=== rr_sel_sequencer_flat ===
**rr_sel_sequencer_flat: the metal 3 layer**

Scale: 6 px per µm.
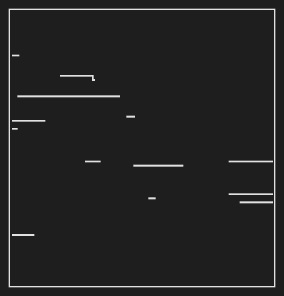

## config.mk

```make
export PLATFORM = sky130hd
export DESIGN_NAME = rr_sel_sequencer_flat
export DESIGN_NICKNAME = d
export VERILOG_FILES = /design/src/rtl/rr_sel_pkg.sv /design/src/rtl/rr_sel_sequencer_if.sv /design/src/rtl/rr_pick4.sv /design/src/rtl/rr_sel_sequencer.sv /design/src/flat_wrapper.sv
export SDC_FILE = /design/constraint.sdc
export NUM_CORES = 1
export LEC_CHECK = 0
export CORE_AREA = 2 2 42 44
export DETAILED_ROUTE_END_ITERATION = 6
export DIE_AREA = 0 0 44 46
export GPL_ROUTABILITY_DRIVEN = 0
export PLACE_DENSITY = 0.74
export SLEW_MARGIN = 40
export SYNTH_ARGS = -nofsm -noshare
export SYNTH_HDL_FRONTEND = slang
export SYNTH_SLANG_ARGS = --single-unit
```

## constraint.sdc

```tcl
create_clock -name clk -period 1.9 [get_ports clk]
set_clock_uncertainty 0.05 [all_clocks]
set_input_delay 0.38 -clock clk [delete_from_list [all_inputs] [get_ports clk]]
set_output_delay 0.38 -clock clk [all_outputs]
set_load 0.02 [all_outputs]
```

## src/rtl/rr_sel_pkg.sv

```systemverilog
// rtl/rr_sel_pkg.sv - shared types and constants for the round-robin select sequencer
package rr_sel_pkg;

  localparam int NUM_CH = 4;

  typedef logic [1:0] ch_idx_t;

  typedef enum logic [1:0] {
    IDLE  = 2'd0,
    GRANT = 2'd1,
    GAP   = 2'd2
  } state_e;

  function automatic logic [NUM_CH-1:0] ch_onehot(input ch_idx_t ch);
    return NUM_CH'(1) << ch;
  endfunction

endpackage

```

## src/rtl/rr_sel_sequencer_if.sv

```systemverilog
// rtl/rr_sel_sequencer_if.sv - request/dwell inputs and decoder select outputs
interface rr_sel_sequencer_if #(
  parameter int DWELL_W = 4
);
  import rr_sel_pkg::*;

  logic [NUM_CH-1:0]  req;
  logic [DWELL_W-1:0] dwell;
  logic               S1;
  logic               S0;
  logic               sel_valid;

  modport master (
    output req,
    output dwell,
    input  S1,
    input  S0,
    input  sel_valid
  );

  modport slave (
    input  req,
    input  dwell,
    output S1,
    output S0,
    output sel_valid
  );

endinterface

```

## src/rtl/rr_pick4.sv

```systemverilog
// rtl/rr_pick4.sv - combinational round-robin pick over four channels
// Search begins one past last_owner and wraps; reaching last_owner itself is the final candidate.
module rr_pick4
  import rr_sel_pkg::*;
(
  input  logic [NUM_CH-1:0] req,
  input  ch_idx_t           last_owner,
  output ch_idx_t           pick,
  output logic              any_req
);

  ch_idx_t cand;
  logic    found;

  always_comb begin
    pick  = last_owner;
    found = 1'b0;
    cand  = last_owner;
    for (int i = 1; i <= NUM_CH; i++) begin
      cand = ch_idx_t'(last_owner + ch_idx_t'(i));
      if (!found && req[cand]) begin
        pick  = cand;
        found = 1'b1;
      end
    end
  end

  assign any_req = |req;

endmodule

```

## src/rtl/rr_sel_sequencer.sv

```systemverilog
// rtl/rr_sel_sequencer.sv - registered round-robin S1/S0 generator with dwell limit and break-before-make gap
module rr_sel_sequencer
  import rr_sel_pkg::*;
#(
  parameter int DWELL_W = 4
) (
  input  logic               clk,
  input  logic               rst_n,
  rr_sel_sequencer_if.slave  bus
);

  localparam logic [1:0] ST_IDLE  = IDLE;
  localparam logic [1:0] ST_GRANT = GRANT;
  localparam logic [1:0] ST_GAP   = GAP;

  logic [1:0]         state;
  logic [1:0]         state_nxt;
  ch_idx_t            owner;
  ch_idx_t            last_owner;
  ch_idx_t            pick;
  logic               any_req;
  logic               others_req;
  logic               released;
  logic               expired;
  logic               preempt;
  logic [DWELL_W-1:0] dwell_cnt;
  logic               sel_valid_q;

  rr_pick4 u_pick (
    .req        (bus.req),
    .last_owner (last_owner),
    .pick       (pick),
    .any_req    (any_req)
  );

  // Counter counts down to 1 and parks there; a load of 0 never reaches 1, so dwell=0 is unlimited.
  assign others_req = |(bus.req & ~ch_onehot(owner));
  assign released   = !bus.req[owner];
  assign expired    = (dwell_cnt == DWELL_W'(1));
  assign preempt    = expired && others_req;

  always_comb begin
    state_nxt = state;
    case (state)
      ST_IDLE:  if (any_req) state_nxt = ST_GRANT;
      ST_GRANT: if (released || preempt) state_nxt = ST_GAP;
      ST_GAP:   state_nxt = any_req ? ST_GRANT : ST_IDLE;
      default:  state_nxt = ST_IDLE;
    endcase
  end

  // Owner and dwell are captured only on entry to GRANT, so the select never moves while valid.
  always_ff @(posedge clk or negedge rst_n) begin
    if (!rst_n) begin
      state       <= ST_IDLE;
      owner       <= '0;
      last_owner  <= ch_idx_t'(NUM_CH - 1);
      dwell_cnt   <= '0;
      sel_valid_q <= 1'b0;
    end else begin
      state       <= state_nxt;
      sel_valid_q <= (state_nxt == ST_GRANT);
      if (state != ST_GRANT && state_nxt == ST_GRANT) begin
        owner      <= pick;
        last_owner <= pick;
        dwell_cnt  <= bus.dwell;
      end else if (state == ST_GRANT && dwell_cnt > DWELL_W'(1)) begin
        dwell_cnt <= dwell_cnt - DWELL_W'(1);
      end
    end
  end

  assign bus.S1        = owner[1];
  assign bus.S0        = owner[0];
  assign bus.sel_valid = sel_valid_q;

endmodule

```

## src/flat_wrapper.sv

```systemverilog
// flat-port wrapper written by rule: the top's interface ports become plain ports
module rr_sel_sequencer_flat import rr_sel_pkg::*;
#(
  parameter int DWELL_W = 4
)
  (clk, rst_n, bus_req, bus_dwell, bus_S1, bus_S0, bus_sel_valid);
  rr_sel_sequencer_if #(.DWELL_W(DWELL_W)) bus_i ();
  input  logic clk;
  input  logic rst_n;
  input wire logic [$bits(bus_i.req)-1:0] bus_req;
  input wire logic [$bits(bus_i.dwell)-1:0] bus_dwell;
  output wire logic [$bits(bus_i.S1)-1:0] bus_S1;
  output wire logic [$bits(bus_i.S0)-1:0] bus_S0;
  output wire logic [$bits(bus_i.sel_valid)-1:0] bus_sel_valid;
  assign bus_i.req = bus_req;
  assign bus_i.dwell = bus_dwell;
  assign bus_S1 = bus_i.S1;
  assign bus_S0 = bus_i.S0;
  assign bus_sel_valid = bus_i.sel_valid;
  rr_sel_sequencer #(.DWELL_W(DWELL_W)) u_core (.clk(clk), .rst_n(rst_n), .bus(bus_i));
endmodule
```

=== sram_test_seq_flat ===
`src/rtl/sram_test_pkg.sv`:
```
// Shared types and constants for the SRAM fill/verify sequencer.
// The LFSR pattern mode is built only when SRAM_TEST_LFSR_EN is defined.
package sram_test_pkg;

    typedef enum logic [2:0] {
        IDLE,
        WR_REQ,
        WR_WAIT,
        RD_REQ,
        RD_WAIT,
        FIN
    } state_e;

    localparam logic [1:0] MODE_CONST = 2'd0;
    localparam logic [1:0] MODE_INC   = 2'd1;
    localparam logic [1:0] MODE_ADDR  = 2'd2;
    localparam logic [1:0] MODE_LFSR  = 2'd3;

    // Fibonacci taps for x^8+x^6+x^5+x^4+1 (state bits 7,5,4,3)
    localparam logic [7:0] LFSR_TAPS     = 8'hB8;
    // An all-zero LFSR would lock up, so a zero seed loads this instead
    localparam logic [7:0] LFSR_ZERO_SUB = 8'h01;

    function automatic logic [7:0] lfsr_next(input logic [7:0] s);
        return {s[6:0], ^(s & LFSR_TAPS)};
    endfunction

endpackage

```
`src/rtl/sram_test_seq_if.sv`:
```
// Request/response port between the test sequencer and the byte-wide SRAM controller.
interface sram_test_seq_if #(
    parameter int ADDR_W = 19,
    parameter int DATA_W = 8
);
    logic              mem;
    logic              rw;
    logic [ADDR_W-1:0] addr;
    logic [DATA_W-1:0] data_f2s;
    logic              ready;
    logic [DATA_W-1:0] data_s2f_r;

    modport master (
        output mem, rw, addr, data_f2s,
        input  ready, data_s2f_r
    );

    modport slave (
        input  mem, rw, addr, data_f2s,
        output ready, data_s2f_r
    );
endinterface

```
`src/rtl/sram_test_patgen.sv`:
```
// Pattern generator for the SRAM test sequencer: maps (mode, seed, index, address) to a data byte.
// With SRAM_TEST_LFSR_EN defined, mode 3 emits an LFSR sequence; otherwise mode 3 is the constant seed.
module sram_test_patgen
    import sram_test_pkg::*;
#(
    parameter int DATA_W = 8
) (
    input  logic              clk,
    input  logic              reset_n,
    input  logic [1:0]        mode,
    input  logic [DATA_W-1:0] seed,
    input  logic [7:0]        idx,
    input  logic [7:0]        addr_lo,
    input  logic              load,
    input  logic              step,
    output logic [DATA_W-1:0] pat
);

`ifdef SRAM_TEST_LFSR_EN
    logic [7:0] lfsr;

    // LFSR reloads at the start of each phase so reads replay the write sequence
    always_ff @(posedge clk or negedge reset_n) begin
        if (!reset_n) begin
            lfsr <= LFSR_ZERO_SUB;
        end else if (load) begin
            lfsr <= (seed[7:0] == 8'h00) ? LFSR_ZERO_SUB : seed[7:0];
        end else if (step) begin
            lfsr <= lfsr_next(lfsr);
        end
    end
`else
    logic unused_lfsr_ports;
    assign unused_lfsr_ports = &{1'b0, clk, reset_n, load, step};
`endif

    // Pattern select
    always_comb begin
        pat = seed;
        case (mode)
            MODE_INC:  pat = seed + DATA_W'(idx);
            MODE_ADDR: pat = DATA_W'(addr_lo) ^ seed;
`ifdef SRAM_TEST_LFSR_EN
            MODE_LFSR: pat = DATA_W'(lfsr);
`endif
            default:   pat = seed;
        endcase
    end

endmodule

```
`src/rtl/sram_test_seq.sv`:
```
// SRAM fill/verify sequencer: on start, writes len pattern bytes from base_addr through the
// controller, reads them back, compares, and reports pass/err_cnt/first_err_addr.
// Optional LFSR pattern mode: define SRAM_TEST_LFSR_EN.
module sram_test_seq
    import sram_test_pkg::*;
#(
    parameter int ADDR_W    = 19,
    parameter int DATA_W    = 8,
    parameter int ERR_CNT_W = 16
) (
    input  logic                 clk,
    input  logic                 reset_n,
    input  logic                 start,
    input  logic [ADDR_W-1:0]    base_addr,
    input  logic [ADDR_W-1:0]    len,
    input  logic [1:0]           mode,
    input  logic [DATA_W-1:0]    seed,
    output logic                 busy,
    output logic                 done,
    output logic                 pass,
    output logic [ERR_CNT_W-1:0] err_cnt,
    output logic [ADDR_W-1:0]    first_err_addr,
    sram_test_seq_if.master      bus
);

    state_e            state, state_nx;
    logic [ADDR_W-1:0] idx;
    logic [ADDR_W-1:0] base_q;
    logic [ADDR_W-1:0] len_q;
    logic [1:0]        mode_q;
    logic [DATA_W-1:0] seed_q;
    logic              guard;

    logic              accept;
    logic              wr_adv;
    logic              rd_cmp;
    logic              last;
    logic [ADDR_W-1:0] cur_addr;
    logic [DATA_W-1:0] pat;
    logic [DATA_W-1:0] pg_seed;
    logic              pg_load;
    logic              pg_step;

    logic              mem_o;
    logic              rw_o;
    logic [ADDR_W-1:0] addr_o;
    logic [DATA_W-1:0] data_o;

    assign last     = (idx == len_q - ADDR_W'(1));
    assign cur_addr = base_q + idx;   // wraps modulo 2^ADDR_W
    // Raw seed at the accepting edge (latched copy not yet valid), latched copy afterwards
    assign pg_seed  = (state == IDLE) ? seed : seed_q;

    sram_test_patgen #(.DATA_W(DATA_W)) u_patgen (
        .clk     (clk),
        .reset_n (reset_n),
        .mode    (mode_q),
        .seed    (pg_seed),
        .idx     (idx[7:0]),
        .addr_lo (cur_addr[7:0]),
        .load    (pg_load),
        .step    (pg_step),
        .pat     (pat)
    );

    // State register; reset forces IDLE so mem drops immediately
    always_ff @(posedge clk or negedge reset_n) begin
        if (!reset_n) state <= IDLE;
        else          state <= state_nx;
    end

    // Next-state, request port drive and per-element control strobes
    always_comb begin
        state_nx = state;
        mem_o    = 1'b0;
        rw_o     = 1'b1;
        addr_o   = '0;
        data_o   = '0;
        accept   = 1'b0;
        wr_adv   = 1'b0;
        rd_cmp   = 1'b0;
        pg_load  = 1'b0;
        pg_step  = 1'b0;
        case (state)
            IDLE: begin
                if (start) begin
                    accept   = 1'b1;
                    pg_load  = 1'b1;
                    state_nx = (len == '0) ? FIN : WR_REQ;
                end
            end
            WR_REQ: begin
                mem_o  = 1'b1;
                rw_o   = 1'b0;
                addr_o = cur_addr;
                data_o = pat;
                if (bus.ready) state_nx = WR_WAIT;
            end
            WR_WAIT: begin
                if (!guard && bus.ready) begin
                    wr_adv = 1'b1;
                    if (last) begin
                        pg_load  = 1'b1;   // replay the same sequence for readback
                        state_nx = RD_REQ;
                    end else begin
                        pg_step  = 1'b1;
                        state_nx = WR_REQ;
                    end
                end
            end
            RD_REQ: begin
                mem_o  = 1'b1;
                rw_o   = 1'b1;
                addr_o = cur_addr;
                if (bus.ready) state_nx = RD_WAIT;
            end
            RD_WAIT: begin
                if (!guard && bus.ready) begin
                    rd_cmp = 1'b1;
                    if (last) begin
                        state_nx = FIN;
                    end else begin
                        pg_step  = 1'b1;
                        state_nx = RD_REQ;
                    end
                end
            end
            FIN:     state_nx = IDLE;
            default: state_nx = IDLE;
        endcase
    end

    assign bus.mem      = mem_o;
    assign bus.rw       = rw_o;
    assign bus.addr     = addr_o;
    assign bus.data_f2s = data_o;

    // Latched pass parameters, element index and the post-request guard flag
    always_ff @(posedge clk or negedge reset_n) begin
        if (!reset_n) begin
            idx    <= '0;
            base_q <= '0;
            len_q  <= '0;
            mode_q <= '0;
            seed_q <= '0;
            guard  <= 1'b0;
        end else begin
            // Controller is still leaving idle on the cycle after an accepted request
            guard <= (state == WR_REQ || state == RD_REQ) && bus.ready;
            if (accept) begin
                base_q <= base_addr;
                len_q  <= len;
                mode_q <= mode;
                seed_q <= seed;
                idx    <= '0;
            end else if (wr_adv) begin
                idx <= last ? '0 : idx + ADDR_W'(1);
            end else if (rd_cmp && !last) begin
                idx <= idx + ADDR_W'(1);
            end
        end
    end

    // Compare, saturating error count, first-error capture and pass/done/busy reporting
    always_ff @(posedge clk or negedge reset_n) begin
        if (!reset_n) begin
            err_cnt        <= '0;
            first_err_addr <= '0;
            pass           <= 1'b0;
            done           <= 1'b0;
            busy           <= 1'b0;
        end else begin
            done <= (state == FIN);
            busy <= (state_nx != IDLE);
            if (accept) begin
                err_cnt        <= '0;
                first_err_addr <= '0;
                pass           <= 1'b0;
            end else if (rd_cmp && (bus.data_s2f_r != pat)) begin
                if (err_cnt != '1) err_cnt <= err_cnt + ERR_CNT_W'(1);
                if (err_cnt == '0) first_err_addr <= cur_addr;
            end
            if (state == FIN) pass <= (err_cnt == '0);
        end
    end

endmodule

```
`src/flat_wrapper.sv`:
```
// flat-port wrapper written by rule: the top's interface ports become plain ports
module sram_test_seq_flat import sram_test_pkg::*;
#(
    parameter int ADDR_W    = 19,
    parameter int DATA_W    = 8,
    parameter int ERR_CNT_W = 16
)
  (clk, reset_n, start, base_addr, len, mode, seed, busy, done, pass, err_cnt, first_err_addr, bus_mem, bus_rw, bus_addr, bus_data_f2s, bus_ready, bus_data_s2f_r);
  sram_test_seq_if #(.ADDR_W(ADDR_W), .DATA_W(DATA_W)) bus_i ();
  input  logic clk;
  input  logic reset_n;
  input  logic start;
  input  logic [ADDR_W-1:0] base_addr;
  input  logic [ADDR_W-1:0] len;
  input  logic [1:0] mode;
  input  logic [DATA_W-1:0] seed;
  output logic busy;
  output logic done;
  output logic pass;
  output logic [ERR_CNT_W-1:0] err_cnt;
  output logic [ADDR_W-1:0] first_err_addr;
  output wire logic [$bits(bus_i.mem)-1:0] bus_mem;
  output wire logic [$bits(bus_i.rw)-1:0] bus_rw;
  output wire logic [$bits(bus_i.addr)-1:0] bus_addr;
  output wire logic [$bits(bus_i.data_f2s)-1:0] bus_data_f2s;
  input wire logic [$bits(bus_i.ready)-1:0] bus_ready;
  input wire logic [$bits(bus_i.data_s2f_r)-1:0] bus_data_s2f_r;
  assign bus_mem = bus_i.mem;
  assign bus_rw = bus_i.rw;
  assign bus_addr = bus_i.addr;
  assign bus_data_f2s = bus_i.data_f2s;
  assign bus_i.ready = bus_ready;
  assign bus_i.data_s2f_r = bus_data_s2f_r;
  sram_test_seq #(.ADDR_W(ADDR_W), .DATA_W(DATA_W), .ERR_CNT_W(ERR_CNT_W)) u_core (.clk(clk), .reset_n(reset_n), .start(start), .base_addr(base_addr), .len(len), .mode(mode), .seed(seed), .busy(busy), .done(done), .pass(pass), .err_cnt(err_cnt), .first_err_addr(first_err_addr), .bus(bus_i));
endmodule
```
`config.mk`:
```
export PLATFORM = sky130hd
export DESIGN_NAME = sram_test_seq_flat
export DESIGN_NICKNAME = d
export VERILOG_FILES = /design/src/rtl/sram_test_pkg.sv /design/src/rtl/sram_test_seq_if.sv /design/src/rtl/sram_test_patgen.sv /design/src/rtl/sram_test_seq.sv /design/src/flat_wrapper.sv
export SDC_FILE = /design/constraint.sdc
export NUM_CORES = 1
export LEC_CHECK = 0
export CORE_ASPECT_RATIO = 1.2
export CORE_MARGIN = 10
export CORE_UTILIZATION = 55
export DETAILED_ROUTE_END_ITERATION = 16
export GPL_TIMING_DRIVEN = 1
export PLACE_DENSITY_LB_ADDON = 0.3
export SETUP_SLACK_MARGIN = 0.05
export SYNTH_ARGS = -nofsm -noshare
export SYNTH_HDL_FRONTEND = slang
export SYNTH_SLANG_ARGS = --single-unit
export TNS_END_PERCENT = 5
```
`constraint.sdc`:
```
create_clock -name clk -period 6.6 [get_ports clk]
set_input_delay 0.66 -clock clk [delete_from_list [all_inputs] [get_ports clk]]
set_output_delay 0.66 -clock clk [all_outputs]
set_load 0.01 [all_outputs]
```
=== pc_branch_unit ===
===== src/rtl/pc_pkg.sv =====
// pc_pkg: shared types and constants for the fetch-side PC/branch unit.
package pc_pkg;
  typedef enum logic [2:0] {NE, EQ, GT, LT, GE, LE, OV, UN} cond_e;
  typedef enum logic {RUN, HALT} state_e;
  localparam int FLAG_Z = 0;
  localparam int FLAG_V = 1;
  localparam int FLAG_N = 2;
endpackage


===== src/rtl/pc_cond_eval.sv =====
// pc_cond_eval: resolves a 3-bit condition code against the {N,V,Z} flags.
module pc_cond_eval
  import pc_pkg::*;
(
  input  logic [2:0] cond_i,
  input  logic [2:0] flags_i,
  output logic       take_o
);
  logic z, v, n;
  assign z = flags_i[FLAG_Z];
  assign v = flags_i[FLAG_V];
  assign n = flags_i[FLAG_N];
  always_comb begin
    take_o = 1'b0;
    case (cond_e'(cond_i))
      NE:      take_o = ~z;
      EQ:      take_o = z;
      GT:      take_o = ~z & ~n;
      LT:      take_o = n;
      GE:      take_o = z | ~n;
      LE:      take_o = n | z;
      OV:      take_o = v;
      UN:      take_o = 1'b1;
      default: take_o = 1'b0;
    endcase
  end
endmodule


===== src/rtl/pc_branch_unit.sv =====
// pc_branch_unit: PC register, flag register, next-PC selection, halt FSM,
// post-branch flush pulse and saturating taken-branch counter.
module pc_branch_unit
  import pc_pkg::*;
#(
  parameter int              PC_W     = 16,
  parameter int              OFF_W    = 9,
  parameter logic [PC_W-1:0] RESET_PC = '0,
  parameter int              CNT_W    = 16
) (
  input  logic             clk,
  input  logic             rst_n,
  input  logic             stall,
  input  logic             halt,
  input  logic             br_valid,
  input  logic             br_mode,
  input  logic [2:0]       cond,
  input  logic [OFF_W-1:0] offset,
  input  logic [PC_W-1:0]  reg_target,
  input  logic [2:0]       flag_we,
  input  logic [2:0]       flags_in,
  output logic [PC_W-1:0]  pc,
  output logic [PC_W-1:0]  pc_plus,
  output logic [2:0]       flags,
  output logic             flush,
  output logic             halted,
  output logic [CNT_W-1:0] taken_cnt
);
  state_e           state_q, state_d;
  logic [PC_W-1:0]  pc_q, pc_d, off_ext, target;
  logic [2:0]       flags_q, flags_d;
  logic             flush_q, flush_d;
  logic [CNT_W-1:0] cnt_q, cnt_d;
  logic             take, run, go, taken;
  pc_cond_eval u_cond (
    .cond_i (cond),
    .flags_i(flags_q),
    .take_o (take)
  );
  assign pc_plus = pc_q + PC_W'(2);
  assign off_ext = {{(PC_W-OFF_W){offset[OFF_W-1]}}, offset};
  // offset counts 16-bit instruction words, so scale to bytes
  assign target  = br_mode ? reg_target : pc_plus + {off_ext[PC_W-2:0], 1'b0};
  assign run     = state_q == RUN;
  assign go      = run & ~stall;
  assign taken   = go & ~halt & br_valid & take;
  always_comb begin
    state_d = (go & halt) ? HALT : state_q;
    pc_d    = (!go || halt) ? pc_q : taken ? target : pc_plus;
    flush_d = taken;
    cnt_d   = (taken && !(&cnt_q)) ? cnt_q + CNT_W'(1) : cnt_q;
    flags_d = run ? ((flags_q & ~flag_we) | (flags_in & flag_we)) : flags_q;
  end
  always_ff @(posedge clk or negedge rst_n) begin
    if (!rst_n) begin
      state_q <= RUN;
      pc_q    <= RESET_PC;
      flags_q <= '0;
      flush_q <= 1'b0;
      cnt_q   <= '0;
    end else begin
      state_q <= state_d;
      pc_q    <= pc_d;
      flags_q <= flags_d;
      flush_q <= flush_d;
      cnt_q   <= cnt_d;
    end
  end
  assign pc        = pc_q;
  assign flags     = flags_q;
  assign flush     = flush_q;
  assign halted    = state_q == HALT;
  assign taken_cnt = cnt_q;
endmodule

===== config.mk =====
export PLATFORM = sky130hd
export DESIGN_NAME = pc_branch_unit
export DESIGN_NICKNAME = d
export VERILOG_FILES = /design/src/rtl/pc_pkg.sv /design/src/rtl/pc_cond_eval.sv /design/src/rtl/pc_branch_unit.sv
export SDC_FILE = /design/constraint.sdc
export NUM_CORES = 1
export LEC_CHECK = 0
export ABC_AREA = 1
export CAP_MARGIN = 20
export CORE_MARGIN = 8
export CORE_UTILIZATION = 48
export DETAILED_ROUTE_END_ITERATION = 8
export PLACE_DENSITY = 0.81
export SLEW_MARGIN = 0
export SYNTH_ARGS = -nofsm -noshare
export SYNTH_HDL_FRONTEND = slang
export SYNTH_SLANG_ARGS = --single-unit

===== constraint.sdc =====
create_clock -name clk -period 3.55 [get_ports clk]
set_clock_uncertainty 0.15 [all_clocks]
set_input_delay 1.065 -clock clk [delete_from_list [all_inputs] [get_ports clk]]
set_output_delay 1.065 -clock clk [all_outputs]
set_load 0.03 [all_outputs]


==> layout pictures side by side <==
Drive-strength map.
panel A
Scale: 4 px per µm.
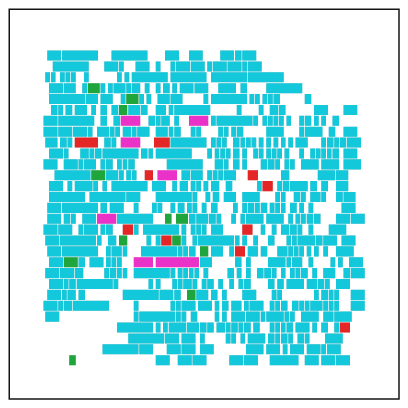
panel B
Scale: 3 px per µm.
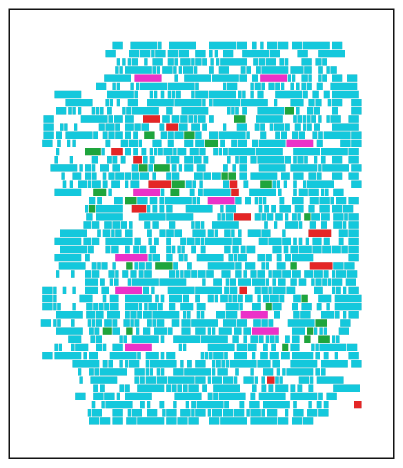
panel C
Scale: 10 px per µm.
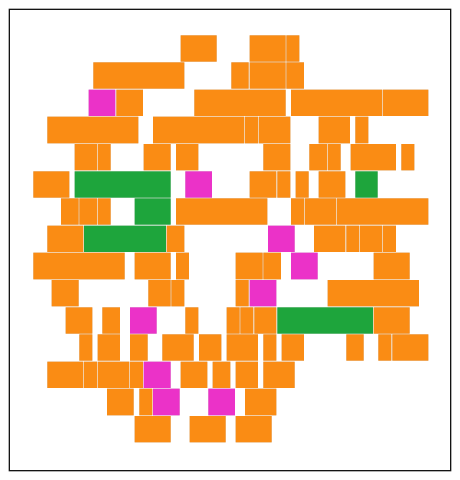
The one with the fewest cells is panel C.
The one with the smallest die is panel C.
| from | picture |
|---|---|
| sram_test_seq_flat | panel B |
| pc_branch_unit | panel A |
| rr_sel_sequencer_flat | panel C |

Key to panel A:
magenta -> _6 and larger  # cells 7, share 1.2%, most used clkbuf_8
red -> _3 and _4 cells  # cells 10, share 1.7%, most used buf_4
green -> _2 cells  # cells 12, share 2.1%
cyan -> _0 and _1 cells  # cells 545, share 95%, most used nand2_1

**pc_branch_unit: track usage over the die**

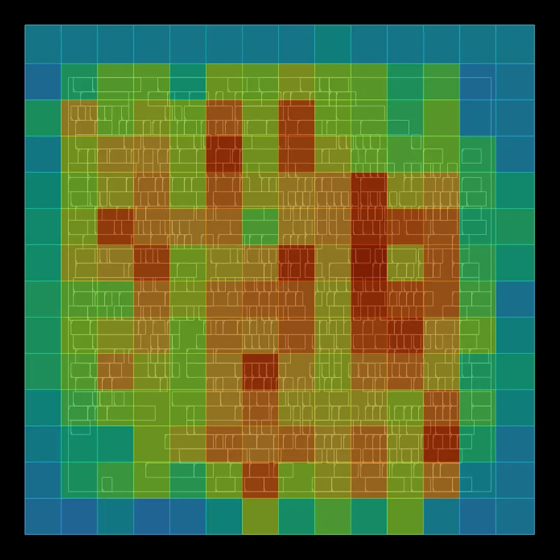
Routed wire per std cell: 14.8 µm
post-layout utilization of the core: 67.6%

==> impl_metrics.tcl, pc_branch_unit <==
# collected from the flow reports
set metrics [dict create \
    netlist_area_um2 3150 \
    ir_drop_mv 0.207 \
    comb_area_share_pct 45.7 \
    ys_sh_aoi_pct 12.4 \
    grt_max_degree 38 \
    clock_latency_ns 0.28 \
    crit_slowest_cell "clkdlybuf4s50_1" \
    grt_pass1_vias 3413 \
    setup_ws_ns 0.195 \
    layout-drive-gt1-share_pct 5.05 \
    enable_flop_cells 0 \
    regToRegSetupSlack_ns 0.62 \
    clk_share_pct 2.71 \
    max_cap_viol_count 0 \
    h-tree-depth 2 \
    netlist_top_cells_count "nand2_1 (172), inv_1 (54), dfrtp_1 (37)" \
    grt_use_met2_pct 33.4 \
    static-leakage-power_nw 2.24 \
    hold-path-endpoint "pc[2]" \
    status "finished, final reports clean" \
    top_cell_area_share_pct 29.4 \
    regArea_um2 926 \
    path_buffers 3 \
    grt_pass1_wl_mm 16.0 \
    clkTransAtPathRegs_ns 0.06 \
    layout.nets 633 \
    die_h_um 97.1 \
    synthAdderAreaFrac_pct 8.17 \
    cp_top_family "buffers and inverters" \
    synth_cell_types 38 \
]
==> pc_branch_unit: where the power goes <==
group          internal (mW)  total, mW  leakage [nW]  switching [mW]
Clock                  0.229      0.372        0.0585           0.143
Combinational          0.126      0.295          1.72           0.169
Sequential             0.429      0.442         0.464          0.0124
==> pc_branch_unit: worst min-delay path: cells and delay by family, from the launching register on <==
family / cells / cell delay [ns]
simple gates: 2 / 0.13
flops: 1 / 0.39
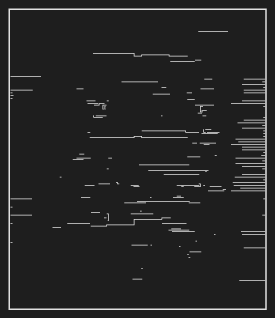
**Above:** sram_test_seq_flat (the metal 3 layer).
Scale: 2 px per µm.
share of all routed wire = 4.9%
nets with wire on the layer = 115
main direction = horizontal

==> impl_metrics.tcl, sram_test_seq_flat <==
# collected from the flow reports
set metrics [dict create \
    power_frac_seq_pct 26.8 \
    status "finished, final reports clean" \
    p_sw_mw 2.05 \
    ir_drop_mv 0.314 \
    worstSetupEndpoint "u_core.first_err_addr[13]" \
    place_inst 1194 \
    ios 127 \
    yosys_warnings 0 \
    first_pass_iters 5 \
    synthAdderAreaFrac_pct 5.59 \
    ys_sh_aoi_pct 17.6 \
    combGateArea_um2 4610 \
    met3_length_mm 1.04 \
    n_all_buffers 129 \
    period_used_pct 72.8 \
    routed-wl-met2_mm 10.8 \
    clockPowerShare_pct 12.5 \
    yosys_area_um2 7650 \
    met3_usage_pct 4.13 \
    r2r_end "u_core.first_err_addr[13]" \
    fmax_ghz 0.208 \
]
==> sram_test_seq_flat: sequential cells by signal, indices dropped and copies added, names as in the netlist <==
| signal | flops |
|---|---|
| u_core.base_q | 19 |
| u_core.first_err_addr | 19 |
| u_core.idx | 19 |
| u_core.len_q | 19 |
| u_core.err_cnt | 16 |
| u_core.seed_q | 8 |
| u_core.state | 3 |
| u_core.mode_q | 2 |
| u_core.busy | 1 |
| u_core.done | 1 |
| u_core.guard | 1 |
| u_core.pass | 1 |
**rr_sel_sequencer_flat: track usage over the die**

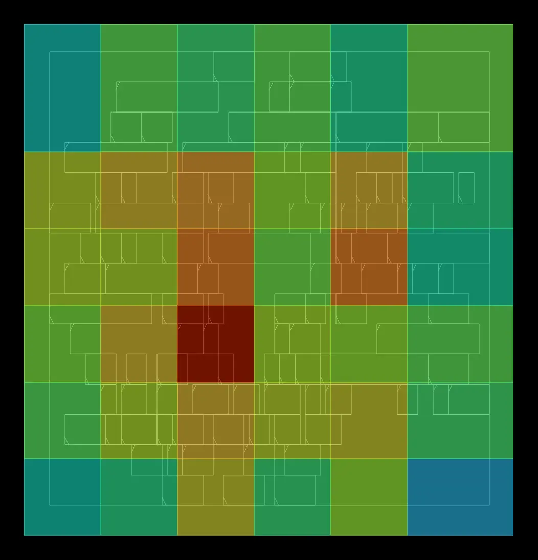
M1 GR Usage: 24.8%
post-layout utilization of the core: 56.7%

**rr_sel_sequencer_flat: selected gate families**

Scale: 10 px per µm.
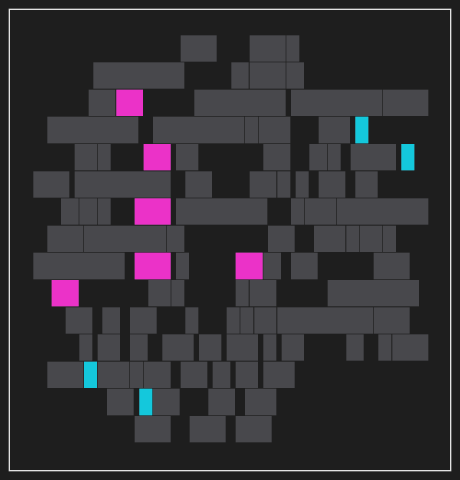
cyan -> inverters  # cells 4, most used inv_1
magenta -> AND-OR and OR-AND gates  # cells 6, most used a21o_1

## Picture notes: 'the metal 3 layer' of rr_sel_sequencer_flat
main direction = horizontal
nets with wire on the layer = 9

==> impl_metrics.tcl, rr_sel_sequencer_flat <==
# collected from the flow reports
set metrics [dict create \
    tightest_slew_ns 0.499 \
    largest_reg_flops 4 \
    p_per_area_nw_per_um2 1540 \
    cts_buffers 3 \
    post_cts.repair.setup_buffers 0 \
    max_cap_viol_count 0 \
    status "finished, final reports clean" \
    postRouteAntennaNets 0 \
    synth_stat.cells 85 \
    ff_type "dfrtp_1" \
    wl_mm 1.49 \
    core_area_um2 1610 \
    cp_cell_sequence "clkdlybuf4s50_1" \
    area_growth_pct 22.0 \
    yosys.stat.seqShare_pct 37.0 \
    topCellsByArea "dfrtp_1 (30%), dfstp_2 (7.0%), nand2_1 (5.0%)" \
    layout_top_cell "clkdlybuf4s50_1" \
    hp-class "primary input to asynchronous set/reset pin" \
    dpl.hpwl_mm 1.13 \
    layout-drive-gt1-share_pct 13.9 \
    seq_cell_count 11 \
]
[rr_sel_sequencer_flat: per-layer routing]
layer | up-vias | share of wire, % | global-route usage (%)
li1 | 339 | - | -
met5 | - | 0 | 0
met1 | 320 | 49 | 24.8
met3 | 4 | 4.4 | 5.95
met2 | 15 | 45 | 30.0
met4 | 0 | 0.94 | 7.27
[rr_sel_sequencer_flat: where the power goes]
group	internal (mW)	switching, mW
Clock	0.0813	0.0776
Combinational	0.370	0.357
Sequential	0.373	0.148
Total	0.825	0.582

=== cpu_debug_ctrl ===
**cpu_debug_ctrl: the metal 3 layer**

Scale: 2 px per µm.
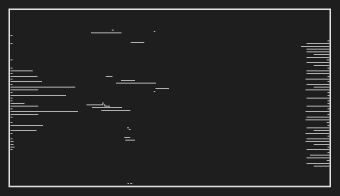

<file path="src/rtl/cpu_debug_ctrl.sv">
// -----------------------------------------------------------------------------
// cpu_debug_ctrl
//   Debug controller sitting between a host command port and a CPU core.
//   It starts, pauses and single-steps the core, latches a halt and
//   streams the 32-entry register file out on a valid/ready channel.
//   It can also keep saturating execution statistics.
//
// Configuration:
//   DBG_STATS_EN  defined   -> five saturating CNT_W-bit statistics counters
//                 undefined -> no counter flops, cnt_* tied to 0, stats_clr unused
//
// Ports:
//   clk, rst_n            clock, synchronous active-low reset
//   cmd_valid/cmd_op      host command (00 RUN, 01 PAUSE, 10 STEP, 11 SCAN)
//   cmd_ready             command accepted when cmd_valid && cmd_ready
//   cpu_en                CPU core enable (registered)
//   cpu_halt .. cpu_branched  CPU status inputs
//   regfile_req_dbg       register index presented to the CPU debug port
//   regfile_data_dbg      combinational register data for regfile_req_dbg
//   scan_valid/idx/data   register-dump stream, scan_ready is its back-pressure
//   stats_clr             synchronous clear of all counters
//   cnt_*                 statistics counters
//   state_dbg             current FSM state
// -----------------------------------------------------------------------------
module cpu_debug_ctrl #(
    parameter int CNT_W = 32
) (
    input  logic             clk,
    input  logic             rst_n,
    input  logic             cmd_valid,
    input  logic [1:0]       cmd_op,
    output logic             cmd_ready,
    output logic             cpu_en,
    input  logic             cpu_halt,
    input  logic             cpu_valid_inst,
    input  logic             cpu_is_jump,
    input  logic             cpu_is_branch,
    input  logic             cpu_branched,
    output logic [4:0]       regfile_req_dbg,
    input  logic [31:0]      regfile_data_dbg,
    output logic             scan_valid,
    output logic [4:0]       scan_idx,
    output logic [31:0]      scan_data,
    input  logic             scan_ready,
    input  logic             stats_clr,
    output logic [CNT_W-1:0] cnt_cycle,
    output logic [CNT_W-1:0] cnt_inst,
    output logic [CNT_W-1:0] cnt_jump,
    output logic [CNT_W-1:0] cnt_branch,
    output logic [CNT_W-1:0] cnt_taken,
    output logic [2:0]       state_dbg
);

    typedef enum logic [2:0] {
        ST_IDLE   = 3'd0,
        ST_RUN    = 3'd1,
        ST_STEP   = 3'd2,
        ST_SCAN   = 3'd3,
        ST_HALTED = 3'd4
    } state_t;

    localparam logic [1:0] OP_RUN   = 2'b00;
    localparam logic [1:0] OP_PAUSE = 2'b01;
    localparam logic [1:0] OP_STEP  = 2'b10;
    localparam logic [1:0] OP_SCAN  = 2'b11;

    state_t      state_r;
    state_t      next_state_s;
    logic        ret_halted_r;   // SCAN returns to HALTED rather than IDLE
    logic        cpu_en_r;
    logic        cmd_ready_r;
    logic        scan_valid_r;
    logic [4:0]  scan_idx_r;
    logic [31:0] scan_data_r;
    logic [4:0]  req_r;          // index of the word being fetched in SCAN
    logic        cmd_fire_s;
    logic        scan_done_s;

    assign cmd_fire_s  = cmd_valid && cmd_ready_r;
    assign scan_done_s = (state_r == ST_SCAN) && scan_valid_r && scan_ready &&
                         (scan_idx_r == 5'd31);

    // Next-state decode; halt has priority over any command in RUN and STEP.
    always_comb begin
        next_state_s = state_r;
        case (state_r)
            ST_IDLE: begin
                if (cmd_fire_s) begin
                    case (cmd_op)
                        OP_RUN:  next_state_s = ST_RUN;
                        OP_STEP: next_state_s = ST_STEP;
                        OP_SCAN: next_state_s = ST_SCAN;
                        default: next_state_s = ST_IDLE;
                    endcase
                end else begin
                    next_state_s = ST_IDLE;
                end
            end
            ST_RUN: begin
                if (cpu_halt) begin
                    next_state_s = ST_HALTED;
                end else if (cmd_fire_s && (cmd_op == OP_PAUSE)) begin
                    next_state_s = ST_IDLE;
                end else begin
                    next_state_s = ST_RUN;
                end
            end
            ST_STEP: begin
                if (cpu_halt) begin
                    next_state_s = ST_HALTED;
                end else begin
                    next_state_s = ST_IDLE;
                end
            end
            ST_SCAN: begin
                if (scan_done_s) begin
                    next_state_s = ret_halted_r ? ST_HALTED : ST_IDLE;
                end else begin
                    next_state_s = ST_SCAN;
                end
            end
            ST_HALTED: begin
                if (cmd_fire_s && (cmd_op == OP_SCAN)) begin
                    next_state_s = ST_SCAN;
                end else begin
                    next_state_s = ST_HALTED;
                end
            end
            default: next_state_s = ST_IDLE;
        endcase
    end

    // State register plus outputs decoded from the next state so they are flops.
    always_ff @(posedge clk) begin
        if (!rst_n) begin
            state_r      <= ST_IDLE;
            ret_halted_r <= 1'b0;
            cpu_en_r     <= 1'b0;
            cmd_ready_r  <= 1'b1;
        end else begin
            state_r     <= next_state_s;
            cpu_en_r    <= (next_state_s == ST_RUN) || (next_state_s == ST_STEP);
            cmd_ready_r <= (next_state_s == ST_IDLE) || (next_state_s == ST_RUN) ||
                           (next_state_s == ST_HALTED);
            if ((next_state_s == ST_SCAN) && (state_r != ST_SCAN)) begin
                ret_halted_r <= (state_r == ST_HALTED);
            end else begin
                ret_halted_r <= ret_halted_r;
            end
        end
    end

    // Register-dump stream: fetch a word while idle, hold it until accepted.
    always_ff @(posedge clk) begin
        if (!rst_n) begin
            scan_valid_r <= 1'b0;
            scan_idx_r   <= 5'd0;
            scan_data_r  <= 32'd0;
            req_r        <= 5'd0;
        end else if (state_r == ST_SCAN) begin
            if (!scan_valid_r) begin
                scan_valid_r <= 1'b1;
                scan_idx_r   <= req_r;
                scan_data_r  <= regfile_data_dbg;
            end else if (scan_ready) begin
                scan_valid_r <= 1'b0;
                req_r        <= (scan_idx_r == 5'd31) ? 5'd0 : (scan_idx_r + 5'd1);
            end else begin
                scan_valid_r <= scan_valid_r;
            end
        end else begin
            scan_valid_r <= 1'b0;
            req_r        <= 5'd0;
        end
    end

    assign cmd_ready       = cmd_ready_r;
    assign cpu_en          = cpu_en_r;
    assign regfile_req_dbg = req_r;
    assign scan_valid      = scan_valid_r;
    assign scan_idx        = scan_idx_r;
    assign scan_data       = scan_data_r;
    assign state_dbg       = state_r;

`ifdef DBG_STATS_EN
    logic [CNT_W-1:0] cnt_cycle_r;
    logic [CNT_W-1:0] cnt_inst_r;
    logic [CNT_W-1:0] cnt_jump_r;
    logic [CNT_W-1:0] cnt_branch_r;
    logic [CNT_W-1:0] cnt_taken_r;

    // Saturating increment: sticks at all-ones instead of wrapping.
    function automatic logic [CNT_W-1:0] sat_inc(input logic [CNT_W-1:0] v,
                                                 input logic inc);
        if (inc && (v != {CNT_W{1'b1}})) begin
            return v + {{(CNT_W-1){1'b0}}, 1'b1};
        end else begin
            return v;
        end
    endfunction

    // Statistics counters; clear wins over a same-cycle increment.
    always_ff @(posedge clk) begin
        if (!rst_n || stats_clr) begin
            cnt_cycle_r  <= {CNT_W{1'b0}};
            cnt_inst_r   <= {CNT_W{1'b0}};
            cnt_jump_r   <= {CNT_W{1'b0}};
            cnt_branch_r <= {CNT_W{1'b0}};
            cnt_taken_r  <= {CNT_W{1'b0}};
        end else begin
            cnt_cycle_r  <= sat_inc(cnt_cycle_r,  cpu_en_r);
            cnt_inst_r   <= sat_inc(cnt_inst_r,   cpu_en_r && cpu_valid_inst);
            cnt_jump_r   <= sat_inc(cnt_jump_r,   cpu_en_r && cpu_is_jump);
            cnt_branch_r <= sat_inc(cnt_branch_r, cpu_en_r && cpu_is_branch);
            cnt_taken_r  <= sat_inc(cnt_taken_r,  cpu_en_r && cpu_branched);
        end
    end

    assign cnt_cycle  = cnt_cycle_r;
    assign cnt_inst   = cnt_inst_r;
    assign cnt_jump   = cnt_jump_r;
    assign cnt_branch = cnt_branch_r;
    assign cnt_taken  = cnt_taken_r;
`else
    // Status inputs only feed the counters, so they are sunk here.
    logic unused_stats_s;
    assign unused_stats_s = ^{stats_clr, cpu_valid_inst, cpu_is_jump,
                              cpu_is_branch, cpu_branched};

    assign cnt_cycle  = {CNT_W{1'b0}};
    assign cnt_inst   = {CNT_W{1'b0}};
    assign cnt_jump   = {CNT_W{1'b0}};
    assign cnt_branch = {CNT_W{1'b0}};
    assign cnt_taken  = {CNT_W{1'b0}};
`endif

endmodule

</file>
<file path="config.mk">
export PLATFORM = sky130hd
export DESIGN_NAME = cpu_debug_ctrl
export DESIGN_NICKNAME = d
export VERILOG_FILES = /design/src/rtl/cpu_debug_ctrl.sv
export SDC_FILE = /design/constraint.sdc
export NUM_CORES = 1
export LEC_CHECK = 0
export CAP_MARGIN = 15
export CORE_ASPECT_RATIO = 0.5
export CORE_MARGIN = 8
export CORE_UTILIZATION = 31
export DETAILED_ROUTE_END_ITERATION = 10
export GPL_TIMING_DRIVEN = 0
export PLACE_DENSITY = 0.85
export SLEW_MARGIN = 25
export SYNTH_ARGS = -nofsm -noshare
export SYNTH_HDL_FRONTEND = slang
export SYNTH_SLANG_ARGS = --single-unit
</file>
<file path="constraint.sdc">
create_clock -name clk -period 1.59 [get_ports clk]
set_clock_uncertainty 0.1 [all_clocks]
set_input_delay 0.2385 -clock clk [delete_from_list [all_inputs] [get_ports clk]]
set_output_delay 0.2385 -clock clk [all_outputs]
set_load 0.005 [all_outputs]
</file>
=== load_store_unit ===
File: src/rtl/lsu_pkg.sv
// Shared constants for the load/store unit: RV32I width codes, FSM encoding, decode helpers.
// Optional feature macro used by the unit: LSU_MISALIGN_TRAP_EN.
package lsu_pkg;

   localparam logic [2:0] F3_B  = 3'b000;
   localparam logic [2:0] F3_H  = 3'b001;
   localparam logic [2:0] F3_W  = 3'b010;
   localparam logic [2:0] F3_BU = 3'b100;
   localparam logic [2:0] F3_HU = 3'b101;

   localparam logic [1:0] ST_IDLE = 2'd0;
   localparam logic [1:0] ST_RD   = 2'd1;
   localparam logic [1:0] ST_WR   = 2'd2;
   localparam logic [1:0] ST_RESP = 2'd3;

   function automatic logic f3_illegal(input logic wr, input logic [2:0] f3);
      if (wr) return (f3 > F3_W);
      return (f3 == 3'b011) || (f3 == 3'b110) || (f3 == 3'b111);
   endfunction

   // Low two bits of funct3 give the access size for both signed and unsigned forms.
   function automatic logic misaligned(input logic [2:0] f3, input logic [1:0] lo);
      case (f3[1:0])
         2'b01:   return lo[0];
         2'b10:   return (lo != 2'b00);
         default: return 1'b0;
      endcase
   endfunction

   function automatic logic [31:0] align_down(input logic [2:0] f3, input logic [31:0] a);
      case (f3[1:0])
         2'b01:   return {a[31:1], 1'b0};
         2'b10:   return {a[31:2], 2'b00};
         default: return a;
      endcase
   endfunction

endpackage

File: src/rtl/lsu_align.sv
// Combinational lane logic: load lane extract with sign/zero extension, and
// store merge of byte/half data into the previously read word.
module lsu_align
   import lsu_pkg::*;
(
   input  logic [31:0] word_i,
   input  logic [1:0]  addr_lo_i,
   input  logic [2:0]  funct3_i,
   input  logic [31:0] wdata_i,
   output logic [31:0] load_data_o,
   output logic [31:0] store_word_o
);

   logic [31:0] lane;
   assign lane = word_i >> {addr_lo_i, 3'b000};

   always_comb begin
      load_data_o = word_i;
      case (funct3_i)
         F3_B:    load_data_o = {{24{lane[7]}}, lane[7:0]};
         F3_BU:   load_data_o = {24'h0, lane[7:0]};
         F3_H:    load_data_o = {{16{lane[15]}}, lane[15:0]};
         F3_HU:   load_data_o = {16'h0, lane[15:0]};
         default: load_data_o = word_i;
      endcase
   end

   always_comb begin
      store_word_o = word_i;
      case (funct3_i)
         F3_B:    store_word_o[8*addr_lo_i +: 8]      = wdata_i[7:0];
         F3_H:    store_word_o[16*addr_lo_i[1] +: 16] = wdata_i[15:0];
         F3_W:    store_word_o = wdata_i;
         default: store_word_o = word_i;
      endcase
   end

endmodule

File: src/rtl/load_store_unit.sv
// Single-request load/store unit: IDLE -> RD -> WR -> RESP, sub-word stores via read-modify-write.
// Define LSU_MISALIGN_TRAP_EN to report misaligned accesses as errors instead of aligning down.
module load_store_unit
   import lsu_pkg::*;
(
   input  logic        clk,
   input  logic        rst,
   input  logic        req_valid,
   output logic        req_ready,
   input  logic        req_write,
   input  logic [2:0]  funct3,
   input  logic [31:0] addr,
   input  logic [31:0] wdata,
   output logic        resp_valid,
   output logic [31:0] rdata,
   output logic        resp_err,
   output logic        MemRead,
   output logic        MemWrite,
   output logic [31:0] mem_addr,
   output logic [31:0] mem_wdata,
   input  logic [31:0] mem_rdata
);

   logic [1:0]  state_q, state_d;
   logic        write_q;
   logic [2:0]  f3_q;
   logic [31:0] addr_q;
   logic [31:0] wdata_q;
   logic [31:0] word_q;
   logic        err_q;

   logic        accept;
   logic        acc_err;
   logic [31:0] acc_addr;
   logic [31:0] load_data;
   logic [31:0] store_word;

   assign accept = req_valid && (state_q == ST_IDLE);

`ifdef LSU_MISALIGN_TRAP_EN
   assign acc_err  = f3_illegal(req_write, funct3) || misaligned(funct3, addr[1:0]);
   assign acc_addr = addr;
`else
   assign acc_err  = f3_illegal(req_write, funct3);
   assign acc_addr = align_down(funct3, addr);
`endif

   always_comb begin
      state_d = state_q;
      case (state_q)
         ST_IDLE: begin
            if (accept) begin
               if (acc_err)                        state_d = ST_RESP;
               else if (req_write && funct3 == F3_W) state_d = ST_WR;
               else                                state_d = ST_RD;
            end
         end
         ST_RD:   state_d = write_q ? ST_WR : ST_RESP;
         ST_WR:   state_d = ST_RESP;
         default: state_d = ST_IDLE;
      endcase
   end

   always_ff @(posedge clk or negedge rst) begin
      if (!rst) begin
         state_q <= ST_IDLE;
         write_q <= 1'b0;
         f3_q    <= 3'b000;
         addr_q  <= 32'h0;
         wdata_q <= 32'h0;
         word_q  <= 32'h0;
         err_q   <= 1'b0;
      end else begin
         state_q <= state_d;
         if (accept) begin
            write_q <= req_write;
            f3_q    <= funct3;
            addr_q  <= acc_addr;
            wdata_q <= wdata;
            err_q   <= acc_err;
         end
         if (state_q == ST_RD) word_q <= mem_rdata;
      end
   end

   lsu_align u_align (
      .word_i       (word_q),
      .addr_lo_i    (addr_q[1:0]),
      .funct3_i     (f3_q),
      .wdata_i      (wdata_q),
      .load_data_o  (load_data),
      .store_word_o (store_word)
   );

   // Memory-side outputs are gated by state so IDLE/RESP (and reset) present all zeros.
   assign req_ready  = (state_q == ST_IDLE);
   assign MemRead    = (state_q == ST_RD);
   assign MemWrite   = (state_q == ST_WR);
   assign mem_addr   = (MemRead || MemWrite) ? {addr_q[31:2], 2'b00} : 32'h0;
   assign mem_wdata  = MemWrite ? store_word : 32'h0;
   assign resp_valid = (state_q == ST_RESP);
   assign rdata      = (resp_valid && !write_q && !err_q) ? load_data : 32'h0;

`ifdef LSU_MISALIGN_TRAP_EN
   assign resp_err = resp_valid && err_q;
`else
   assign resp_err = 1'b0;
`endif

endmodule
File: config.mk
export PLATFORM = sky130hd
export DESIGN_NAME = load_store_unit
export DESIGN_NICKNAME = d
export VERILOG_FILES = /design/src/rtl/lsu_pkg.sv /design/src/rtl/lsu_align.sv /design/src/rtl/load_store_unit.sv
export SDC_FILE = /design/constraint.sdc
export NUM_CORES = 1
export LEC_CHECK = 0
export ABC_AREA = 1
export CORE_ASPECT_RATIO = 1.75
export CORE_UTILIZATION = 30
export CTS_BUF_LIST = sky130_fd_sc_hd__clkbuf_8
export DETAILED_ROUTE_END_ITERATION = 8
export SKIP_CTS_REPAIR_TIMING = 1
export SYNTH_ARGS = -nofsm -noshare
export SYNTH_HDL_FRONTEND = slang
export SYNTH_SLANG_ARGS = --single-unit
File: constraint.sdc
create_clock -name clk -period 2.3 [get_ports clk]
set_input_delay 0.345 -clock clk [delete_from_list [all_inputs] [get_ports clk]]
set_output_delay 0.345 -clock clk [all_outputs]
set_load 0.02 [all_outputs]
=== serial_stream_tx ===
### config.mk
export PLATFORM = sky130hd
export DESIGN_NAME = serial_stream_tx
export DESIGN_NICKNAME = d
export VERILOG_FILES = /design/src/rtl/serial_stream_tx.sv
export SDC_FILE = /design/constraint.sdc
export NUM_CORES = 1
export LEC_CHECK = 0
export CAP_MARGIN = 10
export CORE_ASPECT_RATIO = 1.1
export CORE_UTILIZATION = 45
export DETAILED_ROUTE_END_ITERATION = 6
export MAX_ROUTING_LAYER = met4
export PLACE_DENSITY_LB_ADDON = 0.25
export SLEW_MARGIN = 20
export SYNTH_ARGS = -nofsm -noshare
export SYNTH_HDL_FRONTEND = slang
export SYNTH_SLANG_ARGS = --single-unit
### constraint.sdc
create_clock -name clk -period 3.4 [get_ports clk]
set_clock_uncertainty 0.1 [all_clocks]
set_input_delay 0.68 -clock clk [delete_from_list [all_inputs] [get_ports clk]]
set_output_delay 0.68 -clock clk [all_outputs]
set_load 0.03 [all_outputs]
### src/rtl/serial_stream_tx.sv
// serial_stream_tx: parallel-to-serial bit-stream transmitter.
// Takes a WIDTH-bit word through a valid/ready handshake, shifts it out
// LSB-first one bit per clock on a registered output, then holds an idle
// gap before accepting the next word. It also counts the 1->0 falls that
// occur on x_out while the word is being sent.
module serial_stream_tx #(
    parameter int   WIDTH      = 8,
    parameter int   GAP        = 2,
    parameter logic IDLE_LEVEL = 1'b0
) (
    input  logic                       clk,
    input  logic                       rst,
    input  logic [WIDTH-1:0]           data_in,
    input  logic                       load_in,
    output logic                       ready_out,
    output logic                       x_out,
    output logic                       busy_out,
    output logic                       done_out,
    output logic [$clog2(WIDTH+1)-1:0] fall_cnt_out
);

    localparam int CW = $clog2(WIDTH + 1);
    localparam int GW = (GAP > 1) ? $clog2(GAP) : 1;
    localparam logic [GW-1:0] GAP_LAST = GW'((GAP > 0) ? GAP - 1 : 0);
    localparam logic [CW-1:0] BITS_ALL = CW'(WIDTH);

    typedef enum logic [1:0] {
        S_IDLE,
        S_SHIFT,
        S_GAP
    } state_t;

    state_t            state_reg, state_next;
    logic [WIDTH-1:0]  shift_reg, shift_next;
    logic [CW-1:0]     bit_cnt_reg, bit_cnt_next;
    logic [GW-1:0]     gap_cnt_reg, gap_cnt_next;
    logic [CW-1:0]     fall_reg, fall_next;
    logic              x_reg, x_next;
    logic              done_reg, done_next;

    // State register; the low-going reset forces IDLE at once, no clock needed.
    always_ff @(posedge clk or negedge rst) begin
        if (!rst) begin
            state_reg <= S_IDLE;
        end else begin
            state_reg <= state_next;
        end
    end

    // Datapath registers: shifter, counters and the registered serial outputs.
    always_ff @(posedge clk or negedge rst) begin
        if (!rst) begin
            shift_reg   <= '0;
            bit_cnt_reg <= '0;
            gap_cnt_reg <= '0;
            fall_reg    <= '0;
            x_reg       <= IDLE_LEVEL;
            done_reg    <= 1'b0;
        end else begin
            shift_reg   <= shift_next;
            bit_cnt_reg <= bit_cnt_next;
            gap_cnt_reg <= gap_cnt_next;
            fall_reg    <= fall_next;
            x_reg       <= x_next;
            done_reg    <= done_next;
        end
    end

    // Next-state and next-output logic for the IDLE -> SHIFT -> GAP sequence.
    always_comb begin
        state_next   = state_reg;
        shift_next   = shift_reg;
        bit_cnt_next = bit_cnt_reg;
        gap_cnt_next = gap_cnt_reg;
        fall_next    = fall_reg;
        x_next       = x_reg;
        done_next    = 1'b0;

        case (state_reg)
            S_IDLE: begin
                x_next = IDLE_LEVEL;
                if (load_in) begin
                    // bit_cnt counts bits already placed on x_out
                    shift_next   = data_in;
                    x_next       = data_in[0];
                    bit_cnt_next = CW'(1);
                    fall_next    = (x_reg && !data_in[0]) ? CW'(1) : '0;
                    state_next   = S_SHIFT;
                end
            end

            S_SHIFT: begin
                if (bit_cnt_reg == BITS_ALL) begin
                    // Last bit has been on the line for one cycle; the drop to
                    // the idle level here is deliberately not counted as a fall.
                    x_next       = IDLE_LEVEL;
                    done_next    = 1'b1;
                    bit_cnt_next = '0;
                    gap_cnt_next = '0;
                    state_next   = (GAP == 0) ? S_IDLE : S_GAP;
                end else begin
                    x_next       = shift_reg[1];
                    shift_next   = shift_reg >> 1;
                    bit_cnt_next = bit_cnt_reg + CW'(1);
                    if (x_reg && !shift_reg[1] && (fall_reg != {CW{1'b1}})) begin
                        fall_next = fall_reg + CW'(1);
                    end
                end
            end

            S_GAP: begin
                x_next = IDLE_LEVEL;
                if (gap_cnt_reg == GAP_LAST) begin
                    state_next = S_IDLE;
                end else begin
                    gap_cnt_next = gap_cnt_reg + GW'(1);
                end
            end

            default: begin
                x_next     = IDLE_LEVEL;
                state_next = S_IDLE;
            end
        endcase
    end

    assign ready_out    = (state_reg == S_IDLE);
    assign busy_out     = (state_reg == S_SHIFT) || (state_reg == S_GAP);
    assign x_out        = x_reg;
    assign done_out     = done_reg;
    assign fall_cnt_out = fall_reg;

endmodule
=== switch_handler ===
$ cat config.mk
export PLATFORM = sky130hd
export DESIGN_NAME = switch_handler
export DESIGN_NICKNAME = d
export VERILOG_FILES = /design/src/rtl/sha1_io_pkg.sv /design/src/rtl/sync_ff.sv /design/src/rtl/switch_handler.sv
export SDC_FILE = /design/constraint.sdc
export NUM_CORES = 1
export LEC_CHECK = 0
export CORE_MARGIN = 3
export CORE_UTILIZATION = 51
export CTS_CLUSTER_DIAMETER = 30
export DETAILED_ROUTE_END_ITERATION = 8
export HOLD_SLACK_MARGIN = 0.05
export MAX_ROUTING_LAYER = met4
export PLACE_DENSITY = 0.81
export SLEW_MARGIN = 20
export SYNTH_ARGS = -nofsm -noshare
export SYNTH_HDL_FRONTEND = slang
export SYNTH_SLANG_ARGS = --single-unit
export TNS_END_PERCENT = 30
$ cat constraint.sdc
create_clock -name clk -period 1.85 [get_ports clk]
set_input_delay 0.555 -clock clk [delete_from_list [all_inputs] [get_ports clk]]
set_output_delay 0.555 -clock clk [all_outputs]
set_load 0.01 [all_outputs]
$ cat src/rtl/sha1_io_pkg.sv
// Shared widths and select codes for the board-side SHA-1 I/O path.
// Imported by the switch capture logic and the core/display logic.
package sha1_io_pkg;

  localparam int H0_W  = 5;
  localparam int H1_W  = 5;
  localparam int H2_W  = 5;
  localparam int H3_W  = 3;
  localparam int SW_W  = 5;
  localparam int SEL_W = 2;

  localparam logic [SEL_W-1:0] SEL_H0 = 2'd0;
  localparam logic [SEL_W-1:0] SEL_H1 = 2'd1;
  localparam logic [SEL_W-1:0] SEL_H2 = 2'd2;
  localparam logic [SEL_W-1:0] SEL_H3 = 2'd3;

endpackage

$ cat src/rtl/sync_ff.sv
// Generic multi-bit flop-chain synchroniser with a synchronous active-high clear.
// STAGES must be at least 2.
module sync_ff #(
  parameter int WIDTH  = 1,
  parameter int STAGES = 2
) (
  input  logic             clk,
  input  logic             rst,
  input  logic [WIDTH-1:0] d,
  output logic [WIDTH-1:0] q
);

  logic [WIDTH-1:0] chain [STAGES];

  always_ff @(posedge clk) begin
    if (rst) begin
      for (int i = 0; i < STAGES; i++) chain[i] <= '0;
    end else begin
      chain[0] <= d;
      for (int i = 1; i < STAGES; i++) chain[i] <= chain[i-1];
    end
  end

  assign q = chain[STAGES-1];

endmodule

$ cat src/rtl/switch_handler.sv
// Captures the slide-switch value into one of four holding registers on each
// push-button press; all board inputs are synchronised before use.
module switch_handler
  import sha1_io_pkg::*;
#(
  parameter int SYNC_STAGES = 2
) (
  input  logic             clk,
  input  logic             rst,
  input  logic [SEL_W-1:0] h_select,
  input  logic [SW_W-1:0]  SW,
  input  logic             push,
  output logic [H0_W-1:0]  h0,
  output logic [H1_W-1:0]  h1,
  output logic [H2_W-1:0]  h2,
  output logic [H3_W-1:0]  h3
);

  logic             push_s;
  logic             push_prev;
  logic             load_pulse;
  logic [SEL_W-1:0] sel_s;
  logic [SW_W-1:0]  sw_s;

  // Equal chain depths keep select and data aligned with the button edge.
  sync_ff #(.WIDTH(1), .STAGES(SYNC_STAGES)) u_sync_push (
    .clk (clk),
    .rst (rst),
    .d   (push),
    .q   (push_s)
  );

  sync_ff #(.WIDTH(SEL_W), .STAGES(SYNC_STAGES)) u_sync_sel (
    .clk (clk),
    .rst (rst),
    .d   (h_select),
    .q   (sel_s)
  );

  sync_ff #(.WIDTH(SW_W), .STAGES(SYNC_STAGES)) u_sync_sw (
    .clk (clk),
    .rst (rst),
    .d   (SW),
    .q   (sw_s)
  );

  always_ff @(posedge clk) begin
    if (rst) push_prev <= 1'b0;
    else     push_prev <= push_s;
  end

  assign load_pulse = push_s & ~push_prev;

  always_ff @(posedge clk) begin
    if (rst) begin
      h0 <= '0;
      h1 <= '0;
      h2 <= '0;
      h3 <= '0;
    end else if (load_pulse) begin
      case (sel_s)
        SEL_H0:  h0 <= sw_s[H0_W-1:0];
        SEL_H1:  h1 <= sw_s[H1_W-1:0];
        SEL_H2:  h2 <= sw_s[H2_W-1:0];
        default: h3 <= sw_s[H3_W-1:0];  // upper switch bits dropped for h3
      endcase
    end
  end

endmodule

=== volume_level_pwm ===
==> config.mk <==
export PLATFORM = sky130hd
export DESIGN_NAME = volume_level_pwm
export DESIGN_NICKNAME = d
export VERILOG_FILES = /design/src/rtl/volume_level_pwm.sv
export SDC_FILE = /design/constraint.sdc
export NUM_CORES = 1
export LEC_CHECK = 0
export CORE_UTILIZATION = 40
export CTS_CLUSTER_SIZE = 14
export DETAILED_ROUTE_END_ITERATION = 10
export GPL_TIMING_DRIVEN = 0
export PLACE_DENSITY = 0.6
export SYNTH_ARGS = -nofsm -noshare
export SYNTH_HDL_FRONTEND = slang
export SYNTH_SLANG_ARGS = --single-unit
==> constraint.sdc <==
create_clock -name clk -period 4 [get_ports clk]
set_clock_uncertainty 0.1 [all_clocks]
set_input_delay 1.2 -clock clk [delete_from_list [all_inputs] [get_ports clk]]
set_output_delay 1.2 -clock clk [all_outputs]
set_load 0.05 [all_outputs]
==> src/rtl/volume_level_pwm.sv <==
// Saturating volume level with mute, driven by one-cycle inc/dec/mute pulses.
// The effective level is rendered as a PWM whose duty is latched only at period wrap.
module volume_level_pwm #(
    parameter int WIDTH    = 4,
    parameter int DEFAULT  = 8,
    parameter int PRESCALE = 1
) (
    input  logic             clk,
    input  logic             n_reset,
    input  logic             increment,
    input  logic             decrement,
    input  logic             mute_toggle,
    output logic [WIDTH-1:0] level,
    output logic             muted,
    output logic             at_max,
    output logic             at_min,
    output logic             changed,
    output logic             pwm_out
);

    localparam logic [WIDTH-1:0] MAX_LEVEL  = {WIDTH{1'b1}};
    localparam logic [WIDTH-1:0] CNT_LAST   = MAX_LEVEL - WIDTH'(1);
    localparam int               PW         = (PRESCALE > 1) ? $clog2(PRESCALE) : 1;
    localparam logic [PW-1:0]    PRESC_LAST = PW'(PRESCALE - 1);

    logic [WIDTH-1:0] level_reg, level_next;
    logic             muted_reg, muted_next;
    logic             changed_reg;
    logic             pwm_reg;
    logic [PW-1:0]    presc_reg;
    logic [WIDTH-1:0] cnt_reg;
    logic [WIDTH-1:0] duty_reg;
    logic [WIDTH-1:0] eff;
    logic             tick;
    logic             wrap;

    // Mute toggle wins outright; a simultaneous inc+dec cancels to nothing.
    always_comb begin
        level_next = level_reg;
        muted_next = muted_reg;
        if (mute_toggle) begin
            muted_next = ~muted_reg;
        end else if (increment && !decrement) begin
            muted_next = 1'b0;
            if (level_reg != MAX_LEVEL)
                level_next = level_reg + WIDTH'(1);
        end else if (decrement && !increment) begin
            muted_next = 1'b0;
            if (level_reg != '0)
                level_next = level_reg - WIDTH'(1);
        end
    end

    assign eff  = muted_reg ? '0 : level_reg;
    assign tick = (presc_reg == PRESC_LAST);
    assign wrap = tick && (cnt_reg == CNT_LAST);

    always_ff @(posedge clk) begin
        if (!n_reset) begin
            level_reg   <= WIDTH'(DEFAULT);
            muted_reg   <= 1'b0;
            changed_reg <= 1'b0;
            pwm_reg     <= 1'b0;
            presc_reg   <= '0;
            cnt_reg     <= '0;
            duty_reg    <= '0;
        end else begin
            level_reg   <= level_next;
            muted_reg   <= muted_next;
            changed_reg <= (level_next != level_reg) || (muted_next != muted_reg);
            presc_reg   <= tick ? '0 : presc_reg + PW'(1);
            if (tick)
                cnt_reg <= wrap ? '0 : cnt_reg + WIDTH'(1);
            // Duty only moves at the period boundary so a period is never cut short.
            if (wrap)
                duty_reg <= eff;
            pwm_reg     <= (cnt_reg < duty_reg);
        end
    end

    assign level   = level_reg;
    assign muted   = muted_reg;
    assign at_max  = (level_reg == MAX_LEVEL);
    assign at_min  = (level_reg == '0);
    assign changed = changed_reg;
    assign pwm_out = pwm_reg;

endmodule

**serial_stream_tx: the metal 3 layer**

Scale: 4 px per µm.
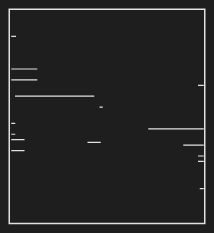
wire length on this layer = 66.0 µm
main direction = horizontal
longest straight run = 19.5 µm
share of all routed wire = 3.0%

==> impl_metrics.tcl, serial_stream_tx <==
# collected from the flow reports
set metrics [dict create \
    status "finished, violations left" \
    violations "DRC" \
    holdBufCountCts 0 \
    r2r_end "fall_cnt_out[3]" \
    p_per_area_nw_per_um2 872 \
    viasPerCell 5.44 \
    antenna_found_initial 0 \
    layout.nets 153 \
    avgRoutedWirePerCell_um 13.3 \
    rows 18 \
    wl_mm 2.20 \
    drcViolationCount 1 \
    topCellsByArea "dfrtp_1 (47%), ha_1 (7.0%), nand2_1 (7.0%)" \
    relSlewSlack_pct 40.0 \
    vias 898 \
    async_reset_ff_share_pct 100 \
    numPortBuffers 18 \
    synthCells 116 \
    slew_viol_final 0 \
    finalSetupViolCount 0 \
    clock_path_buffers 2 \
    grt_max_degree 21 \
    cts_buffers 3 \
    crit_slowest_cell "clkdlybuf4s50_1" \
    initial_core_util_pct 47.6 \
    largest_reg_flops 7 \
    hold_ws_ns 0.406 \
    hold_start "shift_reg[6]" \
    reg2reg_depth 7 \
    p_int_uw 639 \
]
-- serial_stream_tx: per-stage QoR --
| stage | worst slack (ns) | cell area [µm²] |
|---|---|---|
| 6_report | 0.761 | 1310 |
| 5_1_grt | 0.619 | 1310 |
| 4_1_cts | 0.746 | 1310 |
| 3_5_place_dp | 0.707 | 1280 |
| 3_3_place_gp | 0.752 | 1280 |
| 2_1_floorplan | 1.23 | 1070 |
-- serial_stream_tx: layout make-up --
cell class,instances,area [µm²]
fillers,197,938
inverters,7,26.3
well taps,30,37.5
multi-input cells,85,526
clock buffers,4,36.3
flip-flops and latches,20,500
repair buffers,19,188
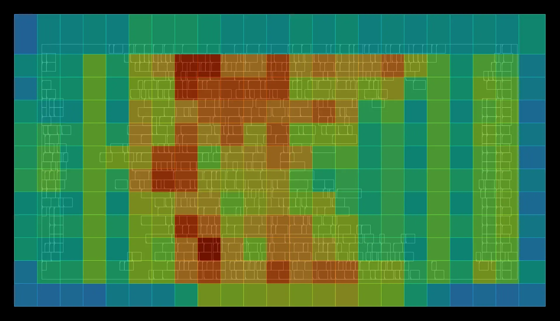
**Above:** cpu_debug_ctrl (track usage over the die).
M2 GR Usage: 23.9%
met3 Use GR: 3.66%

Notes on 'the metal 3 layer' of cpu_debug_ctrl above:
wire length on this layer = 665 µm
longest straight run = 33.4 µm

==> impl_metrics.tcl, cpu_debug_ctrl <==
# collected from the flow reports
set metrics [dict create \
    holdBufCountCts 0 \
    n_all_buffers 259 \
    setup_ws_ns 0.0294 \
    p_clk_uw 999 \
    highest_layer "met4" \
    hold-path-endpoint "scan_data[14]" \
    numPortBuffers 86 \
    cp_num_cells 8 \
    placedInstanceArea_um2 4840 \
    final_cells 789 \
    clk_share_pct 2.70 \
    clock_path_buffers 2 \
    seq_share_pct 19.7 \
    hp-class "flop to flop" \
    yosys.stat.seqShare_pct 30.6 \
    powerSeq_mw 1.26 \
    wl_met1_mm 2.97 \
    log.warning_count 34 \
    netlist_area_um2 3200 \
    status "finished, final reports clean" \
    hold_start "scan_data[14]" \
    ir_drop_mv 0.359 \
    crit_fanout 5 \
    clkTransAtPathRegs_ns 0.06 \
    path_class "flop to flop" \
    num-clock-buffers 8 \
]
==> cpu_debug_ctrl: synthesized netlist by cell type, types with 2 or more instances <==
cell type	number	area (µm²)
nand2_1	84	315
dfxtp_1	49	981
buf_6	4	45.0
o21ai_0	2	10.0
a21boi_1	31	233
buf_4	161	1210
inv_1	4	15.0
nand3_1	7	35.0
nor2_1	7	26.3
a22oi_1	2	15.0
ha_1	5	62.6
buf_2	3	15.0
a21oi_1	5	25.0
clkbuf_1	4	15.0
a21boi_0	8	60.1
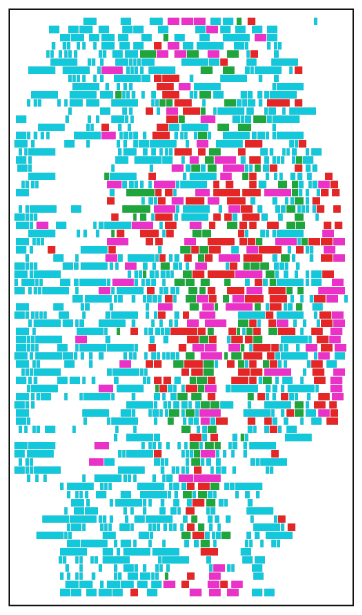
**Above:** load_store_unit (drive-strength map).
Scale: 3 px per µm.
red -> _3 and _4 cells  # cells 173, share 14%, most used buf_4
cyan -> _0 and _1 cells  # cells 888, share 70%, most used nand2_1
magenta -> _6 and larger  # cells 96, share 7.5%, most used buf_6
green -> _2 cells  # cells 120, share 9.4%, most used a21oi_2

==> impl_metrics.tcl, load_store_unit <==
# collected from the flow reports
set metrics [dict create \
    finalSetupViolCount 55 \
    worst_setup_path_start_kind "flop" \
    synth_cell_types 30 \
    mostFrequentLayoutCells "nand2_1 (336), clkdlybuf4s50_1 (104), dfrtp_1 (101)" \
    grt_util_all_layers_pct 23.2 \
    rsz0062_at_grt "yes" \
    violations "setup timing" \
    swShare_pct 51.3 \
    setup_ws_ns -0.224 \
    first_pass_iters 5 \
    pre_cts_ws_ns -0.349 \
    netlist_area_um2 6600 \
    postRouteAntennaNets 0 \
    total_power_mw 16.2 \
    clkTransAtPathRegs_ns 0.11 \
    viasPerCell 4.81 \
    relSlewSlack_pct 62.7 \
    wl_mm 27.3 \
    status "finished, violations left" \
    layout-drive-gt1-share_pct 30.5 \
    placedInstanceArea_um2 9620 \
    combGateArea_um2 4270 \
    setup_tns_ns -4.46 \
    async_reset_ff_share_pct 100 \
]
## load_store_unit: layer usage
layer | routed length, µm | global-route usage [%]
met1 | 9350 | 23.5
met2 | 14700 | 43.3
met3 | 1520 | 3.73
met4 | 1770 | 14.7
met5 | 0 | 0
## load_store_unit: worst max-delay path: cells and delay by family (launching register included)
family / cells / cell delay [ns]
flip-flops: 1 / 0.42
AND/OR/NAND/NOR: 2 / 0.16
buffers and inverters: 5 / 0.90
AND-OR/OR-AND: 2 / 0.13
adder cells (fa/ha/maj): 1 / 0.19
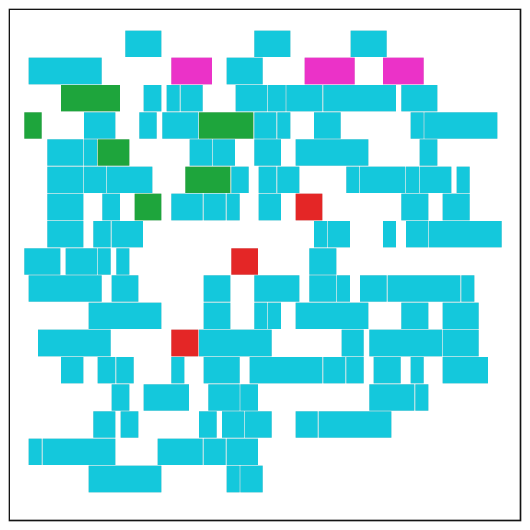
**Above:** volume_level_pwm (drive-strength map).
Scale: 10 px per µm.
magenta -> _6 and larger  # cells 3, share 2.4%, most used buf_6
green -> _2 cells  # cells 6, share 4.8%
red -> _3 and _4 cells  # cells 3, share 2.4%, most used clkbuf_4
cyan -> _0 and _1 cells  # cells 113, share 90%, most used dfxtp_1

==> impl_metrics.tcl, volume_level_pwm <==
# collected from the flow reports
set metrics [dict create \
    mostFrequentLayoutCells "dfxtp_1 (16), clkdlybuf4s50_1 (12), inv_1 (9)" \
    synthAdderAreaFrac_pct 9.13 \
    slew_viol_final 0 \
    fin_util_pct 51.5 \
    dpl.hpwl_mm 1.45 \
    regToRegSetupSlack_ns 2.06 \
    p_comb_uw 82.2 \
    avgRoutedWirePerCell_um 13.3 \
    placedInstanceArea_um2 1110 \
    highest_layer "met4" \
    antenna_cells 0 \
    status "finished, final reports clean" \
    crit_slowest_cell "clkdlybuf4s50_1" \
    finalSetupViolCount 0 \
    cp_cell_sequence "inv_1, ha_1, nor3b_2, clkdlybuf4s50_1" \
    cts_resized 0 \
    fmax_ghz 0.285 \
    top_cell "dfxtp_1" \
]
-- volume_level_pwm: tightest hold or removal path, delay by kind of cell, from the launching register on --
kind            cells  cell delay (ns)
simple gates        1             0.05
flops               1             0.33
compound gates      1             0.05
-- volume_level_pwm: worst min path at each step --
stage,to,startpoint,slack [ns]
2_1_floorplan,duty_reg[1],duty_reg[1],0.33
3_3_place_gp,duty_reg[1],duty_reg[1],0.34
3_5_place_dp,duty_reg[1],duty_reg[1],0.35
4_1_cts,duty_reg[1],duty_reg[1],0.37
5_1_grt,duty_reg[1],duty_reg[1],0.38
6_report,duty_reg[1],duty_reg[1],0.36
**switch_handler: metal 2**

Scale: 4 px per µm.
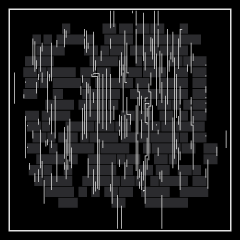
wire length on this layer = 899 µm
nets with wire on the layer = 125

==> impl_metrics.tcl, switch_handler <==
# collected from the flow reports
set metrics [dict create \
    setup_tns_ns 0 \
    p_sw_uw 268 \
    yosys_warnings 0 \
    finalSetupViolCount 0 \
    worst_setup_path_start_kind "flop" \
    cts.sink_count 35 \
    r2r_end "h0[2]" \
    grt_max_degree 41 \
    enable_flop_cells 0 \
    max_cap_viol_count 0 \
    cp_top_family "buffers and inverters" \
    powerSeq_uw 779 \
    slew_viol_final 0 \
    drcViolationCount 0 \
    total_power_mw 1.40 \
    status "finished, final reports clean" \
    p_per_area_nw_per_um2 876 \
    syn_avg_cell_area_um2 11.7 \
    reg2reg_depth 2 \
    crit_slowest_cell "clkdlybuf4s50_1" \
    period_used_pct 95.8 \
    buf_share_pct 18.1 \
    fp_nets 115 \
    worstSetupEndpoint "h1[3]" \
]
-- switch_handler: registers in the layout, summed over array words and instances (netlist names) --
name               cells
h2                     5
h1                     5
u_sync_push.chain      2
u_sync_sw.chain       10
u_sync_sel.chain       4
h3                     3
push_prev              1
h0                     5
-- switch_handler: metal layers --
layer	GRT usage [%]	routed length (µm)	vias to the layer above
met5	-	0	-
met4	3.64	10	0
met3	7.24	123	2
met2	23.6	899	25
met1	19.1	906	348
li1	-	-	400

==> screenshots <==
Selected gate families.
shot_01.png
Scale: 10 px per µm.
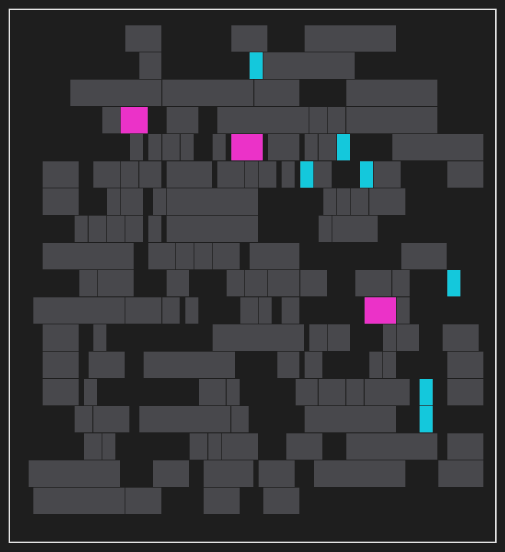
shot_02.png
Scale: 3 px per µm.
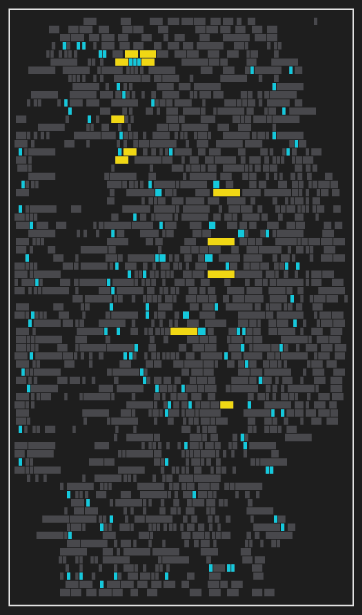
shot_03.png
Scale: 10 px per µm.
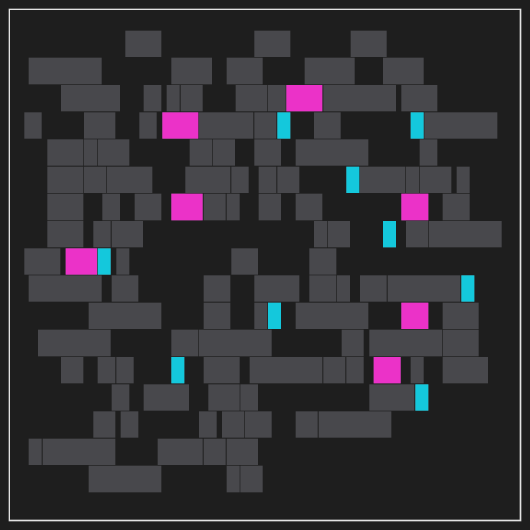
shot_04.png
Scale: 8 px per µm.
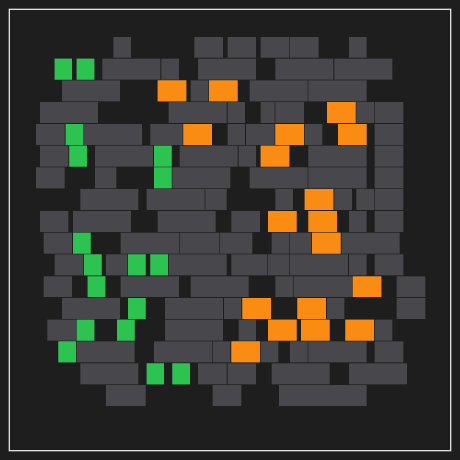
shot_05.png
Scale: 4 px per µm.
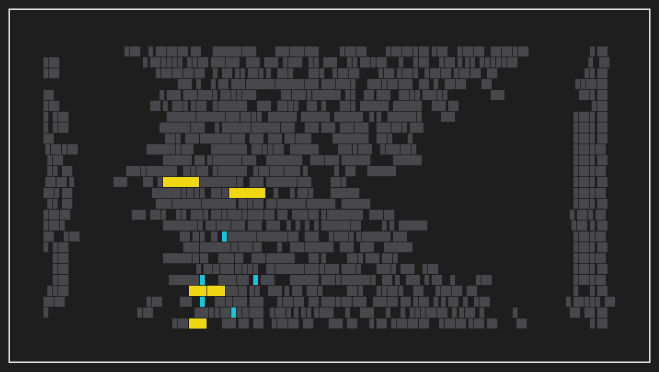
shot_05.png is cpu_debug_ctrl.
shot_01.png is serial_stream_tx.
shot_02.png is load_store_unit.
shot_04.png is switch_handler.
shot_03.png is volume_level_pwm.

Key to shot_04.png:
orange -> multiplexers  # cells 18, most used mux2i_1
green -> NOR gates  # cells 17, most used nor2b_1


=== datapath_run_ctrl ===
**datapath_run_ctrl: track usage over the die**

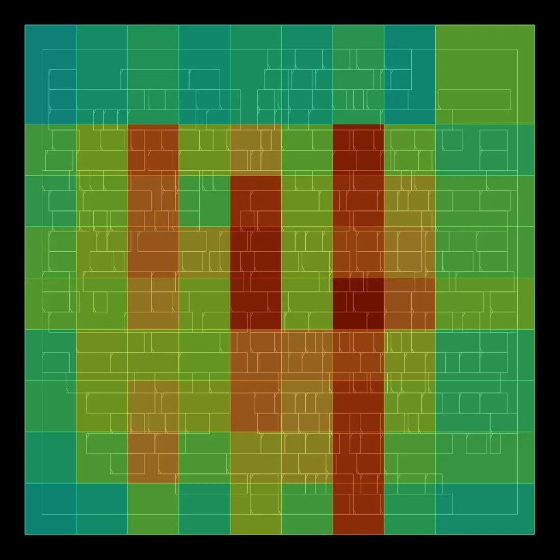

--- src/rtl/datapath_run_ctrl.sv ---
// Run/step controller for the pipelined Datapath: owns its reset and clock enable,
// debounces the step button, limits free-run length and scans the display selectors.
module datapath_run_ctrl #(
  parameter int RST_CYCLES      = 4,
  parameter int DEBOUNCE_CYCLES = 4,
  parameter int MAX_CYCLES      = 13,
  parameter int SCAN_DWELL      = 3
) (
  input  logic        clk,
  input  logic        rst,
  input  logic        run_sw,
  input  logic        step_btn,
  input  logic        scan_en,
  input  logic [1:0]  led_sel_sw,
  input  logic [3:0]  ssd_sel_sw,
  output logic        cpu_rst,
  output logic        cpu_en,
  output logic [1:0]  led_sel,
  output logic [3:0]  ssd_sel,
  output logic [15:0] cycle_cnt,
  output logic [2:0]  state
);

  typedef enum logic [2:0] {
    ST_INIT = 3'b000,
    ST_IDLE = 3'b001,
    ST_STEP = 3'b010,
    ST_RUN  = 3'b011,
    ST_DONE = 3'b100
  } state_t;

  localparam int INIT_W = $clog2(RST_CYCLES + 1);
  localparam int DB_W   = $clog2(DEBOUNCE_CYCLES + 1);
  localparam int SC_W   = $clog2(SCAN_DWELL + 1);

  localparam logic [INIT_W-1:0] INIT_LAST = INIT_W'(RST_CYCLES - 1);
  localparam logic [DB_W-1:0]   DB_LAST   = DB_W'(DEBOUNCE_CYCLES - 1);
  localparam logic [SC_W-1:0]   SCAN_LAST = SC_W'(SCAN_DWELL - 1);
  localparam logic [16:0]       LIMIT     = 17'(MAX_CYCLES);

  state_t             r_state;
  state_t             w_next;
  logic [1:0]         r_run_sync;
  logic [1:0]         r_btn_sync;
  logic [DB_W-1:0]    r_db_cnt;
  logic               r_btn_db;
  logic               r_btn_db_q;
  logic [INIT_W-1:0]  r_init_cnt;
  logic [15:0]        r_cycle_cnt;
  logic [SC_W-1:0]    r_scan_cnt;
  logic [1:0]         r_led_sel;
  logic [3:0]         r_ssd_sel;

  logic               w_run_s;
  logic               w_btn_s;
  logic               w_step_pulse;
  logic               w_cpu_en;
  logic [16:0]        w_cnt_inc;
  logic               w_limit;

  assign w_run_s      = r_run_sync[1];
  assign w_btn_s      = r_btn_sync[1];
  assign w_step_pulse = r_btn_db & ~r_btn_db_q;

  // NOTE: every flop here uses <= so all state updates see pre-edge values; the
  // async reset clears every register, including synchronizers and counters.
  always_ff @(posedge clk or negedge rst) begin
    if (!rst) begin
      r_run_sync <= '0;
      r_btn_sync <= '0;
      r_db_cnt   <= '0;
      r_btn_db   <= 1'b0;
      r_btn_db_q <= 1'b0;
    end else begin
      r_run_sync <= {r_run_sync[0], run_sw};
      r_btn_sync <= {r_btn_sync[0], step_btn};
      r_btn_db_q <= r_btn_db;
      // A new level is accepted only after DEBOUNCE_CYCLES consecutive differing samples.
      if (w_btn_s == r_btn_db) begin
        r_db_cnt <= '0;
      end else if (r_db_cnt == DB_LAST) begin
        r_db_cnt <= '0;
        r_btn_db <= w_btn_s;
      end else begin
        r_db_cnt <= r_db_cnt + DB_W'(1);
      end
    end
  end

  assign w_cpu_en  = (r_state == ST_STEP) || (r_state == ST_RUN);
  assign w_cnt_inc = {1'b0, r_cycle_cnt} + 17'd1;
  assign w_limit   = (MAX_CYCLES != 0) && (w_cnt_inc == LIMIT);

  always_ff @(posedge clk or negedge rst) begin
    if (!rst) begin
      r_state     <= ST_INIT;
      r_init_cnt  <= '0;
      r_cycle_cnt <= '0;
    end else begin
      r_state <= w_next;
      if (r_state == ST_INIT && r_init_cnt != INIT_LAST) begin
        r_init_cnt <= r_init_cnt + INIT_W'(1);
      end
      if (w_cpu_en) begin
        r_cycle_cnt <= r_cycle_cnt + 16'd1;
      end
    end
  end

  // NOTE: w_next gets its default before the case so no path leaves it unassigned
  // and no latch is inferred.
  always_comb begin
    w_next = r_state;
    case (r_state)
      ST_INIT: if (r_init_cnt == INIT_LAST) w_next = ST_IDLE;
      ST_IDLE: begin
        if (w_run_s)           w_next = ST_RUN;
        else if (w_step_pulse) w_next = ST_STEP;
      end
      ST_STEP: w_next = w_limit ? ST_DONE : ST_IDLE;
      ST_RUN: begin
        if (w_limit)       w_next = ST_DONE;
        else if (!w_run_s) w_next = ST_IDLE;
      end
      ST_DONE: w_next = ST_DONE;
      default: w_next = ST_INIT;
    endcase
  end

  // Selectors scan independently of the FSM; ssd_sel is the fast digit, led_sel the slow one.
  always_ff @(posedge clk or negedge rst) begin
    if (!rst) begin
      r_scan_cnt <= '0;
      r_led_sel  <= '0;
      r_ssd_sel  <= '0;
    end else if (!scan_en) begin
      r_scan_cnt <= '0;
      r_led_sel  <= led_sel_sw;
      r_ssd_sel  <= ssd_sel_sw;
    end else if (r_scan_cnt == SCAN_LAST) begin
      r_scan_cnt <= '0;
      r_ssd_sel  <= r_ssd_sel + 4'd1;
      if (r_ssd_sel == 4'hF) r_led_sel <= r_led_sel + 2'd1;
    end else begin
      r_scan_cnt <= r_scan_cnt + SC_W'(1);
    end
  end

  assign cpu_rst   = (r_state == ST_INIT);
  assign cpu_en    = w_cpu_en;
  assign led_sel   = r_led_sel;
  assign ssd_sel   = r_ssd_sel;
  assign cycle_cnt = r_cycle_cnt;
  assign state     = r_state;

endmodule

--- config.mk ---
export PLATFORM = sky130hd
export DESIGN_NAME = datapath_run_ctrl
export DESIGN_NICKNAME = d
export VERILOG_FILES = /design/src/rtl/datapath_run_ctrl.sv
export SDC_FILE = /design/constraint.sdc
export NUM_CORES = 1
export LEC_CHECK = 0
export ABC_CLOCK_PERIOD_IN_PS = 1900
export CAP_MARGIN = 20
export CORE_MARGIN = 2
export CORE_UTILIZATION = 46
export DETAILED_ROUTE_END_ITERATION = 12
export PLACE_DENSITY = 0.75
export RECOVER_POWER = 100
export SLEW_MARGIN = 0
export SYNTH_ARGS = -nofsm -noshare
export SYNTH_HDL_FRONTEND = slang
export SYNTH_SLANG_ARGS = --single-unit
--- constraint.sdc ---
create_clock -name clk -period 1.9 [get_ports clk]
set_input_delay 0.38 -clock clk [delete_from_list [all_inputs] [get_ports clk]]
set_output_delay 0.38 -clock clk [all_outputs]
set_load 0.02 [all_outputs]
=== sample_framer ===
[config.mk]
export PLATFORM = sky130hd
export DESIGN_NAME = sample_framer
export DESIGN_NICKNAME = d
export VERILOG_FILES = /design/src/rtl/axis_pkg.sv /design/src/rtl/sample_framer.sv
export SDC_FILE = /design/constraint.sdc
export NUM_CORES = 1
export LEC_CHECK = 0
export CORE_AREA = 2 2 134 104
export DETAILED_ROUTE_END_ITERATION = 12
export DIE_AREA = 0 0 136 106
export PLACE_DENSITY = 0.82
export SETUP_SLACK_MARGIN = 0.02
export SYNTH_ARGS = -nofsm -noshare
export SYNTH_HDL_FRONTEND = slang
export SYNTH_SLANG_ARGS = --single-unit
[constraint.sdc]
create_clock -name clk -period 1.83 [get_ports clk]
set_input_delay 0.2745 -clock clk [delete_from_list [all_inputs] [get_ports clk]]
set_output_delay 0.2745 -clock clk [all_outputs]
set_load 0.01 [all_outputs]
[src/rtl/axis_pkg.sv]
// Shared AXI-stream payload types and the sample framer state encoding.
package axis_pkg;

  typedef struct packed {
    logic [15:0] re;
    logic [15:0] im;
  } sample_t_int;

  typedef enum logic [1:0] {
    IDLE      = 2'd0,
    RUN       = 2'd1,
    STOP_PEND = 2'd2
  } framer_state_e;

endpackage

[src/rtl/sample_framer.sv]
// Packs a serial sample stream into BUS_NUM-wide beats, FFT_SIZE samples per
// frame, with start/stop control and a completed-frame counter.
module sample_framer
  import axis_pkg::*;
#(
  parameter int unsigned FFT_SIZE = 8192,
  parameter int unsigned BUS_NUM  = 2
) (
  input  logic        clk,
  input  logic        rst,
  input  logic        in_tvalid,
  output logic        in_tready,
  input  sample_t_int in_tdata,
  output logic        out_tvalid,
  input  logic        out_tready,
  output logic        out_tlast,
  output sample_t_int out_tdata [BUS_NUM],
  input  logic        ctrl_start,
  input  logic        ctrl_stop,
  output logic        busy,
  output logic [31:0] frame_cnt
);

  localparam int unsigned BEATS  = FFT_SIZE / BUS_NUM;
  localparam int unsigned LANE_W = $clog2(BUS_NUM);
  localparam int unsigned BEAT_W = (BEATS > 1) ? $clog2(BEATS) : 1;
  localparam logic [LANE_W-1:0] LANE_LAST = LANE_W'(BUS_NUM - 1);
  localparam logic [BEAT_W-1:0] BEAT_LAST = BEAT_W'(BEATS - 1);

  framer_state_e     state_q, state_d;
  logic [LANE_W-1:0] lane_q;
  logic [BEAT_W-1:0] beat_q;
  sample_t_int       asm_q [BUS_NUM-1];

  logic take, lane_last, frame_end, load, out_hs, at_boundary;

  assign lane_last   = (lane_q == LANE_LAST);
  assign frame_end   = lane_last && (beat_q == BEAT_LAST);
  assign at_boundary = (lane_q == '0) && (beat_q == '0);
  assign take        = in_tvalid && in_tready && (state_q != IDLE);
  assign load        = take && lane_last;
  assign out_hs      = out_tvalid && out_tready;

  always_ff @(posedge clk) begin
    if (rst) state_q <= IDLE;
    else     state_q <= state_d;
  end

  // A stop that coincides with the last sample of a frame ends immediately
  // rather than waiting out a whole extra frame in STOP_PEND.
  always_comb begin
    state_d = state_q;
    case (state_q)
      IDLE: begin
        if (ctrl_start && !ctrl_stop) state_d = RUN;
      end
      RUN: begin
        if (ctrl_stop) begin
          if (at_boundary || (take && frame_end)) state_d = IDLE;
          else                                    state_d = STOP_PEND;
        end
      end
      STOP_PEND: begin
        if (take && frame_end) state_d = IDLE;
      end
      default: state_d = IDLE;
    endcase
  end

  // Only the lane that completes a beat can be back-pressured by the output.
  always_comb begin
    in_tready = 1'b0;
    busy      = out_tvalid;
    if (!rst) begin
      if (state_q == IDLE) in_tready = 1'b1;
      else                 in_tready = !lane_last || !out_tvalid || out_tready;
    end
    if (state_q != IDLE) busy = 1'b1;
  end

  always_ff @(posedge clk) begin
    if (rst || (state_d == IDLE)) begin
      lane_q <= '0;
      beat_q <= '0;
    end else if (take) begin
      lane_q <= lane_last ? '0 : lane_q + LANE_W'(1);
      if (lane_last) beat_q <= (beat_q == BEAT_LAST) ? '0 : beat_q + BEAT_W'(1);
    end
  end

  always_ff @(posedge clk) begin
    if (rst) begin
      for (int unsigned i = 0; i < BUS_NUM - 1; i++) asm_q[i] <= '0;
    end else if (take && !lane_last) begin
      for (int unsigned i = 0; i < BUS_NUM - 1; i++) begin
        if (lane_q == LANE_W'(i)) asm_q[i] <= in_tdata;
      end
    end
  end

  // The output register only loads when it is empty or draining this cycle.
  always_ff @(posedge clk) begin
    if (rst) begin
      out_tvalid <= 1'b0;
      out_tlast  <= 1'b0;
      for (int unsigned i = 0; i < BUS_NUM; i++) out_tdata[i] <= '0;
    end else if (load) begin
      out_tvalid <= 1'b1;
      out_tlast  <= (beat_q == BEAT_LAST);
      for (int unsigned i = 0; i < BUS_NUM - 1; i++) out_tdata[i] <= asm_q[i];
      out_tdata[BUS_NUM-1] <= in_tdata;
    end else if (out_hs) begin
      out_tvalid <= 1'b0;
    end
  end

  always_ff @(posedge clk) begin
    if (rst)                      frame_cnt <= '0;
    else if (out_hs && out_tlast) frame_cnt <= frame_cnt + 32'd1;
  end

endmodule

=== alu_result_buf ===
## config.mk

```make
export PLATFORM = sky130hd
export DESIGN_NAME = alu_result_buf
export DESIGN_NICKNAME = d
export VERILOG_FILES = /design/src/rtl/alu_result_buf.sv
export SDC_FILE = /design/constraint.sdc
export NUM_CORES = 1
export LEC_CHECK = 0
export CAP_MARGIN = 20
export CELL_PAD_IN_SITES_DETAIL_PLACEMENT = 0
export CELL_PAD_IN_SITES_GLOBAL_PLACEMENT = 1
export CORE_AREA = 4 4 118 120
export CTS_CLUSTER_SIZE = 12
export DETAILED_ROUTE_END_ITERATION = 16
export DIE_AREA = 0 0 122 124
export PLACE_DENSITY = 0.92
export SLEW_MARGIN = 10
export SYNTH_ARGS = -nofsm -noshare
export SYNTH_HDL_FRONTEND = slang
export SYNTH_SLANG_ARGS = --single-unit
```

## constraint.sdc

```tcl
create_clock -name clk -period 4.85 [get_ports clk]
set_clock_uncertainty 0.2 [all_clocks]
set_input_delay 0.7275 -clock clk [delete_from_list [all_inputs] [get_ports clk]]
set_output_delay 0.7275 -clock clk [all_outputs]
set_load 0.005 [all_outputs]
```

## src/rtl/alu_result_buf.sv

```systemverilog
// alu_result_buf
//   Small circular FIFO that holds logic-unit results between the execute
//   stage and register writeback. Each entry stores the 32-bit result, its
//   destination tag, a zero flag and (optionally) an even-parity bit, all
//   computed when the entry is pushed. Head outputs come straight from
//   storage and read as zero whenever the buffer is empty.
//
// Optional feature macro: ALU_RESULT_PARITY_EN
//   defined   -> parity = XOR of in_z is stored and driven on out_par
//   undefined -> no parity storage, out_par tied to 0
//
// Parameters
//   DEPTH      number of entries (2, 4 or 8)
//
// Ports
//   clk        rising-edge clock
//   rst_n      asynchronous active-low reset
//   flush      synchronous discard of all entries (overrides push/pop)
//   in_valid   upstream result valid
//   in_ready   buffer can accept a result (not full, out of reset)
//   in_z       result, [0:31], bit 0 = MSB
//   in_dest    destination tag, [0:4]
//   out_valid  head entry valid
//   out_ready  writeback consumes head entry
//   out_z      head result (0 when empty)
//   out_dest   head destination tag (0 when empty)
//   out_zero   head result is all zeros (0 when empty)
//   out_par    head even-parity bit (0 when empty or parity disabled)
//   count      occupied entries, 0..DEPTH
module alu_result_buf #(
  parameter int DEPTH = 4
) (
  input  logic        clk,
  input  logic        rst_n,
  input  logic        flush,
  input  logic        in_valid,
  output logic        in_ready,
  input  logic [0:31] in_z,
  input  logic [0:4]  in_dest,
  output logic        out_valid,
  input  logic        out_ready,
  output logic [0:31] out_z,
  output logic [0:4]  out_dest,
  output logic        out_zero,
  output logic        out_par,
  output logic [3:0]  count
);

  localparam int         PTR_W   = $clog2(DEPTH);
  localparam logic [3:0] DEPTH_C = 4'(DEPTH);

  logic [PTR_W-1:0] wr_ptr;
  logic [PTR_W-1:0] rd_ptr;
  logic [3:0]       cnt;
  logic             ready_en;
  logic             push;
  logic             pop;

  logic [0:31] z_mem    [DEPTH];
  logic [0:4]  dest_mem [DEPTH];
  logic        zero_mem [DEPTH];
`ifdef ALU_RESULT_PARITY_EN
  logic        par_mem  [DEPTH];
`endif

  function automatic logic is_zero(input logic [0:31] z);
    return (z == '0);
  endfunction

`ifdef ALU_RESULT_PARITY_EN
  function automatic logic even_par(input logic [0:31] z);
    return ^z;
  endfunction
`endif

  // Explicit wrap keeps the pointer correct even if DEPTH and the pointer
  // width ever stop being an exact power-of-two match.
  function automatic logic [PTR_W-1:0] next_ptr(input logic [PTR_W-1:0] p);
    return (p == PTR_W'(DEPTH - 1)) ? '0 : p + 1'b1;
  endfunction

  // ready_en is cleared by reset and set by the first clock edge after it,
  // so in_ready stays low during reset and rises one edge later.
  assign in_ready  = ready_en && (cnt < DEPTH_C);
  assign out_valid = (cnt != 4'd0);
  assign push      = in_valid && in_ready;
  assign pop       = out_valid && out_ready;
  assign count     = cnt;

  // ---- control state: pointers and occupancy ----
  always_ff @(posedge clk or negedge rst_n) begin
    if (!rst_n) begin
      wr_ptr   <= '0;
      rd_ptr   <= '0;
      cnt      <= 4'd0;
      ready_en <= 1'b0;
    end else begin
      ready_en <= 1'b1;
      if (flush) begin
        wr_ptr <= '0;
        rd_ptr <= '0;
        cnt    <= 4'd0;
      end else begin
        if (push) wr_ptr <= next_ptr(wr_ptr);
        if (pop)  rd_ptr <= next_ptr(rd_ptr);
        case ({push, pop})
          2'b10:   cnt <= cnt + 4'd1;
          2'b01:   cnt <= cnt - 4'd1;
          default: cnt <= cnt;
        endcase
      end
    end
  end

  // ---- entry storage: flags derived from in_z at push time ----
  // A write during flush lands in a slot that is then considered empty,
  // so it needs no extra gating.
  always_ff @(posedge clk) begin
    if (push) begin
      z_mem[wr_ptr]    <= in_z;
      dest_mem[wr_ptr] <= in_dest;
      zero_mem[wr_ptr] <= is_zero(in_z);
`ifdef ALU_RESULT_PARITY_EN
      par_mem[wr_ptr]  <= even_par(in_z);
`endif
    end
  end

  // ---- head read: gated by occupancy so an empty buffer reads as zero ----
  assign out_z    = out_valid ? z_mem[rd_ptr]    : '0;
  assign out_dest = out_valid ? dest_mem[rd_ptr] : '0;
  assign out_zero = out_valid ? zero_mem[rd_ptr] : 1'b0;
`ifdef ALU_RESULT_PARITY_EN
  assign out_par  = out_valid ? par_mem[rd_ptr]  : 1'b0;
`else
  assign out_par  = 1'b0;
`endif

endmodule

```

=== pp_accum_flat ===
===== src/rtl/pp_accum_if.sv =====
// Input and output bundle of the pp_accum batch accumulator.
// o_sum width follows PP_ACCUM_SATURATE_EN (OUT_W when defined, else full accumulator width).
interface pp_accum_if #(
    parameter int NUM_PP = 8,
    parameter int PP_W   = 15,
    parameter int OUT_W  = 16
);
    localparam int ACC_W = PP_W + $clog2(NUM_PP);
    localparam int CNT_W = $clog2(NUM_PP) + 1;
`ifdef PP_ACCUM_SATURATE_EN
    localparam int SUM_W = OUT_W;
`else
    localparam int SUM_W = ACC_W;
`endif

    // No backpressure: a product is accepted on every cycle where i_valid is high.
    // o_valid is a single-cycle pulse; the other outputs hold until the next pulse.
    logic             i_valid;
    logic [PP_W-1:0]  i_align_pp;
    logic [4:0]       i_Q_frac;
    logic             i_flush;
    logic             o_valid;
    logic [SUM_W-1:0] o_sum;
    logic [4:0]       o_Q_frac;
    logic [CNT_W-1:0] o_count;
    logic             o_qf_err;

    modport master (
        output i_valid, i_align_pp, i_Q_frac, i_flush,
        input  o_valid, o_sum, o_Q_frac, o_count, o_qf_err
    );

    modport slave (
        input  i_valid, i_align_pp, i_Q_frac, i_flush,
        output o_valid, o_sum, o_Q_frac, o_count, o_qf_err
    );
endinterface


===== src/rtl/pp_accum.sv =====
// Batch accumulator of sign-extended aligned partial products; closes on NUM_PP accepts or flush.
// Optional output clamp to OUT_W bits when PP_ACCUM_SATURATE_EN is defined.
module pp_accum #(
    parameter int NUM_PP = 8,
    parameter int PP_W   = 15,
    parameter int OUT_W  = 16
) (
    input  logic     i_clk,
    input  logic     i_rst_n,
    pp_accum_if.slave bus,
    output logic     o_dbg_state
);
    localparam int ACC_W = PP_W + $clog2(NUM_PP);
    localparam int CNT_W = $clog2(NUM_PP) + 1;
`ifdef PP_ACCUM_SATURATE_EN
    localparam int SUM_W = OUT_W;
    localparam longint SAT_MAX_L = (longint'(1) << (OUT_W - 1)) - 1;
    localparam logic [ACC_W-1:0] SAT_MAX = ACC_W'(SAT_MAX_L);
    localparam logic [ACC_W-1:0] SAT_MIN = ACC_W'(-SAT_MAX_L - 1);
`else
    localparam int SUM_W = ACC_W;
`endif

    typedef enum logic {IDLE = 1'b0, ACC = 1'b1} state_t;

    state_t           state_q, state_d;
    logic [ACC_W-1:0] acc_q, acc_d;
    logic [CNT_W-1:0] cnt_q, cnt_d;
    logic [4:0]       tag_q, tag_d;
    logic             err_q, err_d;

    logic             ovalid_q, ovalid_d;
    logic [SUM_W-1:0] osum_q, osum_d;
    logic [4:0]       oqf_q, oqf_d;
    logic [CNT_W-1:0] ocnt_q, ocnt_d;
    logic             oerr_q, oerr_d;

    logic [ACC_W-1:0] pp_ext;
    logic [ACC_W-1:0] acc_nx;
    logic [CNT_W-1:0] cnt_nx;
    logic [4:0]       tag_nx;
    logic             err_nx;
    logic [SUM_W-1:0] sum_nx;
    logic             close;

    assign pp_ext = {{(ACC_W - PP_W){bus.i_align_pp[PP_W-1]}}, bus.i_align_pp};

    // Batch contents including this cycle's product, if any.
    always_comb begin
        acc_nx = acc_q;
        cnt_nx = cnt_q;
        tag_nx = tag_q;
        err_nx = err_q;
        if (bus.i_valid) begin
            if (state_q == IDLE) begin
                acc_nx = pp_ext;
                cnt_nx = CNT_W'(1);
                tag_nx = bus.i_Q_frac;
                err_nx = 1'b0;
            end else begin
                acc_nx = acc_q + pp_ext;
                cnt_nx = cnt_q + CNT_W'(1);
                err_nx = err_q | (bus.i_Q_frac != tag_q);
            end
        end
    end

`ifdef PP_ACCUM_SATURATE_EN
    always_comb begin
        sum_nx = acc_nx[SUM_W-1:0];
        if ($signed(acc_nx) > $signed(SAT_MAX)) begin
            sum_nx = SAT_MAX[SUM_W-1:0];
        end else if ($signed(acc_nx) < $signed(SAT_MIN)) begin
            sum_nx = SAT_MIN[SUM_W-1:0];
        end
    end
`else
    assign sum_nx = acc_nx;
`endif

    // A flush in IDLE only closes when it brings a product with it.
    assign close = (bus.i_valid && (cnt_nx == CNT_W'(NUM_PP)))
                || (bus.i_flush && (bus.i_valid || (state_q == ACC)));

    always_comb begin
        state_d  = state_q;
        acc_d    = acc_q;
        cnt_d    = cnt_q;
        tag_d    = tag_q;
        err_d    = err_q;
        ovalid_d = 1'b0;
        osum_d   = osum_q;
        oqf_d    = oqf_q;
        ocnt_d   = ocnt_q;
        oerr_d   = oerr_q;
        if (close) begin
            ovalid_d = 1'b1;
            osum_d   = sum_nx;
            oqf_d    = tag_nx;
            ocnt_d   = cnt_nx;
            oerr_d   = err_nx;
            state_d  = IDLE;
            acc_d    = '0;
            cnt_d    = '0;
        end else if (bus.i_valid) begin
            state_d = ACC;
            acc_d   = acc_nx;
            cnt_d   = cnt_nx;
            tag_d   = tag_nx;
            err_d   = err_nx;
        end
    end

    always_ff @(posedge i_clk or negedge i_rst_n) begin
        if (!i_rst_n) begin
            state_q  <= IDLE;
            acc_q    <= '0;
            cnt_q    <= '0;
            tag_q    <= '0;
            err_q    <= 1'b0;
            ovalid_q <= 1'b0;
            osum_q   <= '0;
            oqf_q    <= '0;
            ocnt_q   <= '0;
            oerr_q   <= 1'b0;
        end else begin
            state_q  <= state_d;
            acc_q    <= acc_d;
            cnt_q    <= cnt_d;
            tag_q    <= tag_d;
            err_q    <= err_d;
            ovalid_q <= ovalid_d;
            osum_q   <= osum_d;
            oqf_q    <= oqf_d;
            ocnt_q   <= ocnt_d;
            oerr_q   <= oerr_d;
        end
    end

    assign bus.o_valid  = ovalid_q;
    assign bus.o_sum    = osum_q;
    assign bus.o_Q_frac = oqf_q;
    assign bus.o_count  = ocnt_q;
    assign bus.o_qf_err = oerr_q;
    assign o_dbg_state  = state_q;
endmodule


===== src/flat_wrapper.sv =====
// flat-port wrapper written by rule: the top's interface ports become plain ports
module pp_accum_flat 
#(
    parameter int NUM_PP = 8,
    parameter int PP_W   = 15,
    parameter int OUT_W  = 16
)
  (i_clk, i_rst_n, o_dbg_state, bus_i_valid, bus_i_align_pp, bus_i_Q_frac, bus_i_flush, bus_o_valid, bus_o_sum, bus_o_Q_frac, bus_o_count, bus_o_qf_err);
  pp_accum_if #(.NUM_PP(NUM_PP), .PP_W(PP_W), .OUT_W(OUT_W)) bus_i ();
  input  logic i_clk;
  input  logic i_rst_n;
  output logic o_dbg_state;
  input wire logic [$bits(bus_i.i_valid)-1:0] bus_i_valid;
  input wire logic [$bits(bus_i.i_align_pp)-1:0] bus_i_align_pp;
  input wire logic [$bits(bus_i.i_Q_frac)-1:0] bus_i_Q_frac;
  input wire logic [$bits(bus_i.i_flush)-1:0] bus_i_flush;
  output wire logic [$bits(bus_i.o_valid)-1:0] bus_o_valid;
  output wire logic [$bits(bus_i.o_sum)-1:0] bus_o_sum;
  output wire logic [$bits(bus_i.o_Q_frac)-1:0] bus_o_Q_frac;
  output wire logic [$bits(bus_i.o_count)-1:0] bus_o_count;
  output wire logic [$bits(bus_i.o_qf_err)-1:0] bus_o_qf_err;
  assign bus_i.i_valid = bus_i_valid;
  assign bus_i.i_align_pp = bus_i_align_pp;
  assign bus_i.i_Q_frac = bus_i_Q_frac;
  assign bus_i.i_flush = bus_i_flush;
  assign bus_o_valid = bus_i.o_valid;
  assign bus_o_sum = bus_i.o_sum;
  assign bus_o_Q_frac = bus_i.o_Q_frac;
  assign bus_o_count = bus_i.o_count;
  assign bus_o_qf_err = bus_i.o_qf_err;
  pp_accum #(.NUM_PP(NUM_PP), .PP_W(PP_W), .OUT_W(OUT_W)) u_core (.i_clk(i_clk), .i_rst_n(i_rst_n), .bus(bus_i), .o_dbg_state(o_dbg_state));
endmodule

===== config.mk =====
export PLATFORM = sky130hd
export DESIGN_NAME = pp_accum_flat
export DESIGN_NICKNAME = d
export VERILOG_FILES = /design/src/rtl/pp_accum_if.sv /design/src/rtl/pp_accum.sv /design/src/flat_wrapper.sv
export SDC_FILE = /design/constraint.sdc
export NUM_CORES = 1
export LEC_CHECK = 0
export CAP_MARGIN = 20
export CORE_ASPECT_RATIO = 1.75
export CORE_MARGIN = 2
export CORE_UTILIZATION = 32
export DETAILED_ROUTE_END_ITERATION = 10
export PLACE_DENSITY = 0.63
export SYNTH_ARGS = -nofsm -noshare
export SYNTH_HDL_FRONTEND = slang
export SYNTH_SLANG_ARGS = --single-unit
export TNS_END_PERCENT = 1

===== constraint.sdc =====
create_clock -name i_clk -period 3.8 [get_ports i_clk]
set_clock_uncertainty 0.1 [all_clocks]
set_input_delay 0.76 -clock i_clk [delete_from_list [all_inputs] [get_ports i_clk]]
set_output_delay 0.76 -clock i_clk [all_outputs]
set_load 0.005 [all_outputs]


==> screenshots <==
The metal 3 layer.
image #1
Scale: 2 px per µm.
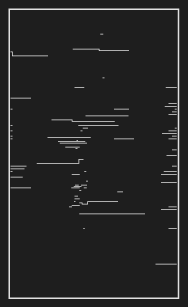
image #2
Scale: 2 px per µm.
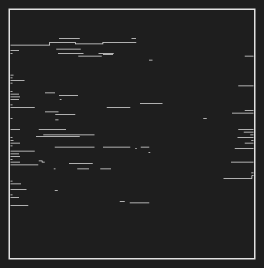
image #3
Scale: 4 px per µm.
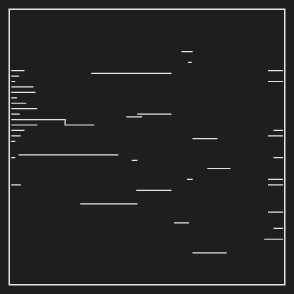
image #4
Scale: 2 px per µm.
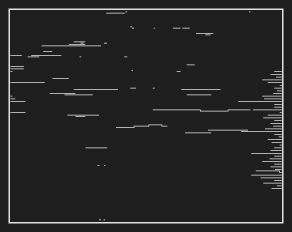
datapath_run_ctrl is image #3.
pp_accum_flat is image #1.
alu_result_buf is image #2.
sample_framer is image #4.
- smallest die: image #3

**alu_result_buf: drive-strength map**

Scale: 4 px per µm.
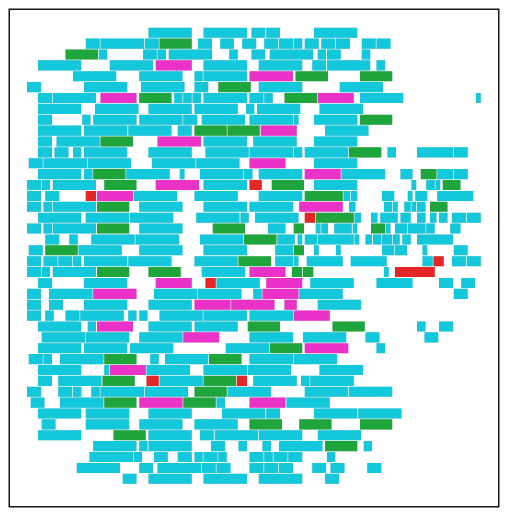
red -> _3 and _4 cells  # cells 8, share 1.9%, most used buf_4
magenta -> _6 and larger  # cells 26, share 6.0%, most used clkbuf_16
cyan -> _0 and _1 cells  # cells 348, share 81%, most used edfxtp_1
green -> _2 cells  # cells 48, share 11%, most used mux4_2

**alu_result_buf: selected gate families**

Scale: 4 px per µm.
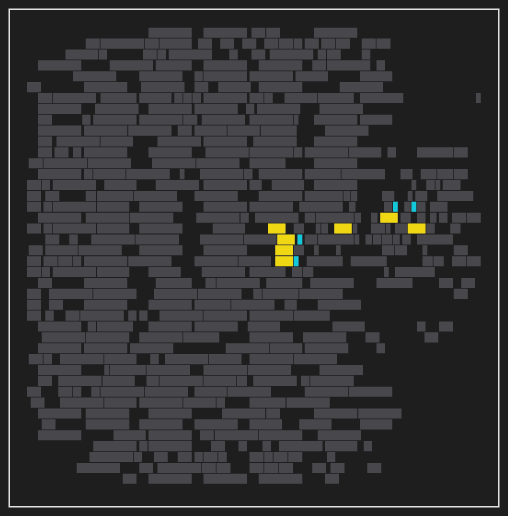
yellow -> adder and majority cells  # cells 7, most used ha_1, where middle
cyan -> inverters  # cells 4, most used inv_1

==> impl_metrics.tcl, alu_result_buf <==
# collected from the flow reports
set metrics [dict create \
    mostFrequentLayoutCells "edfxtp_1 (152), clkdlybuf4s50_1 (85), mux4_2 (38), and2_1 (38), clkbuf_16 (17)" \
    clock_path_buffers 2 \
    numPortBuffers 85 \
    n_all_buffers 88 \
    wl_mm 12.3 \
    topCellsByArea "edfxtp_1 (70%), mux4_2 (13%), and2_1 (4.1%)" \
    regToRegSetupSlack_ns 1.81 \
    initial_core_util_pct 50.0 \
    log.warning_count 29 \
    seq_share_pct 58.3 \
    static-leakage-power_nw 2.66 \
    hold-path-endpoint "wr_ptr[1]" \
    top_cell "edfxtp_1" \
    inverters_excl_clock 4 \
    setup_tns_ns 0 \
    status "finished, final reports clean" \
    grt_pass1_vias 3529 \
    seq_cell_count 161 \
    netlist_top_cells_count "edfxtp_1 (152), and2_1 (42), mux4_2 (38)" \
    tightest_slew_ns 1.05 \
]
==> alu_result_buf: tightest hold or removal path: stages, from the launching register on <==
cell and delay, ns:
dfrtp_1 0.42, nand2_1 0.08, a21oi_1 0.06
==> alu_result_buf: where the power goes <==
group	internal, mW	switching, mW	leakage (nW)
combinational	0.862	0.578	0.821
clock	1.07	0.516	0.338
sequential	1.64	0.102	1.50
total	3.57	1.20	2.66
==> alu_result_buf: cells by family after synthesis <==
logic type | share of synthesized area, %
flops | 73.8
simple gates | 7.16
mux | 13.4
buf+inv | 1.58
compound gates | 1.91
fa+ha+maj | 1.35
xor+xnor | 0.675
other cells | 0.116
**pp_accum_flat: drive-strength map**

Scale: 4 px per µm.
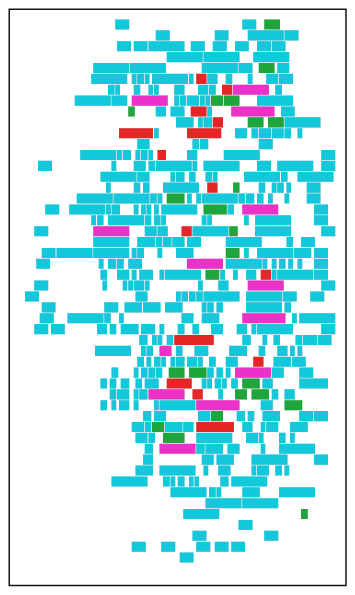
magenta -> _6 and larger  # cells 13, share 3.0%, most used clkbuf_16
cyan -> _0 and _1 cells  # cells 378, share 88%, most used dfrtp_1
green -> _2 cells  # cells 23, share 5.4%, most used mux2_2
red -> _3 and _4 cells  # cells 15, share 3.5%, most used buf_4

==> impl_metrics.tcl, pp_accum_flat <==
# collected from the flow reports
set metrics [dict create \
    clk_share_pct 7.54 \
    p_int_mw 1.75 \
    core_area_um2 11000 \
    cts_tree "built" \
    first_iter_violations 164 \
    grt_util_all_layers_pct 16.4 \
    enable_flop_cells 0 \
    setup_ws_ns 0.592 \
    status "finished, final reports clean" \
    highest_layer "met4" \
    met3_length_um 452 \
    total_power_mw 2.53 \
    fill_cells 1088 \
    hp-class "primary input to asynchronous set/reset pin" \
    comb_area_share_pct 43.3 \
    cp_num_cells 10 \
]
==> pp_accum_flat: logic make-up after synthesis <==
family                     synth area share (%)
muxes                                      4.98
buffers and inverters                      4.38
and+or+nand+nor                            15.8
adders and majority gates                  6.87
DFF                                        40.7
AOI/OAI and AO/OA                          22.1
xor gates and xnor gates                   5.15
**sample_framer: selected gate families**

Scale: 3 px per µm.
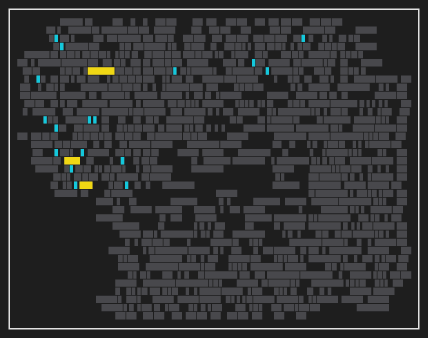
cyan -> inverters  # cells 17, most used inv_1
yellow -> adder and majority cells  # cells 3

==> impl_metrics.tcl, sample_framer <==
# collected from the flow reports
set metrics [dict create \
    setup_ws_ns -0.0181 \
    placedInstanceArea_um2 7690 \
    layout_min_cycle_time_ns 1.85 \
    hp-class "primary input to flop" \
    finalSetupViolCount 1 \
    cp.required_ns 2.17 \
    clkTransAtPathRegs_ns 0.06 \
    clock_latency_ns 0.40 \
    cpMostUsedCell "or4_4" \
    crit_slowest_cell "or4_4" \
    cp_cell_sequence "ha_4, nand3_2, or4_4, buf_6, or4_4, a21oi_2" \
    violations "setup timing" \
    mostFrequentLayoutCells "nand2_1 (146), clkdlybuf4s50_1 (134), dfxtp_1 (96)" \
    clock_path_buffers 2 \
    status "finished, violations left" \
    max_cap_viol_count 0 \
    fp_nets 681 \
    cts_buffers 17 \
    maxPowerGroup "clock" \
    grt_pass1_wl_mm 22.9 \
    critPathLaunch "frame_cnt[0]" \
    cts.sink_count 145 \
    p_comb_uw 242 \
    layout_top_cell "nand2_1" \
]
sample_framer: cell type report:
| type | count | area (µm²) | share of cell area, % |
|---|---|---|---|
| Sequential cell | 145 | 3260 | 39.0 |
| Clock buffer | 18 | 429 | 5.13 |
| Multi-Input combinational cell | 436 | 2450 | 29.3 |
| Clock inverter | 14 | 149 | 1.78 |
| Timing Repair Buffer | 186 | 1790 | 21.4 |
| Tap cell | 175 | 219 | 2.62 |
| Inverter | 17 | 63.8 | 0.763 |
sample_framer: timing repair:
action,in CTS,in global routing
buffers inserted,1,0
endpoints found under the setup margin,13,33
resized,12,20
pin swaps,0,4
hold buffers,0,0
**datapath_run_ctrl: selected gate families**

Scale: 6 px per µm.
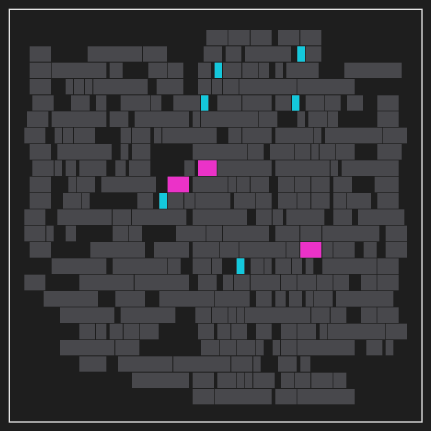
magenta -> AND-OR and OR-AND gates  # cells 3
cyan -> inverters  # cells 6, most used inv_1

**datapath_run_ctrl: drive-strength map**

Scale: 6 px per µm.
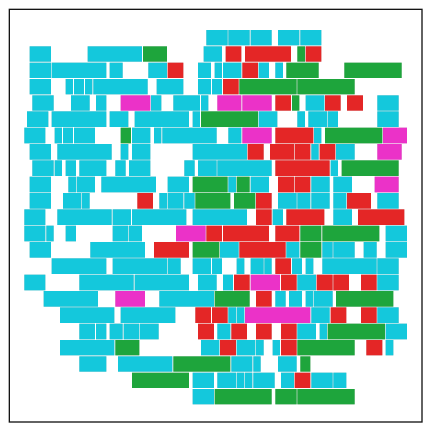
cyan -> _0 and _1 cells  # cells 170, share 66%, most used clkdlybuf4s50_1
red -> _3 and _4 cells  # cells 47, share 18%, most used buf_4
magenta -> _6 and larger  # cells 11, share 4.3%, most used clkbuf_8
green -> _2 cells  # cells 30, share 12%, most used dfrtp_2

## Picture notes: 'track usage over the die' of datapath_run_ctrl
met3 Use GR: 5.84%
GRT busiest layer: met2
post-layout utilization of the core: 72.4%

==> impl_metrics.tcl, datapath_run_ctrl <==
# collected from the flow reports
set metrics [dict create \
    status "finished, violations left" \
    violations "setup timing" \
    crit_fanout 4 \
    relSlewSlack_pct 28.1 \
    cts_buffers 5 \
    layout.nets 274 \
    combinationalPowerShare_pct 41.1 \
    mostFrequentLayoutCells "buf_4 (36), clkdlybuf4s50_1 (31), dfrtp_1 (25)" \
    p_comb_mw 1.31 \
    layout_min_cycle_time_ns 2.07 \
    path_buffers 0 \
    setup_ws_ns -0.173 \
    pre_cts_ws_ns -0.146 \
    max_cap_viol_count 0 \
    netlist_top_cells_count "dfrtp_1 (39), xnor2_1 (18), nor2_1 (17)" \
    worstSetupEndpointType "flop" \
    top_logic_kind "simple AND/OR/NAND/NOR gates" \
    netlist_area_um2 1920 \
    setup_tns_ns -0.378 \
    finalSetupViolCount 3 \
    cp.arrival_ns 2.25 \
    yosys_area_um2 1920 \
    fill_cells 281 \
    post_cts.repair.setup_buffers 1 \
    top_cell_area_share_pct 50.9 \
    yosysTopAreaCell "dfrtp_1" \
    holdBufCountCts 0 \
    synthXorXnorAreaFrac_pct 13.3 \
    num-clock-buffers 6 \
]
==> datapath_run_ctrl: path summary, 6_finish.rpt <==
kind / from / endpoint / slack [ns] / cells past startpoint
max: cycle_cnt[9] / state[1] / -0.17 / 6
min: rst / cycle_cnt[5] / 0.26 / 1
max reg2reg: cycle_cnt[9] / state[1] / -0.17 / 6
min reg2reg: r_run_sync[0] / r_run_sync[1] / 0.35 / 0
max in group asynchronous: rst / cycle_cnt[13] / 0.56 / 2
min in group clk: r_run_sync[0] / r_run_sync[1] / 0.35 / 0

=== fp_subtractor_seq ===
**fp_subtractor_seq: drive-strength map**

Scale: 2 px per µm.
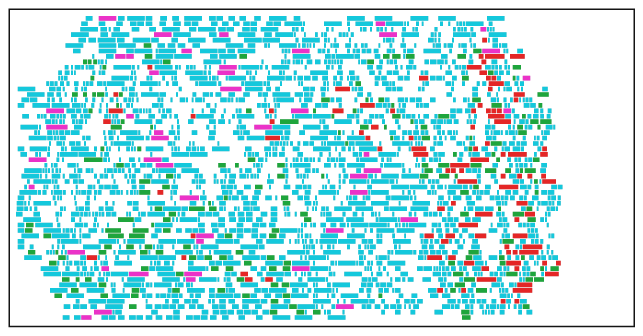

[src/rtl/fp32_pkg.sv]
// Shared definitions for the IEEE-754 single-precision arithmetic blocks.
// Holds field widths, the packed word layout, the canonical quiet NaN,
// the subtractor FSM state encoding and a sign-flip helper.
package fp32_pkg;

  localparam int unsigned EXP_W  = 8;
  localparam int unsigned FRAC_W = 23;
  // {hidden, frac, 23 guard bits}
  localparam int unsigned MANT_W = 47;
  // Mantissa plus carry and sign
  localparam int unsigned SUM_W  = MANT_W + 2;
  // Unsigned magnitude of the sum: mantissa plus carry
  localparam int unsigned MAG_W  = MANT_W + 1;

  localparam logic [EXP_W-1:0] EXP_MAX      = 8'hFF;
  localparam logic [31:0]      QNAN_DEFAULT = 32'hFFC00000;

  typedef struct packed {
    logic              sign;
    logic [EXP_W-1:0]  expo;
    logic [FRAC_W-1:0] frac;
  } fp32_t;

  typedef enum logic [2:0] {
    IDLE  = 3'd0,
    ALIGN = 3'd1,
    ADD   = 3'd2,
    NORM  = 3'd3,
    DONE  = 3'd4
  } state_e;

  // Flip the sign bit only; NaN payloads are left untouched
  function automatic fp32_t negate(input fp32_t v);
    fp32_t r;
    r      = v;
    r.sign = ~v.sign;
    return r;
  endfunction

endpackage

[src/rtl/fp32_special.sv]
// Combinational special-case resolver for a - b, given a and nb = -b.
// Ports:
//   a          minuend
//   nb         subtrahend with its sign flipped
//   is_special either operand has an all-ones exponent
//   result     resolved result, valid when is_special is set
module fp32_special
  import fp32_pkg::*;
#(
  parameter logic [31:0] QNAN_CANON = QNAN_DEFAULT
) (
  input  fp32_t a,
  input  fp32_t nb,
  output logic  is_special,
  output fp32_t result
);

  logic  a_max;
  logic  b_max;
  logic  a_nan;
  logic  b_nan;
  fp32_t b_orig;

  // Priority: a NaN, then a inf, then b inf/NaN
  always_comb begin
    b_orig     = negate(nb);
    a_max      = (a.expo == EXP_MAX);
    b_max      = (nb.expo == EXP_MAX);
    a_nan      = a_max && (a.frac != '0);
    b_nan      = b_max && (nb.frac != '0);
    is_special = a_max || b_max;
    result     = '0;
    if (a_nan) begin
      result = a;
    end else if (a_max) begin
      if (b_nan) begin
        result = b_orig;
      end else if (b_max && (a.sign != nb.sign)) begin
        // a and b are infinities of the same sign: inf - inf
        result = fp32_t'(QNAN_CANON);
      end else begin
        result = a;
      end
    end else if (b_max) begin
      result = b_nan ? b_orig : nb;
    end
  end

endmodule

[src/rtl/fp_subtractor_seq.sv]
// Multi-cycle IEEE-754 single-precision subtractor: diff = a - b.
// Truncating, denormal-aware; normalisation shifts one bit per cycle.
// Ports:
//   clk, rst_n          clock, asynchronous active-low reset
//   in_valid / in_ready operand handshake (ready only while idle)
//   a, b                minuend and subtrahend
//   out_valid/out_ready result handshake
//   diff                result, held stable while out_valid is high
module fp_subtractor_seq
  import fp32_pkg::*;
#(
  parameter logic [31:0] QNAN_CANON = QNAN_DEFAULT,
  parameter logic        ZERO_SIGN  = 1'b0
) (
  input  logic        clk,
  input  logic        rst_n,
  input  logic        in_valid,
  output logic        in_ready,
  input  logic [31:0] a,
  input  logic [31:0] b,
  output logic        out_valid,
  input  logic        out_ready,
  output logic [31:0] diff
);

  state_e state;
  state_e state_next;

  fp32_t             op_a, op_a_d;
  fp32_t             op_nb, op_nb_d;
  logic [EXP_W-1:0]  ex_q, ex_d;
  logic [MANT_W-1:0] mx_q, mx_d;
  logic [MANT_W-1:0] my_q, my_d;
  logic [MANT_W-1:0] m_q, m_d;
  logic              sx_q, sx_d;
  logic              sy_q, sy_d;
  logic              s_q, s_d;
  logic [31:0]       diff_d;
  logic              in_ready_d;
  logic              out_valid_d;

  logic  accept;
  fp32_t nb_in;
  logic  sp_hit;
  fp32_t sp_result;

  assign accept = in_valid && in_ready;
  assign nb_in  = negate(fp32_t'(b));

  fp32_special #(
    .QNAN_CANON(QNAN_CANON)
  ) u_special (
    .a         (fp32_t'(a)),
    .nb        (nb_in),
    .is_special(sp_hit),
    .result    (sp_result)
  );

  // Alignment: order by effective exponent and shift the smaller operand
  logic [EXP_W-1:0]  ea, eb, x_e, y_e, shamt;
  logic [MANT_W-1:0] ma, mb, x_m, y_m, y_sh;
  logic              x_s, y_s, swap;

  always_comb begin
    // A zero exponent field behaves as exponent 1 without the hidden bit
    ea    = (op_a.expo == '0) ? EXP_W'(1) : op_a.expo;
    eb    = (op_nb.expo == '0) ? EXP_W'(1) : op_nb.expo;
    ma    = {op_a.expo != '0, op_a.frac, FRAC_W'(0)};
    mb    = {op_nb.expo != '0, op_nb.frac, FRAC_W'(0)};
    swap  = (eb > ea);
    x_e   = swap ? eb : ea;
    y_e   = swap ? ea : eb;
    x_m   = swap ? mb : ma;
    y_m   = swap ? ma : mb;
    x_s   = swap ? op_nb.sign : op_a.sign;
    y_s   = swap ? op_a.sign : op_nb.sign;
    shamt = x_e - y_e;
    y_sh  = (shamt >= EXP_W'(MANT_W)) ? '0 : (y_m >> shamt);
  end

  // Signed add of the aligned mantissas, then sign/magnitude split
  logic [SUM_W-1:0] vx, vy, sum;
  logic             sum_s;
  logic [MAG_W-1:0] mag;
  logic             add_ovf, add_zero, add_fin;

  always_comb begin
    vx       = sx_q ? (SUM_W'(0) - SUM_W'(mx_q)) : SUM_W'(mx_q);
    vy       = sy_q ? (SUM_W'(0) - SUM_W'(my_q)) : SUM_W'(my_q);
    sum      = vx + vy;
    sum_s    = sum[SUM_W-1];
    mag      = MAG_W'(sum_s ? (SUM_W'(0) - sum) : sum);
    add_ovf  = mag[MAG_W-1];
    add_zero = (mag == '0);
    // Already normalised, or no exponent room left to shift into
    add_fin  = mag[MANT_W-1] || (ex_q == EXP_W'(1));
  end

  // One normalisation step; exit is judged on the shifted value
  logic [MANT_W-1:0] norm_m;
  logic [EXP_W-1:0]  norm_e;
  logic              norm_exit;

  always_comb begin
    norm_m    = m_q << 1;
    norm_e    = ex_q - EXP_W'(1);
    norm_exit = norm_m[MANT_W-1] || (norm_e == EXP_W'(1));
  end

  // State register
  always_ff @(posedge clk or negedge rst_n) begin
    if (!rst_n) begin
      state <= IDLE;
    end else begin
      state <= state_next;
    end
  end

  // Next-state logic
  always_comb begin
    state_next = state;
    case (state)
      IDLE:    if (accept) state_next = sp_hit ? DONE : ALIGN;
      ALIGN:   state_next = ADD;
      ADD:     if (add_ovf || add_zero || add_fin) state_next = DONE;
               else state_next = NORM;
      NORM:    if (norm_exit) state_next = DONE;
      DONE:    if (out_valid && out_ready) state_next = IDLE;
      default: state_next = IDLE;
    endcase
  end

  // Output and datapath next values
  always_comb begin
    op_a_d      = op_a;
    op_nb_d     = op_nb;
    ex_d        = ex_q;
    mx_d        = mx_q;
    my_d        = my_q;
    m_d         = m_q;
    sx_d        = sx_q;
    sy_d        = sy_q;
    s_d         = s_q;
    diff_d      = diff;
    in_ready_d  = (state_next == IDLE);
    // out_valid rises one cycle after entering DONE and drops on handshake
    out_valid_d = (state == DONE) && !(out_valid && out_ready);
    case (state)
      IDLE: begin
        if (accept) begin
          op_a_d  = fp32_t'(a);
          op_nb_d = nb_in;
          if (sp_hit) diff_d = sp_result;
        end
      end
      ALIGN: begin
        ex_d = x_e;
        mx_d = x_m;
        my_d = y_sh;
        sx_d = x_s;
        sy_d = y_s;
      end
      ADD: begin
        s_d = sum_s;
        m_d = mag[MANT_W-1:0];
        if (add_ovf) begin
          if (ex_q >= 8'hFE) diff_d = {sum_s, EXP_MAX, FRAC_W'(0)};
          else diff_d = {sum_s, ex_q + EXP_W'(1), mag[MANT_W-1 -: FRAC_W]};
        end else if (add_zero) begin
          diff_d = {ZERO_SIGN, 31'h0};
        end else if (add_fin) begin
          diff_d = {sum_s, mag[MANT_W-1] ? ex_q : EXP_W'(0), mag[MANT_W-2 -: FRAC_W]};
        end
      end
      NORM: begin
        m_d  = norm_m;
        ex_d = norm_e;
        if (norm_exit) begin
          diff_d = {s_q, norm_m[MANT_W-1] ? norm_e : EXP_W'(0),
                    norm_m[MANT_W-2 -: FRAC_W]};
        end
      end
      default: ;
    endcase
  end

  // Registered outputs and datapath
  always_ff @(posedge clk or negedge rst_n) begin
    if (!rst_n) begin
      op_a      <= '0;
      op_nb     <= '0;
      ex_q      <= '0;
      mx_q      <= '0;
      my_q      <= '0;
      m_q       <= '0;
      sx_q      <= 1'b0;
      sy_q      <= 1'b0;
      s_q       <= 1'b0;
      diff      <= '0;
      in_ready  <= 1'b1;
      out_valid <= 1'b0;
    end else begin
      op_a      <= op_a_d;
      op_nb     <= op_nb_d;
      ex_q      <= ex_d;
      mx_q      <= mx_d;
      my_q      <= my_d;
      m_q       <= m_d;
      sx_q      <= sx_d;
      sy_q      <= sy_d;
      s_q       <= s_d;
      diff      <= diff_d;
      in_ready  <= in_ready_d;
      out_valid <= out_valid_d;
    end
  end

endmodule

[config.mk]
export PLATFORM = sky130hd
export DESIGN_NAME = fp_subtractor_seq
export DESIGN_NICKNAME = d
export VERILOG_FILES = /design/src/rtl/fp32_pkg.sv /design/src/rtl/fp32_special.sv /design/src/rtl/fp_subtractor_seq.sv
export SDC_FILE = /design/constraint.sdc
export NUM_CORES = 1
export LEC_CHECK = 0
export CAP_MARGIN = 20
export CORE_ASPECT_RATIO = 0.5
export CORE_MARGIN = 2
export CORE_UTILIZATION = 40
export CTS_CLUSTER_DIAMETER = 200
export DETAILED_ROUTE_END_ITERATION = 8
export GPL_TIMING_DRIVEN = 0
export PLACE_DENSITY = 0.62
export SLEW_MARGIN = 20
export SYNTH_ARGS = -nofsm -noshare
export SYNTH_HDL_FRONTEND = slang
export SYNTH_HIERARCHICAL = 1
export SYNTH_SLANG_ARGS = --single-unit
[constraint.sdc]
create_clock -name clk -period 7.3 [get_ports clk]
set_input_delay 1.095 -clock clk [delete_from_list [all_inputs] [get_ports clk]]
set_output_delay 1.095 -clock clk [all_outputs]
set_load 0.02 [all_outputs]
=== regfile_bypass_sb ===
===== src/rtl/rf_pkg.sv =====
// Shared constants and helpers for the parametrised register file.
package rf_pkg;

  localparam int RF_DATA_W = 32;
  localparam int RF_ADDR_W = 5;
  localparam int RF_NUM_RD = 2;

  // Number of architectural registers addressed by an addr_w-bit index.
  function automatic int rf_depth(input int addr_w);
    return 1 << addr_w;
  endfunction

endpackage


===== src/rtl/rf_scoreboard.sv =====
// Per-register busy scoreboard.
// Decode marks a destination as pending, and writeback clears it.
// A new producer always supersedes the one currently in flight.
module rf_scoreboard
  import rf_pkg::*;
#(
  parameter int ADDR_W   = RF_ADDR_W,
  parameter int ZERO_REG = 1
) (
  input  logic                 clk,
  input  logic                 rst_n,
  input  logic                 issue_valid,
  input  logic [ADDR_W-1:0]    issue_reg,
  input  logic                 wb_valid,
  input  logic [ADDR_W-1:0]    wb_reg,
  output logic [2**ADDR_W-1:0] busy_vec
);

  localparam int DEPTH = rf_depth(ADDR_W);

  logic [DEPTH-1:0] r_busy;
  logic [DEPTH-1:0] w_busyNext;

  // Next busy state: an issue sets the bit, otherwise a writeback clears it.
  // Register 0 never becomes busy when it is hardwired to zero.
  always_comb begin
    w_busyNext = r_busy;
    for (int r = 0; r < DEPTH; r++) begin
      if (issue_valid && (issue_reg == ADDR_W'(r))) begin
        w_busyNext[r] = 1'b1;
      end else if (wb_valid && (wb_reg == ADDR_W'(r))) begin
        w_busyNext[r] = 1'b0;
      end
    end
    if (ZERO_REG != 0) begin
      w_busyNext[0] = 1'b0;
    end
  end

  // Busy flops; reset leaves every register free.
  always_ff @(posedge clk or negedge rst_n) begin
    if (!rst_n) begin
      r_busy <= '0;
    end else begin
      r_busy <= w_busyNext;
    end
  end

  assign busy_vec = r_busy;

endmodule


===== src/rtl/regfile_bypass_sb.sv =====
// Parametrised register file with a single write port and NUM_RD read ports.
// It forwards the same-cycle writeback to the read ports and exposes
// per-port busy flags so that decode can detect RAW hazards.
module regfile_bypass_sb
  import rf_pkg::*;
#(
  parameter int DATA_W   = RF_DATA_W,
  parameter int ADDR_W   = RF_ADDR_W,
  parameter int NUM_RD   = RF_NUM_RD,
  parameter int ZERO_REG = 1,
  parameter int BYPASS   = 1
) (
  input  logic                     clk,
  input  logic                     rst_n,
  input  logic                     reg_write,
  input  logic [ADDR_W-1:0]        write_reg,
  input  logic [DATA_W-1:0]        write_data,
  input  logic [NUM_RD*ADDR_W-1:0] read_reg,
  output logic [NUM_RD*DATA_W-1:0] read_data,
  output logic [NUM_RD-1:0]        read_busy,
  input  logic                     issue_valid,
  input  logic [ADDR_W-1:0]        issue_reg,
  output logic [2**ADDR_W-1:0]     busy_vec
);

  localparam int DEPTH = rf_depth(ADDR_W);

  logic [DATA_W-1:0] r_regs [DEPTH];
  logic [DEPTH-1:0]  w_busyVec;
  logic              w_wrDrop;
  logic              w_wbEn;

  // When register 0 is hardwired to zero, writes to it are discarded.
  assign w_wrDrop = (ZERO_REG != 0) && (write_reg == '0);

  // A writeback is only visible to the bypass path outside reset.
  assign w_wbEn = reg_write & rst_n;

  // Register array: reset clears every entry, and a write commits only when enabled.
  always_ff @(posedge clk or negedge rst_n) begin
    if (!rst_n) begin
      for (int r = 0; r < DEPTH; r++) begin
        r_regs[r] <= '0;
      end
    end else if (reg_write && !w_wrDrop) begin
      r_regs[write_reg] <= write_data;
    end
  end

  rf_scoreboard #(
    .ADDR_W   (ADDR_W),
    .ZERO_REG (ZERO_REG)
  ) u_scoreboard (
    .clk         (clk),
    .rst_n       (rst_n),
    .issue_valid (issue_valid),
    .issue_reg   (issue_reg),
    .wb_valid    (reg_write),
    .wb_reg      (write_reg),
    .busy_vec    (w_busyVec)
  );

  assign busy_vec = w_busyVec;

  for (genvar g = 0; g < NUM_RD; g++) begin : gen_rd
    logic [ADDR_W-1:0] w_rdAddr;
    logic              w_bypHit;
    logic              w_issueHit;
    logic [DATA_W-1:0] w_rdData;

    assign w_rdAddr   = read_reg[g*ADDR_W +: ADDR_W];
    assign w_bypHit   = (BYPASS != 0) && w_wbEn && (write_reg == w_rdAddr);
    assign w_issueHit = issue_valid && (issue_reg == w_rdAddr);

    // Read mux: the array value, overridden by the writeback in flight.
    // The result is forced to zero for the zero register or while in reset.
    always_comb begin
      w_rdData = r_regs[w_rdAddr];
      if (w_bypHit) begin
        w_rdData = write_data;
      end
      if (((ZERO_REG != 0) && (w_rdAddr == '0)) || !rst_n) begin
        w_rdData = '0;
      end
    end

    assign read_data[g*DATA_W +: DATA_W] = w_rdData;

    // A producer finishing this cycle is no longer a hazard,
    // unless a new producer is issued to the same register in the same cycle.
    assign read_busy[g] = w_busyVec[w_rdAddr] & ~(w_bypHit & ~w_issueHit);
  end

endmodule

===== config.mk =====
export PLATFORM = sky130hd
export DESIGN_NAME = regfile_bypass_sb
export DESIGN_NICKNAME = d
export VERILOG_FILES = /design/src/rtl/rf_pkg.sv /design/src/rtl/rf_scoreboard.sv /design/src/rtl/regfile_bypass_sb.sv
export SDC_FILE = /design/constraint.sdc
export NUM_CORES = 2
export LEC_CHECK = 0
export CORE_ASPECT_RATIO = 0.75
export CORE_UTILIZATION = 63
export CTS_CLUSTER_SIZE = 16
export DETAILED_ROUTE_END_ITERATION = 6
export GPL_TIMING_DRIVEN = 0
export PLACE_DENSITY = 0.81
export SYNTH_ARGS = -nofsm -noshare
export SYNTH_HDL_FRONTEND = slang
export SYNTH_SLANG_ARGS = --single-unit

===== constraint.sdc =====
create_clock -name clk -period 3.3 [get_ports clk]
set_input_delay 0.66 -clock clk [delete_from_list [all_inputs] [get_ports clk]]
set_output_delay 0.66 -clock clk [all_outputs]
set_load 0.03 [all_outputs]

=== pipe_skid_pr ===
==> config.mk <==
export PLATFORM = sky130hd
export DESIGN_NAME = pipe_skid_pr
export DESIGN_NICKNAME = d
export VERILOG_FILES = /design/src/rtl/pipe_skid_pr.sv
export SDC_FILE = /design/constraint.sdc
export NUM_CORES = 1
export LEC_CHECK = 0
export CAP_MARGIN = 10
export CORE_MARGIN = 10
export CORE_UTILIZATION = 38
export DETAILED_ROUTE_END_ITERATION = 10
export GPL_TIMING_DRIVEN = 0
export PLACE_DENSITY = 0.61
export SLEW_MARGIN = 20
export SYNTH_ARGS = -nofsm -noshare
export SYNTH_HDL_FRONTEND = slang
export SYNTH_SLANG_ARGS = --single-unit
==> constraint.sdc <==
create_clock -name clk -period 6.6 [get_ports clk]
set_input_delay 1.98 -clock clk [delete_from_list [all_inputs] [get_ports clk]]
set_output_delay 1.98 -clock clk [all_outputs]
set_load 0.005 [all_outputs]
==> src/rtl/pipe_skid_pr.sv <==
// Elastic pipeline register with a 2-entry skid buffer, registered upstream ready,
// legacy stall/flush controls and a saturating backpressure counter.
module pipe_skid_pr #(
    parameter int unsigned DATA_W         = 32,
    parameter int unsigned CTRL_W         = 7,
    parameter int unsigned IDX_W          = 3,
    parameter int unsigned CNT_W          = 16,
    parameter bit          CLEAR_ON_FLUSH = 1'b1
) (
    input  logic              clk,
    input  logic              rst,
    input  logic              flush,
    input  logic              stall,
    input  logic              valid_in,
    output logic              ready_out,
    input  logic [CTRL_W-1:0] ctrl_in,
    input  logic [IDX_W-1:0]  dst_idx_in,
    input  logic [DATA_W-1:0] data_in,
    output logic              valid_out,
    input  logic              ready_in,
    output logic [CTRL_W-1:0] ctrl_out,
    output logic [IDX_W-1:0]  dst_idx_out,
    output logic [DATA_W-1:0] data_out,
    output logic [1:0]        occupancy,
    output logic [CNT_W-1:0]  bp_cycles
);

    typedef enum logic [1:0] {StEmpty = 2'd0, StOne = 2'd1, StFull = 2'd2} state_e;

    state_e            state_q, state_d;
    logic              ready_q, ready_d;
    logic [CTRL_W-1:0] main_ctrl_q, main_ctrl_d, skid_ctrl_q, skid_ctrl_d;
    logic [IDX_W-1:0]  main_idx_q, main_idx_d, skid_idx_q, skid_idx_d;
    logic [DATA_W-1:0] main_data_q, main_data_d, skid_data_q, skid_data_d;
    logic [CNT_W-1:0]  bp_q, bp_d;
    logic              acc, dep, out_blocked;

    assign valid_out   = (state_q != StEmpty);
    assign ready_out   = ready_q;
    assign ctrl_out    = main_ctrl_q;
    assign dst_idx_out = main_idx_q;
    assign data_out    = main_data_q;
    assign occupancy   = {state_q == StFull, state_q == StOne};
    assign bp_cycles   = bp_q;

    assign acc         = valid_in & ready_q;
    assign out_blocked = ~(ready_in & ~stall);
    assign dep         = valid_out & ~out_blocked;

    always_comb begin
        state_d     = state_q;
        main_ctrl_d = main_ctrl_q;
        main_idx_d  = main_idx_q;
        main_data_d = main_data_q;
        skid_ctrl_d = skid_ctrl_q;
        skid_idx_d  = skid_idx_q;
        skid_data_d = skid_data_q;

        if (flush) begin
            state_d = StEmpty;
            if (CLEAR_ON_FLUSH) begin
                main_ctrl_d = '0;
                main_idx_d  = '0;
                main_data_d = '0;
                skid_ctrl_d = '0;
                skid_idx_d  = '0;
                skid_data_d = '0;
            end
        end else begin
            unique case (state_q)
                StEmpty: begin
                    if (acc) begin
                        state_d     = StOne;
                        main_ctrl_d = ctrl_in;
                        main_idx_d  = dst_idx_in;
                        main_data_d = data_in;
                    end
                end
                StOne: begin
                    if (acc && dep) begin
                        main_ctrl_d = ctrl_in;
                        main_idx_d  = dst_idx_in;
                        main_data_d = data_in;
                    end else if (acc) begin
                        state_d     = StFull;
                        skid_ctrl_d = ctrl_in;
                        skid_idx_d  = dst_idx_in;
                        skid_data_d = data_in;
                    end else if (dep) begin
                        state_d = StEmpty;
                    end
                end
                StFull: begin
                    // ready_out is low here, so only the skid-to-main move can happen
                    if (dep) begin
                        state_d     = StOne;
                        main_ctrl_d = skid_ctrl_q;
                        main_idx_d  = skid_idx_q;
                        main_data_d = skid_data_q;
                    end
                end
                default: state_d = StEmpty;
            endcase
        end

        ready_d = (state_d != StFull);

        bp_d = bp_q;
        if (valid_out && out_blocked && (bp_q != {CNT_W{1'b1}})) begin
            bp_d = bp_q + CNT_W'(1);
        end
    end

    always_ff @(posedge clk or posedge rst) begin
        if (rst) begin
            state_q     <= StEmpty;
            ready_q     <= 1'b1;
            main_ctrl_q <= '0;
            main_idx_q  <= '0;
            main_data_q <= '0;
            skid_ctrl_q <= '0;
            skid_idx_q  <= '0;
            skid_data_q <= '0;
            bp_q        <= '0;
        end else begin
            state_q     <= state_d;
            ready_q     <= ready_d;
            main_ctrl_q <= main_ctrl_d;
            main_idx_q  <= main_idx_d;
            main_data_q <= main_data_d;
            skid_ctrl_q <= skid_ctrl_d;
            skid_idx_q  <= skid_idx_d;
            skid_data_q <= skid_data_d;
            bp_q        <= bp_d;
        end
    end

endmodule
=== count_sequencer ===
File: src/rtl/count_seq_pkg.sv
// Shared types and constants for the count sequencer.
// The optional watchdog is built only when COUNT_SEQ_WDOG_EN is defined.
package count_seq_pkg;

    localparam int CNT_W      = 5;
    localparam int RUN_W      = 4;
    localparam int WDOG_LIMIT = 40;
    localparam int WDOG_W     = $clog2(WDOG_LIMIT + 1);

    typedef enum logic [2:0] {
        ST_IDLE,
        ST_LOAD,
        ST_RUN,
        ST_DONE,
        ST_ERR
    } state_t;

    // A pass count of zero behaves like a single pass.
    function automatic logic [RUN_W-1:0] last_pass_idx(input logic [RUN_W-1:0] runs);
        return (runs == '0) ? '0 : runs - RUN_W'(1);
    endfunction

endpackage

File: src/rtl/count_seq_wdog.sv
// Watchdog for the count sequencer: counts consecutive RUN cycles without a terminal match.
// Instantiated by the top only when COUNT_SEQ_WDOG_EN is defined.
module count_seq_wdog
    import count_seq_pkg::*;
(
    input  logic clk,
    input  logic rst,
    input  logic active,
    output logic expired
);

    logic [WDOG_W-1:0] cycle_cnt_reg;

    // The sequencer leaves RUN as soon as expired is seen, so the counter never wraps.
    always_ff @(posedge clk or posedge rst) begin
        if (rst) begin
            cycle_cnt_reg <= '0;
        end else if (!active) begin
            cycle_cnt_reg <= '0;
        end else begin
            cycle_cnt_reg <= cycle_cnt_reg + WDOG_W'(1);
        end
    end

    assign expired = active && (cycle_cnt_reg == WDOG_W'(WDOG_LIMIT - 1));

endmodule

File: src/rtl/count_sequencer.sv
// Command-driven sequencer that loads and runs an external 5-bit rollover counter for N passes.
// Define COUNT_SEQ_WDOG_EN to build the RUN-state watchdog and the ERR exit path.
module count_sequencer
    import count_seq_pkg::*;
(
    input  logic             clk,
    input  logic             rst,
    input  logic             cmd_valid,
    output logic             cmd_ready,
    input  logic [CNT_W-1:0] cmd_start,
    input  logic [CNT_W-1:0] cmd_end,
    input  logic [RUN_W-1:0] cmd_runs,
    input  logic             abort,
    output logic             cnt_load,
    output logic             cnt_enable,
    output logic [CNT_W-1:0] cnt_start_val,
    input  logic [CNT_W-1:0] cnt_count,
    output logic             busy,
    output logic             done,
    output logic [RUN_W-1:0] run_idx,
    output logic             err
);

    state_t           state_reg, state_next;
    logic [CNT_W-1:0] start_reg, start_next;
    logic [CNT_W-1:0] end_reg, end_next;
    logic [RUN_W-1:0] last_reg, last_next;
    logic [RUN_W-1:0] run_idx_reg, run_idx_next;

    logic accept;
    logic match;
    logic wdog_expired;

    // Reset forces IDLE asynchronously; ready is additionally masked while rst is held.
    assign cmd_ready     = (state_reg == ST_IDLE) && !rst;
    assign accept        = cmd_valid && cmd_ready;
    assign match         = (cnt_count == end_reg);
    assign cnt_start_val = start_reg;
    assign run_idx       = run_idx_reg;

`ifdef COUNT_SEQ_WDOG_EN
    count_seq_wdog u_wdog (
        .clk     (clk),
        .rst     (rst),
        .active  ((state_reg == ST_RUN) && !match),
        .expired (wdog_expired)
    );
    assign err = (state_reg == ST_ERR);
`else
    assign wdog_expired = 1'b0;
    assign err          = 1'b0;
`endif

    always_ff @(posedge clk or posedge rst) begin
        if (rst) begin
            state_reg   <= ST_IDLE;
            start_reg   <= '0;
            end_reg     <= '0;
            last_reg    <= '0;
            run_idx_reg <= '0;
        end else begin
            state_reg   <= state_next;
            start_reg   <= start_next;
            end_reg     <= end_next;
            last_reg    <= last_next;
            run_idx_reg <= run_idx_next;
        end
    end

    always_comb begin
        state_next   = state_reg;
        start_next   = start_reg;
        end_next     = end_reg;
        last_next    = last_reg;
        run_idx_next = run_idx_reg;
        cnt_load     = 1'b0;
        cnt_enable   = 1'b0;
        busy         = 1'b1;
        done         = 1'b0;

        case (state_reg)
            ST_IDLE: begin
                busy = 1'b0;
                // abort has no meaning in IDLE, so a simultaneous command is still taken.
                if (accept) begin
                    start_next   = cmd_start;
                    end_next     = cmd_end;
                    last_next    = last_pass_idx(cmd_runs);
                    run_idx_next = '0;
                    state_next   = ST_LOAD;
                end
            end

            ST_LOAD: begin
                cnt_load   = 1'b1;
                state_next = abort ? ST_IDLE : ST_RUN;
            end

            ST_RUN: begin
                cnt_enable = !match;
                if (abort) begin
                    state_next = ST_IDLE;
                end else if (match) begin
                    if (run_idx_reg == last_reg) begin
                        state_next = ST_DONE;
                    end else begin
                        run_idx_next = run_idx_reg + RUN_W'(1);
                        state_next   = ST_LOAD;
                    end
                end else if (wdog_expired) begin
                    state_next = ST_ERR;
                end
            end

            ST_DONE: begin
                done       = 1'b1;
                state_next = ST_IDLE;
            end

            ST_ERR: begin
                state_next = ST_IDLE;
            end

            default: begin
                state_next = ST_IDLE;
            end
        endcase
    end

endmodule

File: config.mk
export PLATFORM = sky130hd
export DESIGN_NAME = count_sequencer
export DESIGN_NICKNAME = d
export VERILOG_FILES = /design/src/rtl/count_seq_pkg.sv /design/src/rtl/count_seq_wdog.sv /design/src/rtl/count_sequencer.sv
export SDC_FILE = /design/constraint.sdc
export NUM_CORES = 1
export LEC_CHECK = 0
export ABC_CLOCK_PERIOD_IN_PS = 2200
export CAP_MARGIN = 20
export CORE_MARGIN = 4
export CORE_UTILIZATION = 42
export DETAILED_ROUTE_END_ITERATION = 8
export GPL_TIMING_DRIVEN = 0
export PLACE_DENSITY = 0.73
export SETUP_SLACK_MARGIN = 0.02
export SYNTH_ARGS = -nofsm -noshare
export SYNTH_HDL_FRONTEND = slang
export SYNTH_SLANG_ARGS = --single-unit
export TNS_END_PERCENT = 20
File: constraint.sdc
create_clock -name clk -period 2.2 [get_ports clk]
set_input_delay 0.44 -clock clk [delete_from_list [all_inputs] [get_ports clk]]
set_output_delay 0.44 -clock clk [all_outputs]
set_load 0.02 [all_outputs]
**fp_subtractor_seq: metal 2**

Scale: 1 px per µm.
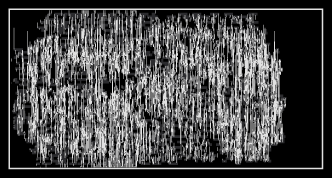
wire length on this layer = 31.0 mm
share of all routed wire = 40%

## Picture notes: 'drive-strength map' of fp_subtractor_seq
green -> _2 cells  # cells 193, share 7.9%, most used mux2_2
magenta -> _6 and larger  # cells 46, share 1.9%, most used clkbuf_16
red -> _3 and _4 cells  # cells 99, share 4.0%, most used buf_4
cyan -> _0 and _1 cells  # cells 2111, share 86%, most used nand2_1

==> impl_metrics.tcl, fp_subtractor_seq <==
# collected from the flow reports
set metrics [dict create \
    synthXorXnorAreaFrac_pct 6.94 \
    largest_reg_flops 47 \
    vias 19500 \
    synthCells 2278 \
    status "finished, final reports clean" \
    grt_util_all_layers_pct 30.6 \
    first_pass_iters 6 \
    core_area_um2 46800 \
    dpl.hpwl_mm 61.2 \
    num_tap_cells 638 \
    worstSetupEndpoint "diff[16]" \
    cp.required_ns 7.74 \
    hold_ws_ns 0.472 \
    top_cell_area_share_pct 30.1 \
    comb_area_share_pct 57.9 \
    chip_area_um2 49200 \
    cp_num_cells 27 \
    ios 102 \
    finalSetupViolCount 0 \
    synth_cell_types 98 \
    place.gp.congestion 1.02 \
    topCellsByArea "dfrtp_1 (30%), nand2_1 (5.7%), xnor2_1 (5.0%)" \
    wl_mm 77.3 \
    combGateArea_um2 13200 \
    seq_cell_count 229 \
    die_h_um 158 \
    crit_slowest_cell "or4_4" \
]
==> fp_subtractor_seq: layer usage <==
layer / share of wire (%) / up-vias / global-route usage, %
met5: 0 / - / 0
met4: 2.6 / 0 / 7.33
met3: 12 / 129 / 8.41
met2: 40 / 978 / 43.7
met1: 46 / 9586 / 45.1
li1: - / 8757 / -
==> fp_subtractor_seq: timing repair <==
action                                  4_1_cts  5_1_grt
pin swaps                                    14       35
endpoints found under the setup margin       59       70
setup buffers                                18       17
endpoints found under the hold margin         0        0
hold buffers                                  0        0
resized                                      83      100
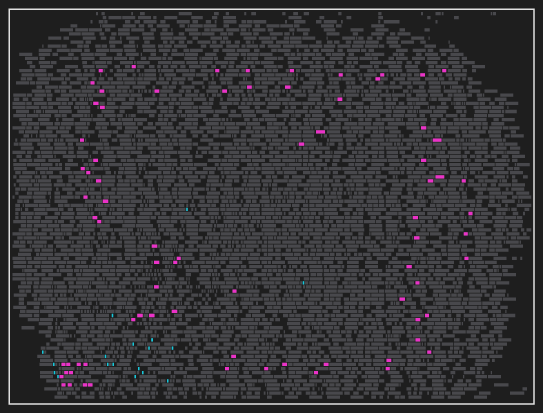
**Above:** regfile_bypass_sb (selected gate families).
Scale: 1.5 px per µm.
magenta -> AND-OR and OR-AND gates  # cells 77, most used a211o_1, where all over the die
cyan -> inverters  # cells 18, most used inv_1, where bottom left

==> impl_metrics.tcl, regfile_bypass_sb <==
# collected from the flow reports
set metrics [dict create \
    hold_viol_final 0 \
    slew_viol_final 11 \
    cts_resized 917 \
    busiest_layer "met2" \
    netlist_area_um2 56800 \
    max_cap_viol_count 1 \
    status "finished, violations left" \
    finalSetupViolCount 47 \
    setup_ws_ns -0.116 \
    inverters_excl_clock 18 \
    path_buffers 4 \
    drcViolationCount 12 \
    ios 154 \
    clkTransAtPathRegs_ns 0.07 \
    violations "DRC, capacitance limit, slew limit, setup timing" \
    grt_use_met2_pct 64.2 \
    top_logic_kind "multiplexers" \
    tightest_slew_ns 1.54 \
    synth_stat.cells 3880 \
]
regfile_bypass_sb: registers in the layout (all words and copies together) (netlist names):
signal                 flops
u_scoreboard.busy_vec     31
r_regs                  1024
regfile_bypass_sb: routing by layer:
layer / wire (µm) / vias up
met3: 37300 / 1036
met5: 278 / -
li1: - / 15700
met4: 14500 / 13
met1: 75100 / 22000
met2: 88200 / 4116
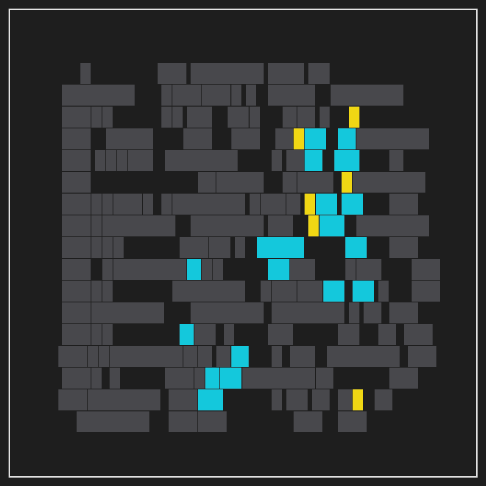
**Above:** count_sequencer (selected gate families).
Scale: 8 px per µm.
cyan -> inverting AOI/OAI gates  # cells 18, most used o211ai_1
yellow -> inverters  # cells 6, most used inv_1

==> impl_metrics.tcl, count_sequencer <==
# collected from the flow reports
set metrics [dict create \
    status "finished, final reports clean" \
    num-clock-buffers 3 \
    area_growth_pct 42.2 \
    setup_ws_ns 0.0974 \
    yosys_area_um2 1060 \
    syn_avg_cell_area_um2 8.77 \
    wl_mm 2.49 \
    clock_latency_ns 0.30 \
    skew_ns 0.00983 \
    routed-wl-met2_mm 1.29 \
    fmax_ghz 0.476 \
    place_inst 185 \
    ys_sh_aoi_pct 13.2 \
    fp_nets 145 \
    place.gp.congestion 0.730 \
    enable_flop_cells 0 \
    layout-drive-gt1-share_pct 10.0 \
    initial_core_util_pct 46.2 \
    ys_sh_simple_pct 27.0 \
    critPathLaunch "cnt_count[2]" \
    r2r_end "run_idx[2]" \
    drcViolationCount 0 \
    gr-total-overflow 0 \
    clkTransAtPathRegs_ns 0.10 \
]
[count_sequencer: worst max-delay path: stages]
cell	delay, ns
clkdlybuf4s50_1	0.44
xor2_2	0.18
or2_4	0.26
o21ai_2	0.13
inv_1	0.05
buf_2	0.15
**pipe_skid_pr: selected gate families**

Scale: 4 px per µm.
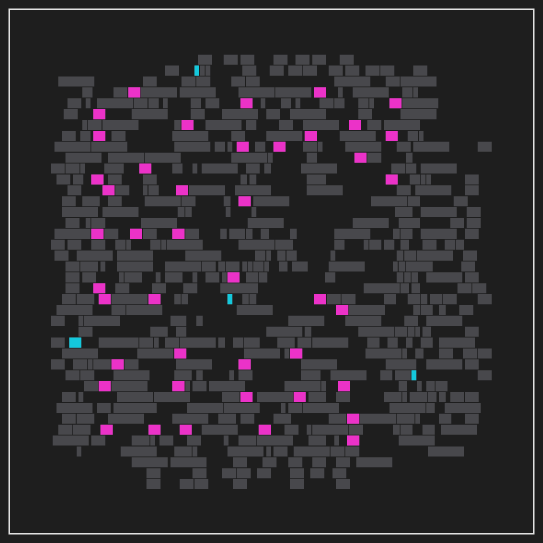
cyan -> inverters  # cells 4, most used inv_1
magenta -> AND-OR and OR-AND gates  # cells 43, most used a22o_1

**pipe_skid_pr: drive-strength map**

Scale: 4 px per µm.
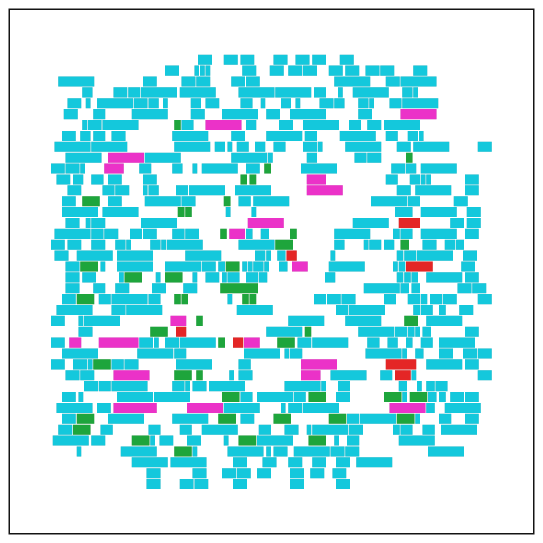
cyan -> _0 and _1 cells  # cells 428, share 86%, most used clkdlybuf4s50_1
red -> _3 and _4 cells  # cells 7, share 1.4%, most used buf_4
green -> _2 cells  # cells 46, share 9.2%, most used a211oi_2
magenta -> _6 and larger  # cells 19, share 3.8%, most used clkbuf_16

==> impl_metrics.tcl, pipe_skid_pr <==
# collected from the flow reports
set metrics [dict create \
    status "finished, final reports clean" \
    dpl.hpwl_mm 8.70 \
    topCellsByArea "dfrtp_1 (55%), mux2i_1 (9.0%), a22o_1 (7.9%)" \
    syn_avg_cell_area_um2 12.4 \
    antenna_cells 0 \
    ff_type "dfrtp_1" \
    yosys.stat.seqShare_pct 55.3 \
    h-tree-depth 3 \
    ys_sh_simple_pct 10.7 \
    ys_sh_aoi_pct 17.7 \
    worst_setup_path_start_kind "flop" \
    drcViolationCount 0 \
    grt_pass1_wl_mm 20.0 \
    core_area_um2 12000 \
    final_area_um2 6270 \
    critPathLaunch "state_q[0]" \
    path_class "flop to primary output" \
    pre_cts_ws_ns 2.75 \
    grt_pass1_vias 3722 \
    ys.flops 103 \
    place.gp.congestion 0.760 \
    hold-path-endpoint "skid_ctrl_q[4]" \
    fill_cells 1115 \
    setup_ws_ns 2.71 \
]
## pipe_skid_pr: critical path: stages, from the launching register on
cell and delay (ns):
dfrtp_1 0.41, nand2b_1 0.15, buf_4 0.19, buf_2 0.23, inv_1 0.08, clkdlybuf4s50_1 0.50
## pipe_skid_pr: final cells by class
| cell class | count | share of cell area (%) |
|---|---|---|
| buffer | 28 | 2.65 |
| clock buffer | 13 | 4.31 |
| clock inverter | 3 | 0.639 |
| inverter | 4 | 0.319 |
| multi-input combinational | 240 | 30.3 |
| sequential | 103 | 41.1 |
| tap | 147 | 2.93 |
| timing repair buffer | 109 | 17.7 |

==> layout pictures side by side <==
Track usage over the die.
picture 1
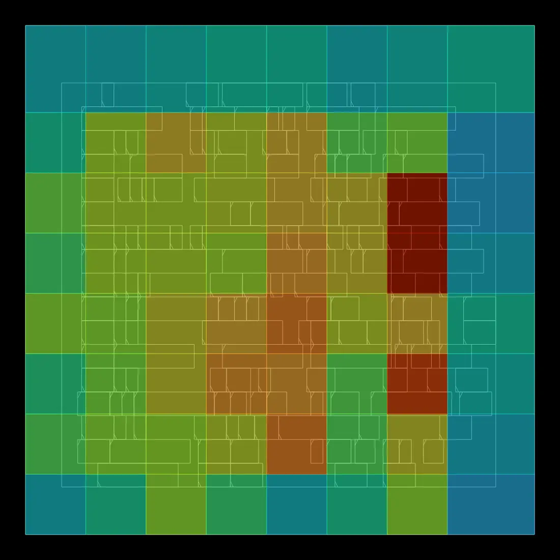
picture 2
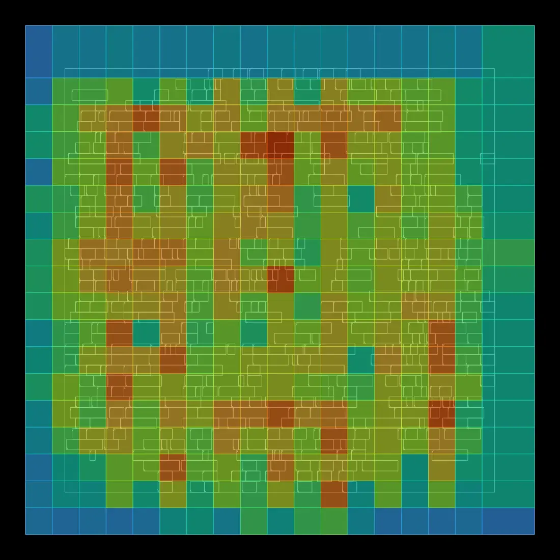
picture 3
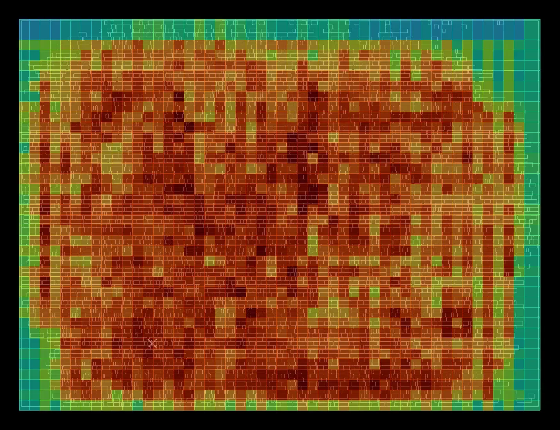
| picture | from |
|---|---|
| picture 3 | regfile_bypass_sb |
| picture 2 | pipe_skid_pr |
| picture 1 | count_sequencer |
The one with the least wire per cell is picture 1.
The one with the most wire per cell is picture 3.



==> gallery <==
The metal 3 layer.
(a)
Scale: 1 px per µm.
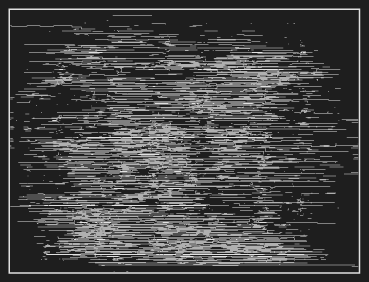
(b)
Scale: 2 px per µm.
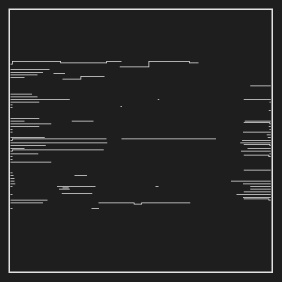
(c)
Scale: 1 px per µm.
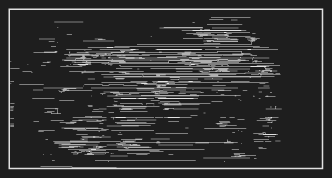
(d)
Scale: 4 px per µm.
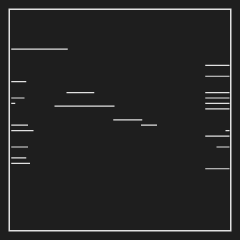
(e)
Scale: 4 px per µm.
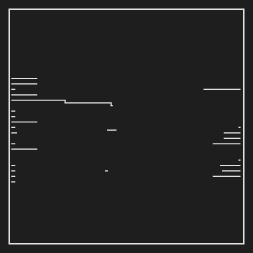
(f)
Scale: 2 px per µm.
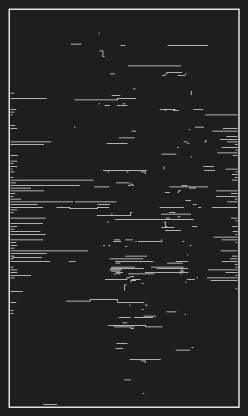
count_sequencer -> (e)
regfile_bypass_sb -> (a)
fp_subtractor_seq -> (c)
load_store_unit -> (f)
pipe_skid_pr -> (b)
switch_handler -> (d)
Of these, largest die: (a)

Key to (f):
nets with wire on the layer = 179
share of all routed wire = 5.6%
longest straight run = 41.2 µm


==> screenshots <==
Drive-strength map.
Plate I
Scale: 10 px per µm.
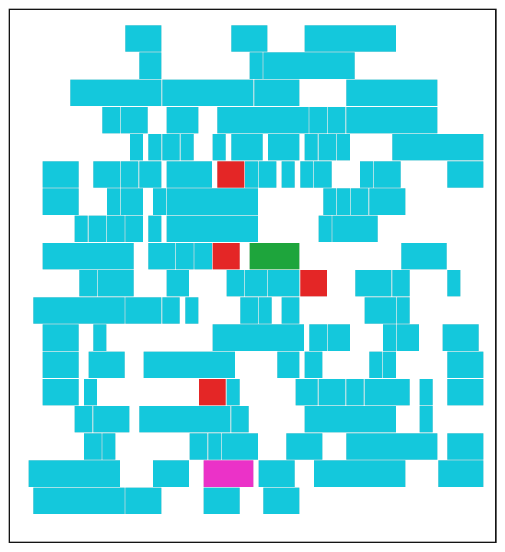
Plate II
Scale: 8 px per µm.
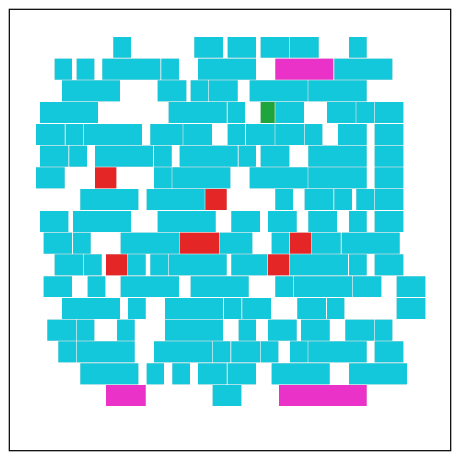
Plate III
Scale: 8 px per µm.
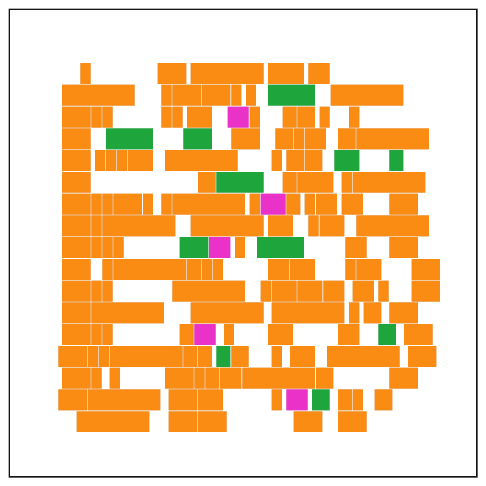
Plate IV
Scale: 4 px per µm.
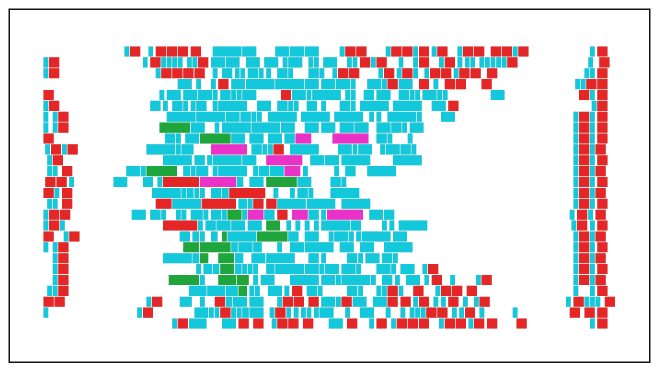
Plate V
Scale: 3 px per µm.
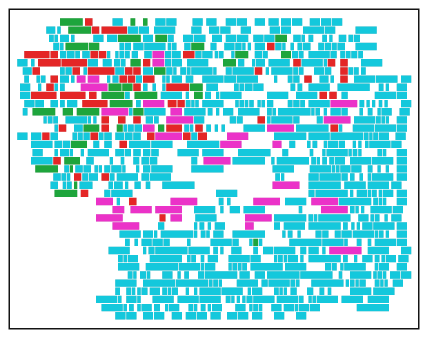
Plate VI
Scale: 1.5 px per µm.
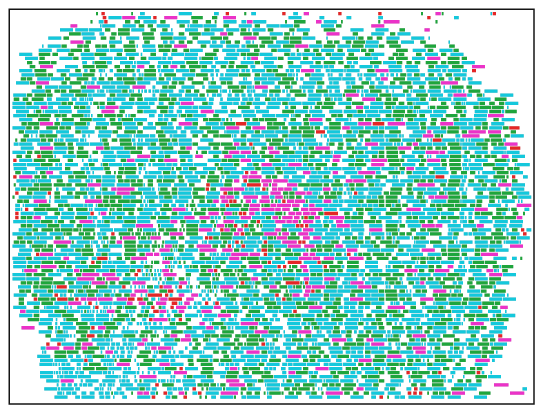
Plate III -> count_sequencer
Plate IV -> cpu_debug_ctrl
Plate V -> sample_framer
Plate II -> switch_handler
Plate VI -> regfile_bypass_sb
Plate I -> serial_stream_tx

Power is estimated from default activity; no workload was simulated.
